# ---- delta_pattern_detector ----
==> src/rtl/delta_pattern_detector.sv <==
// rtl/delta_pattern_detector.sv - infers a constant 0/1/4/8 step in a sample stream
//
// Purpose: watches accepted samples, classifies the delta between consecutive
// samples and reports it as an Xmode code plus base value, so a downstream
// pattern counter loaded with Xmode/base predicts the next sample.
//
// Ports:
//   clk        - clock, rising edge
//   rst_n      - synchronous reset, active-high (asserted = 1)
//   restart    - synchronous history clear, below rst_n in priority
//   sample_vld - sample qualifier
//   sample     - incoming W-bit sample
//   Xmode      - detected step code: 00=0, 01=1, 10=4, 11=8
//   base       - last accepted sample
//   pred       - base + step, mod 2^W
//   locked     - pattern locked
//   mismatch   - one-cycle pulse when a locked pattern breaks
//   run_len    - consecutive matching deltas, saturating
module delta_pattern_detector #(
    parameter int W        = 12,
    parameter int LOCK_CNT = 3,
    parameter int RUN_W    = 8
) (
    input  logic             clk,
    input  logic             rst_n,
    input  logic             restart,
    input  logic             sample_vld,
    input  logic [W-1:0]     sample,
    output logic [1:0]       Xmode,
    output logic [W-1:0]     base,
    output logic [W-1:0]     pred,
    output logic             locked,
    output logic             mismatch,
    output logic [RUN_W-1:0] run_len
);

    typedef enum logic [1:0] {
        EMPTY  = 2'd0,
        FIRST  = 2'd1,
        TRACK  = 2'd2,
        LOCKED = 2'd3
    } state_t;

    localparam logic [RUN_W-1:0] RUN_MAX  = '1;
    localparam logic [RUN_W-1:0] LOCK_THR = RUN_W'(LOCK_CNT);
    // With a lock count of one, the very first classified delta already locks.
    localparam bit               LOCK_NOW = (LOCK_CNT <= 1);

    state_t           state, state_nxt;
    logic [1:0]       xmode_nxt;
    logic [W-1:0]     base_nxt;
    logic             locked_nxt;
    logic             mismatch_nxt;
    logic [RUN_W-1:0] run_nxt;

    logic [W-1:0]     diff;
    logic             classified;
    logic [1:0]       code;
    logic [RUN_W-1:0] run_inc;
    logic             same_step;

    function automatic logic [W-1:0] step_of(input logic [1:0] c);
        case (c)
            2'b00:   step_of = W'(0);
            2'b01:   step_of = W'(1);
            2'b10:   step_of = W'(4);
            default: step_of = W'(8);
        endcase
    endfunction

    // Modular subtraction makes wrap-around steps (e.g. 4095 -> 0) classify normally.
    assign diff      = sample - base;
    assign run_inc   = (run_len == RUN_MAX) ? run_len : run_len + RUN_W'(1);
    assign same_step = classified && (code == Xmode);

    always_comb begin
        classified = 1'b1;
        code       = 2'b00;
        case (diff)
            W'(0):   code = 2'b00;
            W'(1):   code = 2'b01;
            W'(4):   code = 2'b10;
            W'(8):   code = 2'b11;
            default: classified = 1'b0;
        endcase
    end

    always_comb begin
        state_nxt    = state;
        xmode_nxt    = Xmode;
        base_nxt     = base;
        locked_nxt   = locked;
        mismatch_nxt = 1'b0;
        run_nxt      = run_len;

        if (restart) begin
            locked_nxt = 1'b0;
            run_nxt    = '0;
            xmode_nxt  = 2'b00;
            if (sample_vld) begin
                base_nxt  = sample;
                state_nxt = FIRST;
            end else begin
                state_nxt = EMPTY;
            end
        end else if (sample_vld) begin
            base_nxt = sample;
            case (state)
                EMPTY: begin
                    state_nxt = FIRST;
                end
                FIRST: begin
                    if (classified) begin
                        xmode_nxt = code;
                        run_nxt   = RUN_W'(1);
                        if (LOCK_NOW) begin
                            state_nxt  = LOCKED;
                            locked_nxt = 1'b1;
                        end else begin
                            state_nxt = TRACK;
                        end
                    end
                end
                TRACK: begin
                    if (same_step) begin
                        run_nxt = run_inc;
                        if (run_inc >= LOCK_THR) begin
                            state_nxt  = LOCKED;
                            locked_nxt = 1'b1;
                        end
                    end else if (classified) begin
                        xmode_nxt = code;
                        run_nxt   = RUN_W'(1);
                    end else begin
                        run_nxt   = '0;
                        state_nxt = FIRST;
                    end
                end
                LOCKED: begin
                    if (same_step) begin
                        run_nxt = run_inc;
                    end else begin
                        locked_nxt   = 1'b0;
                        mismatch_nxt = 1'b1;
                        if (classified) begin
                            xmode_nxt = code;
                            run_nxt   = RUN_W'(1);
                            state_nxt = TRACK;
                        end else begin
                            run_nxt   = '0;
                            state_nxt = FIRST;
                        end
                    end
                end
                default: state_nxt = EMPTY;
            endcase
        end
    end

    always_ff @(posedge clk) begin
        if (rst_n) begin
            state    <= EMPTY;
            Xmode    <= 2'b00;
            base     <= '0;
            pred     <= '0;
            locked   <= 1'b0;
            mismatch <= 1'b0;
            run_len  <= '0;
        end else begin
            state    <= state_nxt;
            Xmode    <= xmode_nxt;
            base     <= base_nxt;
            // Built from next-state values so pred tracks base/Xmode in the same cycle.
            pred     <= base_nxt + step_of(xmode_nxt);
            locked   <= locked_nxt;
            mismatch <= mismatch_nxt;
            run_len  <= run_nxt;
        end
    end

endmodule

==> config.mk <==
export PLATFORM = sky130hd
export DESIGN_NAME = delta_pattern_detector
export DESIGN_NICKNAME = d
export VERILOG_FILES = /design/src/rtl/delta_pattern_detector.sv
export SDC_FILE = /design/constraint.sdc
export NUM_CORES = 1
export LEC_CHECK = 0
export CAP_MARGIN = 20
export CORE_MARGIN = 5
export CORE_UTILIZATION = 40
export CTS_CLUSTER_DIAMETER = 60
export DETAILED_ROUTE_END_ITERATION = 8
export GPL_ROUTABILITY_DRIVEN = 0
export PLACE_DENSITY_LB_ADDON = 0.12
export SLEW_MARGIN = 20
export SYNTH_ARGS = -nofsm -noshare
export SYNTH_HDL_FRONTEND = slang
export SYNTH_SLANG_ARGS = --single-unit
==> constraint.sdc <==
create_clock -name clk -period 6 [get_ports clk]
set_clock_uncertainty 0.15 [all_clocks]
set_input_delay 1.2 -clock clk [delete_from_list [all_inputs] [get_ports clk]]
set_output_delay 1.2 -clock clk [all_outputs]
set_load 0.02 [all_outputs]
Fig. 1: delta_pattern_detector, selected gate families
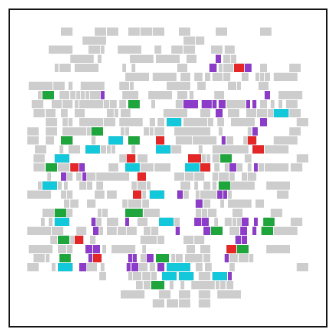
purple -> nand cells  # cells 49, most used nand2_1
cyan -> fa/ha/maj cells  # cells 17, most used ha_1
red -> non-inverting ao/oa cells  # cells 13, most used a21o_1
green -> mux cells  # cells 18, most used mux2i_1

Fig. 2: delta_pattern_detector, M2 wires
Cells faint in the background.
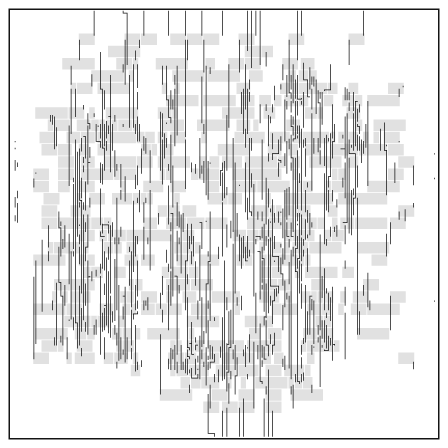
share of all routed wire = 46%
main direction = vertical
nets with wire on the layer = 375

==> impl_metrics.toml <==
# generated from flow reports
[finish]
flop_area_um2 = 761
layout-drive-gt1-share_pct = 6.91
flops = 38
seq_share_pct = 21.2
clk_share_pct = 3.83

[setup_path]
slowest_delay_ps = 530
crit_path_frequent_cell = "ha_1"
path_class = "input pin to flip-flop"
crit_arrival_ps = 5610

[die]
ios = 52
n_tap_cell = 99
die-area_um2 = 9010

[clock_network]
h-tree-depth = 2
cts_tree = "done"
clock-root-buffer = "clkbuf_8"
path_clk_slew_ps = 80
hold_buffers = 0

[worst_hold_path]
hp-class = "flip-flop to flip-flop"

[logic_synthesis]
yosys-top-cells-count = "nor2_1 (43), dfxtp_1 (38), inv_1 (25)"
synth.most_common_cell = "nor2_1"
syn_area_um2 = 2880
syn_inst = 361
ys_sh_aoi_pct = 21.7
numSynthFlops = 38
synthArstFlopShare_pct = 0
synth.distinct_cells = 65
area_leaders = "dfxtp_1 (26%), ha_1 (6.9%), nor2_1 (5.6%)"

[run]
warnings = 26

[power_and_ir_drop]
comb_power_share_pct = 28.0
pwr-share-seq_pct = 35.9
power.group.top = "clock"
p_sw_w = 0.000229

[sta]
setup_viol = 0

[detailed_routing]
vias = 2789
wl_met2_um = 3500
postRouteAntennaNets = 0
routedWlPerCell_um = 15.0

[global_route]
busiest_layer = "met2"

[placed_design]
hpwl_um = 5730

[outcome]
status = "finished, final reports clean"
Fig. 3: delta_pattern_detector, sequential cells colored by netlist name
Other sequential cells in the stronger gray, the rest of the logic in the fainter gray.
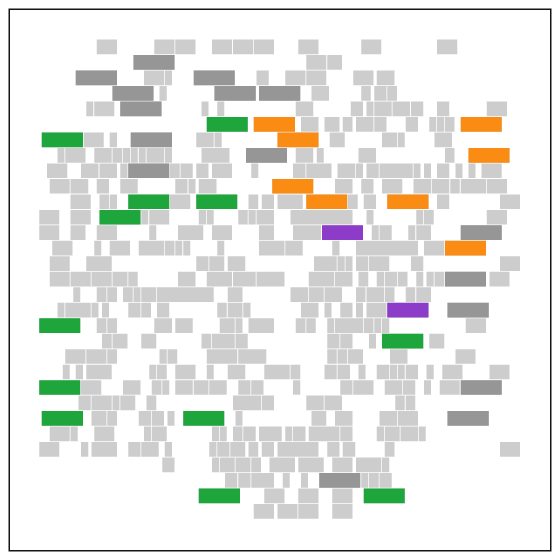
purple -> state  # sequential cells 2
green -> base  # sequential cells 12
orange -> run_len  # sequential cells 8
not colored = 16

-- stage by stage --
| step | util (%) | hold WS (ps) | total power (W) | worst slack [ps] |
|---|---|---|---|---|
| after global routing | 50.3 | 397 | 0.000788 | 95.1 |
| final | 50.3 | 355 | 0.000747 | 419 |
| after detailed placement | 48.4 | 336 | 0.000482 | 136 |
| after floorplan | - | 310 | 0.000421 | 1070 |
| after CTS | 50.3 | 350 | 0.000755 | 434 |
| after global placement | 48.4 | 345 | 0.000481 | 299 |
-- worst paths after layout --
check | start | to | slack (ps) | cells after the start
hold reg to reg | state[0] | mismatch | 350 | 2
setup / recovery | sample[0] | pred[10] | 420 | 19
setup reg to reg | base[0] | pred[10] | 1510 | 17
hold / removal | state[0] | mismatch | 350 | 2
-- placed cells by master, fill, tap and decap left out, drive strengths merged, types with 4 or more instances in the layout --
cell and count:
nand3 10, a21oi 12, clkdlybuf4s50 51, inv 26, a21o 5, xor2 10
clkbuf 5, or3 4, a41oi 5, o211ai 5, nand2b 9, nor2 43
nand2 19, nand4 10, ha 16, o21ai 15, or2 5, nor2b 10
o2111ai 4, mux2i 15, nor3 13, and2 6, xnor2 10, buf 4
dfxtp 38

# ---- signed_divider_16bit ----
**src/rtl/signed_divider_pkg.sv**
```systemverilog
// Shared types and constants for the 16-bit signed restoring divider.
package signed_divider_pkg;

   localparam int DIV_WIDTH = 16;
   localparam logic [DIV_WIDTH-1:0] DIV_ZERO_QUOTIENT = '1;

   typedef enum logic [1:0] {
      IDLE = 2'd0,
      CALC = 2'd1,
      FIX  = 2'd2
   } div_state_t;

endpackage

```
**src/rtl/div_restore_step.sv**
```systemverilog
// One combinational restoring-division step on unsigned magnitudes.
module div_restore_step #(
   parameter int WIDTH = 16
) (
   input  logic [WIDTH-1:0] rem_in,
   input  logic             dvd_bit,
   input  logic [WIDTH:0]   div_mag,
   output logic [WIDTH-1:0] rem_out,
   output logic             q_bit
);

   logic [WIDTH:0] shifted;

   // The partial remainder is always below the divisor magnitude, so the
   // restored/subtracted result fits back into WIDTH bits.
   always_comb begin
      shifted = {rem_in, dvd_bit};
      q_bit   = (shifted >= div_mag);
      rem_out = q_bit ? WIDTH'(shifted - div_mag) : shifted[WIDTH-1:0];
   end

endmodule

```
**src/rtl/signed_divider_16bit.sv**
```systemverilog
// Multi-cycle signed divider (IDLE -> CALC -> FIX), fixed WIDTH+2 latency.
// Optional div_by_zero output enabled by SIGNED_DIVIDER_DIV_ZERO_FLAG_EN.
module signed_divider_16bit
   import signed_divider_pkg::*;
#(
   parameter int WIDTH = DIV_WIDTH
) (
   input  logic             clock,
   input  logic             aclr,
   input  logic             start,
   input  logic [WIDTH-1:0] dividend,
   input  logic [WIDTH-1:0] divisor,
   output logic             busy,
   output logic             done,
   output logic [WIDTH-1:0] quotient,
   output logic [WIDTH-1:0] remainder
`ifdef SIGNED_DIVIDER_DIV_ZERO_FLAG_EN
   ,
   output logic             div_by_zero
`endif
);

   localparam int CNT_W = $clog2(WIDTH + 1);

   div_state_t       state, next_state;
   logic [CNT_W-1:0] count;
   logic [WIDTH-1:0] rem_acc;
   logic [WIDTH-1:0] shift_q;
   logic [WIDTH-1:0] dividend_r;
   logic [WIDTH:0]   div_mag;
   logic             neg_q, neg_r, zero_div;
   logic [WIDTH:0]   dvd_ext, dsr_ext;
   logic [WIDTH-1:0] step_rem;
   logic             step_q;
   logic             steps_done;

   // Sign-extended to WIDTH+1 bits so |-2^(WIDTH-1)| is representable.
   assign dvd_ext    = {dividend[WIDTH-1], dividend};
   assign dsr_ext    = {divisor[WIDTH-1], divisor};
   assign steps_done = (count == CNT_W'(WIDTH));

   div_restore_step #(.WIDTH(WIDTH)) u_step (
      .rem_in  (rem_acc),
      .dvd_bit (shift_q[WIDTH-1]),
      .div_mag (div_mag),
      .rem_out (step_rem),
      .q_bit   (step_q)
   );

   always_ff @(posedge clock or posedge aclr) begin
      if (aclr) state <= IDLE;
      else      state <= next_state;
   end

   always_comb begin
      next_state = state;
      unique case (state)
         IDLE:    if (start) next_state = CALC;
         CALC:    if (steps_done) next_state = FIX;
         FIX:     next_state = IDLE;
         default: next_state = IDLE;
      endcase
   end

   always_comb begin
      busy = (state != IDLE);
   end

   // shift_q starts as the dividend magnitude and fills with quotient bits
   // from the right, ending as the quotient magnitude.
   always_ff @(posedge clock or posedge aclr) begin
      if (aclr) begin
         count      <= '0;
         rem_acc    <= '0;
         shift_q    <= '0;
         dividend_r <= '0;
         div_mag    <= '0;
         neg_q      <= 1'b0;
         neg_r      <= 1'b0;
         zero_div   <= 1'b0;
         done       <= 1'b0;
         quotient   <= '0;
         remainder  <= '0;
`ifdef SIGNED_DIVIDER_DIV_ZERO_FLAG_EN
         div_by_zero <= 1'b0;
`endif
      end else begin
         done <= 1'b0;
         unique case (state)
            IDLE: if (start) begin
               dividend_r <= dividend;
               neg_q      <= dividend[WIDTH-1] ^ divisor[WIDTH-1];
               neg_r      <= dividend[WIDTH-1];
               zero_div   <= (divisor == '0);
               shift_q    <= WIDTH'(dvd_ext[WIDTH] ? -dvd_ext : dvd_ext);
               div_mag    <= dsr_ext[WIDTH] ? -dsr_ext : dsr_ext;
               rem_acc    <= '0;
               count      <= '0;
            end
            CALC: if (!steps_done) begin
               rem_acc <= step_rem;
               shift_q <= {shift_q[WIDTH-2:0], step_q};
               count   <= count + CNT_W'(1);
            end
            FIX: begin
               done <= 1'b1;
               if (zero_div) begin
                  quotient  <= DIV_ZERO_QUOTIENT;
                  remainder <= dividend_r;
               end else begin
                  quotient  <= neg_q ? -shift_q : shift_q;
                  remainder <= neg_r ? -rem_acc : rem_acc;
               end
`ifdef SIGNED_DIVIDER_DIV_ZERO_FLAG_EN
               div_by_zero <= zero_div;
`endif
            end
            default: ;
         endcase
      end
   end

endmodule

```
**config.mk**
```make
export PLATFORM = sky130hd
export DESIGN_NAME = signed_divider_16bit
export DESIGN_NICKNAME = d
export VERILOG_FILES = /design/src/rtl/signed_divider_pkg.sv /design/src/rtl/div_restore_step.sv /design/src/rtl/signed_divider_16bit.sv
export SDC_FILE = /design/constraint.sdc
export NUM_CORES = 1
export LEC_CHECK = 0
export CAP_MARGIN = 20
export CORE_MARGIN = 1.5
export CORE_UTILIZATION = 55
export DETAILED_ROUTE_END_ITERATION = 10
export PLACE_DENSITY = 0.78
export SLEW_MARGIN = 15
export SYNTH_ARGS = -nofsm -noshare
export SYNTH_HDL_FRONTEND = slang
export SYNTH_HIERARCHICAL = 1
export SYNTH_SLANG_ARGS = --single-unit
```
**constraint.sdc**
```tcl
create_clock -name clock -period 3.95 [get_ports clock]
set_input_delay 0.79 -clock clock [delete_from_list [all_inputs] [get_ports clock]]
set_output_delay 0.79 -clock clock [all_outputs]
set_load 0.005 [all_outputs]
```
Fig. 4: signed_divider_16bit, sequential cells colored by netlist name
Other sequential cells in the stronger gray, the rest of the logic in the fainter gray.
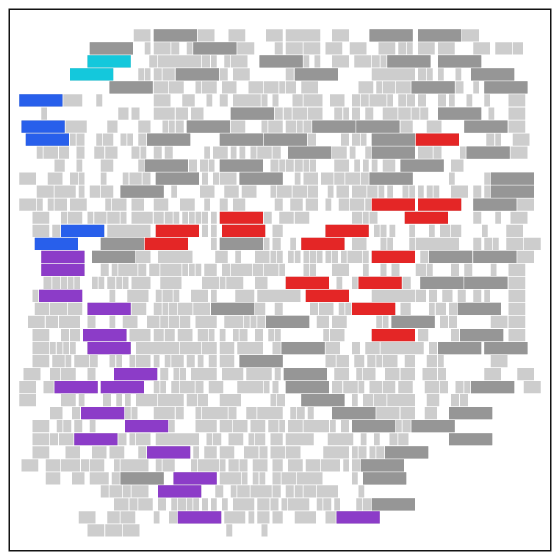
blue -> count  # sequential cells 5, where upper left
cyan -> state  # sequential cells 2
red -> dividend_r  # sequential cells 16
purple -> div_mag  # sequential cells 17
not colored = 67
seq pwr: 0.00209 W
Seq area share: 35.0%
utilization after layout: 66.2%
FF+latch area: 2680 um2

Fig. 5: signed_divider_16bit, M3 wires
Bar = 20 um.
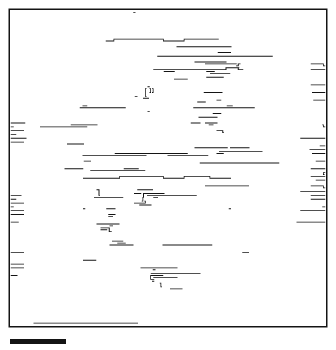
longest straight run = 40.9 um
main direction = horizontal
wire length on this layer = 906 um
nets with wire on the layer = 100
share of all routed wire = 5.9%

## critical path: stages
cell and delay [ps]:
clkdlybuf4s50_1 410, and2_1 150, nor2_1 760, inv_1 550, a221oi_1 400
## how the worst max path moves through the flow
stage / start / cells past startpoint / endpoint
after floorplan: aclr / 1 / count[0]
final: start / 5 / shift_q[7]
after CTS: start / 5 / shift_q[7]
after global routing: count[0] / 7 / shift_q[6]
after detailed placement: start / 5 / shift_q[7]
after global placement: start / 5 / shift_q[5]
## area by class of cell
| cell class | instances | area [um2] |
|---|---|---|
| repair buffers | 76 | 753 |
| fillers | 945 | 3910 |
| multi-input cells | 581 | 3630 |
| clock inverters | 3 | 22.5 |
| inverters | 36 | 140 |
| clock buffers | 12 | 246 |
| flip-flops and latches | 107 | 2680 |
| well taps | 143 | 179 |
## per-layer routing
metal / GRT usage, % / vias up
met4: 7.17 / 0
met5: 0 / -
met1: 37.4 / 2689
li1: - / 2741
met2: 40.3 / 203
met3: 4.45 / 22
## flip-flops by register name, indices dropped and copies added (netlist names)
register	flops
zero_div	1
quotient	16
neg_q	1
dividend_r	16
count	5
shift_q	16
div_mag	17
done	1
rem_acc	16
remainder	16
state	2
==> impl_metrics.toml <==
# generated from flow reports
[outcome]
status = "finished, final reports clean"

[power_and_ir_drop]
p_leak_nw = 3.38
p_sw_w = 0.00290
comb-power_w = 0.00373
peakVddDrop_mv = 0.441
power.group.top = "combinational logic"

[logic_synthesis]
top_area_cell = "dfrtp_1"
ys_sh_aoi_pct = 18.3
yosys.stat.seqShare_pct = 40.4
yosysCellCount = 764
fp_nets = 823
yosys_area_um2 = 6620

[global_route]
grt_overflow = 0
grt_use_total_pct = 25.8

[sta]
setup_viol = 0
fin_crit_ps = 2810

[setup_path]
path_class = "input pin to flip-flop"
cp-end-kind = "flip-flop"
start_kind = "input pin"

[placed_design]
dp.cells = 943
place.gp.congestion = 0.928

[die]
ios = 69
fp-utilization_pct = 57.3
die_y_um = 113

[clock_network]
clock-root-buffer = "clkbuf_16"
h-tree-depth = 3

[detailed_routing]
wl_met2_um = 7100

[run]
maxCapViolCount = 0

# ---- hazard_ctrl_fsm ----
## src/rtl/hazard_ctrl_fsm.sv

```systemverilog
// hazard_ctrl_fsm
// Sequential hazard controller for the 5-stage MIPS pipeline. It detects
// load-use and store-after-load hazards on the instruction in IF/ID and
// sequences stall and jump-flush windows with a small FSM and down-counter.
//
// Optional build macro: HAZARD_PERF_CNT_EN adds the StallCycles and
// FlushEvents performance counters (saturating, cleared by reset).
//
// Ports:
//   Clk                in  pipeline clock, rising edge
//   Rst                in  asynchronous reset, active-low
//   IF_ID_Instruction  in  instruction currently in ID
//   ID_EX_RTreg        in  destination (rt) of the instruction in EX
//   ID_EX_MemRead      in  instruction in EX is a load
//   EX_MEM_MemRead     in  instruction in MEM is a load
//   JumpID             in  jump decoded and resolved in ID this cycle
//   BranchTaken        in  branch resolved taken this cycle
//   PCWrite            out PC update enable
//   IF_ID_Write        out IF/ID register enable
//   IF_ID_Flush        out zero IF/ID on next edge
//   ID_EX_Flush        out zero ID/EX control on next edge (bubble)
//   StallCycles        out (HAZARD_PERF_CNT_EN) cycles with StallActive=1
//   FlushEvents        out (HAZARD_PERF_CNT_EN) cycles with any flush
//   StallActive        out high whenever PCWrite=0
module hazard_ctrl_fsm #(
  parameter int unsigned REG_ADDR_W        = 5,
  parameter int unsigned LOAD_STALL_CYCLES = 1,
  parameter int unsigned JUMP_BUBBLES      = 1,
  parameter logic [5:0]  SW_OPCODE         = 6'b101011
) (
  input  logic                  Clk,
  input  logic                  Rst,
  input  logic [31:0]           IF_ID_Instruction,
  input  logic [REG_ADDR_W-1:0] ID_EX_RTreg,
  input  logic                  ID_EX_MemRead,
  input  logic                  EX_MEM_MemRead,
  input  logic                  JumpID,
  input  logic                  BranchTaken,
  output logic                  PCWrite,
  output logic                  IF_ID_Write,
  output logic                  IF_ID_Flush,
  output logic                  ID_EX_Flush,
`ifdef HAZARD_PERF_CNT_EN
  output logic [31:0]           StallCycles,
  output logic [31:0]           FlushEvents,
`endif
  output logic                  StallActive
);

  localparam int unsigned CNT_MAX = (LOAD_STALL_CYCLES > JUMP_BUBBLES) ?
                                    LOAD_STALL_CYCLES : JUMP_BUBBLES;
  localparam int unsigned CNT_W   = $clog2(CNT_MAX + 1);

  localparam logic [CNT_W-1:0] LOAD_INIT = CNT_W'(LOAD_STALL_CYCLES - 1);
  localparam logic [CNT_W-1:0] JUMP_INIT = CNT_W'(JUMP_BUBBLES - 1);
  localparam logic [CNT_W-1:0] CNT_ONE   = CNT_W'(1);

  typedef enum logic [1:0] {
    IDLE,
    LOAD_STALL,
    JUMP_FLUSH
  } state_e;

  state_e           state_q, state_d;
  logic [CNT_W-1:0] cnt_q, cnt_d;

  logic [REG_ADDR_W-1:0] id_rs, id_rt;
  logic                  lu, sl, hazard;

  assign id_rs = REG_ADDR_W'(IF_ID_Instruction[25:21]);
  assign id_rt = REG_ADDR_W'(IF_ID_Instruction[20:16]);

  assign lu = ID_EX_MemRead && (ID_EX_RTreg != '0) &&
              ((id_rs == ID_EX_RTreg) || (id_rt == ID_EX_RTreg));
  assign sl = (IF_ID_Instruction[31:26] == SW_OPCODE) &&
              (ID_EX_MemRead || EX_MEM_MemRead);
  assign hazard = lu || sl;

  // State register
  always_ff @(posedge Clk or negedge Rst) begin
    if (!Rst) begin
      state_q <= IDLE;
      cnt_q   <= '0;
    end else begin
      state_q <= state_d;
      cnt_q   <= cnt_d;
    end
  end

  // Next-state logic. The first stall/flush cycle is served from IDLE, so the
  // counter is loaded with (length - 1) and the window ends at counter == 1.
  always_comb begin
    state_d = state_q;
    cnt_d   = cnt_q;
    case (state_q)
      IDLE: begin
        if (!BranchTaken) begin
          if (hazard) begin
            if (LOAD_STALL_CYCLES > 1) begin
              state_d = LOAD_STALL;
              cnt_d   = LOAD_INIT;
            end
          end else if (JumpID) begin
            if (JUMP_BUBBLES > 1) begin
              state_d = JUMP_FLUSH;
              cnt_d   = JUMP_INIT;
            end
          end
        end
      end
      LOAD_STALL, JUMP_FLUSH: begin
        if (BranchTaken || (cnt_q == CNT_ONE)) begin
          state_d = IDLE;
          cnt_d   = '0;
        end else begin
          cnt_d = cnt_q - CNT_ONE;
        end
      end
      default: begin
        state_d = IDLE;
        cnt_d   = '0;
      end
    endcase
  end

  // Mealy outputs; reset forces the pass-through defaults immediately.
  always_comb begin
    PCWrite     = 1'b1;
    IF_ID_Write = 1'b1;
    IF_ID_Flush = 1'b0;
    ID_EX_Flush = 1'b0;
    if (Rst) begin
      if (BranchTaken) begin
        IF_ID_Flush = 1'b1;
        ID_EX_Flush = 1'b1;
      end else begin
        case (state_q)
          IDLE: begin
            if (hazard) begin
              PCWrite     = 1'b0;
              IF_ID_Write = 1'b0;
              ID_EX_Flush = 1'b1;
            end else if (JumpID) begin
              IF_ID_Flush = 1'b1;
            end
          end
          LOAD_STALL: begin
            PCWrite     = 1'b0;
            IF_ID_Write = 1'b0;
            ID_EX_Flush = 1'b1;
          end
          JUMP_FLUSH: begin
            IF_ID_Flush = 1'b1;
          end
          default: ;
        endcase
      end
    end
  end

  assign StallActive = !PCWrite;

`ifdef HAZARD_PERF_CNT_EN
  logic [31:0] stall_cycles_q, stall_cycles_d;
  logic [31:0] flush_events_q, flush_events_d;

  always_comb begin
    stall_cycles_d = stall_cycles_q;
    flush_events_d = flush_events_q;
    if (StallActive && (stall_cycles_q != '1)) begin
      stall_cycles_d = stall_cycles_q + 32'd1;
    end
    if ((IF_ID_Flush || ID_EX_Flush) && (flush_events_q != '1)) begin
      flush_events_d = flush_events_q + 32'd1;
    end
  end

  always_ff @(posedge Clk or negedge Rst) begin
    if (!Rst) begin
      stall_cycles_q <= '0;
      flush_events_q <= '0;
    end else begin
      stall_cycles_q <= stall_cycles_d;
      flush_events_q <= flush_events_d;
    end
  end

  assign StallCycles = stall_cycles_q;
  assign FlushEvents = flush_events_q;
`endif

endmodule

```

## config.mk

```make
export PLATFORM = sky130hd
export DESIGN_NAME = hazard_ctrl_fsm
export DESIGN_NICKNAME = d
export VERILOG_FILES = /design/src/rtl/hazard_ctrl_fsm.sv
export SDC_FILE = /design/constraint.sdc
export NUM_CORES = 1
export LEC_CHECK = 0
export CAP_MARGIN = 20
export CORE_AREA = 2 2 39 41
export DETAILED_ROUTE_END_ITERATION = 8
export DIE_AREA = 0 0 41 43
export PLACE_DENSITY = 0.74
export SETUP_SLACK_MARGIN = 0.05
export SYNTH_ARGS = -nofsm -noshare
export SYNTH_HDL_FRONTEND = slang
export SYNTH_SLANG_ARGS = --single-unit
```

## constraint.sdc

```tcl
create_clock -name Clk -period 3.2 [get_ports Clk]
set_clock_uncertainty 0.1 [all_clocks]
set_input_delay 0.64 -clock Clk [delete_from_list [all_inputs] [get_ports Clk]]
set_output_delay 0.64 -clock Clk [all_outputs]
set_load 0.1 [all_outputs]
```

Fig. 6: hazard_ctrl_fsm, M2 wires
Cells faint in the background.
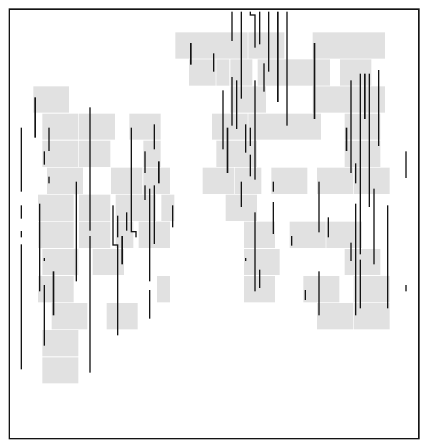
wire length on this layer = 360 um
main direction = vertical
share of all routed wire = 48%

==> impl_metrics.toml <==
# generated from flow reports
[outcome]
status = "finished, final reports clean"

[die]
ios = 48
core_um2 = 1380
row_count = 14

[sta]
setup_tns_ps = 0
relSlewSlack_pct = 79.6
setup_viol = 0
period_used_pct = 96.1

[power_and_ir_drop]
peakVddDrop_mv = 0.0489
p_int_w = 0.0000458
powerDensity_nw_per_um2 = 138
swShare_pct = 43.3
p_leak_nw = 0.229
clockPowerShare_pct = 0

[logic_synthesis]
yosys_area_um2 = 205
yosys-top-cells-count = "xor2_1 (10), nor2_1 (2), nor3_1 (2), o21ai_2 (2)"
syn_inst = 27
synth.distinct_cells = 15
synth_xor_xnor_area_share_pct = 42.7
area_leaders = "xor2_1 (43%), o21ai_2 (8.5%), or4_4 (5.5%)"
yosysTopAreaCellShare_pct = 42.7
synth.cellmix.simpleShare_pct = 24.4
fp_nets = 70

[run]
warnings = 45

[setup_path]
cp-startpoint = "ID_EX_RTreg[3]"
setup.worst_path.end = "IF_ID_Flush"

[global_route]
grt_overflow = 0
grt_pass1_vias = 319
met2_usage_pct = 16.9
grt_pass1_wl_um = 1210

[detailed_routing]
wl_met3_um = 129
wl_um = 756
drt_iter0_drc = 2
wl_met2_um = 359
viasPerCell = 4.15
drc = 0
met1_length_um = 267
drt-pass1-iter-count = 2

[finish]
flop_area_um2 = 0
finalNetCount = 102

[clock_network]
cts_setup_buffers = 0

[worst_hold_path]
holdPathEnd = "IF_ID_Flush"
min_path_cells = 4
Fig. 7: hazard_ctrl_fsm, selected gate families
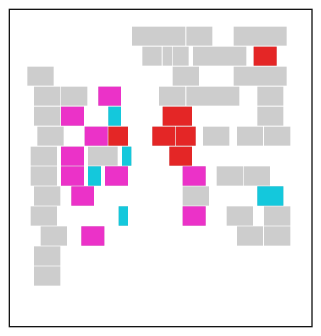
cyan -> nor cells  # cells 5
red -> aoi and oai cells  # cells 6, most used o21ai_2, where center
magenta -> xor and xnor cells  # cells 10, most used xor2_1
most numerous logic cell after layout: clkdlybuf4s50_1
final cell count without fillers: 73

## through the flow
stage                     setup WS [ps]  cell area, um2  hold slack [ps]  cells  power [W]
final                               126             587             1940     73  0.0000807
after global routing               54.7             587             1960     73  0.0000868
after CTS                           117             587             1940     73  0.0000818
after detailed placement            117             587             1930     73  0.0000815
after global placement              128             587             1940     73  0.0000804
after floorplan                     174             214             1490     27  0.0000331
## area by class of cell
class,instances,area [um2]
repair buffers,31,360
multi-input cells,25,203
fillers,157,797
inverters,1,3.75
well taps,16,20.0
## worst max-delay path: stages
cell and delay [ps]:
clkdlybuf4s50_1 470, or4_4 560, o21ai_2 160, o211ai_1 110, a21boi_2 210, buf_12 190
## power groups by stage
stage	clock network, W	registers [W]	logic (W)
detailed placement	0	0	0.0000815
global placement	0	0	0.0000804
global route	0	0	0.0000868
CTS	0	0	0.0000818
floorplan	0	0	0.0000331
finish	0	0	0.0000807
## logic make-up after synthesis
| logic type | Yosys count |
|---|---|
| AND/OR/NAND/NOR | 8 |
| XOR/XNOR | 10 |
| buffers and inverters | 2 |
| AND-OR/OR-AND | 7 |

# ---- rle_bitmap_writer ----
$ cat config.mk
export PLATFORM = sky130hd
export DESIGN_NAME = rle_bitmap_writer
export DESIGN_NICKNAME = d
export VERILOG_FILES = /design/src/rtl/rle_bitmap_writer_pkg.sv /design/src/rtl/rle_bitmap_writer_pix_cnt.sv /design/src/rtl/rle_bitmap_writer.sv
export SDC_FILE = /design/constraint.sdc
export NUM_CORES = 1
export LEC_CHECK = 0
export CAP_MARGIN = 20
export CORE_MARGIN = 10
export CORE_UTILIZATION = 50
export CTS_BUF_LIST = sky130_fd_sc_hd__clkbuf_4 sky130_fd_sc_hd__clkbuf_8 sky130_fd_sc_hd__clkbuf_16
export DETAILED_ROUTE_END_ITERATION = 6
export GPL_ROUTABILITY_DRIVEN = 0
export PLACE_DENSITY = 0.84
export SKIP_CTS_REPAIR_TIMING = 1
export SYNTH_ARGS = -nofsm -noshare
export SYNTH_HDL_FRONTEND = slang
export SYNTH_SLANG_ARGS = --single-unit
$ cat constraint.sdc
create_clock -name i_pixel_clk -period 6.5 [get_ports i_pixel_clk]
set_input_delay 0.975 -clock i_pixel_clk [delete_from_list [all_inputs] [get_ports i_pixel_clk]]
set_output_delay 0.975 -clock i_pixel_clk [all_outputs]
set_load 0.005 [all_outputs]
$ cat src/rtl/rle_bitmap_writer_pkg.sv
// Shared definitions for the RLE bitmap writer and the display-side reader.
// Both sides must agree on the bitmap geometry and on how a run length is decoded.
package rle_bitmap_writer_pkg;

    typedef enum logic [2:0] {
        StIdle,
        StGetLen,
        StGetVal,
        StWrite,
        StDone
    } state_e;

    localparam int unsigned RLE_LEN_ZERO   = 256;
    localparam int unsigned RUN_W          = 9;
    localparam int unsigned DEFAULT_WIDTH  = 72;
    localparam int unsigned DEFAULT_HEIGHT = 512;
    localparam int unsigned DEFAULT_ADDR_W = 16;

    // A LEN byte of zero encodes the longest run, so one record can cover 256 pixels.
    function automatic logic [RUN_W-1:0] decode_len(input logic [7:0] len_byte);
        if (len_byte == 8'd0) begin
            return RUN_W'(RLE_LEN_ZERO);
        end
        return {1'b0, len_byte};
    endfunction

endpackage

$ cat src/rtl/rle_bitmap_writer_pix_cnt.sv
// Pixel address counter: cleared at frame start, advanced once per issued write,
// with a flag marking the final pixel of the frame.
module rle_bitmap_writer_pix_cnt
    import rle_bitmap_writer_pkg::*;
#(
    parameter int unsigned ADDR_W = DEFAULT_ADDR_W,
    parameter int unsigned LAST   = DEFAULT_WIDTH * DEFAULT_HEIGHT - 1
) (
    input  logic              i_clk,
    input  logic              i_reset,
    input  logic              i_clear,
    input  logic              i_inc,
    output logic [ADDR_W-1:0] o_count,
    output logic              o_last
);

    logic [ADDR_W-1:0] r_count;

    always_ff @(posedge i_clk) begin
        if (i_reset || i_clear) begin
            r_count <= '0;
        end else if (i_inc) begin
            r_count <= r_count + ADDR_W'(1);
        end
    end

    assign o_count = r_count;
    assign o_last  = (r_count == ADDR_W'(LAST));

endmodule

$ cat src/rtl/rle_bitmap_writer.sv
// Decodes a two-byte-per-record RLE stream into sequential 8-bit pixel writes
// into the image RAM, row-major from address 0.
module rle_bitmap_writer
    import rle_bitmap_writer_pkg::*;
#(
    parameter int unsigned WIDTH  = DEFAULT_WIDTH,
    parameter int unsigned HEIGHT = DEFAULT_HEIGHT,
    parameter int unsigned ADDR_W = DEFAULT_ADDR_W
) (
    input  logic              i_pixel_clk,
    input  logic              i_reset,
    input  logic              i_start,
    input  logic [7:0]        i_in_data,
    input  logic              i_in_valid,
    output logic              o_in_ready,
    output logic              o_wr_en,
    output logic [ADDR_W-1:0] o_wr_addr,
    output logic [7:0]        o_wr_data,
    output logic              o_busy,
    output logic              o_done,
    output logic              o_error
);

    localparam int unsigned       LAST     = WIDTH * HEIGHT - 1;
    localparam logic [ADDR_W-1:0] LAST_PIX = ADDR_W'(LAST);

    state_e            r_state;
    logic [RUN_W-1:0]  r_run;
    logic              r_in_ready;
    logic              r_wr_en;
    logic [ADDR_W-1:0] r_wr_addr;
    logic [7:0]        r_wr_data;
    logic              r_busy;
    logic              r_done;
    logic              r_error;

    logic              w_xfer;
    logic              w_issue;
    logic [ADDR_W-1:0] w_pix;
    logic              w_pix_last;

    assign w_xfer = i_in_valid && r_in_ready;

    // r_run counts writes of the current record not yet issued; a write is issued
    // on the VAL transfer and then once per cycle while the run and frame last.
    always_comb begin
        w_issue = 1'b0;
        if (!i_start) begin
            case (r_state)
                StGetVal: w_issue = w_xfer;
                StWrite:  w_issue = (r_wr_addr != LAST_PIX) && (r_run != '0);
                default:  w_issue = 1'b0;
            endcase
        end
    end

    rle_bitmap_writer_pix_cnt #(
        .ADDR_W (ADDR_W),
        .LAST   (LAST)
    ) u_pix_cnt (
        .i_clk   (i_pixel_clk),
        .i_reset (i_reset),
        .i_clear (i_start),
        .i_inc   (w_issue),
        .o_count (w_pix),
        .o_last  (w_pix_last)
    );

    always_ff @(posedge i_pixel_clk) begin
        if (i_reset) begin
            r_state    <= StIdle;
            r_run      <= '0;
            r_in_ready <= 1'b0;
            r_wr_en    <= 1'b0;
            r_wr_addr  <= '0;
            r_wr_data  <= '0;
            r_busy     <= 1'b0;
            r_done     <= 1'b0;
            r_error    <= 1'b0;
        end else if (i_start) begin
            // Restart wins over everything; the old run is dropped mid-flight.
            r_state    <= StGetLen;
            r_run      <= '0;
            r_in_ready <= 1'b1;
            r_wr_en    <= 1'b0;
            r_busy     <= 1'b1;
            r_done     <= 1'b0;
            r_error    <= 1'b0;
        end else begin
            r_wr_en <= 1'b0;
            r_done  <= 1'b0;

            if (w_issue) begin
                r_wr_en   <= 1'b1;
                r_wr_addr <= w_pix;
                r_run     <= r_run - RUN_W'(1);
                // Final pixel reached with run left over: flag it with this write.
                if (w_pix_last && (r_run != RUN_W'(1))) begin
                    r_error <= 1'b1;
                end
            end

            case (r_state)
                StIdle: begin
                    r_in_ready <= 1'b0;
                end
                StGetLen: begin
                    if (w_xfer) begin
                        r_run   <= decode_len(i_in_data);
                        r_state <= StGetVal;
                    end
                end
                StGetVal: begin
                    if (w_xfer) begin
                        r_wr_data  <= i_in_data;
                        r_in_ready <= 1'b0;
                        r_state    <= StWrite;
                    end
                end
                StWrite: begin
                    if (r_wr_addr == LAST_PIX) begin
                        r_done  <= 1'b1;
                        r_busy  <= 1'b0;
                        r_state <= StDone;
                    end else if (r_run == '0) begin
                        r_in_ready <= 1'b1;
                        r_state    <= StGetLen;
                    end
                end
                StDone: begin
                    r_state <= StIdle;
                end
                default: begin
                    r_in_ready <= 1'b0;
                    r_busy     <= 1'b0;
                    r_state    <= StIdle;
                end
            endcase
        end
    end

    assign o_in_ready = r_in_ready;
    assign o_wr_en    = r_wr_en;
    assign o_wr_addr  = r_wr_addr;
    assign o_wr_data  = r_wr_data;
    assign o_busy     = r_busy;
    assign o_done     = r_done;
    assign o_error    = r_error;

endmodule

Fig. 8: rle_bitmap_writer, selected gate families
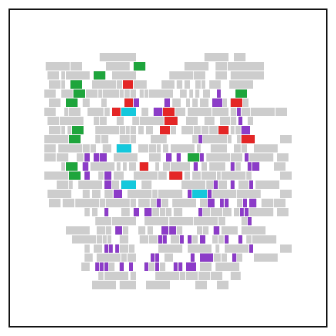
purple -> nand cells  # cells 73, most used nand2_1
green -> mux cells  # cells 11, most used mux2i_1
cyan -> fa/ha/maj cells  # cells 4, most used ha_1
red -> non-inverting ao/oa cells  # cells 11, most used o21a_1

Fig. 9: rle_bitmap_writer, M3 wires
Bar = 20 um.
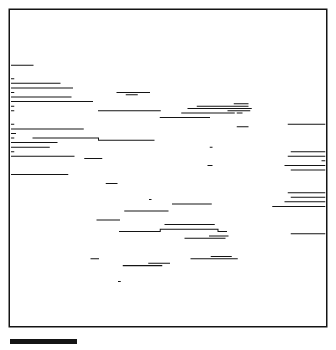
share of all routed wire = 8.4%
wire length on this layer = 575 um
GR Util met3: 6.00%
vias: 2604
WL final: 6850 um

==> impl_metrics.toml <==
# generated from flow reports
[outcome]
status = "finished, final reports clean"

[logic_synthesis]
top_area_cell = "dfxtp_1"
fp_nets = 345
ys_sh_mux_pct = 3.99
synth.distinct_cells = 54
synth_xor_xnor_area_share_pct = 0
yosys_area_um2 = 2760
synthAdderAreaFrac_pct = 1.81
ys.warnings.count = 0
ys_sh_aoi_pct = 19.9

[die]
die_y_um = 94.3
core_um2 = 5240

[finish]
inverters_excl_clock = 9
comb_area_um2 = 1460
largest_class = "multi-input combinational cells"
fill_cells = 442
buffer_area_share_pct = 13.2
clkbuf_count = 10
layout-drive-gt1-share_pct = 8.70
clk_share_pct = 6.32

[global_route]
antenna_found_initial = 0
grt_pass1_vias = 2436

[worst_hold_path]
min_path_cells = 2
hp-start = "o_wr_addr[14]"

[sta]
fin_worst_skew_ps = 8.56

[power_and_ir_drop]
powerDensity_nw_per_um2 = 223
power_w = 0.000755
p_int_w = 0.000587
peakVddDrop_mv = 0.128
p_leak_nw = 1.08
pwr-share-seq_pct = 47.0

[setup_path]
path_class = "input pin to flip-flop"
crit_arrival_ps = 3390
cp_max_fo = 33
r2r_cells = 8
critPathRequiredTime_ps = 6760

[clock_network]
cts_made_buffers = 9
clock_latency_ps = 340
cts_tree = "done"
clock-root-buffer = "clkbuf_8"

[detailed_routing]
postRouteAntennaNets = 0
drc = 0
wl_met3_um = 574
viasPerCell = 5.95

[run]
maxCapViolCount = 0

[placed_design]
dp.cells = 420
Fig. 10: rle_bitmap_writer, sequential cells colored by netlist name
Other sequential cells in the stronger gray, the rest of the logic in the fainter gray.
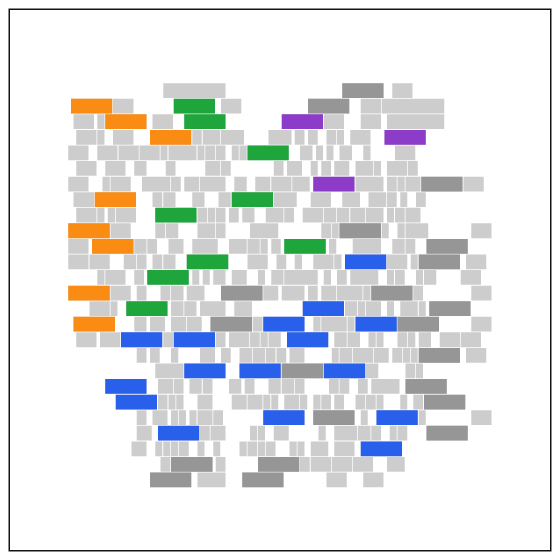
purple -> r_state  # sequential cells 3
blue -> u_pix_cnt.o_count  # sequential cells 16
green -> r_run  # sequential cells 9
orange -> o_wr_data  # sequential cells 8
utilization after layout: 64.7%
seq pwr: 0.000355 W

[synthesized netlist by cell type, drive strengths merged (2+ instances only)]
cell type,count
inv,9
nor2,20
or2,2
a31oi,4
nor3,7
ha,4
nand2,47
mux2i,11
nand4b,2
nor4,5
or3,11
a2111oi,2
nand4,10
and3,4
dfxtp,57
a211oi,2
or4,11
nand3,10
buf,9
o31ai,7
or4b,2
clkbuf,11
o21a,4
a21oi,41
o21ai,17
nand3b,3
or3b,2
o221a,2
[worst max-delay path, cell delays in order]
cell	delay [ps]
clkdlybuf4s50_1	500
or3b_1	440
nor3_2	350
a21oi_4	170
buf_4	270
or4_1	510
a21oi_1	160
[worst paths after layout]
kind                           end  slack [ps]
max          u_pix_cnt.o_count[10]        3370
min                  o_wr_addr[14]         470
max reg2reg               r_run[8]        3730
min reg2reg          o_wr_addr[14]         470
[power groups by stage]
stage                     Combinational [W]  Clock, W  Sequential, W
after global routing              0.0000413  0.000381       0.000355
final                             0.0000373  0.000362       0.000355
after detailed placement          0.0000352         0       0.000363
after CTS                         0.0000353  0.000365       0.000355
after floorplan                   0.0000217         0       0.000361
after global placement            0.0000344         0       0.000363

# ---- mem_stage_flat ----
Fig. 11: mem_stage_flat, M2 wires
Cells faint in the background.
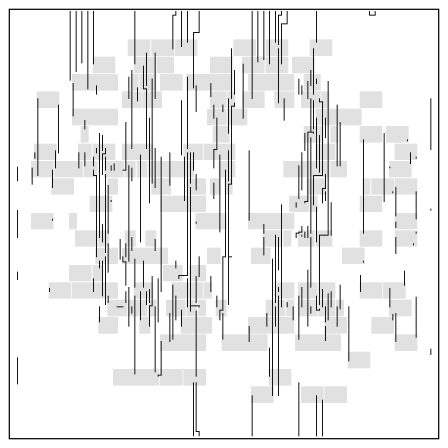
**src/rtl/mem_stage_if.sv**
```systemverilog
// Bundles the MEM-stage request, data-memory and writeback signals.
// The slave modport is the stage's view and the master modport is the EX/memory side's view.
interface mem_stage_if #(
    parameter int unsigned REG_IDX_W = 3
) ();
    logic                 req_valid;
    logic                 req_ready;
    logic [1:0]           req_op;
    logic [7:0]           req_addr;
    logic [7:0]           req_data;
    logic [REG_IDX_W-1:0] req_rd_idx;
    logic                 flush;
    logic                 mem_we;
    logic                 mem_re;
    logic [7:0]           mem_a;
    logic [7:0]           mem_wd;
    logic [7:0]           mem_rd;
    logic                 wb_valid;
    logic [REG_IDX_W-1:0] wb_rd_idx;
    logic [7:0]           wb_data;
    logic                 stall;

    modport slave (
        input  req_valid, req_op, req_addr, req_data, req_rd_idx, flush, mem_rd,
        output req_ready, mem_we, mem_re, mem_a, mem_wd, wb_valid, wb_rd_idx, wb_data, stall
    );

    modport master (
        output req_valid, req_op, req_addr, req_data, req_rd_idx, flush, mem_rd,
        input  req_ready, mem_we, mem_re, mem_a, mem_wd, wb_valid, wb_rd_idx, wb_data, stall
    );
endinterface

```
**src/rtl/mem_stage.sv**
```systemverilog
// Pipeline MEM stage: stores complete in the transfer cycle, PASS writes back one cycle later,
// and LOAD writes back two cycles later through a one-cycle LOAD_WAIT state.
module mem_stage #(
    parameter int unsigned REG_IDX_W = 3
) (
    input logic       Clk,
    input logic       rst,
    mem_stage_if.slave bus
);
    typedef enum logic [1:0] {OpNop, OpLoad, OpStore, OpPass} op_e;
    typedef enum logic {StIdle, StLoadWait} state_e;

    state_e               state_q, state_d;
    logic                 wb_valid_q, wb_valid_d;
    logic [7:0]           wb_data_q, wb_data_d;
    logic [REG_IDX_W-1:0] wb_idx_q, wb_idx_d;
    logic [REG_IDX_W-1:0] ld_idx_q, ld_idx_d;
    logic                 ready;
    logic                 accept;

    always_comb begin
        state_d    = state_q;
        wb_valid_d = 1'b0;
        wb_data_d  = wb_data_q;
        wb_idx_d   = wb_idx_q;
        ld_idx_d   = ld_idx_q;

        ready  = (state_q == StIdle) && !rst;
        // A flushed transfer is still consumed but has no side effects.
        accept = bus.req_valid && ready && !bus.flush;

        unique case (state_q)
            StIdle: begin
                if (accept) begin
                    case (bus.req_op)
                        OpPass: begin
                            wb_valid_d = 1'b1;
                            wb_data_d  = bus.req_data;
                            wb_idx_d   = bus.req_rd_idx;
                        end
                        OpLoad: begin
                            ld_idx_d = bus.req_rd_idx;
                            state_d  = StLoadWait;
                        end
                        default: ;
                    endcase
                end
            end
            StLoadWait: begin
                state_d = StIdle;
                if (!bus.flush) begin
                    wb_valid_d = 1'b1;
                    wb_data_d  = bus.mem_rd;
                    wb_idx_d   = ld_idx_q;
                end
            end
        endcase
    end

    always_ff @(posedge Clk) begin
        if (rst) begin
            state_q    <= StIdle;
            wb_valid_q <= 1'b0;
            wb_data_q  <= '0;
            wb_idx_q   <= '0;
            ld_idx_q   <= '0;
        end else begin
            state_q    <= state_d;
            wb_valid_q <= wb_valid_d;
            wb_data_q  <= wb_data_d;
            wb_idx_q   <= wb_idx_d;
            ld_idx_q   <= ld_idx_d;
        end
    end

    assign bus.req_ready = ready;
    assign bus.stall     = !ready;
    assign bus.mem_we    = accept && (bus.req_op == OpStore);
    assign bus.mem_re    = accept && (bus.req_op == OpLoad);
    assign bus.mem_a     = bus.req_addr;
    assign bus.mem_wd    = bus.req_data;
    assign bus.wb_valid  = wb_valid_q;
    assign bus.wb_data   = wb_data_q;
    assign bus.wb_rd_idx = wb_idx_q;
endmodule

```
**src/flat_wrapper.sv**
```systemverilog
// flat-port wrapper written by rule: the top's interface ports become plain ports
module mem_stage_flat 
#(
    parameter int unsigned REG_IDX_W = 3
)
  (Clk, rst, bus_req_valid, bus_req_op, bus_req_addr, bus_req_data, bus_req_rd_idx, bus_flush, bus_mem_rd, bus_req_ready, bus_mem_we, bus_mem_re, bus_mem_a, bus_mem_wd, bus_wb_valid, bus_wb_rd_idx, bus_wb_data, bus_stall);
  mem_stage_if #(.REG_IDX_W(REG_IDX_W)) bus_i ();
  input logic Clk;
  input logic rst;
  input wire logic [$bits(bus_i.req_valid)-1:0] bus_req_valid;
  input wire logic [$bits(bus_i.req_op)-1:0] bus_req_op;
  input wire logic [$bits(bus_i.req_addr)-1:0] bus_req_addr;
  input wire logic [$bits(bus_i.req_data)-1:0] bus_req_data;
  input wire logic [$bits(bus_i.req_rd_idx)-1:0] bus_req_rd_idx;
  input wire logic [$bits(bus_i.flush)-1:0] bus_flush;
  input wire logic [$bits(bus_i.mem_rd)-1:0] bus_mem_rd;
  output wire logic [$bits(bus_i.req_ready)-1:0] bus_req_ready;
  output wire logic [$bits(bus_i.mem_we)-1:0] bus_mem_we;
  output wire logic [$bits(bus_i.mem_re)-1:0] bus_mem_re;
  output wire logic [$bits(bus_i.mem_a)-1:0] bus_mem_a;
  output wire logic [$bits(bus_i.mem_wd)-1:0] bus_mem_wd;
  output wire logic [$bits(bus_i.wb_valid)-1:0] bus_wb_valid;
  output wire logic [$bits(bus_i.wb_rd_idx)-1:0] bus_wb_rd_idx;
  output wire logic [$bits(bus_i.wb_data)-1:0] bus_wb_data;
  output wire logic [$bits(bus_i.stall)-1:0] bus_stall;
  assign bus_i.req_valid = bus_req_valid;
  assign bus_i.req_op = bus_req_op;
  assign bus_i.req_addr = bus_req_addr;
  assign bus_i.req_data = bus_req_data;
  assign bus_i.req_rd_idx = bus_req_rd_idx;
  assign bus_i.flush = bus_flush;
  assign bus_i.mem_rd = bus_mem_rd;
  assign bus_req_ready = bus_i.req_ready;
  assign bus_mem_we = bus_i.mem_we;
  assign bus_mem_re = bus_i.mem_re;
  assign bus_mem_a = bus_i.mem_a;
  assign bus_mem_wd = bus_i.mem_wd;
  assign bus_wb_valid = bus_i.wb_valid;
  assign bus_wb_rd_idx = bus_i.wb_rd_idx;
  assign bus_wb_data = bus_i.wb_data;
  assign bus_stall = bus_i.stall;
  mem_stage #(.REG_IDX_W(REG_IDX_W)) u_core (.Clk(Clk), .rst(rst), .bus(bus_i));
endmodule
```
**config.mk**
```make
export PLATFORM = sky130hd
export DESIGN_NAME = mem_stage_flat
export DESIGN_NICKNAME = d
export VERILOG_FILES = /design/src/rtl/mem_stage_if.sv /design/src/rtl/mem_stage.sv /design/src/flat_wrapper.sv
export SDC_FILE = /design/constraint.sdc
export NUM_CORES = 1
export LEC_CHECK = 0
export CELL_PAD_IN_SITES_DETAIL_PLACEMENT = 0
export CELL_PAD_IN_SITES_GLOBAL_PLACEMENT = 1
export CORE_MARGIN = 3
export CORE_UTILIZATION = 26
export DETAILED_ROUTE_END_ITERATION = 10
export HOLD_SLACK_MARGIN = 0.05
export PLACE_DENSITY_LB_ADDON = 0.1
export SYNTH_ARGS = -nofsm -noshare
export SYNTH_HDL_FRONTEND = slang
export SYNTH_SLANG_ARGS = --single-unit
```
**constraint.sdc**
```tcl
create_clock -name Clk -period 4.15 [get_ports Clk]
set_clock_uncertainty 0.2 [all_clocks]
set_input_delay 0.415 -clock Clk [delete_from_list [all_inputs] [get_ports Clk]]
set_output_delay 0.415 -clock Clk [all_outputs]
set_load 0.03 [all_outputs]
```
==> impl_metrics.toml <==
# generated from flow reports
[global_route]
grtUsageMet1_pct = 16.4
grt_pass1_vias = 905

[run]
warnings = 26

[sta]
finalHoldViolCount = 0
rsz0062_at_grt = "no"
timing.final.ws_setup_ps = 1000
setup_tns_ps = 0

[setup_path]
crit_slowest_cell = "clkdlybuf4s50_1"
cp_max_fo = 17
cp-startpoint = "rst"
r2r_end = "u_core.bus.wb_rd_idx[2]"

[logic_synthesis]
fp_nets = 145
syn_area_um2 = 971
top_area_cell = "dfxtp_1"

[power_and_ir_drop]
comb-power_w = 0.0000921

[finish]
mostFrequentLayoutCell = "clkdlybuf4s50_1"

[detailed_routing]
wl_met2_um = 1230

[die]
core_um2 = 3470

[outcome]
status = "finished, final reports clean"
About Fig. 11:
longest straight run = 24.1 um
wire length on this layer = 1230 um
WL final: 2740 um
vias: 932
met2 GRT Util: 20.0%

## per-stage QoR
step / std cells / hold WS [ps] / power, W / utilization (%)
finish: 186 / 280 / 0.000394 / 40.6
CTS: 186 / 283 / 0.000400 / 40.6
global route: 186 / 313 / 0.000412 / 40.6
floorplan: 112 / 254 / 0.000229 / -
detailed placement: 182 / 274 / 0.000258 / 39.0
global placement: 182 / 281 / 0.000258 / 39.0
## flip-flops by register name, indices dropped and copies added (netlist names)
signal                cells
u_core.bus.wb_valid       1
u_core.bus.wb_rd_idx      3
u_core.state_q            1
u_core.bus.wb_data        8
u_core.ld_idx_q           3
## logic make-up (layout without fill, tap and decap cells)
group | after synthesis | after routing | share of synthesized area (%)
AOI/OAI and AO/OA | 28 | 28 | 20.7
buffers and inverters | 28 | 56 | 18.8
DFF | 16 | 16 | 33.0
and+or+nand+nor | 40 | 40 | 27.4
## area by class of cell
cell class	count	area [um2]	share of cell area (%)
clock buffer	4	55.1	3.91
sequential	16	320	22.8
tap	46	57.6	4.09
inverter	1	3.75	0.267
multi-input combinational	68	468	33.2
timing repair buffer	51	503	35.7

# ---- cnn_flow_controller ----
Fig. 12: cnn_flow_controller, clock wires, drivers and flops
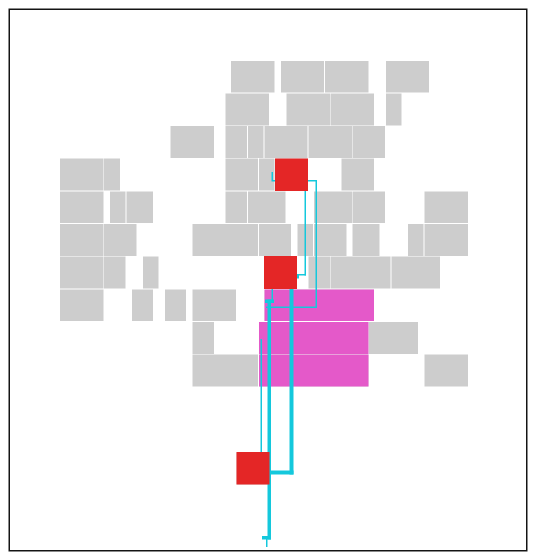
Fig. 13: cnn_flow_controller, selected gate families
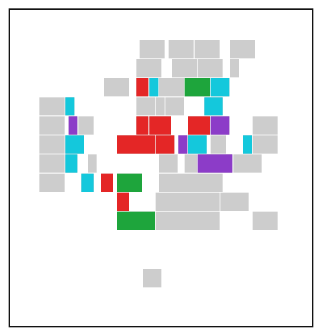
File: src/rtl/cnn_flow_controller_pkg.sv
// rtl/cnn_flow_controller_pkg.sv - shared state encoding and default constants for the CNN flow controller
package cnn_flow_controller_pkg;

    typedef enum logic [2:0] {
        S_IDLE    = 3'd0,
        S_CAPTURE = 3'd1,
        S_SEND    = 3'd2,
        S_PE      = 3'd3,
        S_SA3     = 3'd4,
        S_SA2     = 3'd5,
        S_DISPLAY = 3'd6
    } state_t;

    localparam int DISP_W_DEF          = 3;
    localparam int LAST_DISPLAY_DEF    = 4;
    localparam int unsigned WDOG_CYCLES_DEF = 1024;

endpackage

File: src/rtl/ctrl_watchdog.sv
// rtl/ctrl_watchdog.sv - per-stage timeout counter with sticky error flag (used under CTRL_WATCHDOG_EN)
module ctrl_watchdog
    import cnn_flow_controller_pkg::*;
#(
    parameter int unsigned CYCLES = WDOG_CYCLES_DEF
) (
    input  logic clk,
    input  logic rst_n,
    input  logic active,
    input  logic clear,
    input  logic accept_run,
    output logic expire,
    output logic timeout_err
);

    localparam int unsigned CW = (CYCLES > 1) ? $clog2(CYCLES) : 1;

    logic [CW-1:0] cnt_q;

    always_ff @(posedge clk or negedge rst_n) begin
        if (!rst_n) begin
            cnt_q <= '0;
        end else if (clear || !active) begin
            cnt_q <= '0;
        end else begin
            cnt_q <= cnt_q + CW'(1);
        end
    end

    assign expire = active && (cnt_q == CW'(CYCLES - 1));

    // A fresh run clears the error on the same edge that leaves IDLE.
    always_ff @(posedge clk or negedge rst_n) begin
        if (!rst_n) begin
            timeout_err <= 1'b0;
        end else if (accept_run) begin
            timeout_err <= 1'b0;
        end else if (expire) begin
            timeout_err <= 1'b1;
        end
    end

endmodule

File: src/rtl/cnn_flow_controller.sv
// rtl/cnn_flow_controller.sv - capture/send/PE/SA3/SA2/display sequencing FSM; CTRL_WATCHDOG_EN adds a stage timeout
module cnn_flow_controller
    import cnn_flow_controller_pkg::*;
#(
    parameter int DISP_W = DISP_W_DEF,
    parameter logic [DISP_W-1:0] LAST_DISPLAY = DISP_W'(LAST_DISPLAY_DEF),
    parameter int unsigned WDOG_CYCLES = WDOG_CYCLES_DEF
) (
    input  logic              clk,
    input  logic              reset,
    input  logic              run,
    input  logic              done_capture,
    input  logic              done_send,
    input  logic              done_PE,
    input  logic              done_SA_3x3,
    input  logic              done_SA_2x2,
    input  logic [DISP_W-1:0] current_display,
`ifdef CTRL_WATCHDOG_EN
    output logic              timeout_err,
`endif
    output logic              state_idle,
    output logic              state_capture,
    output logic              state_send,
    output logic              state_PE,
    output logic              state_SA_3x3,
    output logic              state_SA_2x2,
    output logic              state_display
);

    state_t state_q;
    state_t state_d;
    logic   wdog_expire;

    always_ff @(posedge clk or negedge reset) begin
        if (!reset) begin
            state_q <= S_IDLE;
        end else begin
            state_q <= state_d;
        end
    end

    // Only the current stage's done is examined, so stray dones never advance the flow.
    always_comb begin
        state_d = state_q;
        case (state_q)
            S_IDLE:    if (run)                              state_d = S_CAPTURE;
            S_CAPTURE: if (done_capture)                     state_d = S_SEND;
            S_SEND:    if (done_send)                        state_d = S_PE;
            S_PE:      if (done_PE)                          state_d = S_SA3;
            S_SA3:     if (done_SA_3x3)                      state_d = S_SA2;
            S_SA2:     if (done_SA_2x2)                      state_d = S_DISPLAY;
            S_DISPLAY: if (current_display == LAST_DISPLAY)  state_d = S_IDLE;
            default:                                         state_d = S_IDLE;
        endcase
        if (wdog_expire) begin
            state_d = S_IDLE;
        end
    end

`ifdef CTRL_WATCHDOG_EN
    ctrl_watchdog #(
        .CYCLES (WDOG_CYCLES)
    ) u_watchdog (
        .clk         (clk),
        .rst_n       (reset),
        .active      (state_q != S_IDLE),
        .clear       (state_d != state_q),
        .accept_run  ((state_q == S_IDLE) && run),
        .expire      (wdog_expire),
        .timeout_err (timeout_err)
    );
`else
    assign wdog_expire = 1'b0;
`endif

    assign state_idle    = (state_q == S_IDLE);
    assign state_capture = (state_q == S_CAPTURE);
    assign state_send    = (state_q == S_SEND);
    assign state_PE      = (state_q == S_PE);
    assign state_SA_3x3  = (state_q == S_SA3);
    assign state_SA_2x2  = (state_q == S_SA2);
    assign state_display = (state_q == S_DISPLAY);

endmodule

File: config.mk
export PLATFORM = sky130hd
export DESIGN_NAME = cnn_flow_controller
export DESIGN_NICKNAME = d
export VERILOG_FILES = /design/src/rtl/cnn_flow_controller_pkg.sv /design/src/rtl/ctrl_watchdog.sv /design/src/rtl/cnn_flow_controller.sv
export SDC_FILE = /design/constraint.sdc
export NUM_CORES = 1
export LEC_CHECK = 0
export ABC_CLOCK_PERIOD_IN_PS = 3080
export CORE_AREA = 3 3 40 42
export CTS_CLUSTER_DIAMETER = 100
export DETAILED_ROUTE_END_ITERATION = 8
export DIE_AREA = 0 0 43 45
export GPL_TIMING_DRIVEN = 0
export PLACE_DENSITY_LB_ADDON = 0.3
export SETUP_SLACK_MARGIN = 0.02
export SYNTH_ARGS = -nofsm -noshare
export SYNTH_HDL_FRONTEND = slang
export SYNTH_SLANG_ARGS = --single-unit
export TNS_END_PERCENT = 50
File: constraint.sdc
create_clock -name clk -period 3.08 [get_ports clk]
set_input_delay 0.616 -clock clk [delete_from_list [all_inputs] [get_ports clk]]
set_output_delay 0.616 -clock clk [all_outputs]
set_load 0.005 [all_outputs]
==> impl_metrics.toml <==
# generated from flow reports
[sta]
setup_tns_ps = 0
tightest_slew_ps = 244
timing.hold.ws_ps = 559
fin_worst_skew_ps = 5.14
finalMaxSlewViolations = 0
fin_crit_ps = 2270
period_used_pct = 73.6
fmax_mhz = 441

[detailed_routing]
wl_um = 738
vias = 329
drc = 0
routedWlPerCell_um = 10.4
drt-pass1-iter-count = 5
viasPerCell = 4.63
drt_iter0_drc = 4

[setup_path]
setup.worst_path.end = "state_send"
cp-startpoint = "state_q[0]"
r2r_cells = 5
rrSetupSlack_ps = 1550
crit_arrival_ps = 1650
crit_slowest_cell = "clkdlybuf4s50_1"
path_class = "flip-flop to output port"
start_kind = "flip-flop"
r2r_end = "state_q[0]"
crit_chain = "buf_2 -> nor3_1 -> clkdlybuf4s50_1"
critPathRequiredTime_ps = 2460

[logic_synthesis]
yosys_area_um2 = 305
ys_sh_aoi_pct = 22.1
ys_sh_mux_pct = 11.5
synth.cellmix.simpleShare_pct = 30.3
syn_area_um2 = 305
yosysTopAreaCellShare_pct = 24.6
yosys.stat.seqShare_pct = 24.6
avgSynthCellArea_um2 = 8.72
yosysCellCount = 35
synth.distinct_cells = 21

[global_route]
grt_max_degree = 11
grt_use_total_pct = 9.51
grt_pass1_vias = 307

[placed_design]
portBuffers = 17
place.gp.congestion = 0.690
post-place-ws_ps = 1070

[run]
maxCapViolCount = 0

[clock_network]
path_clk_slew_ps = 40
cts_tree = "done"
clock-root-buffer = "clkbuf_4"
cts.path.max_buffers = 2
ctsResizeCount = 0
hold_buffers = 0

[power_and_ir_drop]
swShare_pct = 36.7
pwr-share-seq_pct = 17.3
clockPowerShare_pct = 15.4
p_leak_nw = 0.217

[die]
row_count = 13
fp-utilization_pct = 23.8
die_y_um = 45
die-area_um2 = 1940

[finish]
top_regs = "state_q (3)"
layout_top_cells = "clkdlybuf4s50_1 (17), nor3b_1 (4)"
layout-drive-gt1-share_pct = 19.6
finalNetCount = 68
comb_area_um2 = 195
flop_area_um2 = 75.1
design_area_um2 = 520
post-route-util_pct = 40.5
top_register = "state_q"

[outcome]
status = "finished, final reports clean"
About Fig. 12:
cyan -> clock wires  # length 84.0 um
red -> clock-net drivers  # count 3
magenta -> flip-flops  # count 3
routed clock nets = 4

About Fig. 13:
cyan -> nor cells  # cells 9, most used nor3b_1
purple -> nand cells  # cells 4, most used nand2_1
red -> aoi and oai cells  # cells 8, most used a21oi_1, where center
green -> mux cells  # cells 3, most used mux2i_1
logic share of the area: 37.5%
most numerous logic cell after layout: clkdlybuf4s50_1
final cell count without fillers: 71

[synth_stat cells, drive strengths merged]
master / n
nor3: 2
inv: 2
nand2: 2
a21o: 1
nand3b: 1
o31ai: 1
mux2i: 2
mux2: 1
o21ai: 2
or3: 1
and3: 1
a21oi: 4
nand2b: 1
buf: 3
nor2: 3
nor3b: 4
dfrtp: 3
o2111ai: 1
[layout make-up]
class	count	area share, %
multi-input cells	27	37.5
plain buffers	3	5.29
inverters	2	1.44
flip-flops and latches	3	14.4
clock buffers	4	5.05
repair buffers	17	32.7
well taps	15	3.61
[critical path, delay by kind of cell (launching register included)]
family	cells	cell delay [ps]
buffers and inverters	2	750
DFF	1	420
and+or+nand+nor	1	240
[power by group through the flow]
stage          clock network [W]  registers (W)  logic [W]
2_1_floorplan                  0      0.0000762   0.000205
3_3_place_gp                   0      0.0000803   0.000308
3_5_place_dp                   0      0.0000789   0.000305
4_1_cts                0.0000726      0.0000786   0.000307
5_1_grt                0.0000793      0.0000810   0.000339
6_report               0.0000697      0.0000784   0.000305
[metal layers]
metal,share of wire [%],GRT usage [%]
met5,0,0
met4,4.9,12.7
met3,4.6,1.59
met2,44,11.7
met1,47,12.1

# ---- mc_ctrl_fsm ----
Fig. 14: mc_ctrl_fsm, M3 wires
Bar = 20 um.
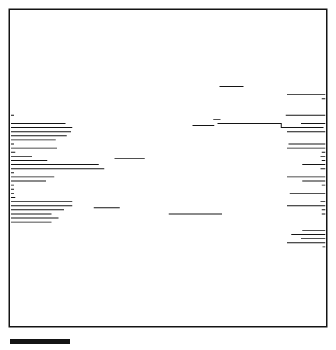
Fig. 15: mc_ctrl_fsm, routing congestion map
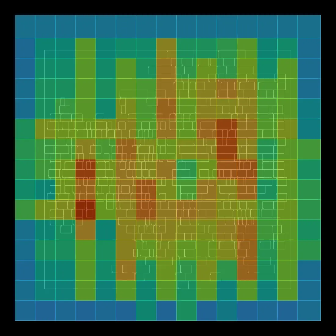
**src/rtl/mc_ctrl_fsm.sv**
```systemverilog
// Opcode-aware multi-cycle CPU controller with a memory req/ready handshake,
// a wait-state timeout, illegal-opcode trapping and a retired-instruction counter.
module mc_ctrl_fsm #(
  parameter int unsigned TIMEOUT = 16,
  parameter int unsigned CNT_W   = 32
) (
  input  logic             clk,
  input  logic             rst,
  input  logic [5:0]       opcode,
  input  logic             zero,
  input  logic             mem_ready,
  output logic             mem_req,
  output logic             mem_read,
  output logic             mem_write,
  output logic             iord,
  output logic             ir_write,
  output logic             mdr_write,
  output logic             pc_write,
  output logic [1:0]       pc_src,
  output logic             alu_src_a,
  output logic [1:0]       alu_src_b,
  output logic [1:0]       alu_op,
  output logic             alu_out_write,
  output logic             reg_write,
  output logic             reg_dst,
  output logic             mem_to_reg,
  output logic             instr_done,
  output logic             err,
  output logic [CNT_W-1:0] retired,
  output logic [2:0]       state
);

  localparam int unsigned WAIT_W = (TIMEOUT < 2) ? 1 : $clog2(TIMEOUT);

  localparam logic [5:0] OP_R    = 6'b000000;
  localparam logic [5:0] OP_LW   = 6'b100011;
  localparam logic [5:0] OP_SW   = 6'b101011;
  localparam logic [5:0] OP_BEQ  = 6'b000100;
  localparam logic [5:0] OP_ADDI = 6'b001000;
  localparam logic [5:0] OP_J    = 6'b000010;

  typedef enum logic [2:0] {
    S_IF  = 3'd0,
    S_ID  = 3'd1,
    S_EX  = 3'd2,
    S_MEM = 3'd3,
    S_WB  = 3'd4,
    S_ERR = 3'd5
  } state_t;

  state_t              r_state;
  state_t              w_next;
  logic [WAIT_W-1:0]   r_wait;
  logic [CNT_W-1:0]    r_retired;
  logic                w_timeout;
  logic                w_waiting;

  // A memory wait is counted only while an access is pending without ready.
  assign w_waiting = ((r_state == S_IF) || (r_state == S_MEM)) && !mem_ready;
  // Expires when cycle TIMEOUT of the access still lacks ready.
  assign w_timeout = (TIMEOUT != 0) && w_waiting &&
                     (r_wait == WAIT_W'(TIMEOUT - 1));

  assign state   = r_state;
  assign retired = r_retired;

  // State, wait counter and retired-instruction counter.
  always_ff @(posedge clk or posedge rst) begin
    if (rst) begin
      r_state   <= S_IF;
      r_wait    <= '0;
      r_retired <= '0;
    end else begin
      r_state <= w_next;
      if (w_next != r_state) begin
        r_wait <= '0;
      end else if (w_waiting && (r_wait != '1)) begin
        r_wait <= r_wait + WAIT_W'(1);
      end
      if (instr_done) begin
        r_retired <= r_retired + CNT_W'(1);
      end
    end
  end

  // Next-state and datapath control decode; everything is held at 0 in reset.
  always_comb begin
    w_next        = r_state;
    mem_req       = 1'b0;
    mem_read      = 1'b0;
    mem_write     = 1'b0;
    iord          = 1'b0;
    ir_write      = 1'b0;
    mdr_write     = 1'b0;
    pc_write      = 1'b0;
    pc_src        = 2'b00;
    alu_src_a     = 1'b0;
    alu_src_b     = 2'b00;
    alu_op        = 2'b00;
    alu_out_write = 1'b0;
    reg_write     = 1'b0;
    reg_dst       = 1'b0;
    mem_to_reg    = 1'b0;
    instr_done    = 1'b0;
    err           = 1'b0;

    if (!rst) begin
      case (r_state)
        S_IF: begin
          mem_req   = 1'b1;
          mem_read  = 1'b1;
          alu_src_b = 2'b01;
          if (mem_ready) begin
            ir_write = 1'b1;
            pc_write = 1'b1;
            w_next   = S_ID;
          end else if (w_timeout) begin
            w_next = S_ERR;
          end
        end

        // ALUOut captures the branch target speculatively.
        S_ID: begin
          alu_src_b     = 2'b11;
          alu_out_write = 1'b1;
          case (opcode)
            OP_J: begin
              pc_write   = 1'b1;
              pc_src     = 2'b10;
              instr_done = 1'b1;
              w_next     = S_IF;
            end
            OP_R, OP_LW, OP_SW, OP_BEQ, OP_ADDI: w_next = S_EX;
            default: w_next = S_ERR;
          endcase
        end

        S_EX: begin
          alu_src_a = 1'b1;
          case (opcode)
            OP_R: begin
              alu_op        = 2'b10;
              alu_out_write = 1'b1;
              w_next        = S_WB;
            end
            OP_ADDI: begin
              alu_src_b     = 2'b10;
              alu_out_write = 1'b1;
              w_next        = S_WB;
            end
            OP_LW, OP_SW: begin
              alu_src_b     = 2'b10;
              alu_out_write = 1'b1;
              w_next        = S_MEM;
            end
            OP_BEQ: begin
              alu_op     = 2'b01;
              pc_src     = 2'b01;
              pc_write   = zero;
              instr_done = 1'b1;
              w_next     = S_IF;
            end
            default: w_next = S_ERR;
          endcase
        end

        S_MEM: begin
          mem_req   = 1'b1;
          iord      = 1'b1;
          mem_read  = (opcode == OP_LW);
          mem_write = (opcode == OP_SW);
          if (mem_ready) begin
            if (opcode == OP_LW) begin
              mdr_write = 1'b1;
              w_next    = S_WB;
            end else if (opcode == OP_SW) begin
              instr_done = 1'b1;
              w_next     = S_IF;
            end else begin
              w_next = S_ERR;
            end
          end else if (w_timeout) begin
            w_next = S_ERR;
          end
        end

        S_WB: begin
          reg_write  = 1'b1;
          instr_done = 1'b1;
          reg_dst    = (opcode == OP_R);
          mem_to_reg = (opcode == OP_LW);
          w_next     = S_IF;
        end

        S_ERR: err = 1'b1;

        default: w_next = S_ERR;
      endcase
    end
  end

endmodule

```
**config.mk**
```make
export PLATFORM = sky130hd
export DESIGN_NAME = mc_ctrl_fsm
export DESIGN_NICKNAME = d
export VERILOG_FILES = /design/src/rtl/mc_ctrl_fsm.sv
export SDC_FILE = /design/constraint.sdc
export NUM_CORES = 1
export LEC_CHECK = 0
export CORE_MARGIN = 10
export CORE_UTILIZATION = 34
export DETAILED_ROUTE_END_ITERATION = 8
export GPL_ROUTABILITY_DRIVEN = 0
export PLACE_DENSITY = 0.67
export SLEW_MARGIN = 20
export SYNTH_ARGS = -nofsm -noshare
export SYNTH_HDL_FRONTEND = slang
export SYNTH_SLANG_ARGS = --single-unit
```
**constraint.sdc**
```tcl
create_clock -name clk -period 3.5 [get_ports clk]
set_input_delay 0.7 -clock clk [delete_from_list [all_inputs] [get_ports clk]]
set_output_delay 0.7 -clock clk [all_outputs]
set_load 0.02 [all_outputs]
```
==> impl_metrics.toml <==
# generated from flow reports
[logic_synthesis]
fp_nets = 277
ys_top_logic_family = "simple AND/OR/NAND/NOR gates"
syn_inst = 265

[finish]
clkbuf_count = 6
signal_buffers = 79
syn2layout_area_growth_pct = 37.5
inverters_excl_clock = 9
logic_gates = 204

[setup_path]
crit_arrival_ps = 2650
cp-end-kind = "output port"
path_class = "input pin to output port"
crit_slowest_cell = "clkdlybuf4s50_1"
start_kind = "input pin"

[detailed_routing]
drt-pass1-iter-count = 4

[placed_design]
hpwl_um = 5020

[worst_hold_path]
holdPathEnd = "retired[31]"

[power_and_ir_drop]
p_sw_w = 0.000519
pg_seq_w = 0.000570
p_leak_nw = 1.43

[global_route]
busiest_layer = "met2"
grt_pass1_wl_um = 11000
grt_overflow = 0
grt_max_degree = 41

[die]
core_um2 = 6870

[sta]
timing.hold.ws_ps = 468
timing.final.ws_setup_ps = 146
finalMaxSlewViolations = 0

[outcome]
status = "finished, final reports clean"

[run]
maxCapViolCount = 0
## Picture notes: Fig. 14
main direction = horizontal
share of all routed wire = 8.6%
vias: 2211
WL final: 6580 um
GR Util met3: 5.08%

## Picture notes: Fig. 15
M1 GR Usage: 15.1%
utilization after layout: 48.6%

[through the flow]
step | cell area (um2) | util (%)
after global placement | 3230 | 47.1
final | 3340 | 48.6
after global routing | 3340 | 48.6
after floorplan | 2430 | -
after CTS | 3320 | 48.3
after detailed placement | 3230 | 47.1
[Yosys cell counts (2+ instances only)]
cell,instances,area (um2)
dfrtp_1,39,976
xnor2_1,25,219
nand3_1,22,110
nor2_1,21,78.8
nand4_1,18,113
nand2_1,16,60.1
nor3_1,13,65.1
o21ai_0,11,55.1
inv_1,9,33.8
a21oi_1,8,40.0
and3_1,8,50.1
xor2_1,8,70.1
clkbuf_1,7,26.3
nand2b_1,6,37.5
nor2b_1,6,37.5
and2_1,4,25.0
mux2i_1,3,30.0
a31oi_1,2,12.5
buf_2,2,10.0
buf_4,2,15.0
ha_1,2,25.0
nor4_1,2,12.5
nor4_4,2,42.5
or2_2,2,12.5
[registers in the layout (all words and copies together), names as in the netlist]
| register | count |
|---|---|
| r_wait | 4 |
| retired | 32 |
| state | 3 |

# ---- hl_match_ctrl ----
Fig. 16: hl_match_ctrl, selected gate families
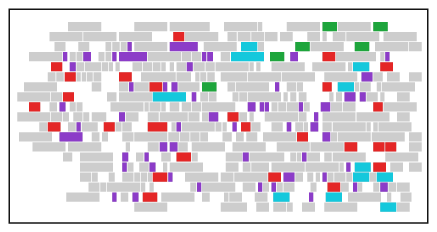
--- config.mk ---
export PLATFORM = sky130hd
export DESIGN_NAME = hl_match_ctrl
export DESIGN_NICKNAME = d
export VERILOG_FILES = /design/src/rtl/hl_match_ctrl.sv
export SDC_FILE = /design/constraint.sdc
export NUM_CORES = 1
export LEC_CHECK = 0
export CAP_MARGIN = 25
export CORE_ASPECT_RATIO = 0.5
export CORE_UTILIZATION = 52
export CTS_CLUSTER_DIAMETER = 80
export DETAILED_ROUTE_END_ITERATION = 6
export PLACE_DENSITY = 0.76
export REMOVE_ABC_BUFFERS = 1
export SETUP_SLACK_MARGIN = 0.3
export SLEW_MARGIN = 40
export SYNTH_ARGS = -nofsm -noshare
export SYNTH_HDL_FRONTEND = slang
export SYNTH_SLANG_ARGS = --single-unit
--- constraint.sdc ---
create_clock -name clk -period 2.5 [get_ports clk]
set_input_delay 0.5 -clock clk [delete_from_list [all_inputs] [get_ports clk]]
set_output_delay 0.5 -clock clk [all_outputs]
set_load 0.05 [all_outputs]
--- src/rtl/hl_match_ctrl.sv ---
`default_nettype none
// ============================================================================
// Module   : hl_match_ctrl
// Purpose  : Match controller for a two-player higher/lower guessing game.
//            Sequences turns between two players, forwards one accepted
//            guess per turn to the game datapath, scores the judged outcome,
//            enforces a per-turn time limit and declares the match winner.
// Revision : 1.0 - initial release
// ----------------------------------------------------------------------------
// Parameters
//   ROUNDS        turns per player per match (1..15)
//   TIMEOUT       cycles allowed per turn (fits a 26-bit counter)
// Ports
//   clk           clock, rising edge
//   reset         asynchronous, active-high reset
//   start         level button, rising edge starts a match (IDLE/DONE only)
//   p1_higher/p1_lower/p2_higher/p2_lower
//                 player guess buttons (levels, edge detected internally)
//   result_valid  one-cycle pulse from the datapath: a guess was judged
//   result_win    guess outcome, qualified by result_valid
//   btn_higher/btn_lower
//                 one-cycle guess pulses to the datapath
//   game_restart  one-cycle pulse re-arming the datapath at each turn
//   active_player 0 = player 1, 1 = player 2
//   score_p1/score_p2  wins per player (saturating at 15)
//   round         current round, 1-based while playing
//   match_over    high while the match result is displayed
//   winner        01 = P1, 10 = P2, 11 = tie, 00 = none
// ============================================================================
module hl_match_ctrl #(
    parameter int ROUNDS  = 5,
    parameter int TIMEOUT = 50_000_000
) (
    input  logic       clk,
    input  logic       reset,
    input  logic       start,
    input  logic       p1_higher,
    input  logic       p1_lower,
    input  logic       p2_higher,
    input  logic       p2_lower,
    input  logic       result_valid,
    input  logic       result_win,
    output logic       btn_higher,
    output logic       btn_lower,
    output logic       game_restart,
    output logic       active_player,
    output logic [3:0] score_p1,
    output logic [3:0] score_p2,
    output logic [3:0] round,
    output logic       match_over,
    output logic [1:0] winner
);

    localparam int              c_cnt_w     = 26;
    localparam logic [25:0]     c_turn_last = c_cnt_w'(TIMEOUT - 1);
    localparam logic [3:0]      c_rounds    = 4'(ROUNDS);

    // Bit positions inside the sampled button vector
    localparam int c_b_p2l   = 0;
    localparam int c_b_p2h   = 1;
    localparam int c_b_p1l   = 2;
    localparam int c_b_p1h   = 3;
    localparam int c_b_start = 4;

    typedef enum logic [2:0] {
        S_IDLE        = 3'd0,
        S_ARM         = 3'd1,
        S_WAIT_GUESS  = 3'd2,
        S_WAIT_RESULT = 3'd3,
        S_NEXT        = 3'd4,
        S_DONE        = 3'd5
    } state_t;

    state_t              r_state;
    logic [c_cnt_w-1:0]  r_turn_cnt;

    // ------------------------------------------------------------------
    // Button sampling and rising-edge detection
    // ------------------------------------------------------------------
    logic [4:0] w_btn_in;
    logic [4:0] r_btn_smp;
    logic [4:0] r_btn_prev;
    logic       r_primed;
    logic [4:0] w_edge;

    assign w_btn_in = {start, p1_higher, p1_lower, p2_higher, p2_lower};

    // On the first clock after reset the history is loaded with the live
    // input level, so a button held through reset cannot look like a fresh
    // press; it has to be released and pressed again.
    always_ff @(posedge clk or posedge reset) begin
        if (reset) begin
            r_btn_smp  <= '0;
            r_btn_prev <= '0;
            r_primed   <= 1'b0;
        end else begin
            r_btn_smp  <= w_btn_in;
            r_btn_prev <= r_primed ? r_btn_smp : w_btn_in;
            r_primed   <= 1'b1;
        end
    end

    assign w_edge = r_btn_smp & ~r_btn_prev;

    // Only the active player's buttons are considered
    logic w_start_edge;
    logic w_hi_edge;
    logic w_lo_edge;

    assign w_start_edge = w_edge[c_b_start];
    assign w_hi_edge    = active_player ? w_edge[c_b_p2h] : w_edge[c_b_p1h];
    assign w_lo_edge    = active_player ? w_edge[c_b_p2l] : w_edge[c_b_p1l];

    // Turn ends on the cycle the counter reaches its last value
    logic w_turn_expired;
    assign w_turn_expired = (r_turn_cnt >= c_turn_last);

    // Final verdict from the current scores, captured on entry to DONE
    logic [1:0] w_verdict;
    always_comb begin
        w_verdict = 2'b11;
        if (score_p1 > score_p2) begin
            w_verdict = 2'b01;
        end else if (score_p2 > score_p1) begin
            w_verdict = 2'b10;
        end
    end

    function automatic logic [3:0] sat_inc(input logic [3:0] v);
        return (v == 4'd15) ? v : v + 4'd1;
    endfunction

    // ------------------------------------------------------------------
    // Match FSM with registered outputs
    // ------------------------------------------------------------------
    always_ff @(posedge clk or posedge reset) begin
        if (reset) begin
            r_state       <= S_IDLE;
            r_turn_cnt    <= '0;
            btn_higher    <= 1'b0;
            btn_lower     <= 1'b0;
            game_restart  <= 1'b0;
            active_player <= 1'b0;
            score_p1      <= 4'd0;
            score_p2      <= 4'd0;
            round         <= 4'd0;
            match_over    <= 1'b0;
            winner        <= 2'b00;
        end else begin
            // Pulse outputs default low so they last exactly one cycle
            btn_higher   <= 1'b0;
            btn_lower    <= 1'b0;
            game_restart <= 1'b0;

            case (r_state)
                S_IDLE, S_DONE: begin
                    if (w_start_edge) begin
                        score_p1      <= 4'd0;
                        score_p2      <= 4'd0;
                        round         <= 4'd1;
                        active_player <= 1'b0;
                        match_over    <= 1'b0;
                        winner        <= 2'b00;
                        r_state       <= S_ARM;
                    end
                end

                S_ARM: begin
                    game_restart <= 1'b1;
                    r_turn_cnt   <= '0;
                    r_state      <= S_WAIT_GUESS;
                end

                S_WAIT_GUESS: begin
                    // Exactly one of higher/lower must have an edge; both
                    // at once is ambiguous and is dropped.
                    if (w_hi_edge ^ w_lo_edge) begin
                        btn_higher <= w_hi_edge;
                        btn_lower  <= w_lo_edge;
                        r_turn_cnt <= r_turn_cnt + 1'b1;
                        r_state    <= S_WAIT_RESULT;
                    end else if (w_turn_expired) begin
                        r_state    <= S_NEXT;
                    end else begin
                        r_turn_cnt <= r_turn_cnt + 1'b1;
                    end
                end

                S_WAIT_RESULT: begin
                    if (result_valid) begin
                        if (result_win) begin
                            if (active_player) begin
                                score_p2 <= sat_inc(score_p2);
                            end else begin
                                score_p1 <= sat_inc(score_p1);
                            end
                        end
                        r_state <= S_NEXT;
                    end else if (w_turn_expired) begin
                        // No verdict in time: the turn counts as a loss
                        r_state <= S_NEXT;
                    end else begin
                        r_turn_cnt <= r_turn_cnt + 1'b1;
                    end
                end

                S_NEXT: begin
                    if (active_player && (round == c_rounds)) begin
                        match_over <= 1'b1;
                        winner     <= w_verdict;
                        r_state    <= S_DONE;
                    end else begin
                        if (active_player) begin
                            round <= round + 4'd1;
                        end
                        active_player <= ~active_player;
                        r_state       <= S_ARM;
                    end
                end

                default: begin
                    r_state <= S_IDLE;
                end
            endcase
        end
    end

endmodule
`default_nettype wire
==> impl_metrics.toml <==
# generated from flow reports
[detailed_routing]
wl_um = 7630
wl_met2_um = 3390
drt-pass1-iter-count = 5
wl_met3_um = 492

[sta]
finalHoldViolCount = 0
setup_viol = 0
timing.hold.ws_ps = 501

[run]
warnings = 27

[setup_path]
crit_buf_inv = 1
cp-end-kind = "output port"
cp-startpoint = "score_p2[2]"
worstReg2RegStart = "r_turn_cnt[7]"
r2r_end = "r_turn_cnt[7]"

[global_route]
antenna_found_initial = 0

[finish]
diodes = 0
largest_register_ffs = 26
largest_class = "multi-input combinational cells"
comb_area_um2 = 1690
fill_cells = 403

[die]
fp-utilization_pct = 56.3
core_um2 = 5710
die-area_um2 = 6510
n_tap_cell = 73
die_y_um = 57.6

[clock_network]
cts.path.max_buffers = 2
clock-root-buffer = "clkbuf_16"
cts_tree = "done"

[logic_synthesis]
synth.distinct_cells = 64
synth.cellmix.simpleShare_pct = 21.3

[outcome]
status = "finished, final reports clean"

[placed_design]
place.gp.congestion = 0.872
Notes on Fig. 16 above:
green -> mux cells  # cells 6, most used mux2_2
purple -> nand cells  # cells 56, most used nand2_1
cyan -> fa/ha/maj cells  # cells 11, most used ha_1
red -> non-inverting ao/oa cells  # cells 26, most used o22a_1
logic share of the area: 41.9%
final cell count without fillers: 441
most numerous logic cell after layout: dfrtp_1

-- report_power, final --
part / internal (W) / switching, W / leakage, nW
Combinational: 0.000620 / 0.000987 / 0.797
Clock: 0.000897 / 0.000435 / 0.155
Sequential: 0.00108 / 0.000219 / 0.780
Total: 0.00259 / 0.00164 / 1.73
-- how the worst min path moves through the flow --
stage	cells past startpoint	end	from
final	1	match_over	match_over
after global routing	1	match_over	match_over
after global placement	1	match_over	match_over
after detailed placement	1	winner[1]	winner[1]
after CTS	1	winner[1]	winner[1]
after floorplan	1	r_turn_cnt[21]	r_turn_cnt[21]
-- cell usage after synthesis (5+ instances only) --
cell type  count  area share [%]
inv_1         15             1.8
o22a_1         6             1.6
nand2b_1       5            0.97
and3_1         5            0.97
nor3_1         9             1.4
nand2_1       29             3.4
nand3_1       11             1.7
mux2_2         6             2.1
o21ai_0       19             3.0
nor2_1        23             2.7
ha_1          11             4.3
a21oi_1       14             2.2
o31ai_1        5             1.2
clkbuf_1       6            0.70
a2bb2oi_1      6             1.6
xor2_1         5             1.4
a31oi_1        8             1.6
dfrtp_1       59              46

# ---- adder_arbiter ----
### src/rtl/adder_arb_pkg.sv
// Shared types and the round-robin pick function for adder_arbiter.
package adder_arb_pkg;

  typedef enum logic [1:0] {
    IDLE = 2'd0,
    CALC = 2'd1,
    DONE = 2'd2
  } arb_state_e;

  // Widest requester vector rr_pick can search (NREQ must not exceed this).
  localparam int MAX_REQ = 64;
  localparam int PIW     = 6;
  localparam int PW      = 7;

  typedef struct packed {
    logic           found;
    logic [PIW-1:0] idx;
  } rr_pick_t;

  // First set bit of valid at or after ptr, wrapping at nreq.
  function automatic rr_pick_t rr_pick(input logic [MAX_REQ-1:0] valid,
                                       input logic [PW-1:0]      ptr,
                                       input logic [PW-1:0]      nreq);
    rr_pick_t       p;
    logic [PW-1:0]  idx;
    logic           hit;
    p.found = 1'b0;
    p.idx   = '0;
    for (int k = 0; k < MAX_REQ; k++) begin
      idx     = ((ptr + PW'(k)) >= nreq) ? (ptr + PW'(k) - nreq) : (ptr + PW'(k));
      hit     = (PW'(k) < nreq) && !p.found && valid[idx[PIW-1:0]];
      p.idx   = hit ? idx[PIW-1:0] : p.idx;
      p.found = p.found | hit;
    end
    return p;
  endfunction

endpackage

### src/rtl/adder.sv
// Registered adder: x + y + cin, truncated or zero-extended to SWIDTH, with a zero flag.
module adder #(
  parameter int SWIDTH = 9,
  parameter int WIDTH  = 8
) (
  input  logic              i_clk,
  input  logic              i_rst_n,
  input  logic [WIDTH-1:0]  i_x,
  input  logic [WIDTH-1:0]  i_y,
  input  logic              i_cin,
  output logic [SWIDTH-1:0] o_sm,
  output logic [SWIDTH-1:0] o_sm_r,
  output logic              o_sm_zero_r
);

  localparam int FW = (SWIDTH > WIDTH + 1) ? SWIDTH : WIDTH + 1;

  logic [FW-1:0] w_full;

  assign w_full = FW'(i_x) + FW'(i_y) + FW'(i_cin);
  assign o_sm   = SWIDTH'(w_full);

  // Capture sum and zero flag every cycle; inputs are held static while a result waits.
  always_ff @(posedge i_clk or negedge i_rst_n) begin
    if (!i_rst_n) begin
      o_sm_r      <= '0;
      o_sm_zero_r <= 1'b0;
    end else begin
      o_sm_r      <= o_sm;
      o_sm_zero_r <= (o_sm == '0);
    end
  end

endmodule

### src/rtl/adder_arbiter.sv
// Round-robin front end sharing one registered adder between NREQ requesters,
// one operation in flight, result tagged with the owner's ID.
module adder_arbiter
  import adder_arb_pkg::*;
#(
  parameter int NREQ   = 4,
  parameter int WIDTH  = 8,
  parameter int SWIDTH = WIDTH + 1
) (
  input  logic                  i_clk,
  input  logic                  i_rst_n,
  input  logic [NREQ-1:0]       i_req_valid,
  output logic [NREQ-1:0]       o_req_ready,
  input  logic [NREQ*WIDTH-1:0] i_req_x,
  input  logic [NREQ*WIDTH-1:0] i_req_y,
  input  logic [NREQ-1:0]       i_req_cin,
  output logic                  o_resp_valid,
  input  logic                  i_resp_ready,
  output logic [((NREQ > 1) ? $clog2(NREQ) : 1)-1:0] o_resp_id,
  output logic [SWIDTH-1:0]     o_resp_sum,
  output logic                  o_resp_zero
);

  localparam int IDW = (NREQ > 1) ? $clog2(NREQ) : 1;

  arb_state_e        r_state;
  arb_state_e        w_state_nxt;
  logic [IDW-1:0]    r_rr_ptr;
  logic [WIDTH-1:0]  r_op_x;
  logic [WIDTH-1:0]  r_op_y;
  logic              r_op_cin;
  logic [IDW-1:0]    r_op_id;

  rr_pick_t          w_pick;
  logic [IDW-1:0]    w_win;
  logic              w_open;
  logic              w_accept;
  logic [SWIDTH-1:0] w_sm_unused;
  logic [SWIDTH-1:0] w_sm_r;
  logic              w_sm_zero_r;

  assign w_pick   = rr_pick(MAX_REQ'(i_req_valid), PW'(r_rr_ptr), PW'(NREQ));
  assign w_win    = IDW'(w_pick.idx);
  // Ready is withheld during reset so no requester sees a phantom grant.
  assign w_accept = i_rst_n && w_open && w_pick.found;

  assign o_req_ready  = w_accept ? (NREQ'(1'b1) << w_win) : NREQ'(1'b0);
  assign o_resp_valid = (r_state == DONE);
  assign o_resp_id    = r_op_id;
  assign o_resp_sum   = w_sm_r;
  assign o_resp_zero  = w_sm_zero_r;

  // Grant window and next state.
  always_comb begin
    w_open      = 1'b0;
    w_state_nxt = r_state;
    case (r_state)
      IDLE: begin
        w_open      = 1'b1;
        w_state_nxt = w_accept ? CALC : IDLE;
      end
      CALC: begin
        w_open      = 1'b0;
        w_state_nxt = DONE;
      end
      DONE: begin
        w_open = i_resp_ready;
        if (i_resp_ready) begin
          w_state_nxt = w_accept ? CALC : IDLE;
        end else begin
          w_state_nxt = DONE;
        end
      end
      default: begin
        w_open      = 1'b0;
        w_state_nxt = IDLE;
      end
    endcase
  end

  // State, round-robin pointer and operand capture on accept.
  always_ff @(posedge i_clk or negedge i_rst_n) begin
    if (!i_rst_n) begin
      r_state  <= IDLE;
      r_rr_ptr <= '0;
      r_op_x   <= '0;
      r_op_y   <= '0;
      r_op_cin <= 1'b0;
      r_op_id  <= '0;
    end else begin
      r_state <= w_state_nxt;
      if (w_accept) begin
        r_rr_ptr <= (w_win == IDW'(NREQ - 1)) ? IDW'(0) : (w_win + IDW'(1));
        r_op_x   <= i_req_x[int'(w_win)*WIDTH +: WIDTH];
        r_op_y   <= i_req_y[int'(w_win)*WIDTH +: WIDTH];
        r_op_cin <= i_req_cin[w_win];
        r_op_id  <= w_win;
      end
    end
  end

  adder #(
    .SWIDTH (SWIDTH),
    .WIDTH  (WIDTH)
  ) u_adder (
    .i_clk       (i_clk),
    .i_rst_n     (i_rst_n),
    .i_x         (r_op_x),
    .i_y         (r_op_y),
    .i_cin       (r_op_cin),
    .o_sm        (w_sm_unused),
    .o_sm_r      (w_sm_r),
    .o_sm_zero_r (w_sm_zero_r)
  );

endmodule
### config.mk
export PLATFORM = sky130hd
export DESIGN_NAME = adder_arbiter
export DESIGN_NICKNAME = d
export VERILOG_FILES = /design/src/rtl/adder_arb_pkg.sv /design/src/rtl/adder.sv /design/src/rtl/adder_arbiter.sv
export SDC_FILE = /design/constraint.sdc
export NUM_CORES = 1
export LEC_CHECK = 0
export CAP_MARGIN = 20
export CORE_MARGIN = 2
export CORE_UTILIZATION = 25
export CTS_BUF_LIST = sky130_fd_sc_hd__clkbuf_8
export DETAILED_ROUTE_END_ITERATION = 10
export PLACE_DENSITY_LB_ADDON = 0.05
export SETUP_SLACK_MARGIN = 0.2
export SLEW_MARGIN = 20
export SYNTH_ARGS = -nofsm -noshare
export SYNTH_HDL_FRONTEND = slang
export SYNTH_SLANG_ARGS = --single-unit
### constraint.sdc
create_clock -name i_clk -period 3.41 [get_ports i_clk]
set_clock_uncertainty 0.05 [all_clocks]
set_input_delay 0.5115 -clock i_clk [delete_from_list [all_inputs] [get_ports i_clk]]
set_output_delay 0.5115 -clock i_clk [all_outputs]
set_load 0.02 [all_outputs]
Fig. 17: adder_arbiter, M3 wires
Bar = 20 um.
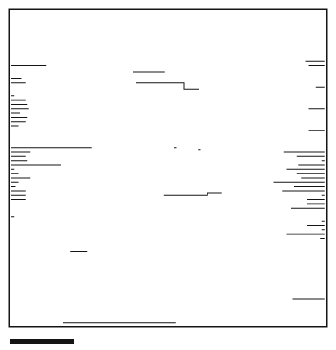
wire length on this layer = 388 um
nets with wire on the layer = 54
longest straight run = 35.2 um
main direction = horizontal

Fig. 18: adder_arbiter, selected gate families
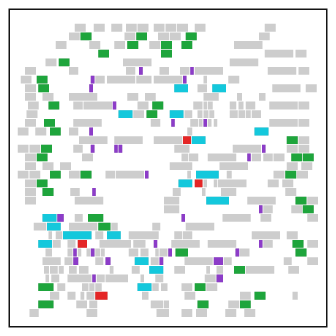
purple -> nand cells  # cells 31, most used nand2_1
cyan -> fa/ha/maj cells  # cells 17, most used ha_1
green -> mux cells  # cells 40, most used mux2i_1, where all over the die
red -> non-inverting ao/oa cells  # cells 4, most used a21o_1
logic share of the area: 38.2%
final cell count without fillers: 434
most numerous logic cell after layout: clkdlybuf4s50_1

Fig. 19: adder_arbiter, sequential cells colored by netlist name
Other sequential cells in the stronger gray, the rest of the logic in the fainter gray.
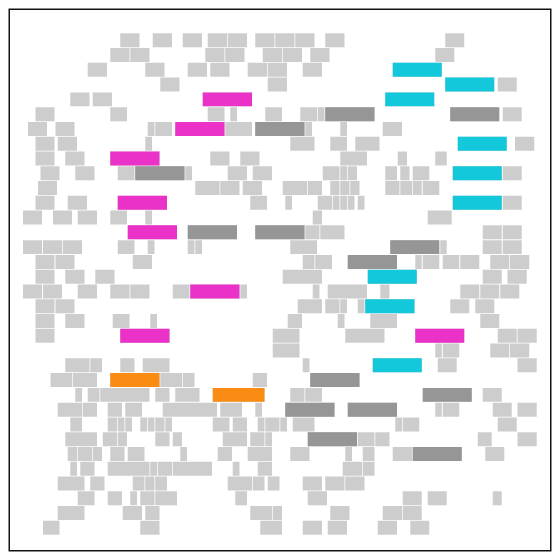
orange -> r_rr_ptr  # sequential cells 2
cyan -> u_adder.o_sm_r  # sequential cells 9
magenta -> r_op_x  # sequential cells 8
not colored = 14

==> impl_metrics.toml <==
# generated from flow reports
[global_route]
grt_pass1_wl_um = 10100
grt_max_degree = 34
grt_pass1_vias = 2038
grt_use_total_pct = 13.1
grtUsageMet1_pct = 17.6

[logic_synthesis]
ys.warnings.count = 0
avgSynthCellArea_um2 = 10.6
ys_top_logic_family = "multiplexers"
yosys-top-cells-count = "mux2i_1 (37), dfrtp_1 (33), nand2_1 (26)"
synth.most_common_cell = "mux2i_1"
ys_sh_aoi_pct = 15.3

[placed_design]
hpwl_um = 4770
post_dp_cell_area_um2 = 3370
dp.cells = 422

[clock_network]
cts.path.max_buffers = 2
hold_buffers = 0
cts_tree = "done"

[detailed_routing]
routedWlPerCell_um = 14.3
viasPerCell = 4.51

[setup_path]
crit_arrival_ps = 2520
r2r_end = "r_op_x[3]"
cp_max_fo = 8
path_class = "flip-flop to output port"

[sta]
finalHoldViolCount = 0
timing.final.ws_setup_ps = 331
fmax_mhz = 325
period_used_pct = 90.3
finalMaxSlewViolations = 0
fin_crit_ps = 3080

[power_and_ir_drop]
comb-power_w = 0.00230
swShare_pct = 43.3
powerDensity_nw_per_um2 = 936

[finish]
syn2layout_area_growth_pct = 55.0
flop_area_um2 = 827
layout-drive-gt1-share_pct = 14.4

[outcome]
status = "finished, final reports clean"

[die]
die_y_um = 99.4
fp-utilization_pct = 26.0
## worst register-to-register path, delay by kind of cell, from the launching register on
| kind | cells | cell delay, ps |
|---|---|---|
| buf+inv | 4 | 750 |
| compound gates | 4 | 690 |
| flops | 1 | 450 |
| mux | 2 | 450 |
| simple gates | 1 | 250 |
## metal layers
layer	vias up	part of all wire [%]
li1	1005	-
met1	888	47
met2	61	45
met3	5	6.3
met4	0	1.4
met5	-	0
## layout by cell type, fill, tap and decap left out, types with 6 or more instances in the layout
cell type	count
clkbuf_8	6
mux2i_1	35
inv_1	11
clkdlybuf4s50_1	84
nand2_1	26
dfrtp_1	32
a21oi_1	6
buf_4	20
ha_1	14
o221ai_1	17
## final cells by class
| cell class | instances | area share [%] |
|---|---|---|
| inverter | 13 | 1.38 |
| tap | 108 | 3.83 |
| multi-input combinational | 160 | 38.2 |
| clock inverter | 1 | 0.106 |
| clock buffer | 6 | 2.34 |
| timing repair buffer | 113 | 30.7 |
| sequential | 33 | 23.4 |
## logic make-up after synthesis
family          after synthesis
compound gates               43
buf+inv                      22
mux                          40
simple gates                 55
fa+ha+maj                    17
flops                        33
xor+xnor                      5

# ---- avalon_bus_matrix_burst_arbiter_flat ----
### src/rtl/avalon_bus_matrix_pkg.sv
// Shared types and helpers for the Avalon bus-matrix burst arbiter.
package avalon_bus_matrix_pkg;

  typedef enum logic [1:0] {
    ST_IDLE,
    ST_WRITE,
    ST_READ_CMD,
    ST_READ_DATA
  } arb_state_e;

  localparam int unsigned DEF_NUM_MASTERS = 5;
  localparam int unsigned SEL_W           = $clog2(DEF_NUM_MASTERS);
  localparam int unsigned MAX_BURST_W     = 8;
  localparam int unsigned BC_VEC_W        = 64;

  // Extract master idx's burstcount field from a packed per-master vector.
  function automatic logic [MAX_BURST_W-1:0] bc_slice(input logic [BC_VEC_W-1:0] vec,
                                                      input int unsigned idx,
                                                      input int unsigned bw);
    logic [BC_VEC_W-1:0] mask;
    mask = (BC_VEC_W'(1) << bw) - BC_VEC_W'(1);
    return MAX_BURST_W'((vec >> (idx * bw)) & mask);
  endfunction

endpackage

### src/rtl/avalon_bus_matrix_burst_arbiter_if.sv
// Request/response bundle between the matrix master ports and one slave-port arbiter.
interface avalon_bus_matrix_burst_arbiter_if #(
  parameter int unsigned NUM_MASTERS = avalon_bus_matrix_pkg::DEF_NUM_MASTERS,
  parameter int unsigned BURST_W     = 4
);
  localparam int unsigned PSEL_W = $clog2(NUM_MASTERS);

  logic [NUM_MASTERS-1:0]         read_i;
  logic [NUM_MASTERS-1:0]         write_i;
  logic [NUM_MASTERS*BURST_W-1:0] burstcount_i;
  logic                           slv_waitrequest_i;
  logic                           slv_readdatavalid_i;
  logic [PSEL_W-1:0]              port_sel_o;
  logic                           port_no_sel_o;
  logic [NUM_MASTERS-1:0]         grant_o;
  logic                           busy_o;
  logic                           err_o;

  modport master (
    output read_i, write_i, burstcount_i, slv_waitrequest_i, slv_readdatavalid_i,
    input  port_sel_o, port_no_sel_o, grant_o, busy_o, err_o
  );

  modport slave (
    input  read_i, write_i, burstcount_i, slv_waitrequest_i, slv_readdatavalid_i,
    output port_sel_o, port_no_sel_o, grant_o, busy_o, err_o
  );
endinterface

### src/rtl/avalon_bus_matrix_rr_pick.sv
// Combinational picker: rotating priority from last+1, or fixed priority with port 0 highest.
module avalon_bus_matrix_rr_pick #(
  parameter int unsigned NUM_MASTERS = 5,
  parameter int unsigned ROUND_ROBIN = 1,
  localparam int unsigned SEL_W      = $clog2(NUM_MASTERS)
) (
  input  logic [NUM_MASTERS-1:0] i_req,
  input  logic [SEL_W-1:0]       i_last,
  output logic [SEL_W-1:0]       o_winner,
  output logic                   o_any
);

  always_comb begin
    int unsigned idx;
    idx      = 0;
    o_winner = '0;
    o_any    = 1'b0;
    for (int unsigned i = 0; i < NUM_MASTERS; i++) begin
      idx = (ROUND_ROBIN != 0) ? (32'(i_last) + i + 1) % NUM_MASTERS : i;
      if (!o_any && i_req[SEL_W'(idx)]) begin
        o_any    = 1'b1;
        o_winner = SEL_W'(idx);
      end
    end
  end

endmodule

### src/rtl/avalon_bus_matrix_burst_arbiter.sv
// Burst-aware slave-port arbiter: grants one master and holds it until every beat is done.
module avalon_bus_matrix_burst_arbiter
  import avalon_bus_matrix_pkg::*;
#(
  parameter int unsigned NUM_MASTERS = DEF_NUM_MASTERS,
  parameter int unsigned BURST_W     = 4,
  parameter int unsigned ROUND_ROBIN = 1
) (
  input logic clk,
  input logic rst,
  avalon_bus_matrix_burst_arbiter_if.slave bus
);

  localparam int unsigned PSEL_W = $clog2(NUM_MASTERS);

  arb_state_e               r_state;
  logic [NUM_MASTERS-1:0]   r_grant;
  logic [PSEL_W-1:0]        r_port_sel;
  logic                     r_no_sel;
  logic                     r_busy;
  logic                     r_err;
  logic [BURST_W-1:0]       r_cnt;
  logic [BURST_W-1:0]       r_bc;
  logic [PSEL_W-1:0]        r_last;

  logic [NUM_MASTERS-1:0]   w_req;
  logic [PSEL_W-1:0]        w_winner;
  logic                     w_any;
  logic [BURST_W-1:0]       w_bc_raw;
  logic [BURST_W-1:0]       w_bc;
  logic                     w_beat_wr;
  logic                     w_cmd_rd;

  assign w_req = bus.read_i | bus.write_i;

  avalon_bus_matrix_rr_pick #(
    .NUM_MASTERS (NUM_MASTERS),
    .ROUND_ROBIN (ROUND_ROBIN)
  ) u_pick (
    .i_req    (w_req),
    .i_last   (r_last),
    .o_winner (w_winner),
    .o_any    (w_any)
  );

  // A zero burstcount still moves one beat.
  assign w_bc_raw  = BURST_W'(bc_slice(BC_VEC_W'(bus.burstcount_i), 32'(w_winner), BURST_W));
  assign w_bc      = (w_bc_raw == '0) ? BURST_W'(1) : w_bc_raw;
  assign w_beat_wr = bus.write_i[r_port_sel] & ~bus.slv_waitrequest_i;
  assign w_cmd_rd  = bus.read_i[r_port_sel] & ~bus.slv_waitrequest_i;

  always_ff @(posedge clk) begin
    if (rst) begin
      r_state    <= ST_IDLE;
      r_grant    <= '0;
      r_port_sel <= '0;
      r_no_sel   <= 1'b1;
      r_busy     <= 1'b0;
      r_err      <= 1'b0;
      r_cnt      <= '0;
      r_bc       <= '0;
      r_last     <= PSEL_W'(NUM_MASTERS - 1);
    end else begin
      // Read data with no read outstanding is a protocol violation.
      if (bus.slv_readdatavalid_i && (r_state != ST_READ_DATA))
        r_err <= 1'b1;

      case (r_state)
        ST_IDLE: begin
          if (w_any) begin
            r_grant    <= NUM_MASTERS'(1) << w_winner;
            r_port_sel <= w_winner;
            r_no_sel   <= 1'b0;
            r_busy     <= 1'b1;
            r_bc       <= w_bc;
            r_cnt      <= w_bc;
            if (bus.write_i[w_winner]) begin
              r_state <= ST_WRITE;
              if (bus.read_i[w_winner])
                r_err <= 1'b1;
            end else begin
              r_state <= ST_READ_CMD;
            end
          end
        end

        ST_WRITE: begin
          if (w_beat_wr) begin
            if (r_cnt == BURST_W'(1)) begin
              r_state  <= ST_IDLE;
              r_grant  <= '0;
              r_no_sel <= 1'b1;
              r_busy   <= 1'b0;
              r_cnt    <= '0;
              r_last   <= r_port_sel;
            end else begin
              r_cnt <= r_cnt - BURST_W'(1);
            end
          end
        end

        ST_READ_CMD: begin
          if (w_cmd_rd) begin
            r_cnt   <= r_bc;
            r_state <= ST_READ_DATA;
          end
        end

        ST_READ_DATA: begin
          // Grant held so port_sel keeps steering readdata to the owner.
          if (bus.slv_readdatavalid_i) begin
            if (r_cnt == BURST_W'(1)) begin
              r_state  <= ST_IDLE;
              r_grant  <= '0;
              r_no_sel <= 1'b1;
              r_busy   <= 1'b0;
              r_cnt    <= '0;
              r_last   <= r_port_sel;
            end else begin
              r_cnt <= r_cnt - BURST_W'(1);
            end
          end
        end

        default: r_state <= ST_IDLE;
      endcase
    end
  end

  assign bus.grant_o       = r_grant;
  assign bus.port_sel_o    = r_port_sel;
  assign bus.port_no_sel_o = r_no_sel;
  assign bus.busy_o        = r_busy;
  assign bus.err_o         = r_err;

endmodule

### src/flat_wrapper.sv
// flat-port wrapper written by rule: the top's interface ports become plain ports
module avalon_bus_matrix_burst_arbiter_flat import avalon_bus_matrix_pkg::*;
#(
  parameter int unsigned NUM_MASTERS = DEF_NUM_MASTERS,
  parameter int unsigned BURST_W     = 4,
  parameter int unsigned ROUND_ROBIN = 1
)
  (clk, rst, bus_read_i, bus_write_i, bus_burstcount_i, bus_slv_waitrequest_i, bus_slv_readdatavalid_i, bus_port_sel_o, bus_port_no_sel_o, bus_grant_o, bus_busy_o, bus_err_o);
  avalon_bus_matrix_burst_arbiter_if #(.NUM_MASTERS(NUM_MASTERS), .BURST_W(BURST_W)) bus_i ();
  input logic clk;
  input logic rst;
  input wire logic [$bits(bus_i.read_i)-1:0] bus_read_i;
  input wire logic [$bits(bus_i.write_i)-1:0] bus_write_i;
  input wire logic [$bits(bus_i.burstcount_i)-1:0] bus_burstcount_i;
  input wire logic [$bits(bus_i.slv_waitrequest_i)-1:0] bus_slv_waitrequest_i;
  input wire logic [$bits(bus_i.slv_readdatavalid_i)-1:0] bus_slv_readdatavalid_i;
  output wire logic [$bits(bus_i.port_sel_o)-1:0] bus_port_sel_o;
  output wire logic [$bits(bus_i.port_no_sel_o)-1:0] bus_port_no_sel_o;
  output wire logic [$bits(bus_i.grant_o)-1:0] bus_grant_o;
  output wire logic [$bits(bus_i.busy_o)-1:0] bus_busy_o;
  output wire logic [$bits(bus_i.err_o)-1:0] bus_err_o;
  assign bus_i.read_i = bus_read_i;
  assign bus_i.write_i = bus_write_i;
  assign bus_i.burstcount_i = bus_burstcount_i;
  assign bus_i.slv_waitrequest_i = bus_slv_waitrequest_i;
  assign bus_i.slv_readdatavalid_i = bus_slv_readdatavalid_i;
  assign bus_port_sel_o = bus_i.port_sel_o;
  assign bus_port_no_sel_o = bus_i.port_no_sel_o;
  assign bus_grant_o = bus_i.grant_o;
  assign bus_busy_o = bus_i.busy_o;
  assign bus_err_o = bus_i.err_o;
  avalon_bus_matrix_burst_arbiter #(.NUM_MASTERS(NUM_MASTERS), .BURST_W(BURST_W), .ROUND_ROBIN(ROUND_ROBIN)) u_core (.clk(clk), .rst(rst), .bus(bus_i));
endmodule
### config.mk
export PLATFORM = sky130hd
export DESIGN_NAME = avalon_bus_matrix_burst_arbiter_flat
export DESIGN_NICKNAME = d
export VERILOG_FILES = /design/src/rtl/avalon_bus_matrix_pkg.sv /design/src/rtl/avalon_bus_matrix_burst_arbiter_if.sv /design/src/rtl/avalon_bus_matrix_rr_pick.sv /design/src/rtl/avalon_bus_matrix_burst_arbiter.sv /design/src/flat_wrapper.sv
export SDC_FILE = /design/constraint.sdc
export NUM_CORES = 1
export LEC_CHECK = 0
export CAP_MARGIN = 20
export CELL_PAD_IN_SITES_DETAIL_PLACEMENT = 1
export CELL_PAD_IN_SITES_GLOBAL_PLACEMENT = 1
export CORE_UTILIZATION = 38
export CTS_CLUSTER_SIZE = 16
export DETAILED_ROUTE_END_ITERATION = 6
export PLACE_DENSITY = 0.77
export SYNTH_ARGS = -nofsm -noshare
export SYNTH_HDL_FRONTEND = slang
export SYNTH_SLANG_ARGS = --single-unit
export TNS_END_PERCENT = 10
### constraint.sdc
create_clock -name clk -period 6.1 [get_ports clk]
set_clock_uncertainty 0.05 [all_clocks]
set_input_delay 0.915 -clock clk [delete_from_list [all_inputs] [get_ports clk]]
set_output_delay 0.915 -clock clk [all_outputs]
set_load 0.03 [all_outputs]
Fig. 20: avalon_bus_matrix_burst_arbiter_flat, routing congestion map
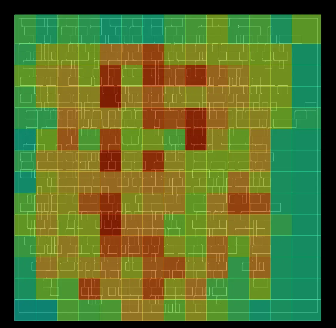
met2 GRT Util: 39.3%
GR peak layer: met2
Total GRT Usage: 23.5%
routed length per instance: 19.1 um
GR Util met3: 2.20%

==> impl_metrics.toml <==
# generated from flow reports
[clock_network]
h-tree-depth = 1
hold_buffers = 0
cts_tree = "done"

[power_and_ir_drop]
p_int_w = 0.000515
comb_power_share_pct = 56.4
peakVddDrop_mv = 0.164
powerDensity_nw_per_um2 = 220
pg_seq_w = 0.000266
swShare_pct = 44.9

[logic_synthesis]
ys_sh_aoi_pct = 30.3
syn_inst = 451
synthArstFlopShare_pct = 0
yosysTopAreaCellShare_pct = 13.4
synth_top_flop_cell = "dfxtp_1"
yosys.stat.seqShare_pct = 13.4
ys.warnings.count = 0
yosys_area_um2 = 3580
synthAdderAreaFrac_pct = 11.4
syn_area_um2 = 3580
synth.distinct_cells = 90

[placed_design]
post_dp_cell_area_um2 = 4140
place.gp.congestion = 0.873

[worst_hold_path]
holdPathEnd = "u_core.bus.grant_o[3]"
min_path_cells = 2

[finish]
mostFrequentLayoutCell = "clkdlybuf4s50_1"
diodes = 0
post-route-util_pct = 46.2
syn2layout_area_growth_pct = 18.8
fill_cells = 1141
finalNetCount = 557

[sta]
fmax_mhz = 173
finalMaxSlewViolations = 0
tightest_slew_ps = 912
period_used_pct = 94.8
relSlewSlack_pct = 39.0
fin_crit_ps = 5790

[detailed_routing]
met1_length_um = 5690
top_layer = "met4"
wl_met3_um = 276

[setup_path]
worstReg2RegStart = "u_core.r_last[2]"
rrSetupSlack_ps = 310
critPathRequiredTime_ps = 6220
cpLargestDelayFamily = "AND-OR/OR-AND gates"
crit_chain = "buf_4 -> ha_1 -> nand2_2 -> inv_1 -> a32o_1 -> xnor2_2 -> xnor2_1 -> ha_1 -> mux4_2 -> nand2b_1 -> mux2i_1 -> o211ai_1 -> or3_1 -> a21oi_1 -> o32ai_4 -> nand2_4 -> mux2_2 -> a222oi_1 -> buf_4 -> nand3_1 -> a211oi_1"
path_class = "flip-flop to flip-flop"
r2r_end = "u_core.r_cnt[0]"

[die]
fp.dieW_um = 99.1
die_y_um = 99.1
ios = 45

[outcome]
status = "finished, final reports clean"
-- state kept, by name, summed over array words and instances (netlist names) --
| signal | flops |
|---|---|
| u_core.bus.port_no_sel_o | 1 |
| u_core.r_last | 3 |
| u_core.r_state | 2 |
| u_core.bus.port_sel_o | 3 |
| u_core.bus.busy_o | 1 |
| u_core.r_bc | 4 |
| u_core.bus.err_o | 1 |
| u_core.r_cnt | 4 |
| u_core.bus.grant_o | 5 |
-- layout make-up --
cell class / instances / area (um2) / share of cell area (%)
multi-input combinational: 380 / 2930 / 68.8
timing repair buffer: 57 / 538 / 12.7
sequential: 24 / 482 / 11.3
tap: 111 / 139 / 3.27
inverter: 25 / 97.6 / 2.29
clock buffer: 3 / 41.3 / 0.971
clock inverter: 1 / 30.0 / 0.706
-- per-stage QoR --
stage	setup TNS [ps]	hold WS [ps]	setup WS, ps	instances	total power, W
after floorplan	0	415	184	451	0.000615
after global placement	0	396	375	595	0.000762
after detailed placement	0	429	146	595	0.000782
after CTS	0	449	92.0	599	0.000929
after global routing	-98.1	461	-76.8	601	0.00100
final	0	441	315	601	0.000935
-- what timing repair did --
action,CTS,global route
buffers inserted,0,2
gates resized,0,5
setup endpoints to repair,0,17

# ---- clock_mode_sequencer ----
Fig. 21: clock_mode_sequencer, selected gate families
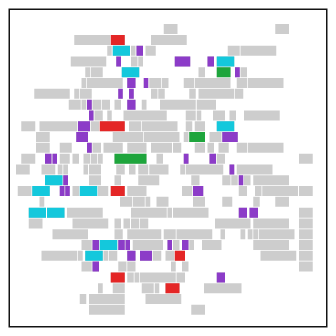
Fig. 22: clock_mode_sequencer, M2 wires
Cells faint in the background.
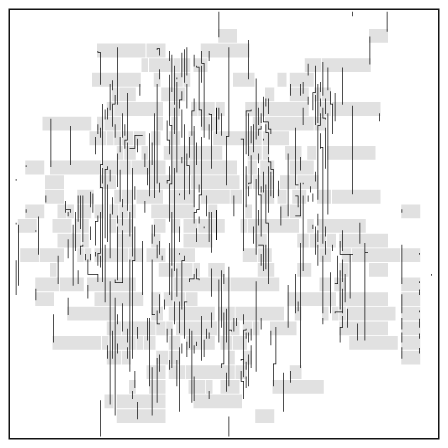
Fig. 23: clock_mode_sequencer, M3 wires
Bar = 20 um.
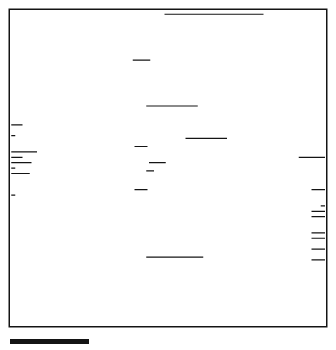
**config.mk**
```make
export PLATFORM = sky130hd
export DESIGN_NAME = clock_mode_sequencer
export DESIGN_NICKNAME = d
export VERILOG_FILES = /design/src/rtl/clock_mode_sequencer.sv
export SDC_FILE = /design/constraint.sdc
export NUM_CORES = 1
export LEC_CHECK = 0
export CAP_MARGIN = 10
export CORE_UTILIZATION = 35
export DETAILED_ROUTE_END_ITERATION = 6
export HOLD_SLACK_MARGIN = 0.08
export SYNTH_ARGS = -nofsm -noshare
export SYNTH_HDL_FRONTEND = slang
export SYNTH_SLANG_ARGS = --single-unit
```
**constraint.sdc**
```tcl
create_clock -name clk -period 6.84 [get_ports clk]
set_clock_uncertainty 0.2 [all_clocks]
set_input_delay 1.368 -clock clk [delete_from_list [all_inputs] [get_ports clk]]
set_output_delay 1.368 -clock clk [all_outputs]
set_load 0.01 [all_outputs]
```
**src/rtl/clock_mode_sequencer.sv**
```systemverilog
// clock_mode_sequencer: central mode controller for the clock/alarm datapath.
// Sequences RUN, SET_TIME, SET_ALARM and RING from debounced buttons and the slow
// tick. Issues one-cycle increment strobes to the time or alarm counter bank, freezes
// timekeeping while setting, selects the display bank and drives the ring output.
//
// Ports:
//   clk         system clock, all logic on posedge
//   RESETn      asynchronous active-low reset
//   tick        one-clk strobe from the divider; the only timebase for counts
//   mode_btn    debounced level; rising edge = next mode
//   set_btn     debounced level; rising edge = next field
//   inc_btn     debounced level; rising edge or hold = increment
//   alarm_hit   one-clk pulse: time equals alarm
//   alarm_en    level; 0 blocks entry to RING
//   mode_state  00 RUN, 01 SET_TIME, 10 SET_ALARM, 11 RING
//   field_sel   0 sec, 1 min, 2 hour
//   inc_time    one-hot {hour,min,sec} strobe to the time counters
//   inc_alarm   one-hot {hour,min,sec} strobe to the alarm counters
//   time_hold   time counters must not advance on their own
//   show_alarm  display mux selects the alarm bank
//   blink       toggles every 4 ticks in SET states, 0 otherwise
//   ring        high while in RING
module clock_mode_sequencer #(
    parameter int unsigned IDLE_TIMEOUT  = 80,
    parameter int unsigned REPEAT_DELAY  = 4,
    parameter int unsigned REPEAT_PERIOD = 1,
    parameter int unsigned RING_TICKS    = 480
) (
    input  logic       clk,
    input  logic       RESETn,
    input  logic       tick,
    input  logic       mode_btn,
    input  logic       set_btn,
    input  logic       inc_btn,
    input  logic       alarm_hit,
    input  logic       alarm_en,
    output logic [1:0] mode_state,
    output logic [1:0] field_sel,
    output logic [2:0] inc_time,
    output logic [2:0] inc_alarm,
    output logic       time_hold,
    output logic       show_alarm,
    output logic       blink,
    output logic       ring
);

    localparam int unsigned RepMax =
        (REPEAT_DELAY > REPEAT_PERIOD) ? REPEAT_DELAY : REPEAT_PERIOD;
    localparam int unsigned IdleW  = $clog2(IDLE_TIMEOUT + 1);
    localparam int unsigned RepW   = $clog2(RepMax + 1);
    localparam int unsigned RingW  = $clog2(RING_TICKS + 1);

    localparam logic [IdleW-1:0] IdleLimit = IdleW'(IDLE_TIMEOUT);
    localparam logic [RepW-1:0]  RepDelay  = RepW'(REPEAT_DELAY);
    localparam logic [RepW-1:0]  RepPeriod = RepW'(REPEAT_PERIOD);
    localparam logic [RingW-1:0] RingLimit = RingW'(RING_TICKS);

    // Encoding matches the mode_state output code directly.
    typedef enum logic [1:0] {
        StRun      = 2'b00,
        StSetTime  = 2'b01,
        StSetAlarm = 2'b10,
        StRing     = 2'b11
    } state_e;

    state_e           state_q, state_d;
    logic             mode_q, set_q, inc_q;
    logic [1:0]       field_q, field_d;
    logic [IdleW-1:0] idle_q, idle_d;
    logic [RepW-1:0]  rep_q, rep_d;
    logic             rep_armed_q, rep_armed_d;
    logic [RingW-1:0] ring_cnt_q, ring_cnt_d;
    logic [1:0]       blink_cnt_q, blink_cnt_d;
    logic             blink_q, blink_d;
    logic [2:0]       inc_time_q, inc_time_d;
    logic [2:0]       inc_alarm_q, inc_alarm_d;

    logic             mode_rise, set_rise, inc_rise, any_rise;
    logic             enter_set, strobe, next_in_set;
    logic [RepW-1:0]  rep_inc, rep_thr;

    assign mode_rise = mode_btn & ~mode_q;
    assign set_rise  = set_btn & ~set_q;
    assign inc_rise  = inc_btn & ~inc_q;
    assign any_rise  = mode_rise | set_rise | inc_rise;

    // Before the first repeat strobe the hold must reach REPEAT_DELAY ticks; after it,
    // the same counter restarts and fires every REPEAT_PERIOD ticks.
    assign rep_inc = rep_q + RepW'(1);
    assign rep_thr = rep_armed_q ? RepPeriod : RepDelay;

    always_comb begin
        state_d     = state_q;
        field_d     = field_q;
        idle_d      = idle_q;
        rep_d       = rep_q;
        rep_armed_d = rep_armed_q;
        ring_cnt_d  = ring_cnt_q;
        blink_cnt_d = blink_cnt_q;
        blink_d     = blink_q;
        inc_time_d  = 3'b000;
        inc_alarm_d = 3'b000;
        enter_set   = 1'b0;
        strobe      = 1'b0;

        unique case (state_q)
            StRun: begin
                if (alarm_hit && alarm_en) begin
                    state_d    = StRing;
                    ring_cnt_d = '0;
                end else if (mode_rise) begin
                    state_d   = StSetTime;
                    enter_set = 1'b1;
                end
            end

            StSetTime, StSetAlarm: begin
                if (mode_rise) begin
                    // Mode wins over any same-cycle set/inc action.
                    if (state_q == StSetTime) begin
                        state_d   = StSetAlarm;
                        enter_set = 1'b1;
                    end else begin
                        state_d = StRun;
                    end
                end else if (idle_q == IdleLimit) begin
                    state_d = StRun;
                end else begin
                    if (set_rise || inc_rise) begin
                        idle_d = '0;
                    end else if (tick && (idle_q != IdleLimit)) begin
                        idle_d = idle_q + IdleW'(1);
                    end

                    if (tick) begin
                        if (blink_cnt_q == 2'd3) begin
                            blink_cnt_d = 2'd0;
                            blink_d     = ~blink_q;
                        end else begin
                            blink_cnt_d = blink_cnt_q + 2'd1;
                        end
                    end

                    if (set_rise) begin
                        field_d = (field_q == 2'd2) ? 2'd0 : field_q + 2'd1;
                    end

                    if (inc_rise) begin
                        rep_d       = '0;
                        rep_armed_d = 1'b0;
                        strobe      = 1'b1;
                    end else if (!inc_btn) begin
                        rep_d       = '0;
                        rep_armed_d = 1'b0;
                    end else if (tick) begin
                        if (rep_inc == rep_thr) begin
                            rep_d       = '0;
                            rep_armed_d = 1'b1;
                            strobe      = 1'b1;
                        end else begin
                            rep_d = rep_inc;
                        end
                    end

                    // A same-cycle field change swallows the strobe.
                    if (strobe && !set_rise) begin
                        if (state_q == StSetTime) begin
                            inc_time_d = 3'b001 << field_q;
                        end else begin
                            inc_alarm_d = 3'b001 << field_q;
                        end
                    end
                end
            end

            StRing: begin
                if (any_rise) begin
                    state_d = StRun;
                end else if (ring_cnt_q == RingLimit) begin
                    state_d = StRun;
                end else if (tick) begin
                    ring_cnt_d = ring_cnt_q + RingW'(1);
                end
            end

            default: state_d = StRun;
        endcase

        if (enter_set) begin
            field_d     = 2'd0;
            idle_d      = '0;
            rep_d       = '0;
            rep_armed_d = 1'b0;
            blink_cnt_d = 2'd0;
            blink_d     = 1'b0;
        end

        next_in_set = (state_d == StSetTime) || (state_d == StSetAlarm);
        if (!next_in_set) begin
            blink_d     = 1'b0;
            blink_cnt_d = 2'd0;
            rep_d       = '0;
            rep_armed_d = 1'b0;
        end
    end

    always_ff @(posedge clk or negedge RESETn) begin
        if (!RESETn) begin
            state_q     <= StRun;
            // History starts high so a button held through reset never fires.
            mode_q      <= 1'b1;
            set_q       <= 1'b1;
            inc_q       <= 1'b1;
            field_q     <= 2'd0;
            idle_q      <= '0;
            rep_q       <= '0;
            rep_armed_q <= 1'b0;
            ring_cnt_q  <= '0;
            blink_cnt_q <= 2'd0;
            blink_q     <= 1'b0;
            inc_time_q  <= 3'b000;
            inc_alarm_q <= 3'b000;
        end else begin
            state_q     <= state_d;
            mode_q      <= mode_btn;
            set_q       <= set_btn;
            inc_q       <= inc_btn;
            field_q     <= field_d;
            idle_q      <= idle_d;
            rep_q       <= rep_d;
            rep_armed_q <= rep_armed_d;
            ring_cnt_q  <= ring_cnt_d;
            blink_cnt_q <= blink_cnt_d;
            blink_q     <= blink_d;
            inc_time_q  <= inc_time_d;
            inc_alarm_q <= inc_alarm_d;
        end
    end

    assign mode_state = state_q;
    assign field_sel  = field_q;
    assign inc_time   = inc_time_q;
    assign inc_alarm  = inc_alarm_q;
    assign time_hold  = (state_q == StSetTime);
    assign show_alarm = (state_q == StSetAlarm);
    assign blink      = blink_q;
    assign ring       = (state_q == StRing);

endmodule

```
==> impl_metrics.toml <==
# generated from flow reports
[finish]
inverters_excl_clock = 11
clkbuf_count = 6
clk_share_pct = 4.30
flop_area_um2 = 905
comb_area_um2 = 1150
signal_buffers = 22
fill_cells = 530
buffer_area_share_pct = 8.50
syn2layout_area_growth_pct = 18.7
seq_share_pct = 36.2
finalNetCount = 255
design_area_um2 = 2500
largest_class = "multi-input combinational cells"
logic_gates = 160

[run]
maxCapViolCount = 0

[detailed_routing]
postRouteAntennaNets = 0
drt-pass1-iter-count = 4
routedWlPerCell_um = 13.6
wl_um = 4190

[die]
die-area_um2 = 6340
die_y_um = 79.6
fp.dieW_um = 79.6
row_count = 27
ios = 22
core_um2 = 5640

[sta]
finalMaxSlewViolations = 0
fmax_mhz = 295
timing.final.ws_setup_ps = 3450
fin_crit_ps = 3390
tightest_slew_ps = 985
relSlewSlack_pct = 34.2

[logic_synthesis]
synth.cellmix.simpleShare_pct = 26.2
top_area_cell = "dfrtp_1"
numSynthFlops = 36
synth_xor_xnor_area_share_pct = 4.15
yosys-top-cells-count = "dfrtp_1 (33), nor2_1 (18), nand2_1 (17)"
avgSynthCellArea_um2 = 10.0
edf_count = 0
synth_top_flop_cell = "dfrtp_1"
ys_sh_aoi_pct = 15.4

[power_and_ir_drop]
comb_power_share_pct = 41.2
pg_seq_w = 0.000272
clockPowerShare_pct = 23.8
comb-power_w = 0.000320
p_leak_nw = 1.03
p_int_w = 0.000480

[clock_network]
cts.path.max_buffers = 2
hold_buffers = 0
h-tree-depth = 2
cts_made_buffers = 5
clock-sinks = 36

[setup_path]
critPathRequiredTime_ps = 5270
start_kind = "flip-flop"
crit_arrival_ps = 1830
path_depth = 3
cp_max_fo = 7
crit_buf_inv = 2
cp-end-kind = "output port"
cp-startpoint = "mode_state[1]"
slowest_delay_ps = 590

[outcome]
status = "finished, final reports clean"

[global_route]
antenna_found_initial = 0
grt_max_degree = 37
grt_pass1_wl_um = 7500

[placed_design]
portBuffers = 21
place.gp.congestion = 0.785

[worst_hold_path]
hp-class = "flip-flop to flip-flop"
min_path_cells = 1
Notes on Fig. 21 above:
purple -> nand cells  # cells 37, most used nand2_1
cyan -> fa/ha/maj cells  # cells 11, most used ha_1
green -> mux cells  # cells 3
red -> non-inverting ao/oa cells  # cells 6, most used o21ba_2
logic share of the area: 45.8%
final cell count without fillers: 309
most numerous logic cell after layout: dfrtp_1

Notes on Fig. 22 above:
main direction = vertical
wire length on this layer = 1850 um
met2 GRT Util: 24.3%
vias: 1619

Notes on Fig. 23 above:
longest straight run = 24.6 um
main direction = horizontal
share of all routed wire = 3.1%
nets with wire on the layer = 21
wire length on this layer = 128 um

-- layer usage --
layer | track usage, % | part of all wire [%] | vias to the layer above
met5 | 0 | 0 | -
met4 | 6.73 | 1.8 | 0
met3 | 3.43 | 3.1 | 7
met2 | 24.3 | 44 | 28
met1 | 20.1 | 51 | 769
li1 | - | - | 815
-- sequential cells by signal, indices dropped and copies added, names as in the netlist, 2 cells and up --
register and flops:
ring_cnt_q 9, idle_q 7, inc_alarm 3, inc_time 3
rep_q 3, blink_cnt_q 2, field_sel 2, mode_state 2
-- cells in the final DEF, fill, tap and decap left out, types with 2 or more instances in the layout --
cell type        netlist  layout
a211oi_1               2       2
a21oi_1               10      10
a22oi_1                2       2
a2bb2oi_1              2       2
and2_1                 2       2
and3_1                 6       6
clkbuf_8               0       5
clkdlybuf4s50_1        0      20
dfrtp_1               33      33
dfstp_2                3       3
ha_1                  11      11
inv_1                 11      11
nand2_1               17      17
nand2b_1               3       3
nand3_1                8       8
nand4_1                3       3
nand4b_1               2       2
nor2_1                18      18
nor3_1                 9       9
nor3b_1                4       4
nor4_1                 5       5
o21ai_0                6       6
o21ba_2                2       2
o31ai_1                3       3
or3_1                  4       4
xnor2_1                7       7
xor2_1                 3       3

# ---- command_queue ----
<file path="src/rtl/cpu_pkg.sv">
// Shared CPU definitions: word/command widths, the command type and the
// opcode field location used by the fetch/decode pipeline.
package cpu_pkg;

   localparam int unsigned DATA_W  = 14;
   localparam int unsigned ADDR_W  = 12;
   localparam int unsigned CMD_W   = 2 * DATA_W;
   localparam int unsigned OPC_W   = 4;
   localparam int unsigned OPC_MSB = CMD_W - 1;

   typedef logic [CMD_W-1:0] cmd_t;
   typedef logic [OPC_W-1:0] opcode_t;

   // Opcode occupies the top OPC_W bits of a command.
   function automatic opcode_t cmd_opcode(input cmd_t cmd);
      return cmd[OPC_MSB -: OPC_W];
   endfunction

endpackage

</file>
<file path="src/rtl/cmd_fifo_mem.sv">
// Command storage array: synchronous write port, asynchronous read port.
// Contents are intentionally not reset; validity is tracked by the owner.
// Ports:
//   clk    - write clock
//   we     - write enable
//   waddr  - write address
//   wdata  - write data
//   raddr  - read address
//   rdata  - read data (combinational from the array)
module cmd_fifo_mem
   import cpu_pkg::*;
#(
   parameter int unsigned WIDTH = CMD_W,
   parameter int unsigned DEPTH = 4,
   localparam int unsigned AW   = $clog2(DEPTH)
) (
   input  logic             clk,
   input  logic             we,
   input  logic [AW-1:0]    waddr,
   input  logic [WIDTH-1:0] wdata,
   input  logic [AW-1:0]    raddr,
   output logic [WIDTH-1:0] rdata
);

   logic [WIDTH-1:0] mem [DEPTH];

   // Write port
   always_ff @(posedge clk) begin
      if (we) begin
         mem[waddr] <= wdata;
      end
   end

   // Show-ahead read port
   assign rdata = mem[raddr];

endmodule

</file>
<file path="src/rtl/command_queue.sv">
// Command buffer between ROM fetch and decode. Pairs consecutive ROM words
// into commands, queues them in a DEPTH-entry FIFO and produces the fetch
// and decode stall signals.
// Ports:
//   clk, reset    - clock, asynchronous active-low reset
//   rom_data      - ROM word, valid with comm_write
//   comm_write    - fetch delivers a word this cycle
//   comm_read     - decode consumes the head command this cycle
//   flush         - synchronous discard of all buffered state
//   command_in    - head command {first, second}; 0 when empty
//   pause_READ    - fetch must stall (full and a first half is held)
//   pause_DECODE  - decode must stall (queue empty)
//   count         - committed commands in the FIFO
//   overflow      - sticky: a second-half word was dropped
//   underflow     - sticky: read attempted while empty
module command_queue #(
   parameter int unsigned  DATA_W = cpu_pkg::DATA_W,
   parameter int unsigned  DEPTH  = 4,
   localparam int unsigned CNT_W  = $clog2(DEPTH) + 1,
   localparam int unsigned CMD_W  = 2 * DATA_W
) (
   input  logic              clk,
   input  logic              reset,
   input  logic [DATA_W-1:0] rom_data,
   input  logic              comm_write,
   input  logic              comm_read,
   input  logic              flush,
   output logic [CMD_W-1:0]  command_in,
   output logic              pause_READ,
   output logic              pause_DECODE,
   output logic [CNT_W-1:0]  count,
   output logic              overflow,
   output logic              underflow
);

   localparam int unsigned PTR_W = $clog2(DEPTH);

   logic [PTR_W-1:0]  wr_ptr;
   logic [PTR_W-1:0]  rd_ptr;
   logic [DATA_W-1:0] hi_reg;
   logic              half_valid;
   logic [CMD_W-1:0]  rd_data;

   logic empty_c;
   logic full_c;
   logic pop_ok_c;
   logic push_ok_c;
   logic mem_we_c;

   // Push/pop qualification; a full queue still accepts a push when a pop
   // frees the head in the same cycle.
   always_comb begin
      empty_c   = (count == '0);
      full_c    = (count == CNT_W'(DEPTH));
      pop_ok_c  = comm_read && !empty_c;
      push_ok_c = comm_write && half_valid && (!full_c || comm_read);
      mem_we_c  = push_ok_c && !flush;
   end

   // Assembler, pointers, occupancy and sticky flags
   always_ff @(posedge clk or negedge reset) begin
      if (!reset) begin
         wr_ptr     <= '0;
         rd_ptr     <= '0;
         count      <= '0;
         hi_reg     <= '0;
         half_valid <= 1'b0;
         overflow   <= 1'b0;
         underflow  <= 1'b0;
      end else if (flush) begin
         wr_ptr     <= '0;
         rd_ptr     <= '0;
         count      <= '0;
         half_valid <= 1'b0;
      end else begin
         if (push_ok_c) begin
            wr_ptr <= wr_ptr + PTR_W'(1);
         end
         if (pop_ok_c) begin
            rd_ptr <= rd_ptr + PTR_W'(1);
         end
         case ({push_ok_c, pop_ok_c})
            2'b10:   count <= count + CNT_W'(1);
            2'b01:   count <= count - CNT_W'(1);
            default: count <= count;
         endcase
         if (comm_write) begin
            if (!half_valid) begin
               hi_reg     <= rom_data;
               half_valid <= 1'b1;
            end else if (push_ok_c) begin
               half_valid <= 1'b0;
            end else begin
               // Second half dropped; first half stays held for retry.
               overflow <= 1'b1;
            end
         end
         if (comm_read && empty_c) begin
            underflow <= 1'b1;
         end
      end
   end

   cmd_fifo_mem #(
      .WIDTH (CMD_W),
      .DEPTH (DEPTH)
   ) u_mem (
      .clk   (clk),
      .we    (mem_we_c),
      .waddr (wr_ptr),
      .wdata ({hi_reg, rom_data}),
      .raddr (rd_ptr),
      .rdata (rd_data)
   );

   assign command_in   = empty_c ? '0 : rd_data;
   assign pause_DECODE = empty_c;
   assign pause_READ   = full_c && half_valid;

endmodule

</file>
<file path="config.mk">
export PLATFORM = sky130hd
export DESIGN_NAME = command_queue
export DESIGN_NICKNAME = d
export VERILOG_FILES = /design/src/rtl/cpu_pkg.sv /design/src/rtl/cmd_fifo_mem.sv /design/src/rtl/command_queue.sv
export SDC_FILE = /design/constraint.sdc
export NUM_CORES = 1
export LEC_CHECK = 0
export CAP_MARGIN = 0
export CORE_ASPECT_RATIO = 1.2
export CORE_MARGIN = 10
export CORE_UTILIZATION = 56
export DETAILED_ROUTE_END_ITERATION = 8
export HOLD_SLACK_MARGIN = 0.02
export PLACE_DENSITY = 0.81
export SETUP_SLACK_MARGIN = 0.4
export SYNTH_ARGS = -nofsm -noshare
export SYNTH_HDL_FRONTEND = slang
export SYNTH_SLANG_ARGS = --single-unit
</file>
<file path="constraint.sdc">
create_clock -name clk -period 2.86 [get_ports clk]
set_input_delay 0.429 -clock clk [delete_from_list [all_inputs] [get_ports clk]]
set_output_delay 0.429 -clock clk [all_outputs]
set_load 0.05 [all_outputs]
</file>
Fig. 24: command_queue, sequential cells colored by netlist name
Other sequential cells in the stronger gray, the rest of the logic in the fainter gray.
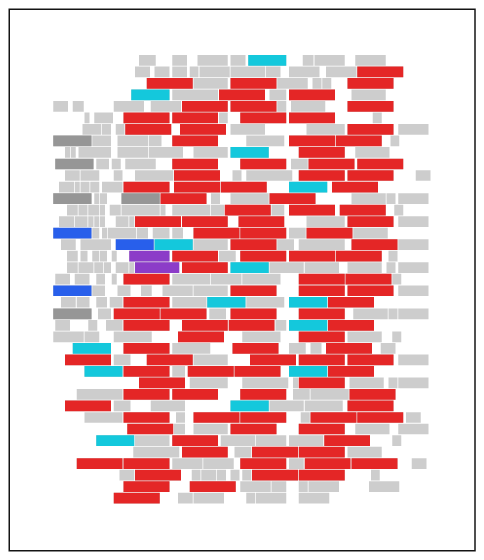
cyan -> hi_reg  # sequential cells 14
purple -> rd_ptr  # sequential cells 2
blue -> count  # sequential cells 3
red -> u_mem.mem  # sequential cells 112
not colored = 5
utilization after layout: 75.2%
seq pwr: 0.00231 W

==> impl_metrics.toml <==
# generated from flow reports
[die]
die-area_um2 = 14000
die_y_um = 127
core_um2 = 9470
fp.dieW_um = 110

[detailed_routing]
viasPerCell = 5.69
vias = 2720
drt_iter0_drc = 158
drt-pass1-iter-count = 4
top_layer = "met4"
met1_length_um = 3920

[run]
warnings = 30

[global_route]
grt_use_total_pct = 16.0

[placed_design]
post_dp_cell_area_um2 = 6430
post-place-ws_ps = 534

[finish]
finalNetCount = 366
largest_register_ffs = 112
seq_share_pct = 55.7
signal_buffers = 63
comb_area_um2 = 1350
fill_cells = 518
sh_comb_area_pct = 18.9
flops = 136
clkbuf_count = 18

[outcome]
status = "finished, final reports clean"

[setup_path]
start_kind = "flip-flop"
cp-startpoint = "count[1]"
r2r_end = "count[2]"
r2r_cells = 7
crit_chain = "nor2_1 -> and3_2 -> clkdlybuf4s15_1"
crit_arrival_ps = 1960

[clock_network]
clock-root-buffer = "clkbuf_16"
clock-sinks = 136
cts.path.max_buffers = 2
path_clk_slew_ps = 60

[sta]
relSlewSlack_pct = 65.3
rsz0062_at_grt = "yes"
period_used_pct = 83.6
fin_crit_ps = 2390
timing.hold.ws_ps = 395
finalMaxSlewViolations = 0

[power_and_ir_drop]
pwr-share-seq_pct = 43.3
p_int_w = 0.00417
peakVddDrop_mv = 0.443

[logic_synthesis]
synth_top_flop_cell = "edfxtp_1"
yosysCellCount = 272
edf_count = 112
syn_inst = 272
fp_nets = 296
Fig. 25: command_queue, M2 wires
Cells faint in the background.
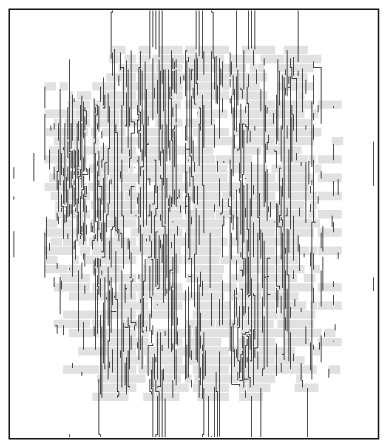
nets with wire on the layer = 337
wire length on this layer = 5850 um
longest straight run = 84.0 um
share of all routed wire = 56%
main direction = vertical

## cell usage after synthesis, types with 2 or more instances
library cell | count | area, um2
inv_1 | 5 | 18.8
nand2_1 | 3 | 11.3
dfrtp_1 | 24 | 601
a21oi_1 | 2 | 10.0
buf_4 | 2 | 15.0
mux2_2 | 7 | 78.8
o21ai_0 | 2 | 10.0
nor2_1 | 7 | 26.3
mux4_2 | 28 | 631
and3_1 | 4 | 25.0
ha_1 | 4 | 50.1
a31o_2 | 2 | 17.5
clkbuf_1 | 3 | 11.3
xor2_1 | 2 | 17.5
nor3_1 | 3 | 15.0
mux2_1 | 7 | 78.8
and3_2 | 2 | 15.0
edfxtp_1 | 112 | 3360
buf_2 | 5 | 25.0
nor2b_1 | 28 | 175
## cell families after synthesis
logic type      after synthesis  share of synthesized area, %
compound gates               13                          1.95
simple gates                 54                          6.08
xor+xnor                      3                         0.488
fa+ha+maj                     5                          1.30
mux                          44                          15.1
buf+inv                      17                          1.58
flops                       136                          73.5
## layer usage
metal	GRT usage (%)	up-vias
li1	-	1210
met1	17.9	1417
met2	27.5	85
met3	5.18	8
met4	6.06	0
met5	0	-

# ---- int_dispatch ----
Fig. 26: int_dispatch, selected gate families
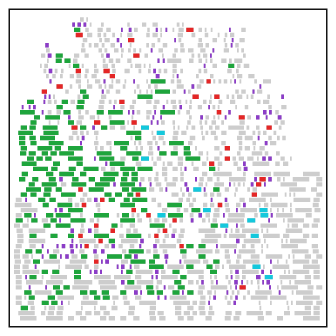
Fig. 27: int_dispatch, sequential cells colored by netlist name
Other sequential cells in the stronger gray, the rest of the logic in the fainter gray.
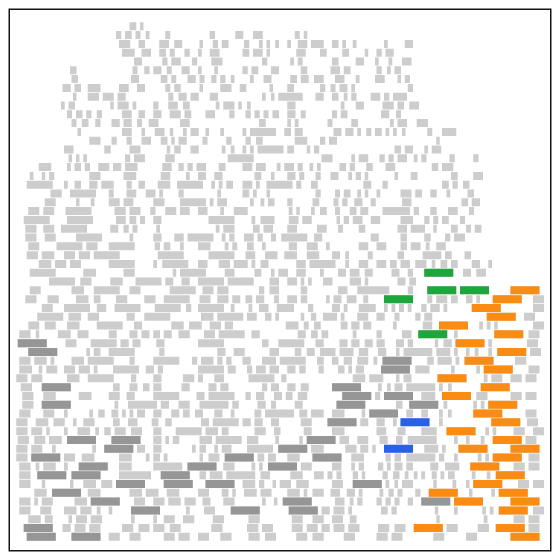
Fig. 28: int_dispatch, routing congestion map
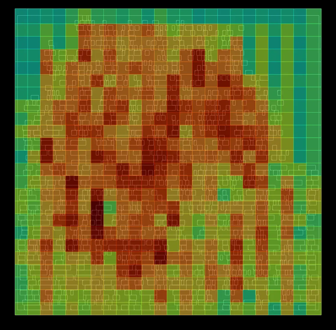
--- src/rtl/int_dispatch_pkg.sv ---
// Shared types and register map for the interrupt dispatcher.
package int_dispatch_pkg;

    localparam int unsigned DATA_W = 16;
    localparam int unsigned ADDR_W = 3;
    localparam int unsigned STAT_W = 32;

    typedef enum logic [1:0] {
        ST_IDLE   = 2'd0,
        ST_PEND   = 2'd1,
        ST_ACTIVE = 2'd2,
        ST_CLEAR  = 2'd3
    } state_e;

    localparam logic [ADDR_W-1:0] ADDR_MASK_LO = 3'd0;
    localparam logic [ADDR_W-1:0] ADDR_MASK_HI = 3'd1;
    localparam logic [ADDR_W-1:0] ADDR_VECTOR  = 3'd2;
    localparam logic [ADDR_W-1:0] ADDR_EOI     = 3'd3;
    localparam logic [ADDR_W-1:0] ADDR_STATUS  = 3'd4;
    localparam logic [ADDR_W-1:0] ADDR_CTRL    = 3'd5;

endpackage

--- src/rtl/int_dispatch_rr_arbiter.sv ---
// Combinational arbiter: fixed priority (lowest index) or round-robin from ptr.
module int_dispatch_rr_arbiter #(
    parameter int unsigned NUM_SRC = 32,
    parameter int unsigned VEC_W   = 5
) (
    input  logic [NUM_SRC-1:0] req,
    input  logic [VEC_W-1:0]   ptr,
    input  logic               mode,
    output logic               gnt_valid,
    output logic [VEC_W-1:0]   gnt_idx
);

    int unsigned start_idx;
    int unsigned idx;

    // Ascending search from the start index, wrapping at NUM_SRC; first hit wins.
    always_comb begin
        gnt_valid = 1'b0;
        gnt_idx   = '0;
        idx       = 0;
        start_idx = mode ? 32'(ptr) : 32'd0;
        if (start_idx >= NUM_SRC) begin
            start_idx = 0;
        end
        for (int unsigned i = 0; i < NUM_SRC; i++) begin
            idx = start_idx + i;
            if (idx >= NUM_SRC) begin
                idx = idx - NUM_SRC;
            end
            if (!gnt_valid && req[VEC_W'(idx)]) begin
                gnt_valid = 1'b1;
                gnt_idx   = VEC_W'(idx);
            end
        end
    end

endmodule

--- src/rtl/int_dispatch.sv ---
// Interrupt dispatcher: arbitration, claim/EOI sequencing and bus registers.
module int_dispatch
    import int_dispatch_pkg::*;
#(
    parameter int unsigned NUM_SRC = 32,
    parameter int unsigned VEC_W   = 5
) (
    input  logic              Clk,
    input  logic              Reset,
    input  logic [ADDR_W-1:0] Addr,
    output logic [DATA_W-1:0] DataRd,
    input  logic [DATA_W-1:0] DataWr,
    input  logic              En,
    input  logic              Rd,
    input  logic              Wr,
    input  logic [STAT_W-1:0] IntStatus,
    output logic [STAT_W-1:0] IntReset,
    output logic              Int
);

    state_e              state_q, state_d;
    logic [STAT_W-1:0]   mask_q, mask_d;
    logic                mode_q, mode_d;
    logic [VEC_W-1:0]    rr_ptr_q, rr_ptr_d;
    logic [VEC_W-1:0]    vec_q, vec_d;
    logic                err_q, err_d;
    logic                hold_q, hold_d;
    logic                int_q, int_d;
    logic [STAT_W-1:0]   intreset_q, intreset_d;

    logic [NUM_SRC-1:0]  pend;
    logic                gnt_valid;
    logic [VEC_W-1:0]    gnt_idx;
    logic                wr_en;
    logic                claim;
    logic                rd_status;
    logic                eoi_wr;

    assign pend      = IntStatus[NUM_SRC-1:0] & mask_q[NUM_SRC-1:0];
    assign wr_en     = En & Wr;
    assign claim     = En & Rd & (Addr == ADDR_VECTOR) & (state_q == ST_PEND);
    assign rd_status = En & Rd & (Addr == ADDR_STATUS);
    assign eoi_wr    = wr_en & (Addr == ADDR_EOI) & (state_q == ST_ACTIVE);

    int_dispatch_rr_arbiter #(
        .NUM_SRC (NUM_SRC),
        .VEC_W   (VEC_W)
    ) u_arb (
        .req       (pend),
        .ptr       (rr_ptr_q),
        .mode      (mode_q),
        .gnt_valid (gnt_valid),
        .gnt_idx   (gnt_idx)
    );

    // Next-state, register updates and registered output values.
    always_comb begin
        state_d    = state_q;
        mask_d     = mask_q;
        mode_d     = mode_q;
        rr_ptr_d   = rr_ptr_q;
        vec_d      = vec_q;
        err_d      = err_q;
        hold_d     = 1'b0;
        int_d      = 1'b0;
        intreset_d = '0;

        if (wr_en) begin
            case (Addr)
                ADDR_MASK_LO: mask_d[DATA_W-1:0]      = DataWr;
                ADDR_MASK_HI: mask_d[STAT_W-1:DATA_W] = DataWr;
                ADDR_CTRL:    mode_d                  = DataWr[0];
                default:      ;
            endcase
        end

        if (rd_status) begin
            err_d = 1'b0;
        end

        case (state_q)
            ST_IDLE: begin
                // One quiet cycle after a clear lets the source status fall.
                if (!hold_q && gnt_valid) begin
                    vec_d   = gnt_idx;
                    state_d = ST_PEND;
                end
            end
            ST_PEND: begin
                if (claim) begin
                    state_d = ST_ACTIVE;
                end else if (!pend[vec_q]) begin
                    state_d = ST_IDLE;
                end
            end
            ST_ACTIVE: begin
                if (eoi_wr) begin
                    if (DataWr[VEC_W-1:0] == vec_q) begin
                        state_d = ST_CLEAR;
                    end else begin
                        err_d = 1'b1;
                    end
                end
            end
            ST_CLEAR: begin
                rr_ptr_d = (vec_q == VEC_W'(NUM_SRC - 1)) ? '0 : VEC_W'(vec_q + 1'b1);
                hold_d   = 1'b1;
                state_d  = ST_IDLE;
            end
            default: state_d = ST_IDLE;
        endcase

        int_d = (state_d == ST_PEND);
        if (state_d == ST_CLEAR) begin
            intreset_d = STAT_W'(1) << vec_q;
        end
    end

    // State and register flops.
    always_ff @(posedge Clk or negedge Reset) begin
        if (!Reset) begin
            state_q    <= ST_IDLE;
            mask_q     <= '0;
            mode_q     <= 1'b0;
            rr_ptr_q   <= '0;
            vec_q      <= '0;
            err_q      <= 1'b0;
            hold_q     <= 1'b0;
            int_q      <= 1'b0;
            intreset_q <= '0;
        end else begin
            state_q    <= state_d;
            mask_q     <= mask_d;
            mode_q     <= mode_d;
            rr_ptr_q   <= rr_ptr_d;
            vec_q      <= vec_d;
            err_q      <= err_d;
            hold_q     <= hold_d;
            int_q      <= int_d;
            intreset_q <= intreset_d;
        end
    end

    // Read data decode, combinational from address and state.
    always_comb begin
        DataRd = '0;
        case (Addr)
            ADDR_MASK_LO: DataRd = mask_q[DATA_W-1:0];
            ADDR_MASK_HI: DataRd = mask_q[STAT_W-1:DATA_W];
            ADDR_VECTOR:  DataRd = (state_q == ST_PEND) ? (DATA_W'(vec_q) | 16'h8000) : '0;
            ADDR_STATUS:  DataRd = DATA_W'({err_q, state_q, mode_q});
            ADDR_CTRL:    DataRd = DATA_W'(mode_q);
            default:      DataRd = '0;
        endcase
    end

    assign Int      = int_q;
    assign IntReset = intreset_q;

endmodule

--- config.mk ---
export PLATFORM = sky130hd
export DESIGN_NAME = int_dispatch
export DESIGN_NICKNAME = d
export VERILOG_FILES = /design/src/rtl/int_dispatch_pkg.sv /design/src/rtl/int_dispatch_rr_arbiter.sv /design/src/rtl/int_dispatch.sv
export SDC_FILE = /design/constraint.sdc
export NUM_CORES = 1
export LEC_CHECK = 0
export CAP_MARGIN = 40
export CELL_PAD_IN_SITES_DETAIL_PLACEMENT = 1
export CELL_PAD_IN_SITES_GLOBAL_PLACEMENT = 2
export CORE_MARGIN = 1
export CORE_UTILIZATION = 36
export DETAILED_ROUTE_END_ITERATION = 10
export PLACE_DENSITY_LB_ADDON = 0.3
export SETUP_SLACK_MARGIN = 0.1
export SYNTH_ARGS = -nofsm -noshare
export SYNTH_HDL_FRONTEND = slang
export SYNTH_SLANG_ARGS = --single-unit
--- constraint.sdc ---
create_clock -name Clk -period 7.6 [get_ports Clk]
set_input_delay 1.52 -clock Clk [delete_from_list [all_inputs] [get_ports Clk]]
set_output_delay 1.52 -clock Clk [all_outputs]
set_load 0.02 [all_outputs]
==> impl_metrics.toml <==
# generated from flow reports
[outcome]
status = "finished, final reports clean"

[sta]
fmax_mhz = 155
finalHoldViolCount = 0
finalMaxSlewViolations = 0
timing.hold.ws_ps = 537
tightest_slew_ps = 977
rsz0062_at_grt = "no"

[logic_synthesis]
synthAdderAreaFrac_pct = 1.66
synth_top_flop_cell = "dfrtp_1"
synth.cellmix.simpleShare_pct = 21.8
edf_count = 0
synth.distinct_cells = 86
syn_inst = 1133
syn_area_um2 = 9790
ys_sh_aoi_pct = 19.9

[finish]
design_area_um2 = 11600
layout-drive-gt1-share_pct = 17.0
syn2layout_area_growth_pct = 18.1
layout.cells.non_filler = 1550

[power_and_ir_drop]
powerDensity_nw_per_um2 = 485
p_int_w = 0.00235
power.group.top = "combinational logic"
clockPowerShare_pct = 7.7
power_w = 0.00560

[setup_path]
crit_arrival_ps = 6690
r2r_cells = 18
path_class = "flip-flop to flip-flop"
crit_chain = "buf_4 -> and2_1 -> inv_2 -> ha_1 -> buf_4 -> inv_1 -> xnor2_1 -> buf_4 -> mux4_2 -> mux4_2 -> or2_1 -> or4_4 -> or4_1 -> nor4_2 -> a21oi_1 -> buf_4 -> a311o_1 -> nor2b_1"
critPathRequiredTime_ps = 7840
path_depth = 18

[global_route]
busiest_layer = "met2"
antenna_found_initial = 1
grt_overflow = 0
grt_pass1_vias = 10200

[detailed_routing]
wl_met2_um = 19500
wl_met3_um = 4200
top_layer = "met4"
routedWlPerCell_um = 28.0
drt-pass1-iter-count = 7

[die]
core_um2 = 26400
fp-utilization_pct = 37.1
die_y_um = 167
ios = 105
fp.dieW_um = 167

[clock_network]
hold_buffers = 0
cts.path.max_buffers = 2
h-tree-depth = 3

[worst_hold_path]
holdPathEnd = "mask_q[26]"
hp-class = "flip-flop to flip-flop"

[placed_design]
post_dp_cell_area_um2 = 11300
post-place-ws_ps = 999
## Picture notes: Fig. 26
purple -> nand cells  # cells 179, most used nand2_1, where all over the die
cyan -> fa/ha/maj cells  # cells 13, most used ha_1
green -> mux cells  # cells 196, most used mux2i_1
red -> non-inverting ao/oa cells  # cells 43, most used o21a_1

## Picture notes: Fig. 27
blue -> state_q  # sequential cells 2
orange -> IntReset  # sequential cells 32
green -> vec_q  # sequential cells 5, where middle right
not colored = 41

## Picture notes: Fig. 28
met2 GRT Util: 49.2%
utilization after layout: 43.9%
GR Util met3: 6.70%

-- final cells by class --
cell class                 instances  area, um2
timing repair buffer             148       1420
clock inverter                     6       51.3
multi-input combinational        946       7330
fill                            3101      14800
antenna                            1       2.50
inverter                          24       95.1
sequential                        80       2000
clock buffer                      10        239
tap                              335        419
-- cell usage after synthesis, types with 12 or more instances --
master | n | share of area, %
a211oi_1 | 12 | 0.92
a21oi_1 | 45 | 2.3
a221oi_1 | 13 | 1.2
and2_1 | 16 | 1.0
buf_1 | 17 | 0.65
buf_2 | 17 | 0.87
clkbuf_1 | 45 | 1.7
dfrtp_1 | 80 | 20
ha_1 | 13 | 1.7
inv_1 | 20 | 0.77
mux2_2 | 60 | 6.9
mux2i_1 | 77 | 7.9
mux4_2 | 59 | 14
nand2_1 | 107 | 4.1
nand3_1 | 30 | 1.5
nand4_1 | 30 | 1.9
nor2_1 | 115 | 4.4
nor2b_1 | 15 | 0.96
nor3_1 | 22 | 1.1
o211ai_1 | 40 | 3.1
o21a_1 | 17 | 1.3
o21ai_0 | 53 | 2.7
o22ai_1 | 15 | 0.96
or3_1 | 12 | 0.77
xnor2_1 | 30 | 2.7

# ---- alu_issue ----
$ cat src/rtl/alu_pkg.sv
//------------------------------------------------------------------------------
// Module : alu_pkg
// Brief  : Opcode encoding and default width shared by the ALU, its issue
//          stage and their benches.
// Rev    : 1.0
//------------------------------------------------------------------------------
`default_nettype none

package alu_pkg;

    localparam int ALU_W_DEFAULT = 32;
    localparam int ALU_OP_W      = 4;

    typedef enum logic [ALU_OP_W-1:0] {
        ALU_ADD = 4'd0,
        ALU_SUB = 4'd1,
        ALU_AND = 4'd2,
        ALU_OR  = 4'd3,
        ALU_XOR = 4'd4,
        ALU_SLT = 4'd5,
        ALU_SLL = 4'd6,
        ALU_SRL = 4'd7
    } alu_op_e;

endpackage

`default_nettype wire

$ cat src/rtl/alu_regfile.sv
//------------------------------------------------------------------------------
// Module : alu_regfile
// Brief  : NREG x W register file, two async read ports plus a debug read
//          port, one synchronous write port, r0 hardwired to zero.
// Rev    : 1.0
//------------------------------------------------------------------------------
`default_nettype none

module alu_regfile
    import alu_pkg::*;
#(
    parameter int W    = ALU_W_DEFAULT,
    parameter int NREG = 8,
    localparam int RW  = $clog2(NREG)
) (
    input  logic          clk,
    input  logic          rst,
    input  logic          we_i,
    input  logic [RW-1:0] waddr_i,
    input  logic [W-1:0]  wdata_i,
    input  logic [RW-1:0] raddr1_i,
    output logic [W-1:0]  rdata1_o,
    input  logic [RW-1:0] raddr2_i,
    output logic [W-1:0]  rdata2_o,
    input  logic [RW-1:0] dbg_addr_i,
    output logic [W-1:0]  dbg_data_o
);

    logic [W-1:0] mem_q [NREG];

    always_ff @(posedge clk or posedge rst) begin
        if (rst) begin
            for (int i = 0; i < NREG; i++) begin
                mem_q[i] <= '0;
            end
        end else if (we_i && (waddr_i != '0)) begin
            mem_q[waddr_i] <= wdata_i;
        end
    end

    // r0 is forced to zero on read so its storage never matters.
    assign rdata1_o   = (raddr1_i   == '0) ? '0 : mem_q[raddr1_i];
    assign rdata2_o   = (raddr2_i   == '0) ? '0 : mem_q[raddr2_i];
    assign dbg_data_o = (dbg_addr_i == '0) ? '0 : mem_q[dbg_addr_i];

endmodule

`default_nettype wire

$ cat src/rtl/alu_issue.sv
//------------------------------------------------------------------------------
// Module : alu_issue
// Brief  : Operand-issue stage (EX slot + WB register) wrapped around an
//          external combinational ALU. Define ALU_ISSUE_FWD_EN to forward the
//          ALU result instead of stalling on a read-after-write hazard.
// Rev    : 1.0
//------------------------------------------------------------------------------
`default_nettype none

module alu_issue
    import alu_pkg::*;
#(
    parameter int W    = ALU_W_DEFAULT,
    parameter int NREG = 8,
    localparam int RW  = $clog2(NREG)
) (
    input  logic          clk,
    input  logic          rst,
    input  logic          in_valid,
    output logic          in_ready,
    input  logic [3:0]    in_op,
    input  logic [RW-1:0] in_rd,
    input  logic [RW-1:0] in_rs1,
    input  logic [RW-1:0] in_rs2,
    input  logic          in_imm_sel,
    input  logic [W-1:0]  in_imm,
    output logic [W-1:0]  alu_a,
    output logic [W-1:0]  alu_b,
    output logic [3:0]    alu_op,
    input  logic [W-1:0]  alu_y,
    input  logic          alu_zero,
    output logic          wb_valid,
    output logic [RW-1:0] wb_rd,
    output logic [W-1:0]  wb_data,
    output logic          wb_zero,
    input  logic [RW-1:0] dbg_addr,
    output logic [W-1:0]  dbg_data
);

    logic          ex_valid_q;
    logic [RW-1:0] ex_rd_q;
    logic [W-1:0]  ex_a_q, ex_b_q;
    logic [3:0]    ex_op_q;
    logic          wb_valid_q, wb_zero_q;
    logic [RW-1:0] wb_rd_q;
    logic [W-1:0]  wb_data_q;

    logic [W-1:0]  rf_rdata1, rf_rdata2;
    logic [W-1:0]  ex_a_d, ex_b_d;
    logic          hz_rs1, hz_rs2, stall, fire;

    alu_regfile #(
        .W    (W),
        .NREG (NREG)
    ) u_regfile (
        .clk        (clk),
        .rst        (rst),
        .we_i       (ex_valid_q),
        .waddr_i    (ex_rd_q),
        .wdata_i    (alu_y),
        .raddr1_i   (in_rs1),
        .rdata1_o   (rf_rdata1),
        .raddr2_i   (in_rs2),
        .rdata2_o   (rf_rdata2),
        .dbg_addr_i (dbg_addr),
        .dbg_data_o (dbg_data)
    );

    // The instruction in EX writes back at the same edge a new one issues,
    // so the regfile read here would be one value stale.
    assign hz_rs1 = ex_valid_q && (ex_rd_q != '0) && (in_rs1 == ex_rd_q);
    assign hz_rs2 = ex_valid_q && (ex_rd_q != '0) && !in_imm_sel && (in_rs2 == ex_rd_q);

`ifdef ALU_ISSUE_FWD_EN
    assign stall  = 1'b0;
    assign ex_a_d = hz_rs1 ? alu_y : rf_rdata1;
    assign ex_b_d = in_imm_sel ? in_imm : (hz_rs2 ? alu_y : rf_rdata2);
`else
    assign stall  = in_valid && (hz_rs1 || hz_rs2);
    assign ex_a_d = rf_rdata1;
    assign ex_b_d = in_imm_sel ? in_imm : rf_rdata2;
`endif

    assign in_ready = !rst && !stall;
    assign fire     = in_valid && in_ready;

    always_ff @(posedge clk or posedge rst) begin
        if (rst) begin
            ex_valid_q <= 1'b0;
            ex_rd_q    <= '0;
            ex_a_q     <= '0;
            ex_b_q     <= '0;
            ex_op_q    <= '0;
            wb_valid_q <= 1'b0;
            wb_rd_q    <= '0;
            wb_data_q  <= '0;
            wb_zero_q  <= 1'b0;
        end else begin
            ex_valid_q <= fire;
            if (fire) begin
                ex_rd_q <= in_rd;
                ex_a_q  <= ex_a_d;
                ex_b_q  <= ex_b_d;
                ex_op_q <= in_op;
            end
            wb_valid_q <= ex_valid_q;
            if (ex_valid_q) begin
                wb_rd_q   <= ex_rd_q;
                wb_data_q <= alu_y;
                wb_zero_q <= alu_zero;
            end
        end
    end

    assign alu_a    = ex_a_q;
    assign alu_b    = ex_b_q;
    assign alu_op   = ex_op_q;
    assign wb_valid = wb_valid_q;
    assign wb_rd    = wb_rd_q;
    assign wb_data  = wb_data_q;
    assign wb_zero  = wb_zero_q;

endmodule

`default_nettype wire

$ cat config.mk
export PLATFORM = sky130hd
export DESIGN_NAME = alu_issue
export DESIGN_NICKNAME = d
export VERILOG_FILES = /design/src/rtl/alu_pkg.sv /design/src/rtl/alu_regfile.sv /design/src/rtl/alu_issue.sv
export SDC_FILE = /design/constraint.sdc
export NUM_CORES = 1
export LEC_CHECK = 0
export ABC_CLOCK_PERIOD_IN_PS = 10900
export CAP_MARGIN = 20
export CORE_AREA = 8 8 211 213
export CTS_BUF_LIST = sky130_fd_sc_hd__clkbuf_16
export DETAILED_ROUTE_END_ITERATION = 10
export DIE_AREA = 0 0 219 221
export PLACE_DENSITY = 0.69
export SYNTH_ARGS = -nofsm -noshare
export SYNTH_HDL_FRONTEND = slang
export SYNTH_SLANG_ARGS = --single-unit
$ cat constraint.sdc
create_clock -name clk -period 10.9 [get_ports clk]
set_clock_uncertainty 0.1 [all_clocks]
set_input_delay 1.635 -clock clk [delete_from_list [all_inputs] [get_ports clk]]
set_output_delay 1.635 -clock clk [all_outputs]
set_load 0.02 [all_outputs]
Fig. 29: alu_issue, M3 wires
Bar = 50 um.
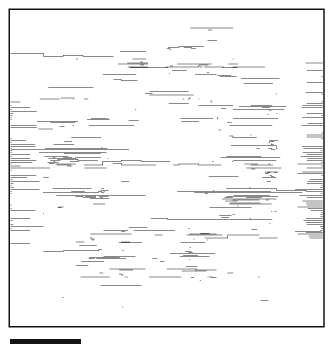
share of all routed wire = 7.7%
longest straight run = 81.9 um
nets with wire on the layer = 210
main direction = horizontal
wire length on this layer = 4160 um

[layout by cell type (no fill, tap or decap), types with 2 or more instances in the layout]
| cell type | count |
|---|---|
| a21oi_1 | 35 |
| a221oi_1 | 49 |
| a22oi_1 | 45 |
| buf_16 | 2 |
| buf_4 | 39 |
| clkbuf_16 | 39 |
| clkdlybuf4s50_1 | 214 |
| clkinv_1 | 9 |
| clkinv_2 | 10 |
| dfrtp_1 | 332 |
| inv_1 | 43 |
| inv_6 | 3 |
| mux2_1 | 2 |
| mux2_2 | 352 |
| mux2_4 | 71 |
| mux2i_1 | 27 |
| mux4_2 | 83 |
| nand2_1 | 37 |
| nand3b_1 | 2 |
| nand4_1 | 2 |
| nand4b_1 | 3 |
| nor2_1 | 49 |
| nor2b_4 | 3 |
| nor3_1 | 18 |
| o21ai_0 | 27 |
| o21ai_1 | 6 |
| o221ai_1 | 13 |
| o22a_1 | 13 |
| xnor2_1 | 6 |
[per-stage QoR]
step                power (W)  hold slack [ps]  utilization (%)  worst slack [ps]
floorplan             0.00366              249                -              2960
global placement      0.00434              387             50.3              4860
detailed placement    0.00440              392             50.4              4940
CTS                   0.00563              408             53.2              4940
global route          0.00592              416             53.3              4850
finish                0.00561              406             53.3              4990
==> impl_metrics.toml <==
# generated from flow reports
[run]
warnings = 26

[detailed_routing]
viasPerCell = 6.08
met1_length_um = 23400

[die]
ios = 223
fp.dieW_um = 219
die-area_um2 = 48400
n_tap_cell = 539

[finish]
clk_share_pct = 5.27
design_area_um2 = 22000
flop_area_um2 = 8330
layout.cells.non_filler = 2091

[setup_path]
start_kind = "input pin"
r2r_end = "ex_rd_q[0]"
path_depth = 6
cpLargestDelayFamily = "buffers and inverters"
cp-end-kind = "output port"

[global_route]
met2_usage_pct = 34.6
grt_pass1_wl_um = 83600

[outcome]
status = "finished, final reports clean"

[sta]
period_used_pct = 54.2
setup_tns_ps = 0
finalHoldViolCount = 0

[logic_synthesis]
yosys_area_um2 = 18300
ys.warnings.count = 0
avgSynthCellArea_um2 = 13.7
synth_top_flop_cell = "dfrtp_1"

[power_and_ir_drop]
peakVddDrop_mv = 0.146

[placed_design]
place.gp.congestion = 0.815

[clock_network]
h-tree-depth = 2
clock-sinks = 333

# ---- stack_alu_seq ----
Fig. 30: stack_alu_seq, M2 wires
Cells faint in the background.
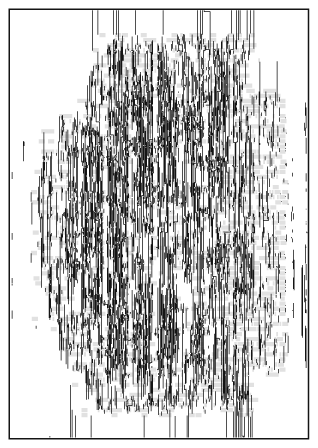
Fig. 31: stack_alu_seq, M3 wires
Bar = 50 um.
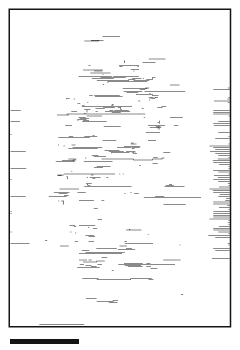
Fig. 32: stack_alu_seq, sequential cells colored by netlist name
Other sequential cells in the stronger gray, the rest of the logic in the fainter gray.
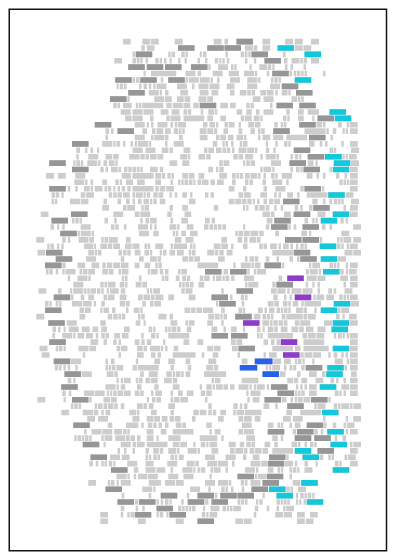
**src/rtl/stack_alu_seq.sv**
```systemverilog
// Sequencer that pops operands from the operand stack, runs one ALU op, and pushes the result back.
// Optional MUL on opcode 7 is enabled by defining STACK_ALU_MUL_EN.
module stack_alu_seq #(
  parameter int DEPTH = 16,
  parameter int WIDTH = 32,
  localparam int DW = $clog2(DEPTH) + 1
) (
  input  logic             clock,
  input  logic             reset,
  input  logic             op_valid,
  input  logic [2:0]       op_code,
  output logic             op_ready,
  output logic             done,
  output logic             err,
  output logic [WIDTH-1:0] result,
  output logic             flag_z,
  output logic             flag_c,
  output logic             flag_v,
  input  logic [WIDTH-1:0] stk_top,
  output logic             stk_pop_alu,
  output logic             stk_push,
  output logic             stk_enable,
  output logic [WIDTH-1:0] stk_data,
  input  logic             host_push,
  input  logic             host_pop,
  output logic [DW-1:0]    depth,
  output logic             depth_err,
  output logic [2:0]       state_dbg
);

  // Handshake: an op transfers on a rising edge where op_valid && op_ready;
  // op_ready is high only in IDLE, and the op is checked on that same edge.

  localparam logic [2:0] S_IDLE  = 3'd0;
  localparam logic [2:0] S_POP_B = 3'd1;
  localparam logic [2:0] S_POP_A = 3'd2;
  localparam logic [2:0] S_EXEC  = 3'd3;
  localparam logic [2:0] S_PUSH  = 3'd4;

  localparam logic [2:0] OP_ADD = 3'd0;
  localparam logic [2:0] OP_SUB = 3'd1;
  localparam logic [2:0] OP_AND = 3'd2;
  localparam logic [2:0] OP_OR  = 3'd3;
  localparam logic [2:0] OP_XOR = 3'd4;
  localparam logic [2:0] OP_NOT = 3'd5;
  localparam logic [2:0] OP_DUP = 3'd6;
  localparam logic [2:0] OP_MUL = 3'd7;

  localparam logic [DW-1:0] DEPTH_MAX = DW'(DEPTH);
  localparam logic [DW-1:0] DEPTH_ONE = DW'(1);
  localparam logic [DW-1:0] DEPTH_TWO = DW'(2);

  logic [2:0]       state_q, state_d;
  logic [2:0]       op_q, op_d;
  logic [WIDTH-1:0] a_q, a_d;
  logic [WIDTH-1:0] b_q, b_d;
  logic [WIDTH-1:0] r_q, r_d;
  logic             pz_q, pz_d;
  logic             pc_q, pc_d;
  logic             pv_q, pv_d;
  logic [WIDTH-1:0] result_q, result_d;
  logic             flag_z_q, flag_z_d;
  logic             flag_c_q, flag_c_d;
  logic             flag_v_q, flag_v_d;
  logic             err_q, err_d;
  logic [DW-1:0]    depth_q, depth_d;
  logic             depth_err_q, depth_err_d;

  logic             op_legal;
  logic [2:0]       idle_next;

  logic [WIDTH-1:0] alu_r;
  logic             alu_z;
  logic             alu_c;
  logic             alu_v;
  logic [WIDTH:0]   sum_ext;
`ifdef STACK_ALU_MUL_EN
  logic [2*WIDTH-1:0] prod;
`endif

  logic [1:0]       inc_cnt;
  logic [1:0]       dec_cnt;
  logic [DW:0]      depth_up;
  logic [DW:0]      depth_net;

  // Admission check against the tracked depth, before any stack strobe.
  always_comb begin
    op_legal  = 1'b0;
    idle_next = S_IDLE;
    case (op_code)
      OP_ADD, OP_SUB, OP_AND, OP_OR, OP_XOR: begin
        op_legal  = (depth_q >= DEPTH_TWO);
        idle_next = S_POP_B;
      end
      OP_NOT: begin
        op_legal  = (depth_q >= DEPTH_ONE);
        idle_next = S_POP_A;
      end
      OP_DUP: begin
        op_legal  = (depth_q >= DEPTH_ONE) && (depth_q < DEPTH_MAX);
        idle_next = S_EXEC;
      end
      OP_MUL: begin
`ifdef STACK_ALU_MUL_EN
        op_legal  = (depth_q >= DEPTH_TWO);
        idle_next = S_POP_B;
`else
        op_legal  = 1'b0;
        idle_next = S_IDLE;
`endif
      end
      default: begin
        op_legal  = 1'b0;
        idle_next = S_IDLE;
      end
    endcase
  end

  // A is the deeper operand, B the former top of stack.
  always_comb begin
    alu_r   = '0;
    alu_c   = 1'b0;
    alu_v   = 1'b0;
    sum_ext = {1'b0, a_q} + {1'b0, b_q};
`ifdef STACK_ALU_MUL_EN
    prod    = {{WIDTH{1'b0}}, a_q} * {{WIDTH{1'b0}}, b_q};
`endif
    case (op_q)
      OP_ADD: begin
        alu_r = sum_ext[WIDTH-1:0];
        alu_c = sum_ext[WIDTH];
        alu_v = (a_q[WIDTH-1] == b_q[WIDTH-1]) && (alu_r[WIDTH-1] != a_q[WIDTH-1]);
      end
      OP_SUB: begin
        alu_r = a_q - b_q;
        alu_c = (a_q < b_q);
        alu_v = (a_q[WIDTH-1] != b_q[WIDTH-1]) && (alu_r[WIDTH-1] != a_q[WIDTH-1]);
      end
      OP_AND: alu_r = a_q & b_q;
      OP_OR:  alu_r = a_q | b_q;
      OP_XOR: alu_r = a_q ^ b_q;
      OP_NOT: alu_r = ~a_q;
      OP_DUP: alu_r = stk_top;
`ifdef STACK_ALU_MUL_EN
      OP_MUL: begin
        alu_r = prod[WIDTH-1:0];
        alu_c = |prod[2*WIDTH-1:WIDTH];
      end
`endif
      default: alu_r = '0;
    endcase
    alu_z = (alu_r == '0);
  end

  always_comb begin
    state_d  = state_q;
    op_d     = op_q;
    a_d      = a_q;
    b_d      = b_q;
    r_d      = r_q;
    pz_d     = pz_q;
    pc_d     = pc_q;
    pv_d     = pv_q;
    result_d = result_q;
    flag_z_d = flag_z_q;
    flag_c_d = flag_c_q;
    flag_v_d = flag_v_q;
    err_d    = 1'b0;
    case (state_q)
      S_IDLE: begin
        if (op_valid) begin
          if (op_legal) begin
            op_d    = op_code;
            state_d = idle_next;
          end else begin
            err_d   = 1'b1;
          end
        end
      end
      S_POP_B: begin
        b_d     = stk_top;
        state_d = S_POP_A;
      end
      S_POP_A: begin
        a_d     = stk_top;
        state_d = S_EXEC;
      end
      S_EXEC: begin
        r_d     = alu_r;
        pz_d    = alu_z;
        pc_d    = alu_c;
        pv_d    = alu_v;
        state_d = S_PUSH;
      end
      S_PUSH: begin
        result_d = r_q;
        flag_z_d = pz_q;
        flag_c_d = pc_q;
        flag_v_d = pv_q;
        state_d  = S_IDLE;
      end
      default: state_d = S_IDLE;
    endcase
  end

  always_comb begin
    stk_pop_alu = (state_q == S_POP_B) || (state_q == S_POP_A);
    stk_push    = (state_q == S_PUSH);
    stk_enable  = stk_pop_alu || stk_push;
    stk_data    = stk_push ? r_q : '0;
    done        = (state_q == S_PUSH);
    op_ready    = (state_q == S_IDLE);
  end

  // Depth counts our own strobes plus observed host strobes; only host events flag saturation.
  always_comb begin
    inc_cnt     = {1'b0, stk_push} + {1'b0, host_push};
    dec_cnt     = {1'b0, stk_pop_alu} + {1'b0, host_pop};
    depth_up    = {1'b0, depth_q} + {{(DW-1){1'b0}}, inc_cnt};
    depth_net   = '0;
    depth_d     = depth_q;
    depth_err_d = depth_err_q;
    if (depth_up < {{(DW-1){1'b0}}, dec_cnt}) begin
      depth_d     = '0;
      depth_err_d = depth_err_q | host_pop;
    end else begin
      depth_net = depth_up - {{(DW-1){1'b0}}, dec_cnt};
      if (depth_net > {1'b0, DEPTH_MAX}) begin
        depth_d     = DEPTH_MAX;
        depth_err_d = depth_err_q | host_push;
      end else begin
        depth_d     = depth_net[DW-1:0];
      end
    end
  end

  always_ff @(posedge clock) begin
    if (reset) begin
      state_q     <= S_IDLE;
      op_q        <= '0;
      a_q         <= '0;
      b_q         <= '0;
      r_q         <= '0;
      pz_q        <= 1'b0;
      pc_q        <= 1'b0;
      pv_q        <= 1'b0;
      result_q    <= '0;
      flag_z_q    <= 1'b0;
      flag_c_q    <= 1'b0;
      flag_v_q    <= 1'b0;
      err_q       <= 1'b0;
      depth_q     <= '0;
      depth_err_q <= 1'b0;
    end else begin
      state_q     <= state_d;
      op_q        <= op_d;
      a_q         <= a_d;
      b_q         <= b_d;
      r_q         <= r_d;
      pz_q        <= pz_d;
      pc_q        <= pc_d;
      pv_q        <= pv_d;
      result_q    <= result_d;
      flag_z_q    <= flag_z_d;
      flag_c_q    <= flag_c_d;
      flag_v_q    <= flag_v_d;
      err_q       <= err_d;
      depth_q     <= depth_d;
      depth_err_q <= depth_err_d;
    end
  end

  assign result    = result_q;
  assign flag_z    = flag_z_q;
  assign flag_c    = flag_c_q;
  assign flag_v    = flag_v_q;
  assign err       = err_q;
  assign depth     = depth_q;
  assign depth_err = depth_err_q;
  assign state_dbg = state_q;

endmodule
```
**config.mk**
```make
export PLATFORM = sky130hd
export DESIGN_NAME = stack_alu_seq
export DESIGN_NICKNAME = d
export VERILOG_FILES = /design/src/rtl/stack_alu_seq.sv
export SDC_FILE = /design/constraint.sdc
export NUM_CORES = 1
export LEC_CHECK = 0
export CORE_ASPECT_RATIO = 1.5
export CORE_MARGIN = 10
export CORE_UTILIZATION = 40
export DETAILED_ROUTE_END_ITERATION = 7
export PLACE_DENSITY = 0.63
export SETUP_SLACK_MARGIN = 0.3
export SLEW_MARGIN = 5
export SYNTH_ARGS = -nofsm -noshare
export SYNTH_HDL_FRONTEND = slang
export SYNTH_SLANG_ARGS = --single-unit
```
**constraint.sdc**
```tcl
create_clock -name clock -period 8 [get_ports clock]
set_input_delay 1.6 -clock clock [delete_from_list [all_inputs] [get_ports clock]]
set_output_delay 1.6 -clock clock [all_outputs]
set_load 0.1 [all_outputs]
```
==> impl_metrics.toml <==
# generated from flow reports
[outcome]
status = "finished, final reports clean"

[die]
fp-utilization_pct = 40.7
ios = 122

[logic_synthesis]
synthArstFlopShare_pct = 0
syn_area_um2 = 11700
yosysTopAreaCellShare_pct = 25.1

[sta]
finalHoldViolCount = 0
rsz0062_at_grt = "no"
period_used_pct = 69.8
fin_worst_skew_ps = 13.9
relSlewSlack_pct = 23.6

[clock_network]
clock_latency_ps = 460
h-tree-depth = 4
clock-sinks = 147
cts_tree = "done"
cts_setup_buffers = 0
ctsResizeCount = 0

[placed_design]
post_dp_cell_area_um2 = 13100
post-place-ws_ps = 2560

[setup_path]
crit_slowest_cell = "clkdlybuf4s50_1"
crit_path_frequent_cell = "nand2_1"
cp-end-kind = "output port"
start_kind = "flip-flop"

[finish]
finalNetCount = 1809
largest_class = "multi-input combinational cells"
layout.cells.non_filler = 2063
flop_area_um2 = 2950

[worst_hold_path]
hp-class = "flip-flop to flip-flop"

[global_route]
grt_use_total_pct = 21.7

[detailed_routing]
postRouteAntennaNets = 0
Notes on Fig. 30 above:
share of all routed wire = 49%
wire length on this layer = 20.5 mm
nets with wire on the layer = 1428

Notes on Fig. 31 above:
nets with wire on the layer = 203
longest straight run = 57.0 um
wire length on this layer = 2380 um
share of all routed wire = 5.7%

Notes on Fig. 32 above:
blue -> op_q  # sequential cells 3
purple -> depth  # sequential cells 5, where middle right
cyan -> result  # sequential cells 32, where a column on the right

[registers in the layout, indices dropped and copies added, names as in the netlist]
signal,count
err,1
op_q,3
r_q,32
flag_v,1
pv_q,1
depth_err,1
b_q,32
pz_q,1
result,32
flag_z,1
state_dbg,3
flag_c,1
depth,5
pc_q,1
a_q,32
[where the power goes]
| part | switching, W | internal (W) | leakage (nW) |
|---|---|---|---|
| registers | 0.000117 | 0.000819 | 1.19 |
| clock network | 0.000355 | 0.000504 | 0.307 |
| logic | 0.00186 | 0.000912 | 3.70 |
| total | 0.00234 | 0.00224 | 5.19 |
[path summary, 6_finish.rpt]
kind | from | endpoint | slack [ps] | cells past startpoint
max reg2reg | state_dbg[1] | depth[3] | 2560 | 18
max | state_dbg[1] | stk_data[14] | 2420 | 7
min reg2reg | result[26] | result[26] | 450 | 2
min | result[26] | result[26] | 450 | 2
[per-layer routing]
metal  track usage (%)  vias to the layer above  wire (um)
met5                 0                        -          0
met4              11.3                        0       1750
met3              3.58                       97       2380
met2              37.6                      443      20500
met1              25.2                     5750      17100
li1                  -                     5812          -

# ---- reg_wb_arbiter ----
### src/rtl/reg_wb_arbiter.sv
// Write-back arbiter for the shared register-file write port.
// Two requesters compete for the port: the ALU result path and the
// load/memory result path. Memory has fixed priority. A starvation
// counter forces an ALU grant after MAX_WAIT consecutive lost
// contentions. The winning request is registered onto the reg_write
// outputs, which drive the register file directly. Writes to x0 can be
// dropped, and counts of performed writes and contended cycles are kept.
module reg_wb_arbiter #(
    parameter int MAX_WAIT           = 3,  // legal range 1..15
    parameter bit ZERO_REG_HARDWIRED = 1'b1
) (
    input  logic        clk,
    input  logic        reset_n,
    input  logic        wb_hold,
    input  logic        alu_wr_valid,
    input  logic [4:0]  alu_wr_dest,
    input  logic [63:0] alu_wr_data,
    output logic        alu_wr_ready,
    input  logic        mem_wr_valid,
    input  logic [4:0]  mem_wr_dest,
    input  logic [63:0] mem_wr_data,
    output logic        mem_wr_ready,
    output logic        reg_write,
    output logic [4:0]  reg_write_dest,
    output logic [63:0] reg_write_data,
    output logic [15:0] wb_count,
    output logic [15:0] conflict_count
);

    localparam logic [3:0] MAX_WAIT_C = 4'(MAX_WAIT);

    logic [3:0]  starve_cnt;
    logic        force_alu;
    logic        grant_alu;
    logic        grant_mem;
    logic        grant_any;
    logic        contended;
    logic [4:0]  sel_dest;
    logic [63:0] sel_data;
    logic        sel_write_en;

    // Grant decision and selection of the winning destination and data.
    always_comb begin
        // NOTE: every signal gets a default first so no path can infer a latch.
        force_alu    = 1'b0;
        grant_alu    = 1'b0;
        grant_mem    = 1'b0;
        sel_dest     = mem_wr_dest;
        sel_data     = mem_wr_data;
        sel_write_en = 1'b1;

        force_alu = (starve_cnt == MAX_WAIT_C);
        if (!wb_hold) begin
            grant_alu = alu_wr_valid && (!mem_wr_valid || force_alu);
            grant_mem = mem_wr_valid && !grant_alu;
        end

        if (grant_alu) begin
            sel_dest = alu_wr_dest;
            sel_data = alu_wr_data;
        end

        if (ZERO_REG_HARDWIRED && (sel_dest == 5'd0)) begin
            sel_write_en = 1'b0;
        end
    end

    assign grant_any    = grant_alu || grant_mem;
    assign contended    = alu_wr_valid && mem_wr_valid && !wb_hold;
    assign alu_wr_ready = grant_alu;
    assign mem_wr_ready = grant_mem;

    // Starvation counter: counts consecutive contentions the ALU loses.
    always_ff @(posedge clk or negedge reset_n) begin
        // NOTE: sequential state uses non-blocking assignments only.
        if (!reset_n) begin
            starve_cnt <= 4'd0;
        end else if (!wb_hold) begin
            if (grant_alu || !alu_wr_valid) begin
                starve_cnt <= 4'd0;
            end else if (grant_mem && (starve_cnt != MAX_WAIT_C)) begin
                starve_cnt <= starve_cnt + 4'd1;
            end
        end
    end

    // Output stage: register the granted write; address and data hold when idle.
    always_ff @(posedge clk or negedge reset_n) begin
        if (!reset_n) begin
            reg_write      <= 1'b0;
            reg_write_dest <= 5'd0;
            reg_write_data <= 64'd0;
        end else begin
            reg_write <= grant_any && sel_write_en;
            if (grant_any) begin
                reg_write_dest <= sel_dest;
                reg_write_data <= sel_data;
            end
        end
    end

    // Statistics: performed writes and contended cycles, both wrapping.
    always_ff @(posedge clk or negedge reset_n) begin
        if (!reset_n) begin
            wb_count       <= 16'd0;
            conflict_count <= 16'd0;
        end else begin
            if (grant_any && sel_write_en) begin
                wb_count <= wb_count + 16'd1;
            end
            if (contended) begin
                conflict_count <= conflict_count + 16'd1;
            end
        end
    end

endmodule

### config.mk
export PLATFORM = sky130hd
export DESIGN_NAME = reg_wb_arbiter
export DESIGN_NICKNAME = d
export VERILOG_FILES = /design/src/rtl/reg_wb_arbiter.sv
export SDC_FILE = /design/constraint.sdc
export NUM_CORES = 1
export LEC_CHECK = 0
export ABC_AREA = 1
export CORE_ASPECT_RATIO = 2
export CORE_MARGIN = 8
export CORE_UTILIZATION = 42
export CTS_CLUSTER_SIZE = 30
export DETAILED_ROUTE_END_ITERATION = 10
export PLACE_DENSITY = 0.81
export SYNTH_ARGS = -nofsm -noshare
export SYNTH_HDL_FRONTEND = slang
export SYNTH_SLANG_ARGS = --single-unit
### constraint.sdc
create_clock -name clk -period 2.5 [get_ports clk]
set_input_delay 0.75 -clock clk [delete_from_list [all_inputs] [get_ports clk]]
set_output_delay 0.75 -clock clk [all_outputs]
set_load 0.01 [all_outputs]
Fig. 33: reg_wb_arbiter, sequential cells colored by netlist name
Other sequential cells in the stronger gray, the rest of the logic in the fainter gray.
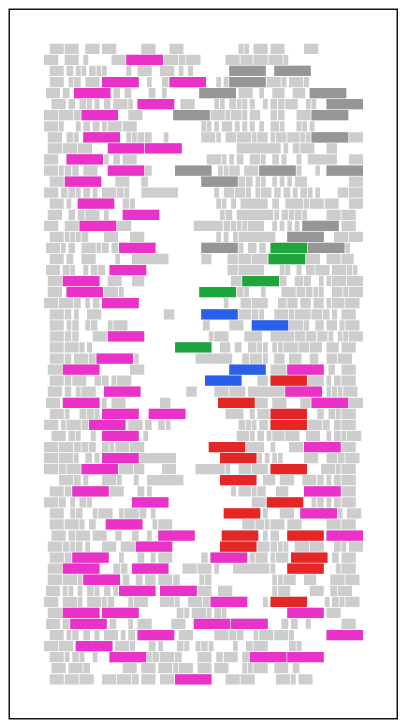
magenta -> reg_write_data  # sequential cells 64
red -> conflict_count  # sequential cells 16
green -> reg_write_dest  # sequential cells 5
blue -> starve_cnt  # sequential cells 4, where center
not colored = 17
seq pwr: 0.00213 W
utilization after layout: 66.9%
Seq area share: 31.9%

Fig. 34: reg_wb_arbiter, routing congestion map
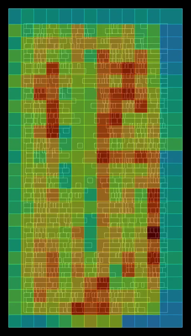
Total GRT Usage: 21.0%
GR Util met3: 10.0%
M1 GR Usage: 24.3%

Fig. 35: reg_wb_arbiter, selected gate families
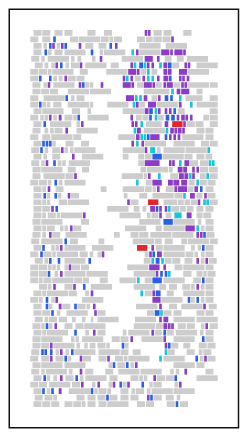
purple -> nand cells  # cells 182, most used nand2_1
blue -> nor cells  # cells 88, most used nor2_1
red -> fa/ha/maj cells  # cells 3, most used ha_1
cyan -> inv cells  # cells 46, most used inv_1

==> impl_metrics.toml <==
# generated from flow reports
[outcome]
status = "finished, final reports clean"

[sta]
finalHoldViolCount = 0
fmax_mhz = 412
fin_crit_ps = 2430
rsz0062_at_grt = "no"

[finish]
signal_buffers = 275
diodes = 0
sh_comb_area_pct = 27.4
clk_share_pct = 3.54
largest_class = "non-clock buffers"
comb_area_um2 = 2280

[power_and_ir_drop]
swShare_pct = 28.9
power.group.top = "registers"
p_leak_nw = 3.71
powerDensity_nw_per_um2 = 592
peakVddDrop_mv = 0.375

[logic_synthesis]
area_leaders = "dfrtp_1 (51%), o21ai_0 (12%), nand2_1 (9.8%)"
yosysTopAreaCellShare_pct = 50.5
synthArstFlopShare_pct = 100
ys_sh_mux_pct = 0.405
syn_inst = 628
synth_top_flop_cell = "dfrtp_1"
numSynthFlops = 106
synth.distinct_cells = 34
synth.cellmix.simpleShare_pct = 23.3

[clock_network]
cts_made_buffers = 9
cts_setup_buffers = 1

[detailed_routing]
postRouteAntennaNets = 0
met1_length_um = 6620
wl_met3_um = 2260
routedWlPerCell_um = 16.5
drt-pass1-iter-count = 5
top_layer = "met4"

[placed_design]
place.gp.congestion = 0.876

[run]
warnings = 26
maxCapViolCount = 0

[die]
die-area_um2 = 16600
die_y_um = 174
n_tap_cell = 150

[setup_path]
setup.worst_path.end = "alu_wr_ready"
worstReg2RegStart = "starve_cnt[0]"
cp-end-kind = "output port"

[global_route]
busiest_layer = "met2"
grt_pass1_vias = 5670
antenna_found_initial = 0
==> worst reg2reg max path, delay by kind of cell (launching register included) <==
kind | cells | cell delay, ps
buffers and inverters | 2 | 720
AND/OR/NAND/NOR | 4 | 450
flip-flops | 1 | 410
adder cells (fa/ha/maj) | 1 | 220
AND-OR/OR-AND | 1 | 200
==> cells in the final DEF, fill, tap and decap left out, drive strengths merged, types with 7 or more instances in the layout <==
cell / count
xor2: 14
nand3: 28
clkbuf: 10
nand2: 147
dfrtp: 106
nor2: 81
o21bai: 9
buf: 30
clkdlybuf4s50: 240
inv: 47
xnor2: 9
o21ai: 135
nor3: 7
==> stage by stage <==
step / util [%] / instances / total power (W) / cell area (um2) / TNS, ps
global route: 66.9 / 1038 / 0.00519 / 8300 / 0
CTS: 66.9 / 1038 / 0.00498 / 8300 / 0
detailed placement: 64.5 / 1021 / 0.00354 / 8000 / -9970
global placement: 64.5 / 1021 / 0.00351 / 8000 / -6870
floorplan: - / 628 / 0.00262 / 5250 / 0
finish: 66.9 / 1038 / 0.00492 / 8300 / 0
==> flip-flops by register name (all words and copies together) (netlist names) <==
name,cells
wb_count,16
reg_write_data,64
starve_cnt,4
reg_write,1
reg_write_dest,5
conflict_count,16

# ---- shift_unit_seq ----
Fig. 36: shift_unit_seq, M3 wires
Bar = 20 um.
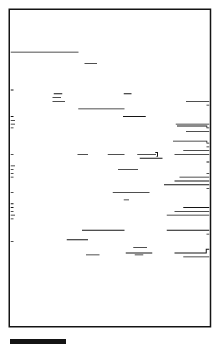
[src/rtl/shift_pkg.sv]
// Shared definitions for the iterative shifter: op encodings,
// FSM state enum and default widths.
package shift_pkg;

    localparam int DEF_WIDTH   = 32;
    localparam int DEF_SHAMT_W = 5;

    typedef enum logic [1:0] {
        OP_SLL = 2'b00,
        OP_SRL = 2'b01,
        OP_SRA = 2'b10,
        OP_ROR = 2'b11
    } op_e;

    typedef enum logic [1:0] {
        S_IDLE  = 2'b00,
        S_SHIFT = 2'b01,
        S_DONE  = 2'b10
    } state_e;

endpackage

[src/rtl/shift_step.sv]
// Single-bit-position shift step, purely combinational.
// Rotate-right on op 11 exists only when SHIFT_ROTATE_EN is defined.
module shift_step
    import shift_pkg::*;
#(
    parameter int WIDTH = DEF_WIDTH
) (
    input  logic [WIDTH-1:0] d,
    input  op_e              op,
    output logic [WIDTH-1:0] q
);

    // One position of SLL/SRL/SRA(/ROR); anything unlisted shifts left
    always_comb begin
        q = {d[WIDTH-2:0], 1'b0};
        case (op)
            OP_SRL: q = {1'b0, d[WIDTH-1:1]};
            OP_SRA: q = {d[WIDTH-1], d[WIDTH-1:1]};
`ifdef SHIFT_ROTATE_EN
            OP_ROR: q = {d[0], d[WIDTH-1:1]};
`endif
            default: q = {d[WIDTH-2:0], 1'b0};
        endcase
    end

endmodule

[src/rtl/shift_unit_seq.sv]
// Iterative shifter, one bit per clock, start/busy/done handshake.
// Optional rotate-right on op 11 via SHIFT_ROTATE_EN.
module shift_unit_seq
    import shift_pkg::*;
#(
    parameter int WIDTH   = DEF_WIDTH,
    parameter int SHAMT_W = DEF_SHAMT_W
) (
    input  logic             clk,
    input  logic             reset,
    input  logic             start,
    input  logic [1:0]       op,
    input  logic [WIDTH-1:0] data_in,
    input  logic [31:0]      shamt_in,
    output logic             busy,
    output logic             done,
    output logic [WIDTH-1:0] data_out
);

    state_e             state;
    state_e             state_n;
    logic [SHAMT_W-1:0] count;
    op_e                op_q;
    logic               load;
    logic               step_en;
    logic [WIDTH-1:0]   stepped;
    logic               shamt_unused;

    // Only the low shift-amount bits matter; the rest are dropped
    assign shamt_unused = ^shamt_in[31:SHAMT_W];

    shift_step #(
        .WIDTH (WIDTH)
    ) u_step (
        .d  (data_out),
        .op (op_q),
        .q  (stepped)
    );

    // State register
    always_ff @(posedge clk) begin
        if (reset) state <= S_IDLE;
        else       state <= state_n;
    end

    // Next-state decode and handshake outputs
    always_comb begin
        state_n = state;
        busy    = 1'b0;
        done    = 1'b0;
        load    = 1'b0;
        step_en = 1'b0;
        unique case (state)
            S_IDLE: begin
                if (start) begin
                    load = 1'b1;
                    if (shamt_in[SHAMT_W-1:0] == '0) state_n = S_DONE;
                    else                             state_n = S_SHIFT;
                end
            end
            S_SHIFT: begin
                busy    = 1'b1;
                step_en = 1'b1;
                if (count == SHAMT_W'(1)) state_n = S_DONE;
            end
            S_DONE: begin
                done    = 1'b1;
                state_n = S_IDLE;
            end
            default: state_n = S_IDLE;
        endcase
    end

    // Operand load, per-cycle step and remaining-count tracking
    always_ff @(posedge clk) begin
        if (reset) begin
            data_out <= '0;
            count    <= '0;
            op_q     <= OP_SLL;
        end else if (load) begin
            data_out <= data_in;
            count    <= shamt_in[SHAMT_W-1:0];
            op_q     <= op_e'(op);
        end else if (step_en) begin
            data_out <= stepped;
            count    <= count - SHAMT_W'(1);
        end
    end

endmodule
[config.mk]
export PLATFORM = sky130hd
export DESIGN_NAME = shift_unit_seq
export DESIGN_NICKNAME = d
export VERILOG_FILES = /design/src/rtl/shift_pkg.sv /design/src/rtl/shift_step.sv /design/src/rtl/shift_unit_seq.sv
export SDC_FILE = /design/constraint.sdc
export NUM_CORES = 1
export LEC_CHECK = 0
export CORE_ASPECT_RATIO = 1.75
export CORE_MARGIN = 8
export CORE_UTILIZATION = 40
export CTS_CLUSTER_DIAMETER = 40
export DETAILED_ROUTE_END_ITERATION = 7
export MAX_ROUTING_LAYER = met4
export PLACE_DENSITY_LB_ADDON = 0.05
export SLEW_MARGIN = 25
export SYNTH_ARGS = -nofsm -noshare
export SYNTH_HDL_FRONTEND = slang
export SYNTH_SLANG_ARGS = --single-unit
[constraint.sdc]
create_clock -name clk -period 2.2 [get_ports clk]
set_clock_uncertainty 0.15 [all_clocks]
set_input_delay 0.44 -clock clk [delete_from_list [all_inputs] [get_ports clk]]
set_output_delay 0.44 -clock clk [all_outputs]
set_load 0.03 [all_outputs]
==> impl_metrics.toml <==
# generated from flow reports
[logic_synthesis]
fp_nets = 324
yosys.stat.seqShare_pct = 37.9
ys.warnings.count = 0
avgSynthCellArea_um2 = 8.63
yosys_area_um2 = 2170
syn_inst = 251
edf_count = 0
ys_sh_mux_pct = 0.924
synthArstFlopShare_pct = 0
synth.cellmix.simpleShare_pct = 12.8
syn_area_um2 = 2170

[setup_path]
crit_arrival_ps = 1480
setup.worst_path.end = "done"
r2r_cells = 6
critPathRequiredTime_ps = 1610
start_kind = "flip-flop"

[power_and_ir_drop]
power_w = 0.00229
comb_power_share_pct = 33.1
p_leak_nw = 1.09
swShare_pct = 33.0
peakVddDrop_mv = 0.392
powerDensity_nw_per_um2 = 748
clockPowerShare_pct = 27.6

[detailed_routing]
wl_met3_um = 358
top_layer = "met4"
met1_length_um = 2790
postRouteAntennaNets = 0
drc = 0
routedWlPerCell_um = 17.5
viasPerCell = 5.95

[sta]
period_used_pct = 93.9
fmax_mhz = 484
setup_viol = 0
tightest_slew_ps = 554
timing.hold.ws_ps = 346
relSlewSlack_pct = 63.0

[finish]
largest_class = "multi-input combinational cells"
finalNetCount = 394
diodes = 0
flops = 41
mostFrequentLayoutCell = "clkdlybuf4s50_1"
seq_share_pct = 26.8
layout-drive-gt1-share_pct = 9.01
layout_top_cells = "clkdlybuf4s50_1 (74), dfxtp_1 (41), a21oi_1 (38)"
buffer_area_share_pct = 28.4

[clock_network]
clock_latency_ps = 290
cts.path.max_buffers = 2

[global_route]
grt_use_total_pct = 17.0
grt_pass1_vias = 2361

[outcome]
status = "finished, final reports clean"

[die]
fp.dieW_um = 71.6
n_tap_cell = 55
ios = 103
die-area_um2 = 8120

[worst_hold_path]
hp-class = "flip-flop to flip-flop"

[placed_design]
place.gp.congestion = 0.834
dp.cells = 369

[run]
warnings = 55
## Picture notes: Fig. 36
main direction = horizontal
nets with wire on the layer = 52
WL final: 6590 um
GR Util met3: 3.63%
vias: 2244

[worst max-delay path, cell delays in order (launching register included)]
cell,delay (ps)
dfxtp_1,330
nor2b_1,160
clkdlybuf4s50_1,690
[per-layer routing]
| layer | global-route usage [%] | vias to the layer above |
|---|---|---|
| met1 | 19.2 | 1062 |
| met4 | 6.72 | 0 |
| met5 | - | - |
| li1 | - | 1096 |
| met2 | 28.2 | 79 |
| met3 | 3.63 | 7 |
[power groups by stage]
stage                     combinational (W)  sequential [W]  clock (W)
after floorplan                    0.000364         0.00102          0
after global placement             0.000756        0.000919          0
after detailed placement           0.000763        0.000919          0
after CTS                          0.000766        0.000902   0.000648
after global routing               0.000826        0.000914   0.000683
final                              0.000760        0.000901   0.000633
[through the flow]
stage | area (um2) | util [%]
2_1_floorplan | 2170 | -
3_3_place_gp | 2950 | 56.1
3_5_place_dp | 2950 | 56.1
4_1_cts | 3070 | 58.3
5_1_grt | 3070 | 58.3
6_report | 3070 | 58.3
[state kept, by name (all words and copies together), names as in the netlist]
signal	cells
state	2
data_out	32
count	5
op_q	2

# ---- ssd_scan_decoder_flat ----
Fig. 37: ssd_scan_decoder_flat, selected gate families
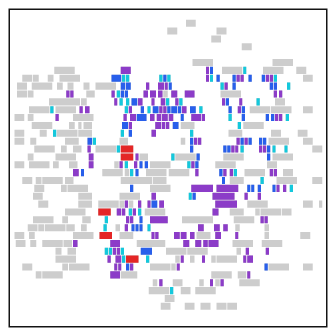
Fig. 38: ssd_scan_decoder_flat, sequential cells colored by netlist name
Other sequential cells in the stronger gray, the rest of the logic in the fainter gray.
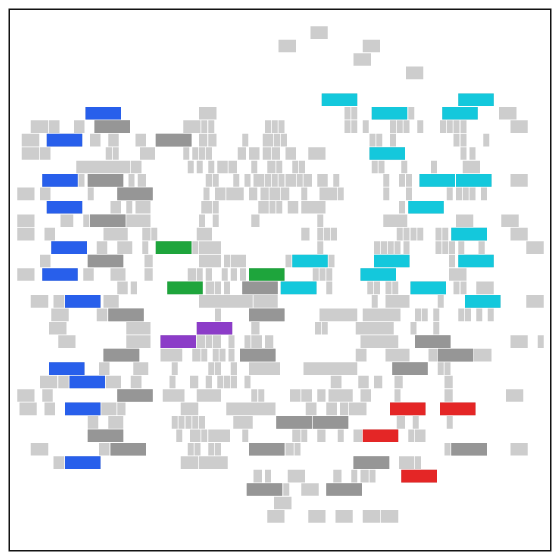
Fig. 39: ssd_scan_decoder_flat, M3 wires
Bar = 20 um.
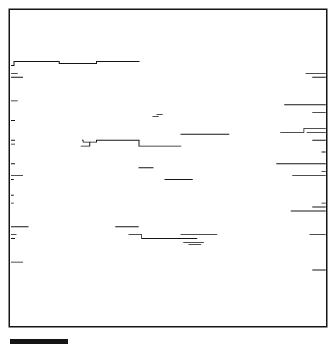
File: config.mk
export PLATFORM = sky130hd
export DESIGN_NAME = ssd_scan_decoder_flat
export DESIGN_NICKNAME = d
export VERILOG_FILES = /design/src/rtl/ssd_pkg.sv /design/src/rtl/ssd_scan_decoder_if.sv /design/src/rtl/ssd_pattern_decode.sv /design/src/rtl/ssd_scan_decoder.sv /design/src/flat_wrapper.sv
export SDC_FILE = /design/constraint.sdc
export NUM_CORES = 1
export LEC_CHECK = 0
export ABC_AREA = 1
export CAP_MARGIN = 15
export CORE_MARGIN = 1
export CORE_UTILIZATION = 25
export CTS_BUF_LIST = sky130_fd_sc_hd__clkbuf_8
export DETAILED_ROUTE_END_ITERATION = 10
export PLACE_DENSITY_LB_ADDON = 0.15
export SYNTH_ARGS = -nofsm -noshare
export SYNTH_HDL_FRONTEND = slang
export SYNTH_HIERARCHICAL = 1
export SYNTH_SLANG_ARGS = --single-unit
File: constraint.sdc
create_clock -name clk -period 3.1 [get_ports clk]
set_input_delay 0.62 -clock clk [delete_from_list [all_inputs] [get_ports clk]]
set_output_delay 0.62 -clock clk [all_outputs]
set_load 0.01 [all_outputs]
File: src/rtl/ssd_pkg.sv
// Shared constants and helpers for the seven-segment scan decoder.
// Segment patterns are active-low, bit0=a .. bit6=g.
package ssd_pkg;

  localparam logic [6:0] SEG_HEX [16] = '{
    7'h40, 7'h79, 7'h24, 7'h30, 7'h19, 7'h12, 7'h02, 7'h78,
    7'h00, 7'h10, 7'h08, 7'h03, 7'h46, 7'h21, 7'h06, 7'h0E
  };

  localparam logic [6:0] SEG_BLANK = 7'h7F;

  typedef enum logic {SETTLE, HELD} state_e;

  // Unused upper anode bits must be padded with ones by the caller.
  function automatic logic ANODE_ONEHOT(input logic [7:0] an_n);
    int zeros;
    zeros = 0;
    for (int k = 0; k < 8; k++)
      if (!an_n[k]) zeros++;
    return (zeros == 1);
  endfunction

endpackage

File: src/rtl/ssd_scan_decoder_if.sv
// Multiplexed seven-segment display bus: segments and anodes, both active-low.
// The encoder drives it (master); the scan decoder snoops it (slave).
interface ssd_scan_decoder_if #(
  parameter int NUM_DIGITS = 4
);
  logic [6:0]            seg_n;
  logic [NUM_DIGITS-1:0] an_n;

  modport master (output seg_n, output an_n);
  modport slave  (input  seg_n, input  an_n);
endinterface

File: src/rtl/ssd_pattern_decode.sv
// Combinational segment-pattern classifier: hex nibble, legal (hex or blank), blank.
// Kept standalone so a display self-checker can reuse it.
module ssd_pattern_decode
  import ssd_pkg::*;
(
  input  logic [6:0] seg_n_i,
  output logic [3:0] nibble_o,
  output logic       legal_o,
  output logic       blank_o
);

  always_comb begin
    nibble_o = '0;
    legal_o  = 1'b0;
    blank_o  = (seg_n_i == SEG_BLANK);
    for (int k = 0; k < 16; k++) begin
      if (seg_n_i == SEG_HEX[k]) begin
        nibble_o = 4'(k);
        legal_o  = 1'b1;
      end
    end
    if (blank_o) legal_o = 1'b1;
  end

endmodule

File: src/rtl/ssd_scan_decoder.sv
// Snoops a multiplexed active-low segment/anode bus and rebuilds the digit shown
// at each position once the bus has been stable for STABLE_CYCLES synced samples.
module ssd_scan_decoder
  import ssd_pkg::*;
#(
  parameter int NUM_DIGITS    = 4,
  parameter int STABLE_CYCLES = 4
) (
  input  logic                    clk,
  input  logic                    rst,
  ssd_scan_decoder_if.slave       bus,
  input  logic                    err_clr,
  output logic [4*NUM_DIGITS-1:0] digits,
  output logic [NUM_DIGITS-1:0]   digit_valid,
  output logic [NUM_DIGITS-1:0]   digit_blank,
  output logic                    update,
  output logic [2:0]              update_idx,
  output logic                    frame_done,
  output logic                    err_illegal,
  output logic                    err_multi
);

  localparam int CW = $clog2(STABLE_CYCLES + 1);
  localparam int SW = NUM_DIGITS + 7;

  // Sync flops reset to the idle bus (all off) so an idle panel never looks like a change.
  logic [SW-1:0] sync1_q, s_q;
  always_ff @(posedge clk) begin
    if (rst) begin
      sync1_q <= '1;
      s_q     <= '1;
    end else begin
      sync1_q <= {bus.an_n, bus.seg_n};
      s_q     <= sync1_q;
    end
  end

  logic [NUM_DIGITS-1:0] an_s;
  logic [6:0]            seg_s;
  assign an_s  = s_q[SW-1:7];
  assign seg_s = s_q[6:0];

  state_e        state_q, state_d;
  logic [CW-1:0] cnt_q, cnt_d;
  logic          chg, eval_en;

  // s changes on this edge; cnt counts cycles s has held its current value.
  assign chg = (sync1_q != s_q);

  always_ff @(posedge clk) begin
    if (rst) begin
      state_q <= SETTLE;
      cnt_q   <= '0;
    end else begin
      state_q <= state_d;
      cnt_q   <= cnt_d;
    end
  end

  always_comb begin
    state_d = state_q;
    cnt_d   = cnt_q;
    if (chg) begin
      state_d = SETTLE;
      cnt_d   = CW'(1);
    end else if (state_q == SETTLE) begin
      if (cnt_q == CW'(STABLE_CYCLES)) state_d = HELD;
      else                             cnt_d   = cnt_q + CW'(1);
    end
  end

  always_comb begin
    eval_en = (state_q == SETTLE) && (cnt_q == CW'(STABLE_CYCLES));
  end

  logic [3:0] nib;
  logic       legal, blank;

  ssd_pattern_decode u_dec (
    .seg_n_i  (seg_s),
    .nibble_o (nib),
    .legal_o  (legal),
    .blank_o  (blank)
  );

  logic [4*NUM_DIGITS-1:0] digits_q, digits_d;
  logic [NUM_DIGITS-1:0]   valid_q, valid_d, blank_q, blank_d, seen_q, seen_d, cap_bit;
  logic                    update_q, update_d, frame_q, frame_d;
  logic [2:0]              idx_q, idx_d;
  logic                    ill_q, ill_d, multi_q, multi_d, ill_new, multi_new;
  logic [7:0]              an_pad;

  always_comb begin
    digits_d  = digits_q;
    valid_d   = valid_q;
    blank_d   = blank_q;
    update_d  = 1'b0;
    idx_d     = idx_q;
    cap_bit   = '0;
    ill_new   = 1'b0;
    multi_new = 1'b0;
    an_pad    = '1;
    an_pad[NUM_DIGITS-1:0] = an_s;

    if (eval_en && !(&an_s)) begin
      if (!ANODE_ONEHOT(an_pad)) begin
        multi_new = 1'b1;
      end else begin
        update_d = 1'b1;
        for (int k = 0; k < NUM_DIGITS; k++) begin
          if (!an_s[k]) begin
            idx_d      = 3'(k);
            cap_bit[k] = 1'b1;
            valid_d[k] = legal;
            blank_d[k] = blank;
            if (legal && !blank) digits_d[4*k +: 4] = nib;
            if (!legal)          ill_new = 1'b1;
          end
        end
      end
    end

    // A full mask is reported and cleared together; a capture here starts the next frame.
    frame_d = &seen_q;
    seen_d  = ((&seen_q) ? '0 : seen_q) | cap_bit;
    ill_d   = (ill_q   & ~err_clr) | ill_new;
    multi_d = (multi_q & ~err_clr) | multi_new;
  end

  always_ff @(posedge clk) begin
    if (rst) begin
      digits_q <= '0;
      valid_q  <= '0;
      blank_q  <= '0;
      update_q <= 1'b0;
      idx_q    <= '0;
      frame_q  <= 1'b0;
      seen_q   <= '0;
      ill_q    <= 1'b0;
      multi_q  <= 1'b0;
    end else begin
      digits_q <= digits_d;
      valid_q  <= valid_d;
      blank_q  <= blank_d;
      update_q <= update_d;
      idx_q    <= idx_d;
      frame_q  <= frame_d;
      seen_q   <= seen_d;
      ill_q    <= ill_d;
      multi_q  <= multi_d;
    end
  end

  assign digits      = digits_q;
  assign digit_valid = valid_q;
  assign digit_blank = blank_q;
  assign update      = update_q;
  assign update_idx  = idx_q;
  assign frame_done  = frame_q;
  assign err_illegal = ill_q;
  assign err_multi   = multi_q;

endmodule
File: src/flat_wrapper.sv
// flat-port wrapper written by rule: the top's interface ports become plain ports
module ssd_scan_decoder_flat import ssd_pkg::*;
#(
  parameter int NUM_DIGITS    = 4,
  parameter int STABLE_CYCLES = 4
)
  (clk, rst, err_clr, digits, digit_valid, digit_blank, update, update_idx, frame_done, err_illegal, err_multi, bus_seg_n, bus_an_n);
  ssd_scan_decoder_if #(.NUM_DIGITS(NUM_DIGITS)) bus_i ();
  input  logic clk;
  input  logic rst;
  input  logic err_clr;
  output logic [4*NUM_DIGITS-1:0] digits;
  output logic [NUM_DIGITS-1:0] digit_valid;
  output logic [NUM_DIGITS-1:0] digit_blank;
  output logic update;
  output logic [2:0] update_idx;
  output logic frame_done;
  output logic err_illegal;
  output logic err_multi;
  input wire logic [$bits(bus_i.seg_n)-1:0] bus_seg_n;
  input wire logic [$bits(bus_i.an_n)-1:0] bus_an_n;
  assign bus_i.seg_n = bus_seg_n;
  assign bus_i.an_n = bus_an_n;
  ssd_scan_decoder #(.NUM_DIGITS(NUM_DIGITS), .STABLE_CYCLES(STABLE_CYCLES)) u_core (.clk(clk), .rst(rst), .bus(bus_i), .err_clr(err_clr), .digits(digits), .digit_valid(digit_valid), .digit_blank(digit_blank), .update(update), .update_idx(update_idx), .frame_done(frame_done), .err_illegal(err_illegal), .err_multi(err_multi));
endmodule
==> impl_metrics.toml <==
# generated from flow reports
[global_route]
antenna_found_initial = 0
grt_overflow = 0

[finish]
sh_comb_area_pct = 38.6
seq_share_pct = 32.8
buffer_area_share_pct = 12.0
diodes = 0
comb_area_um2 = 1410

[sta]
relSlewSlack_pct = 55.2
setup_viol = 0

[power_and_ir_drop]
comb-power_w = 0.000115
swShare_pct = 22.1

[outcome]
status = "finished, final reports clean"

[setup_path]
rrSetupSlack_ps = 510
crit_chain = "inv_1 -> ha_1 -> inv_1 -> nand2_1 -> nand2_2 -> inv_1 -> ha_1 -> inv_1 -> nor2_4 -> xor2_4 -> nand4_4 -> nand2_1 -> nand2_1 -> nor2_1"
crit_buf_inv = 4

[detailed_routing]
drt_iter0_drc = 92

[placed_design]
portBuffers = 43

[die]
core_um2 = 11000
About Fig. 37:
purple -> nand cells  # cells 130, most used nand2_1
cyan -> inv cells  # cells 49, most used inv_1
blue -> nor cells  # cells 66, most used nor2_1
red -> fa/ha/maj cells  # cells 5, most used ha_1
most numerous logic cell after layout: nand2_1
final cell count without fillers: 566

About Fig. 38:
red -> u_core/seen_q  # sequential cells 4, where lower right
purple -> u_core/update_idx  # sequential cells 2
cyan -> u_core/digits  # sequential cells 16
blue -> u_core/sync1_q  # sequential cells 11
green -> u_core/cnt_q  # sequential cells 3

About Fig. 39:
main direction = horizontal
nets with wire on the layer = 39
share of all routed wire = 5.3%
wire length on this layer = 324 um
vias: 2328
GR Util met3: 4.27%
WL final: 6180 um

## how the worst max path moves through the flow
stage                       endpoint  slack (ps)          start
5_1_grt            u_core/digits[12]         250  u_core/s_q[8]
2_1_floorplan  u_core/digit_valid[2]         860  u_core/s_q[7]
6_report           u_core/digits[10]         510  u_core/s_q[8]
3_3_place_gp        u_core/digits[8]         540  u_core/s_q[7]
4_1_cts             u_core/digits[9]         480  u_core/s_q[7]
3_5_place_dp        u_core/digits[9]         500  u_core/s_q[8]
## stage by stage
stage / std cells / hold slack, ps
2_1_floorplan: 376 / 399
3_3_place_gp: 550 / 412
3_5_place_dp: 550 / 418
4_1_cts: 566 / 425
5_1_grt: 566 / 467
6_report: 566 / 427
## cell usage in the layout, fill, tap and decap left out, drive strengths merged
cell type | Yosys | routed
buf | 7 | 1
nor3 | 5 | 5
dfxtp | 60 | 60
a21oi | 16 | 16
inv | 48 | 49
or2 | 23 | 23
bufinv | 0 | 3
nor2 | 61 | 61
xor2 | 5 | 5
ha | 5 | 5
o21ai | 4 | 4
xnor2 | 7 | 7
nand2 | 85 | 85
clkbuf | 3 | 11
clkdlybuf4s50 | 0 | 43
clkinv | 1 | 2
nand4 | 19 | 19
nand3 | 26 | 26
conb | 1 | 1

# ---- rf_access_seq ----
## src/rtl/rf_access_seq_pkg.sv

```systemverilog
// Shared encodings for the register-file access sequencer: request opcodes,
// the R3 (debug-mapped) register index and the default RF address width.
`ifndef REG_ADDR_WIDTH
`define REG_ADDR_WIDTH 2
`endif

package rf_access_seq_pkg;

   localparam logic [1:0] OP_LD   = 2'b00;
   localparam logic [1:0] OP_ST   = 2'b01;
   localparam logic [1:0] OP_SWAP = 2'b10;
   localparam logic [1:0] OP_RSVD = 2'b11;

   localparam int DEFAULT_REG_ADDR_W = `REG_ADDR_WIDTH;

   // R3 reads are redirected to the debug register inside the RF.
   localparam int R3_IDX = 3;

endpackage

```

## src/rtl/rf_seq_bypass_cache.sv

```systemverilog
// One-entry write cache (addr, data, valid) that lets loads of recently
// stored registers skip the RF read. Only instantiated under RF_SEQ_BYPASS_EN.
module rf_seq_bypass_cache
   import rf_access_seq_pkg::*;
#(
   parameter int DATA_WIDTH     = 8,
   parameter int REG_ADDR_WIDTH = DEFAULT_REG_ADDR_W
) (
   input  logic                      clk,
   input  logic                      rst,
   input  logic                      wr_en,
   input  logic [REG_ADDR_WIDTH-1:0] wr_addr,
   input  logic [DATA_WIDTH-1:0]     wr_data,
   input  logic [REG_ADDR_WIDTH-1:0] lookup_addr,
   output logic                      hit,
   output logic [DATA_WIDTH-1:0]     hit_data
);

   localparam logic [REG_ADDR_WIDTH-1:0] R3_ADDR = REG_ADDR_WIDTH'(R3_IDX);

   logic                      valid_q;
   logic [REG_ADDR_WIDTH-1:0] addr_q;
   logic [DATA_WIDTH-1:0]     data_q;

   always_ff @(posedge clk or posedge rst) begin
      if (rst) begin
         valid_q <= 1'b0;
         addr_q  <= '0;
         data_q  <= '0;
      end else if (wr_en) begin
         valid_q <= 1'b1;
         addr_q  <= wr_addr;
         data_q  <= wr_data;
      end
   end

   // R3 never hits: its RF read returns the debug value, not what was stored.
   assign hit      = valid_q && (addr_q == lookup_addr) && (lookup_addr != R3_ADDR);
   assign hit_data = data_q;

endmodule

```

## src/rtl/rf_access_seq.sv

```systemverilog
// Register-file load/store initiator: sequences LD/ST/SWAP requests into
// rf_ld_ce/rf_st_ce strobes and returns read data. RF_SEQ_BYPASS_EN adds a write cache.
module rf_access_seq
   import rf_access_seq_pkg::*;
#(
   parameter int DATA_WIDTH     = 8,
   parameter int REG_ADDR_WIDTH = `REG_ADDR_WIDTH
) (
   input  logic                      clk,
   input  logic                      rst,
   input  logic                      req_valid,
   output logic                      req_ready,
   input  logic [1:0]                req_op,
   input  logic [REG_ADDR_WIDTH-1:0] req_addr,
   input  logic [DATA_WIDTH-1:0]     req_wdata,
   output logic                      rsp_valid,
   input  logic                      rsp_ready,
   output logic [DATA_WIDTH-1:0]     rsp_data,
   output logic                      rsp_err,
   output logic                      rf_ld_ce,
   output logic                      rf_st_ce,
   output logic [REG_ADDR_WIDTH-1:0] rf_addr,
   output logic [DATA_WIDTH-1:0]     rf_acc,
   input  logic [DATA_WIDTH-1:0]     rf_data
);

   typedef enum logic [2:0] {
      S_IDLE,
      S_RD,
      S_CAP,
      S_WR,
      S_RSP
   } state_e;

   state_e                    state_q, state_d;
   logic [1:0]                op_q;
   logic [REG_ADDR_WIDTH-1:0] addr_q;
   logic [DATA_WIDTH-1:0]     wdata_q;
   logic [DATA_WIDTH-1:0]     rsp_data_q;
   logic                      err_q;
   logic                      accept;
   logic                      hit;
   logic [DATA_WIDTH-1:0]     hit_data;
   logic                      cache_wr;

   assign accept   = req_valid && req_ready;
   assign cache_wr = (state_q == S_WR);

`ifdef RF_SEQ_BYPASS_EN
   rf_seq_bypass_cache #(
      .DATA_WIDTH     (DATA_WIDTH),
      .REG_ADDR_WIDTH (REG_ADDR_WIDTH)
   ) u_cache (
      .clk         (clk),
      .rst         (rst),
      .wr_en       (cache_wr),
      .wr_addr     (addr_q),
      .wr_data     (wdata_q),
      .lookup_addr (req_addr),
      .hit         (hit),
      .hit_data    (hit_data)
   );
`else
   assign hit      = 1'b0;
   assign hit_data = '0;
`endif

   always_ff @(posedge clk or posedge rst) begin
      if (rst) state_q <= S_IDLE;
      else     state_q <= state_d;
   end

   always_comb begin
      state_d = state_q;
      case (state_q)
         S_IDLE: begin
            if (req_valid) begin
               case (req_op)
                  OP_LD:   state_d = hit ? S_RSP : S_RD;
                  OP_ST:   state_d = S_WR;
                  OP_SWAP: state_d = S_RD;
                  default: state_d = S_RSP;
               endcase
            end
         end
         S_RD:    state_d = S_CAP;
         S_CAP:   state_d = (op_q == OP_SWAP) ? S_WR : S_RSP;
         S_WR:    state_d = S_RSP;
         S_RSP:   if (rsp_ready) state_d = S_IDLE;
         default: state_d = S_IDLE;
      endcase
   end

   // Request fields are held from accept so rf_addr stays stable through RSP.
   always_ff @(posedge clk or posedge rst) begin
      if (rst) begin
         op_q       <= OP_LD;
         addr_q     <= '0;
         wdata_q    <= '0;
         rsp_data_q <= '0;
         err_q      <= 1'b0;
      end else if (accept) begin
         op_q       <= req_op;
         addr_q     <= req_addr;
         wdata_q    <= req_wdata;
         err_q      <= (req_op == OP_RSVD);
         rsp_data_q <= ((req_op == OP_LD) && hit) ? hit_data : '0;
      end else if (state_q == S_CAP) begin
         rsp_data_q <= rf_data;
      end
   end

   assign req_ready = (state_q == S_IDLE);
   assign rsp_valid = (state_q == S_RSP);
   assign rsp_err   = rsp_valid && err_q;
   assign rsp_data  = rsp_data_q;
   assign rf_ld_ce  = (state_q == S_RD);
   assign rf_st_ce  = (state_q == S_WR);
   assign rf_addr   = addr_q;
   assign rf_acc    = wdata_q;

endmodule

```

## config.mk

```make
export PLATFORM = sky130hd
export DESIGN_NAME = rf_access_seq
export DESIGN_NICKNAME = d
export VERILOG_FILES = /design/src/rtl/rf_access_seq_pkg.sv /design/src/rtl/rf_seq_bypass_cache.sv /design/src/rtl/rf_access_seq.sv
export SDC_FILE = /design/constraint.sdc
export NUM_CORES = 1
export LEC_CHECK = 0
export CAP_MARGIN = 30
export CORE_AREA = 2 2 68 70
export CTS_CLUSTER_DIAMETER = 150
export DETAILED_ROUTE_END_ITERATION = 8
export DIE_AREA = 0 0 70 72
export SYNTH_ARGS = -nofsm -noshare
export SYNTH_HDL_FRONTEND = slang
export SYNTH_SLANG_ARGS = --single-unit
```

## constraint.sdc

```tcl
create_clock -name clk -period 1.6 [get_ports clk]
set_input_delay 0.24 -clock clk [delete_from_list [all_inputs] [get_ports clk]]
set_output_delay 0.24 -clock clk [all_outputs]
set_load 0.02 [all_outputs]
```

Fig. 40: rf_access_seq, M3 wires
Bar = 20 um.
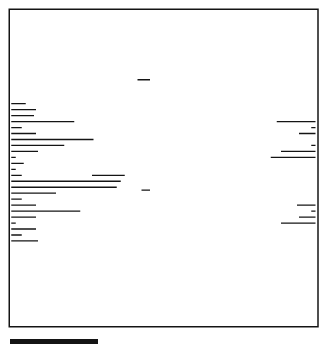
main direction = horizontal
nets with wire on the layer = 35
wire length on this layer = 234 um

==> impl_metrics.toml <==
# generated from flow reports
[outcome]
status = "finished, violations left"
violations = "negative setup slack"

[setup_path]
crit_buf_inv = 3
start_kind = "flip-flop"

[placed_design]
post_dp_cell_area_um2 = 1610
portBuffers = 46

[clock_network]
clock-root-buffer = "clkbuf_8"
clock-sinks = 24

[sta]
timing.final.ws_setup_ps = -3.62
setup_viol = 1

[finish]
buffer_area_share_pct = 34.0

[worst_hold_path]
hp-class = "input pin to asynchronous set/reset pin"

[global_route]
antenna_found_initial = 0

[die]
fp-utilization_pct = 24.4
fp.dieW_um = 70

[logic_synthesis]
numSynthFlops = 24
yosys_area_um2 = 1040
## metal layers
metal,vias to the layer above,global-route usage (%),part of all wire (%)
li1,392,-,-
met1,393,11.9,42
met2,36,15.1,47
met3,4,3.75,9.3
met4,0,4.49,1.3
met5,-,0,0
## how the worst max path moves through the flow
stage | end | slack [ps] | startpoint
after CTS | rsp_err | 10 | state_q[0]
after global placement | rf_acc[0] | -30 | req_valid
after floorplan | op_q[0] | 140 | state_q[1]
after detailed placement | rf_acc[5] | -70 | req_valid
final | op_q[1] | -4 | state_q[1]
after global routing | op_q[1] | -70 | state_q[1]
## synthesized netlist by cell type
cell	number	area [um2]
a211oi_1	1	7.51
or3b_2	1	8.76
nor3b_1	2	15.0
nor3_1	1	5.00
nand3_1	2	10.0
o21ai_0	1	5.00
and3_1	1	6.26
clkbuf_1	1	3.75
nor4b_4	1	23.8
mux2i_1	8	80.1
a221oi_1	1	8.76
mux2_1	10	113
inv_1	2	7.51
and3b_1	1	8.76
buf_2	1	5.00
nor2_1	9	33.8
mux2_2	2	22.5
buf_6	1	11.3
nand3b_1	5	37.5
and2_1	1	6.26
buf_4	2	15.0
dfrtp_1	24	601
nand2_1	1	3.75

# ---- alu_ctrl_flat ----
Fig. 41: alu_ctrl_flat, routing congestion map
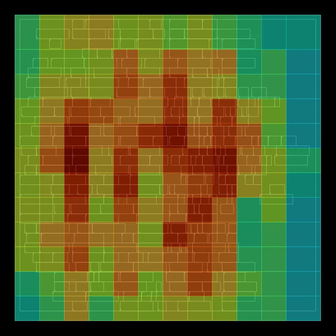
### config.mk
export PLATFORM = sky130hd
export DESIGN_NAME = alu_ctrl_flat
export DESIGN_NICKNAME = d
export VERILOG_FILES = /design/src/rtl/alu_ctrl_pkg.sv /design/src/rtl/alu_ctrl_if.sv /design/src/rtl/alu_ctrl_alu.sv /design/src/rtl/alu_ctrl.sv /design/src/flat_wrapper.sv
export SDC_FILE = /design/constraint.sdc
export NUM_CORES = 1
export LEC_CHECK = 0
export CAP_MARGIN = 20
export CORE_UTILIZATION = 60
export CTS_CLUSTER_DIAMETER = 120
export DETAILED_ROUTE_END_ITERATION = 12
export DONT_BUFFER_PORTS = 1
export PLACE_DENSITY = 0.86
export SLEW_MARGIN = 5
export SYNTH_ARGS = -nofsm -noshare
export SYNTH_HDL_FRONTEND = slang
export SYNTH_HIERARCHICAL = 1
export SYNTH_SLANG_ARGS = --single-unit
### constraint.sdc
create_clock -name clk -period 5.6 [get_ports clk]
set_clock_uncertainty 0.2 [all_clocks]
set_input_delay 1.12 -clock clk [delete_from_list [all_inputs] [get_ports clk]]
set_output_delay 1.12 -clock clk [all_outputs]
set_load 0.01 [all_outputs]
### src/rtl/alu_ctrl_pkg.sv
// Shared encodings for the alu_ctrl slice: opcodes, instruction
// field positions, ALU operation type and controller FSM states.
package alu_ctrl_pkg;

    localparam int OP_MSB  = 15;
    localparam int OP_LSB  = 13;
    localparam int RD_MSB  = 12;
    localparam int RD_LSB  = 11;
    localparam int RS_MSB  = 10;
    localparam int RS_LSB  = 9;
    localparam int IMM_SEL = 8;
    localparam int IMM_MSB = 7;
    localparam int IMM_LSB = 0;

    localparam logic [2:0] OP_ADD = 3'b000;
    localparam logic [2:0] OP_SUB = 3'b001;
    localparam logic [2:0] OP_AND = 3'b010;
    localparam logic [2:0] OP_OR  = 3'b011;
    localparam logic [2:0] OP_LDI = 3'b100;

    typedef enum logic [1:0] {
        ALU_ADD = 2'b00,
        ALU_SUB = 2'b01,
        ALU_AND = 2'b10,
        ALU_OR  = 2'b11
    } alu_op_e;

    typedef enum logic [1:0] {
        ST_IDLE = 2'b00,
        ST_EXEC = 2'b01,
        ST_WB   = 2'b10
    } state_e;

    function automatic logic op_legal(input logic [2:0] op);
        return op <= OP_LDI;
    endfunction

endpackage

### src/rtl/alu_ctrl_if.sv
// Instruction handshake and retirement bus between a
// requester (master) and the alu_ctrl block (slave).
interface alu_ctrl_if;

    logic        in_valid;
    logic        in_ready;
    logic [15:0] instr;
    logic        done;
    logic [7:0]  result;
    logic        zero_flag;
    logic        illegal;

    modport master (
        output in_valid,
        output instr,
        input  in_ready,
        input  done,
        input  result,
        input  zero_flag,
        input  illegal
    );

    modport slave (
        input  in_valid,
        input  instr,
        output in_ready,
        output done,
        output result,
        output zero_flag,
        output illegal
    );

endinterface

### src/rtl/alu_ctrl_alu.sv
// 8-bit combinational ALU: add, sub, and, or (mod 256, no carry)
// with a zero indication on the result.
module alu_ctrl_alu
    import alu_ctrl_pkg::*;
(
    input  alu_op_e    op_i,
    input  logic [7:0] a_i,
    input  logic [7:0] b_i,
    output logic [7:0] y_o,
    output logic       zero_o
);

    always_comb begin
        y_o = 8'h00;
        unique case (op_i)
            ALU_ADD: y_o = a_i + b_i;
            ALU_SUB: y_o = a_i - b_i;
            ALU_AND: y_o = a_i & b_i;
            ALU_OR:  y_o = a_i | b_i;
        endcase
    end

    assign zero_o = (y_o == 8'h00);

endmodule

### src/rtl/alu_ctrl.sv
// Three-state (IDLE/EXEC/WB) controller around a 4x8 register file
// and the shared ALU; one instruction retires every three cycles.
module alu_ctrl
    import alu_ctrl_pkg::*;
#(
    parameter logic [7:0] REG_INIT = 8'h00
) (
    input  logic       clk,
    input  logic       rst_n,
    alu_ctrl_if.slave  bus,
    input  logic [1:0] dbg_addr,
    output logic [7:0] dbg_data
);

    state_e      state_q;
    logic [15:0] instr_q;
    logic [7:0]  hold_y_q;
    logic        hold_z_q;
    logic [7:0]  regs_q [4];
    logic [7:0]  result_q;
    logic        zero_q;
    logic        done_q;
    logic        illegal_q;

    logic [2:0]  op;
    logic [1:0]  rd;
    logic [1:0]  rs;
    logic        imm_sel;
    logic [7:0]  imm;
    logic        is_ldi;
    alu_op_e     alu_op;
    logic [7:0]  alu_a;
    logic [7:0]  alu_b;
    logic [7:0]  alu_y;
    logic        alu_zero;

    assign op      = instr_q[OP_MSB:OP_LSB];
    assign rd      = instr_q[RD_MSB:RD_LSB];
    assign rs      = instr_q[RS_MSB:RS_LSB];
    assign imm_sel = instr_q[IMM_SEL];
    assign imm     = instr_q[IMM_MSB:IMM_LSB];
    assign is_ldi  = (op == OP_LDI);

    // LDI rides the ALU as 0 | imm so its zero flag comes for free
    assign alu_op = is_ldi ? ALU_OR : alu_op_e'(op[1:0]);
    assign alu_a  = is_ldi ? 8'h00 : regs_q[rd];
    assign alu_b  = (is_ldi || imm_sel) ? imm : regs_q[rs];

    alu_ctrl_alu u_alu (
        .op_i   (alu_op),
        .a_i    (alu_a),
        .b_i    (alu_b),
        .y_o    (alu_y),
        .zero_o (alu_zero)
    );

    always_ff @(posedge clk or negedge rst_n) begin
        if (!rst_n) begin
            state_q   <= ST_IDLE;
            instr_q   <= 16'h0000;
            hold_y_q  <= 8'h00;
            hold_z_q  <= 1'b0;
            result_q  <= 8'h00;
            zero_q    <= 1'b0;
            done_q    <= 1'b0;
            illegal_q <= 1'b0;
            for (int i = 0; i < 4; i++) begin
                regs_q[i] <= REG_INIT;
            end
        end else begin
            done_q    <= 1'b0;
            illegal_q <= 1'b0;
            unique case (state_q)
                ST_IDLE: begin
                    if (bus.in_valid) begin
                        instr_q <= bus.instr;
                        state_q <= ST_EXEC;
                    end
                end
                ST_EXEC: begin
                    hold_y_q <= alu_y;
                    hold_z_q <= alu_zero;
                    state_q  <= ST_WB;
                end
                ST_WB: begin
                    done_q  <= 1'b1;
                    state_q <= ST_IDLE;
                    if (op_legal(op)) begin
                        regs_q[rd] <= hold_y_q;
                        result_q   <= hold_y_q;
                        zero_q     <= hold_z_q;
                    end else begin
                        illegal_q <= 1'b1;
                        result_q  <= 8'h00;
                    end
                end
                default: state_q <= ST_IDLE;
            endcase
        end
    end

    assign bus.in_ready  = (state_q == ST_IDLE);
    assign bus.done      = done_q;
    assign bus.result    = result_q;
    assign bus.zero_flag = zero_q;
    assign bus.illegal   = illegal_q;
    assign dbg_data      = regs_q[dbg_addr];

endmodule

### src/flat_wrapper.sv
// flat-port wrapper written by rule: the top's interface ports become plain ports
module alu_ctrl_flat import alu_ctrl_pkg::*;
#(
    parameter logic [7:0] REG_INIT = 8'h00
)
  (clk, rst_n, dbg_addr, dbg_data, bus_in_valid, bus_instr, bus_in_ready, bus_done, bus_result, bus_zero_flag, bus_illegal);
  alu_ctrl_if bus_i ();
  input  logic clk;
  input  logic rst_n;
  input  logic [1:0] dbg_addr;
  output logic [7:0] dbg_data;
  input wire logic [$bits(bus_i.in_valid)-1:0] bus_in_valid;
  input wire logic [$bits(bus_i.instr)-1:0] bus_instr;
  output wire logic [$bits(bus_i.in_ready)-1:0] bus_in_ready;
  output wire logic [$bits(bus_i.done)-1:0] bus_done;
  output wire logic [$bits(bus_i.result)-1:0] bus_result;
  output wire logic [$bits(bus_i.zero_flag)-1:0] bus_zero_flag;
  output wire logic [$bits(bus_i.illegal)-1:0] bus_illegal;
  assign bus_i.in_valid = bus_in_valid;
  assign bus_i.instr = bus_instr;
  assign bus_in_ready = bus_i.in_ready;
  assign bus_done = bus_i.done;
  assign bus_result = bus_i.result;
  assign bus_zero_flag = bus_i.zero_flag;
  assign bus_illegal = bus_i.illegal;
  alu_ctrl #(.REG_INIT(REG_INIT)) u_core (.clk(clk), .rst_n(rst_n), .bus(bus_i), .dbg_addr(dbg_addr), .dbg_data(dbg_data));
endmodule
==> impl_metrics.toml <==
# generated from flow reports
[outcome]
status = "finished, final reports clean"

[setup_path]
cp-end-kind = "flip-flop"
critPathRequiredTime_ps = 5690
cp-startpoint = "u_core/instr_q[15]"
path_depth = 16
crit_slowest_cell = "or4_1"
crit_buf_inv = 2
rrSetupSlack_ps = 1060
setup.worst_path.end = "u_core/hold_z_q"

[clock_network]
ctsResizeCount = 0
cts_tree = "done"
h-tree-depth = 3
clock-root-buffer = "clkbuf_8"
hold_buffers = 0

[sta]
finalMaxSlewViolations = 0
finalHoldViolCount = 0
timing.hold.ws_ps = 264
setup_viol = 0
timing.final.ws_setup_ps = 1060
period_used_pct = 81.1
relSlewSlack_pct = 41.1

[global_route]
grt_overflow = 0
grt_pass1_wl_um = 14000
grt_pass1_vias = 2624
grt.met3_usage_pct = 4.62

[detailed_routing]
viasPerCell = 6.74
drc = 0
wl_met3_um = 564
drt-pass1-iter-count = 5

[logic_synthesis]
numSynthFlops = 70
top_area_cell = "dfrtp_1"
area_leaders = "dfrtp_1 (42%), mux2_2 (15%), mux4_2 (12%)"
syn_inst = 301
yosysTopAreaCellShare_pct = 41.8
yosys.stat.seqShare_pct = 41.8
synth_top_flop_cell = "dfrtp_1"
yosysCellCount = 301
fp_nets = 333
yosys-top-cells-count = "dfrtp_1 (70), mux2_2 (57), mux4_2 (22)"
ys.warnings.count = 6

[die]
die-area_um2 = 7320
fp.dieW_um = 85.5

[placed_design]
hpwl_um = 6060
dp.cells = 365
place.gp.congestion = 0.934
post-place-ws_ps = 1120

[finish]
layout.cells.non_filler = 380
syn2layout_area_growth_pct = 4.12
layout_top_cells = "dfrtp_1 (70), mux2_2 (57), mux4_2 (22)"
Notes on Fig. 41 above:
met2 GRT Util: 40.9%
GR peak layer: met2
M1 GR Usage: 36.1%
routed length per instance: 22.7 um
utilization after layout: 64.5%

flip-flops by register name, indices dropped and copies added, names as in the netlist:
name	cells
u_core/bus.done	1
u_core/bus.illegal	1
u_core/bus.result	8
u_core/bus.zero_flag	1
u_core/hold_y_q	8
u_core/hold_z_q	1
u_core/instr_q	16
u_core/regs_q	32
u_core/state_q	2
power by group:
group	leakage (nW)	total [W]	internal [W]	switching, W
Clock	0.113	0.000454	0.000262	0.000192
Sequential	0.889	0.000957	0.000706	0.000251
Combinational	0.931	0.00145	0.000767	0.000680
final cells by class:
type	instances	area, um2	share of cell area [%]
Multi-Input combinational cell	202	2230	51.1
Inverter	12	52.6	1.21
Tap cell	80	100	2.30
Clock buffer	10	138	3.16
Timing Repair Buffer	1	7.51	0.172
Sequential cell	70	1750	40.2
Clock inverter	5	82.6	1.89
cell families after synthesis:
kind of cell	share of synthesized area [%]
mux	32.5
flops	41.8
simple gates	7.86
compound gates	5.83
buf+inv	4.96
fa+ha+maj	4.96
xor+xnor	2.09

# ---- exact_adder_ref ----
==> src/rtl/approx_eval_pkg.sv <==
// Shared types and helpers for the approximate-circuit evaluation harnesses.
package approx_eval_pkg;

    typedef enum logic [1:0] {
        StIdle  = 2'd0,
        StSweep = 2'd1,
        StDone  = 2'd2
    } state_e;

    localparam int unsigned DefOpBits = 2;
    localparam int unsigned DefEt     = 3;

    // Unsigned magnitude of x - y; callers zero-extend into and truncate out of 32 bits.
    function automatic logic [31:0] abs_diff(input logic [31:0] x, input logic [31:0] y);
        return (x >= y) ? (x - y) : (y - x);
    endfunction

endpackage

==> src/rtl/exact_adder_ref.sv <==
// Combinational exact-sum reference and absolute error against the DUT output.
module exact_adder_ref
    import approx_eval_pkg::*;
#(
    parameter int unsigned OP_BITS  = DefOpBits,
    parameter int unsigned OUT_BITS = OP_BITS + 1
) (
    input  logic [OP_BITS-1:0]  a_i,
    input  logic [OP_BITS-1:0]  b_i,
    input  logic [OUT_BITS-1:0] dut_i,
    output logic [OUT_BITS-1:0] err_o
);

    logic [OUT_BITS-1:0] exact;

    always_comb begin
        exact = OUT_BITS'(a_i) + OUT_BITS'(b_i);
        err_o = OUT_BITS'(abs_diff(32'(exact), 32'(dut_i)));
    end

endmodule

==> config.mk <==
export PLATFORM = sky130hd
export DESIGN_NAME = exact_adder_ref
export DESIGN_NICKNAME = d
export VERILOG_FILES = /design/src/rtl/approx_eval_pkg.sv /design/src/rtl/exact_adder_ref.sv
export SDC_FILE = /design/constraint.sdc
export NUM_CORES = 1
export LEC_CHECK = 0
export ABC_CLOCK_PERIOD_IN_PS = 4450
export CAP_MARGIN = 20
export CORE_AREA = 3 3 40 42
export DETAILED_ROUTE_END_ITERATION = 10
export DIE_AREA = 0 0 43 45
export GPL_ROUTABILITY_DRIVEN = 0
export GPL_TIMING_DRIVEN = 1
export PLACE_DENSITY_LB_ADDON = 0.12
export REMOVE_ABC_BUFFERS = 1
export SLEW_MARGIN = 15
export SYNTH_ARGS = -nofsm -noshare
export SYNTH_HDL_FRONTEND = slang
export SYNTH_SLANG_ARGS = --single-unit
==> constraint.sdc <==
create_clock -name vclk -period 4.45
set_input_delay 1.335 -clock vclk [all_inputs]
set_output_delay 1.335 -clock vclk [all_outputs]
set_load 0.02 [all_outputs]
Fig. 42: exact_adder_ref, M2 wires
Cells faint in the background.
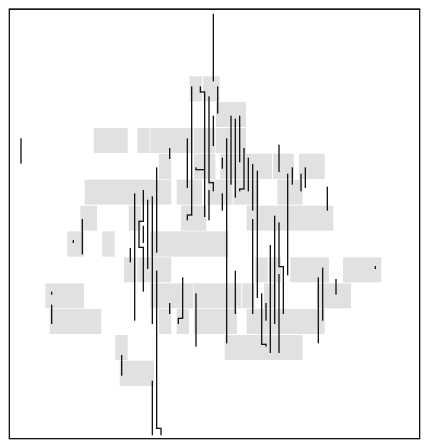
nets with wire on the layer = 50
share of all routed wire = 57%
longest straight run = 21.4 um
wire length on this layer = 332 um
main direction = vertical
vias: 251
WL final: 581 um
met2 GRT Util: 14.7%

Fig. 43: exact_adder_ref, routing congestion map
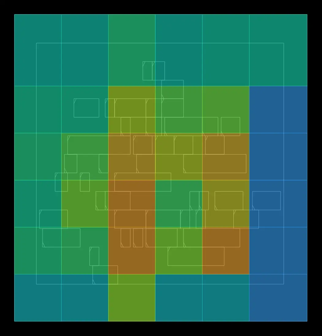
utilization after layout: 34.0%
Total GRT Usage: 6.82%
GR Util met3: 0.797%
GR peak layer: met2

Fig. 44: exact_adder_ref, selected gate families
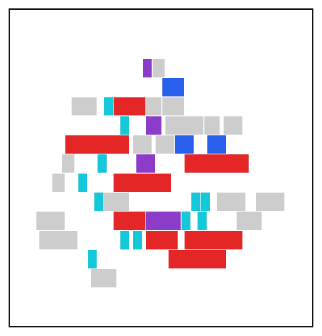
blue -> non-inverting ao/oa cells  # cells 3, most used a21o_1
purple -> nand cells  # cells 4
red -> fa/ha/maj cells  # cells 8
cyan -> inv cells  # cells 12, most used inv_1
logic share of the area: 60.7%
most numerous logic cell after layout: inv_1

## worst max-delay path: stages
cell and delay, ps:
buf_8 70, ha_4 120, inv_2 30, fa_2 560, inv_2 70, ha_4 150, a21o_1 140, a31oi_1 160
mux2_2 360, buf_6 130
## routing by layer
metal,part of all wire (%),wire (um),global-route usage (%),vias up
li1,-,-,-,131
met1,37,214,7.45,113
met2,57,332,14.7,7
met3,5.9,34,0.797,0
met4,0,0,0,0
met5,0,0,0,-
## layout make-up
cell class / count / area, um2
Fill cell: 139 / 848
Multi-Input combinational cell: 21 / 265
Timing Repair Buffer: 12 / 108
Inverter: 12 / 45.0
Tap cell: 15 / 18.8
## stage by stage
step                total power [W]  cell area, um2  util, %
global route              0.0000912             437     34.0
floorplan                 0.0000471             278        -
global placement          0.0000736             404     31.5
CTS                       0.0000790             424     33.0
finish                    0.0000823             437     34.0
detailed placement        0.0000751             404     31.5
## logic make-up (layout without fill, tap and decap cells)
group	after synthesis	count (layout)	share of synthesized area [%]
muxes	1	1	4.05
buffers and inverters	12	24	16.2
adders and majority gates	8	8	44.1
AOI/OAI and AO/OA	6	6	18.9
and+or+nand+nor	6	6	16.7
==> impl_metrics.toml <==
# generated from flow reports
[outcome]
status = "finished, violations left"
violations = "negative setup slack"

[logic_synthesis]
yosys_area_um2 = 278
synth.distinct_cells = 15
top_area_cell = "ha_1"
synth.most_common_cell = "inv_1"
yosys.stat.seqShare_pct = 0
syn_inst = 33

[worst_hold_path]
holdPathEnd = "err_o[1]"
hp-class = "input pin to output port"
min_path_cells = 6

[finish]
diodes = 0
flop_area_um2 = 0
layout-drive-gt1-share_pct = 44.4

[placed_design]
post-place-ws_ps = -901
dp.cells = 59

[die]
fp.dieW_um = 43
fp-utilization_pct = 21.6
ios = 10

[sta]
timing.final.ws_setup_ps = -21.7
timing.hold.ws_ps = 3500
rsz0062_at_grt = "yes"
setup_viol = 1

[global_route]
grt_overflow = 0
grt_max_degree = 8
grt_pass1_vias = 278

[power_and_ir_drop]
swShare_pct = 46.4
pg_seq_w = 0
comb_power_share_pct = 100.0

[setup_path]
crit_arrival_ps = 3140

[detailed_routing]
viasPerCell = 4.18
postRouteAntennaNets = 0

# ---- fp_mul_result_stage ----
[config.mk]
export PLATFORM = sky130hd
export DESIGN_NAME = fp_mul_result_stage
export DESIGN_NICKNAME = d
export VERILOG_FILES = /design/src/rtl/fp_mul_result_stage.sv
export SDC_FILE = /design/constraint.sdc
export NUM_CORES = 1
export LEC_CHECK = 0
export ABC_AREA = 1
export CORE_MARGIN = 2
export CORE_UTILIZATION = 40
export DETAILED_ROUTE_END_ITERATION = 10
export PLACE_DENSITY = 0.65
export SETUP_SLACK_MARGIN = 0.05
export SYNTH_ARGS = -nofsm -noshare
export SYNTH_HDL_FRONTEND = slang
export SYNTH_SLANG_ARGS = --single-unit
[constraint.sdc]
create_clock -name clk_in -period 1.7 [get_ports clk_in]
set_input_delay 0.17 -clock clk_in [delete_from_list [all_inputs] [get_ports clk_in]]
set_output_delay 0.17 -clock clk_in [all_outputs]
set_load 0.01 [all_outputs]
[src/rtl/fp_mul_result_stage.sv]
// Registered output stage for the FP multiplier: exception encoding, two-entry skid buffer,
// sticky flags and saturating counters. Define FP_RESULT_NAN_CANON_EN to canonicalise NaNs.
module fp_mul_result_stage #(
    parameter int EXP_WIDTH      = 8,
    parameter int MANTISSA_WIDTH = 23,
    parameter int CNT_WIDTH      = 16
) (
    input  logic                                  clk_in,
    input  logic                                  rst_in,
    input  logic                                  valid_in,
    output logic                                  ready_out,
    input  logic [EXP_WIDTH+MANTISSA_WIDTH:0]     fpm_in,
    input  logic                                  overflow_in,
    input  logic                                  underflow_in,
    output logic                                  valid_out,
    input  logic                                  ready_in,
    output logic [EXP_WIDTH+MANTISSA_WIDTH:0]     result_out,
    output logic                                  ovf_out,
    output logic                                  unf_out,
    input  logic                                  sticky_clr_in,
    output logic                                  sticky_ovf_out,
    output logic                                  sticky_unf_out,
    output logic [CNT_WIDTH-1:0]                  ovf_count_out,
    output logic [CNT_WIDTH-1:0]                  unf_count_out
);

    localparam int W = EXP_WIDTH + MANTISSA_WIDTH + 1;
    localparam logic [CNT_WIDTH-1:0] CNT_ONE = {{(CNT_WIDTH-1){1'b0}}, 1'b1};

    // Buffer entries carry {ovf, unf, data} so the flags always travel with their result.
    logic [W+1:0] enc_entry;
    logic [W-1:0] enc_data;
    logic         enc_ovf;
    logic         enc_unf;

    logic [W+1:0] main_entry, main_entry_nxt;
    logic [W+1:0] skid_entry, skid_entry_nxt;
    logic         main_valid, main_valid_nxt;
    logic         skid_valid, skid_valid_nxt;

    logic accept;
    logic drain;
    logic acc_ovf;
    logic acc_unf;

    logic [EXP_WIDTH-1:0]      in_exp;
    logic [MANTISSA_WIDTH-1:0] in_mant;

    assign in_exp  = fpm_in[W-2 -: EXP_WIDTH];
    assign in_mant = fpm_in[MANTISSA_WIDTH-1:0];

    always_comb begin
        enc_data = fpm_in;
        enc_ovf  = 1'b0;
        enc_unf  = 1'b0;
        if (overflow_in) begin
            enc_data = {fpm_in[W-1], {EXP_WIDTH{1'b1}}, {MANTISSA_WIDTH{1'b0}}};
            enc_ovf  = 1'b1;
        end else if (underflow_in) begin
            enc_data = {fpm_in[W-1], {(W-1){1'b0}}};
            enc_unf  = 1'b1;
        end
`ifdef FP_RESULT_NAN_CANON_EN
        else if ((in_exp == {EXP_WIDTH{1'b1}}) && (in_mant != '0)) begin
            enc_data = {1'b0, {EXP_WIDTH{1'b1}}, 1'b1, {(MANTISSA_WIDTH-1){1'b0}}};
        end
`endif
    end

    assign enc_entry = {enc_ovf, enc_unf, enc_data};

    assign accept  = valid_in & ready_out;
    assign drain   = main_valid & ready_in;
    assign acc_ovf = accept & enc_ovf;
    assign acc_unf = accept & enc_unf;

    // The skid register is only ever occupied while main is, and ready_out blocks accepts
    // whenever skid is full, so a drain with a full skid never coincides with an accept.
    always_comb begin
        main_entry_nxt = main_entry;
        main_valid_nxt = main_valid;
        skid_entry_nxt = skid_entry;
        skid_valid_nxt = skid_valid;
        if (drain) begin
            if (skid_valid) begin
                main_entry_nxt = skid_entry;
                skid_valid_nxt = 1'b0;
            end else if (accept) begin
                main_entry_nxt = enc_entry;
            end else begin
                main_valid_nxt = 1'b0;
            end
        end else if (accept) begin
            if (main_valid) begin
                skid_entry_nxt = enc_entry;
                skid_valid_nxt = 1'b1;
            end else begin
                main_entry_nxt = enc_entry;
                main_valid_nxt = 1'b1;
            end
        end
    end

    always_ff @(posedge clk_in) begin
        if (rst_in) begin
            main_entry <= '0;
            main_valid <= 1'b0;
            skid_entry <= '0;
            skid_valid <= 1'b0;
            ready_out  <= 1'b0;
        end else begin
            main_entry <= main_entry_nxt;
            main_valid <= main_valid_nxt;
            skid_entry <= skid_entry_nxt;
            skid_valid <= skid_valid_nxt;
            ready_out  <= ~skid_valid_nxt;
        end
    end

    // A clear in the same cycle as an accepted event leaves that event recorded.
    always_ff @(posedge clk_in) begin
        if (rst_in) begin
            sticky_ovf_out <= 1'b0;
            sticky_unf_out <= 1'b0;
            ovf_count_out  <= '0;
            unf_count_out  <= '0;
        end else if (sticky_clr_in) begin
            sticky_ovf_out <= acc_ovf;
            sticky_unf_out <= acc_unf;
            ovf_count_out  <= acc_ovf ? CNT_ONE : '0;
            unf_count_out  <= acc_unf ? CNT_ONE : '0;
        end else begin
            if (acc_ovf) begin
                sticky_ovf_out <= 1'b1;
                if (ovf_count_out != {CNT_WIDTH{1'b1}}) ovf_count_out <= ovf_count_out + CNT_ONE;
            end
            if (acc_unf) begin
                sticky_unf_out <= 1'b1;
                if (unf_count_out != {CNT_WIDTH{1'b1}}) unf_count_out <= unf_count_out + CNT_ONE;
            end
        end
    end

    assign valid_out  = main_valid;
    assign result_out = main_entry[W-1:0];
    assign ovf_out    = main_entry[W+1];
    assign unf_out    = main_entry[W];

endmodule

Fig. 45: fp_mul_result_stage, routing congestion map
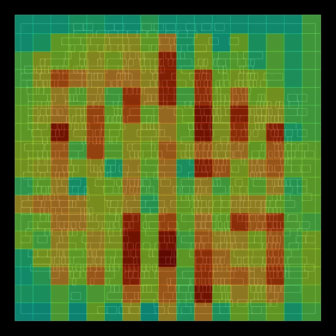
GR Util met3: 6.93%
routed length per instance: 13.9 um

==> impl_metrics.toml <==
# generated from flow reports
[outcome]
status = "finished, final reports clean"

[detailed_routing]
drt-pass1-iter-count = 5
drc = 0
met1_length_um = 6410
wl_met2_um = 6910
wl_met3_um = 1080
drt_iter0_drc = 400
top_layer = "met4"

[clock_network]
hold_buffers = 0
ctsResizeCount = 0
cts_made_buffers = 9
clock-root-buffer = "clkbuf_16"
h-tree-depth = 3
clock_latency_ps = 360
cts_tree = "done"

[logic_synthesis]
ys_top_logic_family = "simple AND/OR/NAND/NOR gates"
yosysTopAreaCellShare_pct = 40.8
synth_top_flop_cell = "dfxtp_1"
syn_inst = 759
edf_count = 0
synth_xor_xnor_area_share_pct = 0.170
synth.cellmix.simpleShare_pct = 32.3
top_area_cell = "dfxtp_1"

[setup_path]
slowest_delay_ps = 530
cp-startpoint = "ovf_count_out[3]"
r2r_cells = 10
crit_buf_inv = 2
setup.worst_path.end = "ovf_count_out[3]"
start_kind = "flip-flop"
r2r_end = "unf_count_out[7]"
path_depth = 2
path_class = "flip-flop to output port"
crit_arrival_ps = 1420

[sta]
timing.hold.ws_ps = 410
fmax_mhz = 628
setup_tns_ps = 0
tightest_slew_ps = 473
fin_worst_skew_ps = 8.02

[power_and_ir_drop]
powerDensity_nw_per_um2 = 792
power_w = 0.00554
peakVddDrop_mv = 0.728
p_leak_nw = 2.85

[finish]
layout.cells.non_filler = 1055
design_area_um2 = 7000
post-route-util_pct = 55.5
layout-drive-gt1-share_pct = 11.0

[global_route]
grtUsageMet1_pct = 25.9
grt_pass1_wl_um = 24500
grt_overflow = 0
met2_usage_pct = 35.7

[placed_design]
portBuffers = 108
post-place-ws_ps = -17.5
dp.cells = 1037

[worst_hold_path]
hp-class = "input pin to flip-flop"
min_path_cells = 3

[die]
row_count = 41
ios = 109
fp-utilization_pct = 40.9
die_y_um = 118
die-area_um2 = 13800

[run]
warnings = 26
cell usage in the layout, fill, tap and decap left out, types with 5 or more instances in the layout:
cell and instances:
nand4_1 6, nand3_1 59, buf_4 33, inv_1 54, nand2_1 183, a31oi_1 35
clkdlybuf4s50_1 108, o21ai_0 76, dfxtp_1 102, buf_12 9, nor2_1 103, nor3_1 5
a21oi_1 45, clkbuf_16 9, nor2_2 5, nand2_2 8
cell type report:
cell class	count	area, um2
Fill cell	1236	5620
Multi-Input combinational cell	551	2630
Sequential cell	105	2110
Timing Repair Buffer	151	1520
Clock buffer	10	239
Inverter	60	228
Tap cell	172	215
Clock inverter	6	58.8
report_power, final:
group	internal [W]	switching, W	leakage, nW
Clock	0.00107	0.00103	0.149
Sequential	0.00256	0.0000654	0.857
Combinational	0.000408	0.000407	1.84
Total	0.00404	0.00151	2.85
state kept, by name, summed over array words and instances, names as in the netlist:
register and cells:
main_entry 34, valid_out 1, ovf_count_out 16, unf_count_out 16, skid_entry 34, ready_out 1, sticky_unf_out 1, sticky_ovf_out 1
skid_valid 1

# ---- mult16_pp_gen ----
$ cat src/rtl/mult16_pkg.sv
// Shared geometry of the 16x16 partial-product bus: column widths, bases and bit indices.
// The pp generator and the compressor-side wrapper both slice the bus with these functions.
package mult16_pkg;

   localparam int N       = 16;
   localparam int NCOL    = 2*N - 1;
   localparam int PP_BITS = N*N;

   typedef logic [PP_BITS-1:0] pp_bus_t;

   typedef struct packed {
      logic [N-1:0] a;
      logic [N-1:0] b;
   } opnd_t;

   // Column k has one AND bit per (i,j) with i+j==k.
   function automatic int col_width(input int k);
      return (k < N) ? k + 1 : NCOL - k;
   endfunction

   // Lowest multiplicand bit index that lands in column k.
   function automatic int col_lo(input int k);
      return (k < N) ? 0 : k - (N - 1);
   endfunction

   function automatic int col_base(input int k);
      int base;
      base = 0;
      for (int m = 0; m < k; m++) base += col_width(m);
      return base;
   endfunction

   function automatic int pp_index(input int k, input int r);
      return col_base(k) + r;
   endfunction

endpackage

$ cat src/rtl/mult16_pp_pack.sv
// Combinational AND array: every a[i]&b[j] placed into column i+j of the packed bus.
module mult16_pp_pack
   import mult16_pkg::*;
(
   input  logic [N-1:0] a_i,
   input  logic [N-1:0] b_i,
   output pp_bus_t      pp_o
);

   for (genvar k = 0; k < NCOL; k++) begin : g_col
      localparam int LO = col_lo(k);
      localparam int W  = col_width(k);
      for (genvar r = 0; r < W; r++) begin : g_bit
         assign pp_o[pp_index(k, r)] = a_i[r + LO] & b_i[k - r - LO];
      end
   end

endmodule

$ cat src/rtl/mult16_pp_gen.sv
// Two-stage streaming partial-product generator with valid/ready backpressure,
// tag sideband and a wrapping output-handshake counter.
module mult16_pp_gen
   import mult16_pkg::*;
#(
   parameter int TAG_W = 8,
   parameter int CNT_W = 32
) (
   input  logic               clk,
   input  logic               rst,
   input  logic               in_valid,
   output logic               in_ready,
   input  logic [N-1:0]       in_a,
   input  logic [N-1:0]       in_b,
   input  logic [TAG_W-1:0]   in_tag,
   output logic               out_valid,
   input  logic               out_ready,
   output logic [PP_BITS-1:0] out_pp,
   output logic [TAG_W-1:0]   out_tag,
   output logic [CNT_W-1:0]   beat_cnt
);

   logic             s1_vld_q, s2_vld_q;
   opnd_t            s1_op_q;
   logic [TAG_W-1:0] s1_tag_q, s2_tag_q;
   pp_bus_t          pp_d, pp_q;
   logic [CNT_W-1:0] cnt_d, cnt_q;
   logic             s2_adv, s1_adv, in_fire, out_fire;

   assign s2_adv   = !s2_vld_q || out_ready;
   assign s1_adv   = s2_adv || !s1_vld_q;
   assign in_ready = s1_adv;
   assign in_fire  = in_valid && s1_adv;
   assign out_fire = s2_vld_q && out_ready;

   mult16_pp_pack u_pack (
      .a_i  (s1_op_q.a),
      .b_i  (s1_op_q.b),
      .pp_o (pp_d)
   );

   always_comb begin
      cnt_d = cnt_q;
      if (out_fire) cnt_d = cnt_q + CNT_W'(1);
   end

   always_ff @(posedge clk) begin
      if (rst) begin
         s1_vld_q <= 1'b0;
         s2_vld_q <= 1'b0;
         pp_q     <= '0;
         s2_tag_q <= '0;
         cnt_q    <= '0;
      end else begin
         cnt_q <= cnt_d;
         if (s1_adv) s1_vld_q <= in_valid;
         if (s2_adv) begin
            s2_vld_q <= s1_vld_q;
            // Only overwrite S2 data with a real beat so an idle output keeps its last value.
            if (s1_vld_q) begin
               pp_q     <= pp_d;
               s2_tag_q <= s1_tag_q;
            end
         end
      end
   end

   always_ff @(posedge clk) begin
      if (in_fire) begin
         s1_op_q.a <= in_a;
         s1_op_q.b <= in_b;
         s1_tag_q  <= in_tag;
      end
   end

   assign out_valid = s2_vld_q;
   assign out_pp    = pp_q;
   assign out_tag   = s2_tag_q;
   assign beat_cnt  = cnt_q;

endmodule

$ cat config.mk
export PLATFORM = sky130hd
export DESIGN_NAME = mult16_pp_gen
export DESIGN_NICKNAME = d
export VERILOG_FILES = /design/src/rtl/mult16_pkg.sv /design/src/rtl/mult16_pp_pack.sv /design/src/rtl/mult16_pp_gen.sv
export SDC_FILE = /design/constraint.sdc
export NUM_CORES = 1
export LEC_CHECK = 0
export CORE_ASPECT_RATIO = 0.8
export CORE_MARGIN = 2
export CORE_UTILIZATION = 37
export DETAILED_ROUTE_END_ITERATION = 8
export GPL_TIMING_DRIVEN = 1
export REMOVE_ABC_BUFFERS = 1
export SLEW_MARGIN = 25
export SYNTH_ARGS = -nofsm -noshare
export SYNTH_HDL_FRONTEND = slang
export SYNTH_SLANG_ARGS = --single-unit
$ cat constraint.sdc
create_clock -name clk -period 3.1 [get_ports clk]
set_clock_uncertainty 0.15 [all_clocks]
set_input_delay 0.62 -clock clk [delete_from_list [all_inputs] [get_ports clk]]
set_output_delay 0.62 -clock clk [all_outputs]
set_load 0.05 [all_outputs]
Fig. 46: mult16_pp_gen, M3 wires
Bar = 50 um.
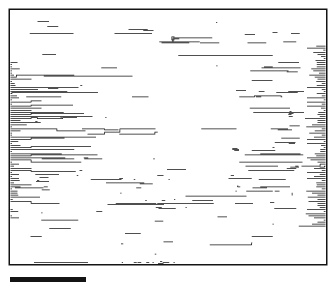
share of all routed wire = 8.3%
main direction = horizontal
WL final: 40400 um
vias: 11200
GR Util met3: 6.26%

==> impl_metrics.toml <==
# generated from flow reports
[outcome]
status = "finished, final reports clean"

[detailed_routing]
postRouteAntennaNets = 0
met1_length_um = 18200
viasPerCell = 5.24
drt-pass1-iter-count = 5
drc = 0

[logic_synthesis]
synth_xor_xnor_area_share_pct = 0.785
yosys.stat.seqShare_pct = 58.4
yosysCellCount = 1437
area_leaders = "dfxtp_1 (49%), a21oi_1 (12%), nand3_1 (11%)"
synth.most_common_cell = "dfxtp_1"
synth.distinct_cells = 30
yosysTopAreaCellShare_pct = 48.6
synthAdderAreaFrac_pct = 0.102
ys.warnings.count = 0
ys_sh_aoi_pct = 12.8
yosys_area_um2 = 12300
synthArstFlopShare_pct = 0
yosys-top-cells-count = "dfxtp_1 (298), nand2_1 (287), a21oi_1 (286)"
syn_inst = 1437
ys_sh_mux_pct = 0
synth.cellmix.simpleShare_pct = 22.7
avgSynthCellArea_um2 = 8.54

[clock_network]
path_clk_slew_ps = 60
cts_setup_buffers = 0
clock-sinks = 338
hold_buffers = 0
cts.path.max_buffers = 3

[sta]
setup_tns_ps = 0
finalHoldViolCount = 0
tightest_slew_ps = 919
period_used_pct = 86.1
fmax_mhz = 375
setup_viol = 0
relSlewSlack_pct = 38.8

[global_route]
grt_max_degree = 87
met2_usage_pct = 33.6
grt_pass1_wl_um = 62100
grtUsageMet1_pct = 31.3
grt_pass1_vias = 10600
antenna_found_initial = 0

[finish]
diodes = 0
design_area_um2 = 17200
layout-drive-gt1-share_pct = 5.50
syn2layout_area_growth_pct = 40.3

[die]
die_y_um = 167
core_um2 = 32600
ios = 342
row_count = 59

[placed_design]
place.gp.congestion = 0.809
hpwl_um = 26400
dp.cells = 2075

[power_and_ir_drop]
p_leak_nw = 5.65
comb_power_share_pct = 10.7
swShare_pct = 26.6
p_sw_w = 0.00267
pwr-share-seq_pct = 47.6
p_int_w = 0.00739

[run]
warnings = 25

[setup_path]
crit_chain = "clkdlybuf4s50_1 -> buf_4 -> and2b_1 -> nand2_1 -> buf_12"
slowest_delay_ps = 470
path_class = "input pin to output port"

[worst_hold_path]
hp-class = "flip-flop to flip-flop"
Fig. 47: mult16_pp_gen, selected gate families
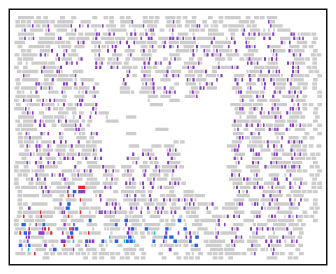
cyan -> inv cells  # cells 6, most used inv_1
red -> nor cells  # cells 18, most used nor2_1, where lower left
purple -> nand cells  # cells 562, most used nand2_1, where all over the die
blue -> and/or cells  # cells 32, most used or4_1
logic share of the area: 26.0%
most numerous logic cell after layout: clkdlybuf4s50_1
final cell count without fillers: 2137

## worst min-delay path, cell delays in order (launching register included)
cell,delay [ps]
dfxtp_1,310
nand2_1,50
a21oi_1,50
## stage by stage
stage | total power, W | setup WS [ps] | util (%)
after floorplan | 0.00541 | -7040 | -
after global placement | 0.00595 | 167 | 49.3
after detailed placement | 0.00597 | 91.8 | 49.3
after CTS | 0.0102 | 406 | 52.9
after global routing | 0.0104 | 377 | 52.9
final | 0.0101 | 430 | 52.9
## final cells by class
cell class / count / area (um2)
multi-input combinational: 930 / 4480
tap: 427 / 534
inverter: 6 / 22.5
timing repair buffer: 374 / 3860
clock buffer: 55 / 1110
fill: 3050 / 15300
clock inverter: 7 / 42.5
sequential: 338 / 7170
## registers in the layout (all words and copies together), names as in the netlist
register and cells:
out_valid 1, beat_cnt 32, s1_vld_q 1, s1_tag_q 8
out_pp 256, s1_op_q 32, out_tag 8
## final timing paths
check | slack (ps) | end | from | cells after the start
min | 300 | out_pp[46] | out_pp[46] | 2
min reg2reg | 300 | out_pp[46] | out_pp[46] | 2
max reg2reg | 610 | beat_cnt[28] | beat_cnt[0] | 5
max | 430 | in_ready | out_ready | 5

# ---- mem_arbiter ----
Fig. 48: mem_arbiter, selected gate families
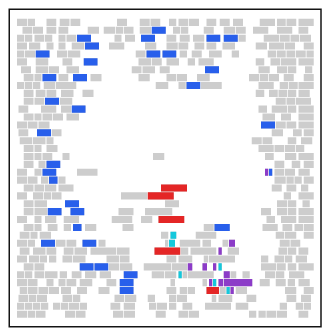
Fig. 49: mem_arbiter, M2 wires
Cells faint in the background.
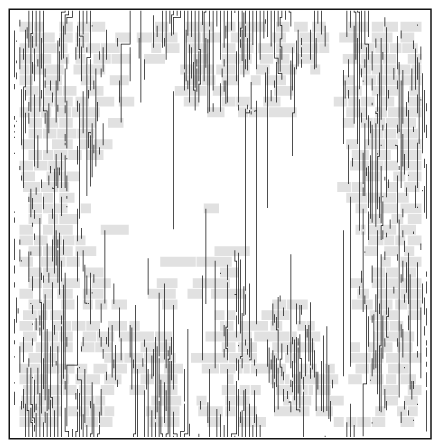
Fig. 50: mem_arbiter, M3 wires
Bar = 20 um.
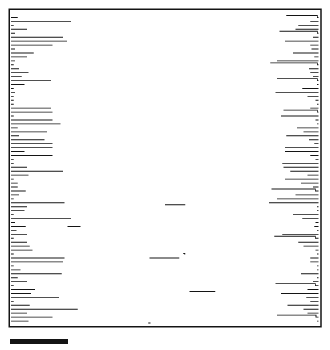
`config.mk`:
```
export PLATFORM = sky130hd
export DESIGN_NAME = mem_arbiter
export DESIGN_NICKNAME = d
export VERILOG_FILES = /design/src/rtl/mem_arbiter.sv
export SDC_FILE = /design/constraint.sdc
export NUM_CORES = 1
export LEC_CHECK = 0
export CAP_MARGIN = 20
export CORE_AREA = 2 2 105 107
export DETAILED_ROUTE_END_ITERATION = 10
export DIE_AREA = 0 0 107 109
export GPL_TIMING_DRIVEN = 0
export PLACE_DENSITY = 0.72
export SKIP_CTS_REPAIR_TIMING = 1
export SLEW_MARGIN = 20
export SYNTH_ARGS = -nofsm -noshare
export SYNTH_HDL_FRONTEND = slang
export SYNTH_SLANG_ARGS = --single-unit
```
`constraint.sdc`:
```
create_clock -name CLK -period 1.64 [get_ports CLK]
set_clock_uncertainty 0.2 [all_clocks]
set_input_delay 0.246 -clock CLK [delete_from_list [all_inputs] [get_ports CLK]]
set_output_delay 0.246 -clock CLK [all_outputs]
set_load 0.05 [all_outputs]
```
`src/rtl/mem_arbiter.sv`:
```
// Arbiter between instruction fetch and data access for a single-ported, variable-latency word RAM.
// Data has priority; a starvation counter forces a fetch through after STARVE_MAX data grants.
module mem_arbiter #(
    parameter int unsigned STARVE_MAX = 3
) (
    input  logic        CLK,
    input  logic        nRST,
    input  logic        iREN,
    input  logic [31:0] iaddr,
    output logic [31:0] iload,
    output logic        ihit,
    input  logic        dREN,
    input  logic        dWEN,
    input  logic [31:0] daddr,
    input  logic [31:0] dstore,
    output logic [31:0] dload,
    output logic        dhit,
    output logic [31:0] ramaddr,
    output logic [31:0] ramstore,
    output logic        ramREN,
    output logic        ramWEN,
    input  logic [31:0] ramload,
    input  logic        ram_ready,
    output logic [1:0]  grant,
    output logic        busy
);

    typedef enum logic [1:0] {
        IDLE = 2'b00,
        IACC = 2'b01,
        DACC = 2'b10
    } state_e;

    localparam logic [3:0] STARVE_LIM = 4'(STARVE_MAX);

    state_e     state_q, state_d;
    logic [3:0] icount_q, icount_d;
    logic       dreq;

    assign dreq = dREN | dWEN;

    // NOTE: every signal written here gets a default first, so no path leaves it unassigned (no latch).
    always_comb begin
        state_d  = state_q;
        icount_d = icount_q;
        unique case (state_q)
            IDLE: begin
                if (dreq && !(iREN && icount_q == STARVE_LIM)) begin
                    state_d = DACC;
                    if (iREN && icount_q != STARVE_LIM) begin
                        icount_d = icount_q + 4'd1;
                    end
                end else if (iREN) begin
                    state_d  = IACC;
                    icount_d = 4'd0;
                end
            end
            IACC: begin
                if (ram_ready || !iREN) begin
                    state_d = IDLE;
                end
            end
            DACC: begin
                if (ram_ready || !dreq) begin
                    state_d = IDLE;
                end
            end
            default: state_d = IDLE;
        endcase
    end

    // NOTE: sequential state uses non-blocking assignments so all registers update together at the edge.
    always_ff @(posedge CLK or negedge nRST) begin
        if (!nRST) begin
            state_q  <= IDLE;
            icount_q <= 4'd0;
        end else begin
            state_q  <= state_d;
            icount_q <= icount_d;
        end
    end

    // RAM-side outputs decode directly from the grant so reset drops the strobes at once.
    always_comb begin
        ramaddr  = 32'd0;
        ramstore = 32'd0;
        ramREN   = 1'b0;
        ramWEN   = 1'b0;
        ihit     = 1'b0;
        dhit     = 1'b0;
        unique case (state_q)
            IACC: begin
                ramaddr = iaddr;
                ramREN  = 1'b1;
                ihit    = ram_ready;
            end
            DACC: begin
                ramaddr  = daddr;
                ramstore = dstore;
                ramWEN   = dWEN;
                ramREN   = dREN & ~dWEN;
                dhit     = ram_ready;
            end
            default: ;
        endcase
    end

    assign iload = ramload;
    assign dload = ramload;
    assign grant = state_q;
    assign busy  = (state_q != IDLE);

endmodule

```
==> impl_metrics.toml <==
# generated from flow reports
[die]
row_count = 38
ios = 269

[setup_path]
cpLargestDelayFamily = "buffers and inverters"
crit_slowest_cell = "dfrtp_2"
rrSetupSlack_ps = -370
path_depth = 7
crit_chain = "inv_4 -> ha_4 -> clkbuf_16 -> buf_12 -> a22oi_2 -> nor2b_4 -> buf_8"
crit_arrival_ps = 1610
cp_max_fo = 5

[power_and_ir_drop]
p_leak_nw = 2.18
power_w = 0.00833
powerDensity_nw_per_um2 = 1620
peakVddDrop_mv = 0.794

[finish]
layout_top_cells = "clkdlybuf4s50_1 (165), buf_4 (70), buf_6 (43)"
post-route-util_pct = 48.6
layout.cells.non_filler = 607
syn2layout_area_growth_pct = 216
flop_area_um2 = 153
mostFrequentLayoutCell = "clkdlybuf4s50_1"
comb_area_um2 = 1440
layout-drive-gt1-share_pct = 57.6
diodes = 0
finalNetCount = 607

[sta]
timing.final.ws_setup_ps = -411
relSlewSlack_pct = 65.7
fmax_mhz = 488
finalHoldViolCount = 0
tightest_slew_ps = 513
finalMaxSlewViolations = 0
period_used_pct = 125
setup_viol = 70
timing.hold.ws_ps = 65.5

[run]
maxCapViolCount = 0

[logic_synthesis]
synth_xor_xnor_area_share_pct = 0
yosysTopAreaCellShare_pct = 29.5
synth.cellmix.simpleShare_pct = 31.8
fp_nets = 360
area_leaders = "buf_4 (29%), a22oi_1 (15%), and2_1 (13%)"
ys_top_logic_family = "buffers and inverters"
synthAdderAreaFrac_pct = 3.84
synth.distinct_cells = 27

[placed_design]
dp.cells = 597

[outcome]
violations = "negative setup slack"
status = "finished, violations left"

[clock_network]
cts_made_buffers = 3
cts.path.max_buffers = 2
path_clk_slew_ps = 40
cts_tree = "done"
h-tree-depth = 1
clock-sinks = 6

[detailed_routing]
postRouteAntennaNets = 0
wl_met3_um = 1050
viasPerCell = 4.01

[global_route]
grt_pass1_vias = 2452
busiest_layer = "met2"
antenna_found_initial = 0
About Fig. 48:
red -> fa/ha/maj cells  # cells 5, most used ha_4
cyan -> inv cells  # cells 6, most used inv_1, where bottom center
blue -> nor cells  # cells 34, most used nor2b_4
purple -> nand cells  # cells 11, most used nand2_1

About Fig. 49:
share of all routed wire = 55%
longest straight run = 56.8 um
nets with wire on the layer = 536
wire length on this layer = 4980 um
main direction = vertical
WL final: 9000 um
vias: 2436
met2 GRT Util: 27.2%

About Fig. 50:
main direction = horizontal
share of all routed wire = 12%
nets with wire on the layer = 159
GR Util met3: 5.08%

[through the flow]
stage,area [um2],setup slack [ps]
after floorplan,2020,-301
after global placement,4560,-1080
after detailed placement,4560,-1110
after CTS,4600,-1380
after global routing,5150,-494
final,5150,-411
[area by class of cell]
class	instances	share of cell area, %
tap	140	3.40
buffer	78	13.5
sequential	6	2.96
timing repair buffer	242	50.8
multi-input combinational	131	28.0
inverter	6	0.534
clock buffer	4	0.874
[synth_stat cells]
library cell,instances
nand4_1,1
nor4b_2,1
mux2_1,1
a21oi_1,2
o22ai_1,2
and2_1,35
and2b_2,1
ha_1,5
nand4bb_1,1
o21ai_1,2
buf_6,2
inv_1,6
and3b_1,1
nand3_1,3
dfrtp_1,6
buf_4,64
clkbuf_1,12
a31oi_1,1
nor2_1,1
mux2i_1,1
o21a_1,1
nand2_1,5
a211oi_4,1
nand2b_1,1
nor2b_1,32
a22oi_1,32
or2_1,1
[power breakdown]
| group | switching [W] | internal (W) | total, W |
|---|---|---|---|
| clock | 0.0000851 | 0.000169 | 0.000254 |
| sequential | 0.0000777 | 0.000219 | 0.000297 |
| combinational | 0.00416 | 0.00362 | 0.00778 |


==> notes/layouts.md <==
Pictures saved along the way, in no particular order.

Sequential cells colored by netlist name.
(a)
Other sequential cells in the stronger gray, the rest of the logic in the fainter gray.
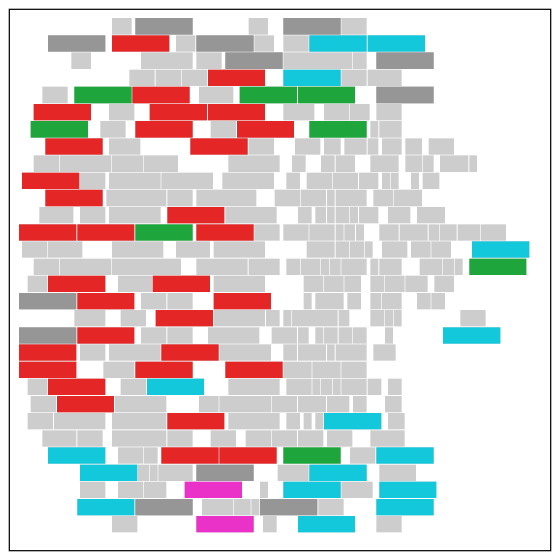
(b)
Other sequential cells in the stronger gray, the rest of the logic in the fainter gray.
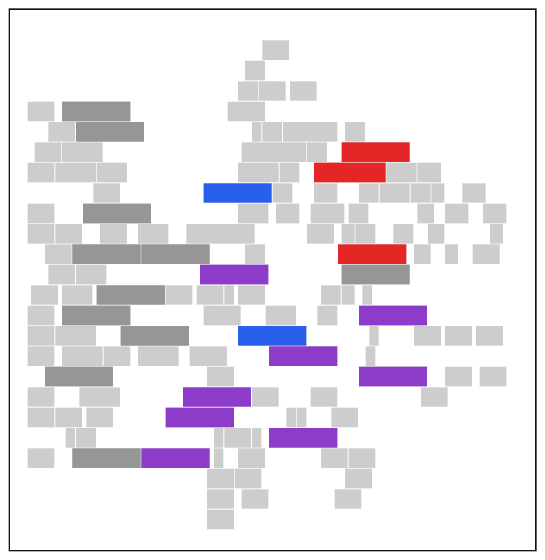
(c)
Other sequential cells in the stronger gray, the rest of the logic in the fainter gray.
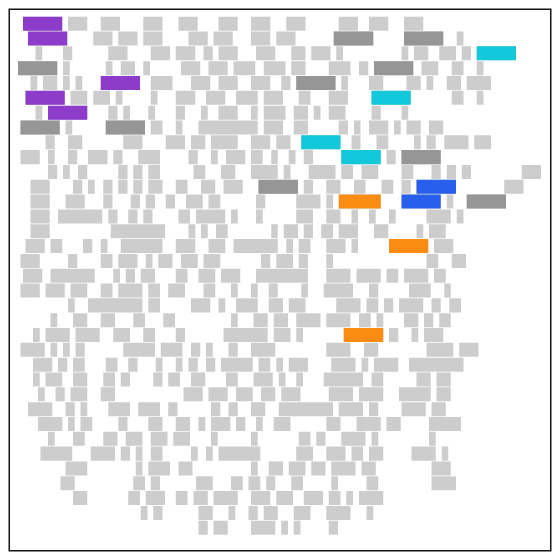
(d)
Other sequential cells in the stronger gray, the rest of the logic in the fainter gray.
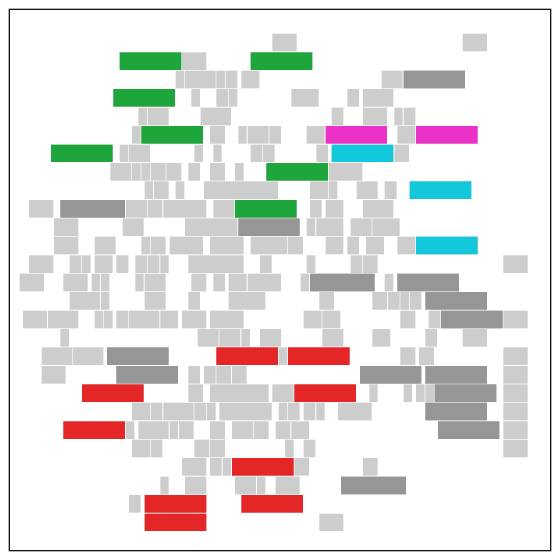
(e)
Other cells in gray.
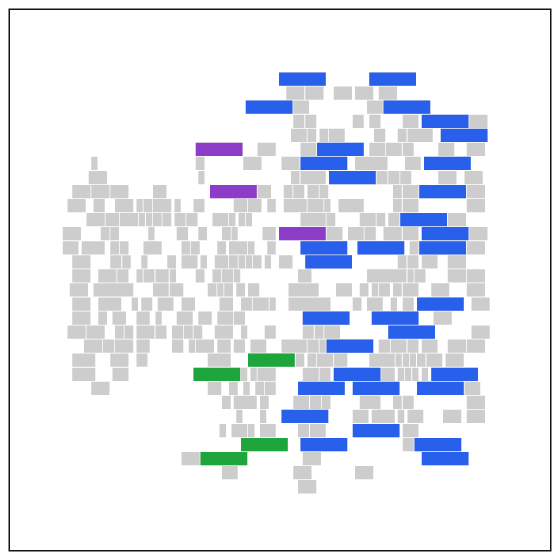
(f)
Other sequential cells in the stronger gray, the rest of the logic in the fainter gray.
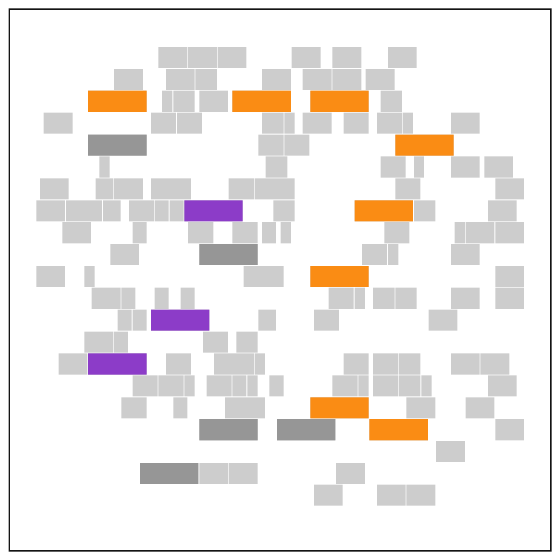
| picture | from |
|---|---|
| (f) | mem_stage_flat |
| (b) | rf_access_seq |
| (a) | alu_ctrl_flat |
| (c) | avalon_bus_matrix_burst_arbiter_flat |
| (e) | mc_ctrl_fsm |
| (d) | clock_mode_sequencer |
- fewest sequential cells: (f)


==> notes/layouts.md <==
Pictures saved along the way, in no particular order.

Routing congestion map.
panel A
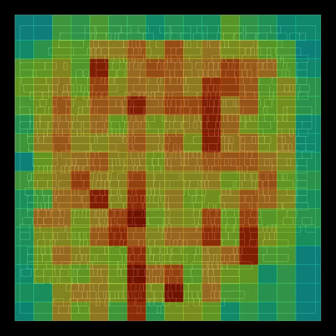
panel B
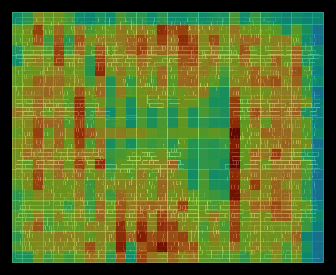
panel C
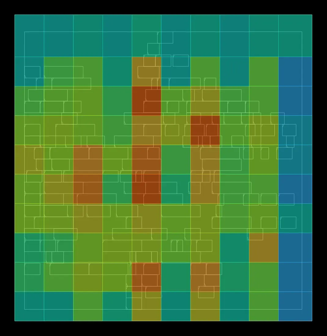
panel D
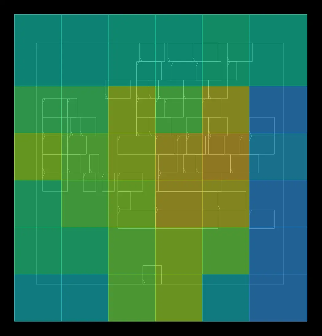
panel E
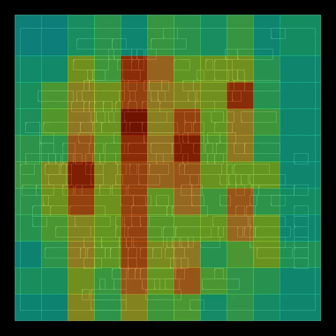
panel F
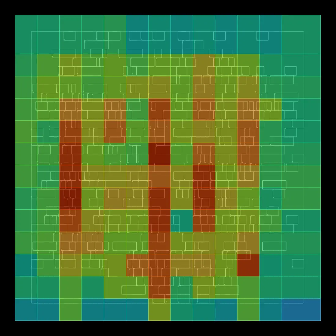
For mult16_pp_gen, see panel B.
For rf_access_seq, see panel C.
For clock_mode_sequencer, see panel E.
For signed_divider_16bit, see panel A.
For cnn_flow_controller, see panel D.
For delta_pattern_detector, see panel F.
Of these, most wire per cell: panel B
Of these, highest utilization: panel A

Power figures rest on the tool's default switching activity, not on a simulated workload.
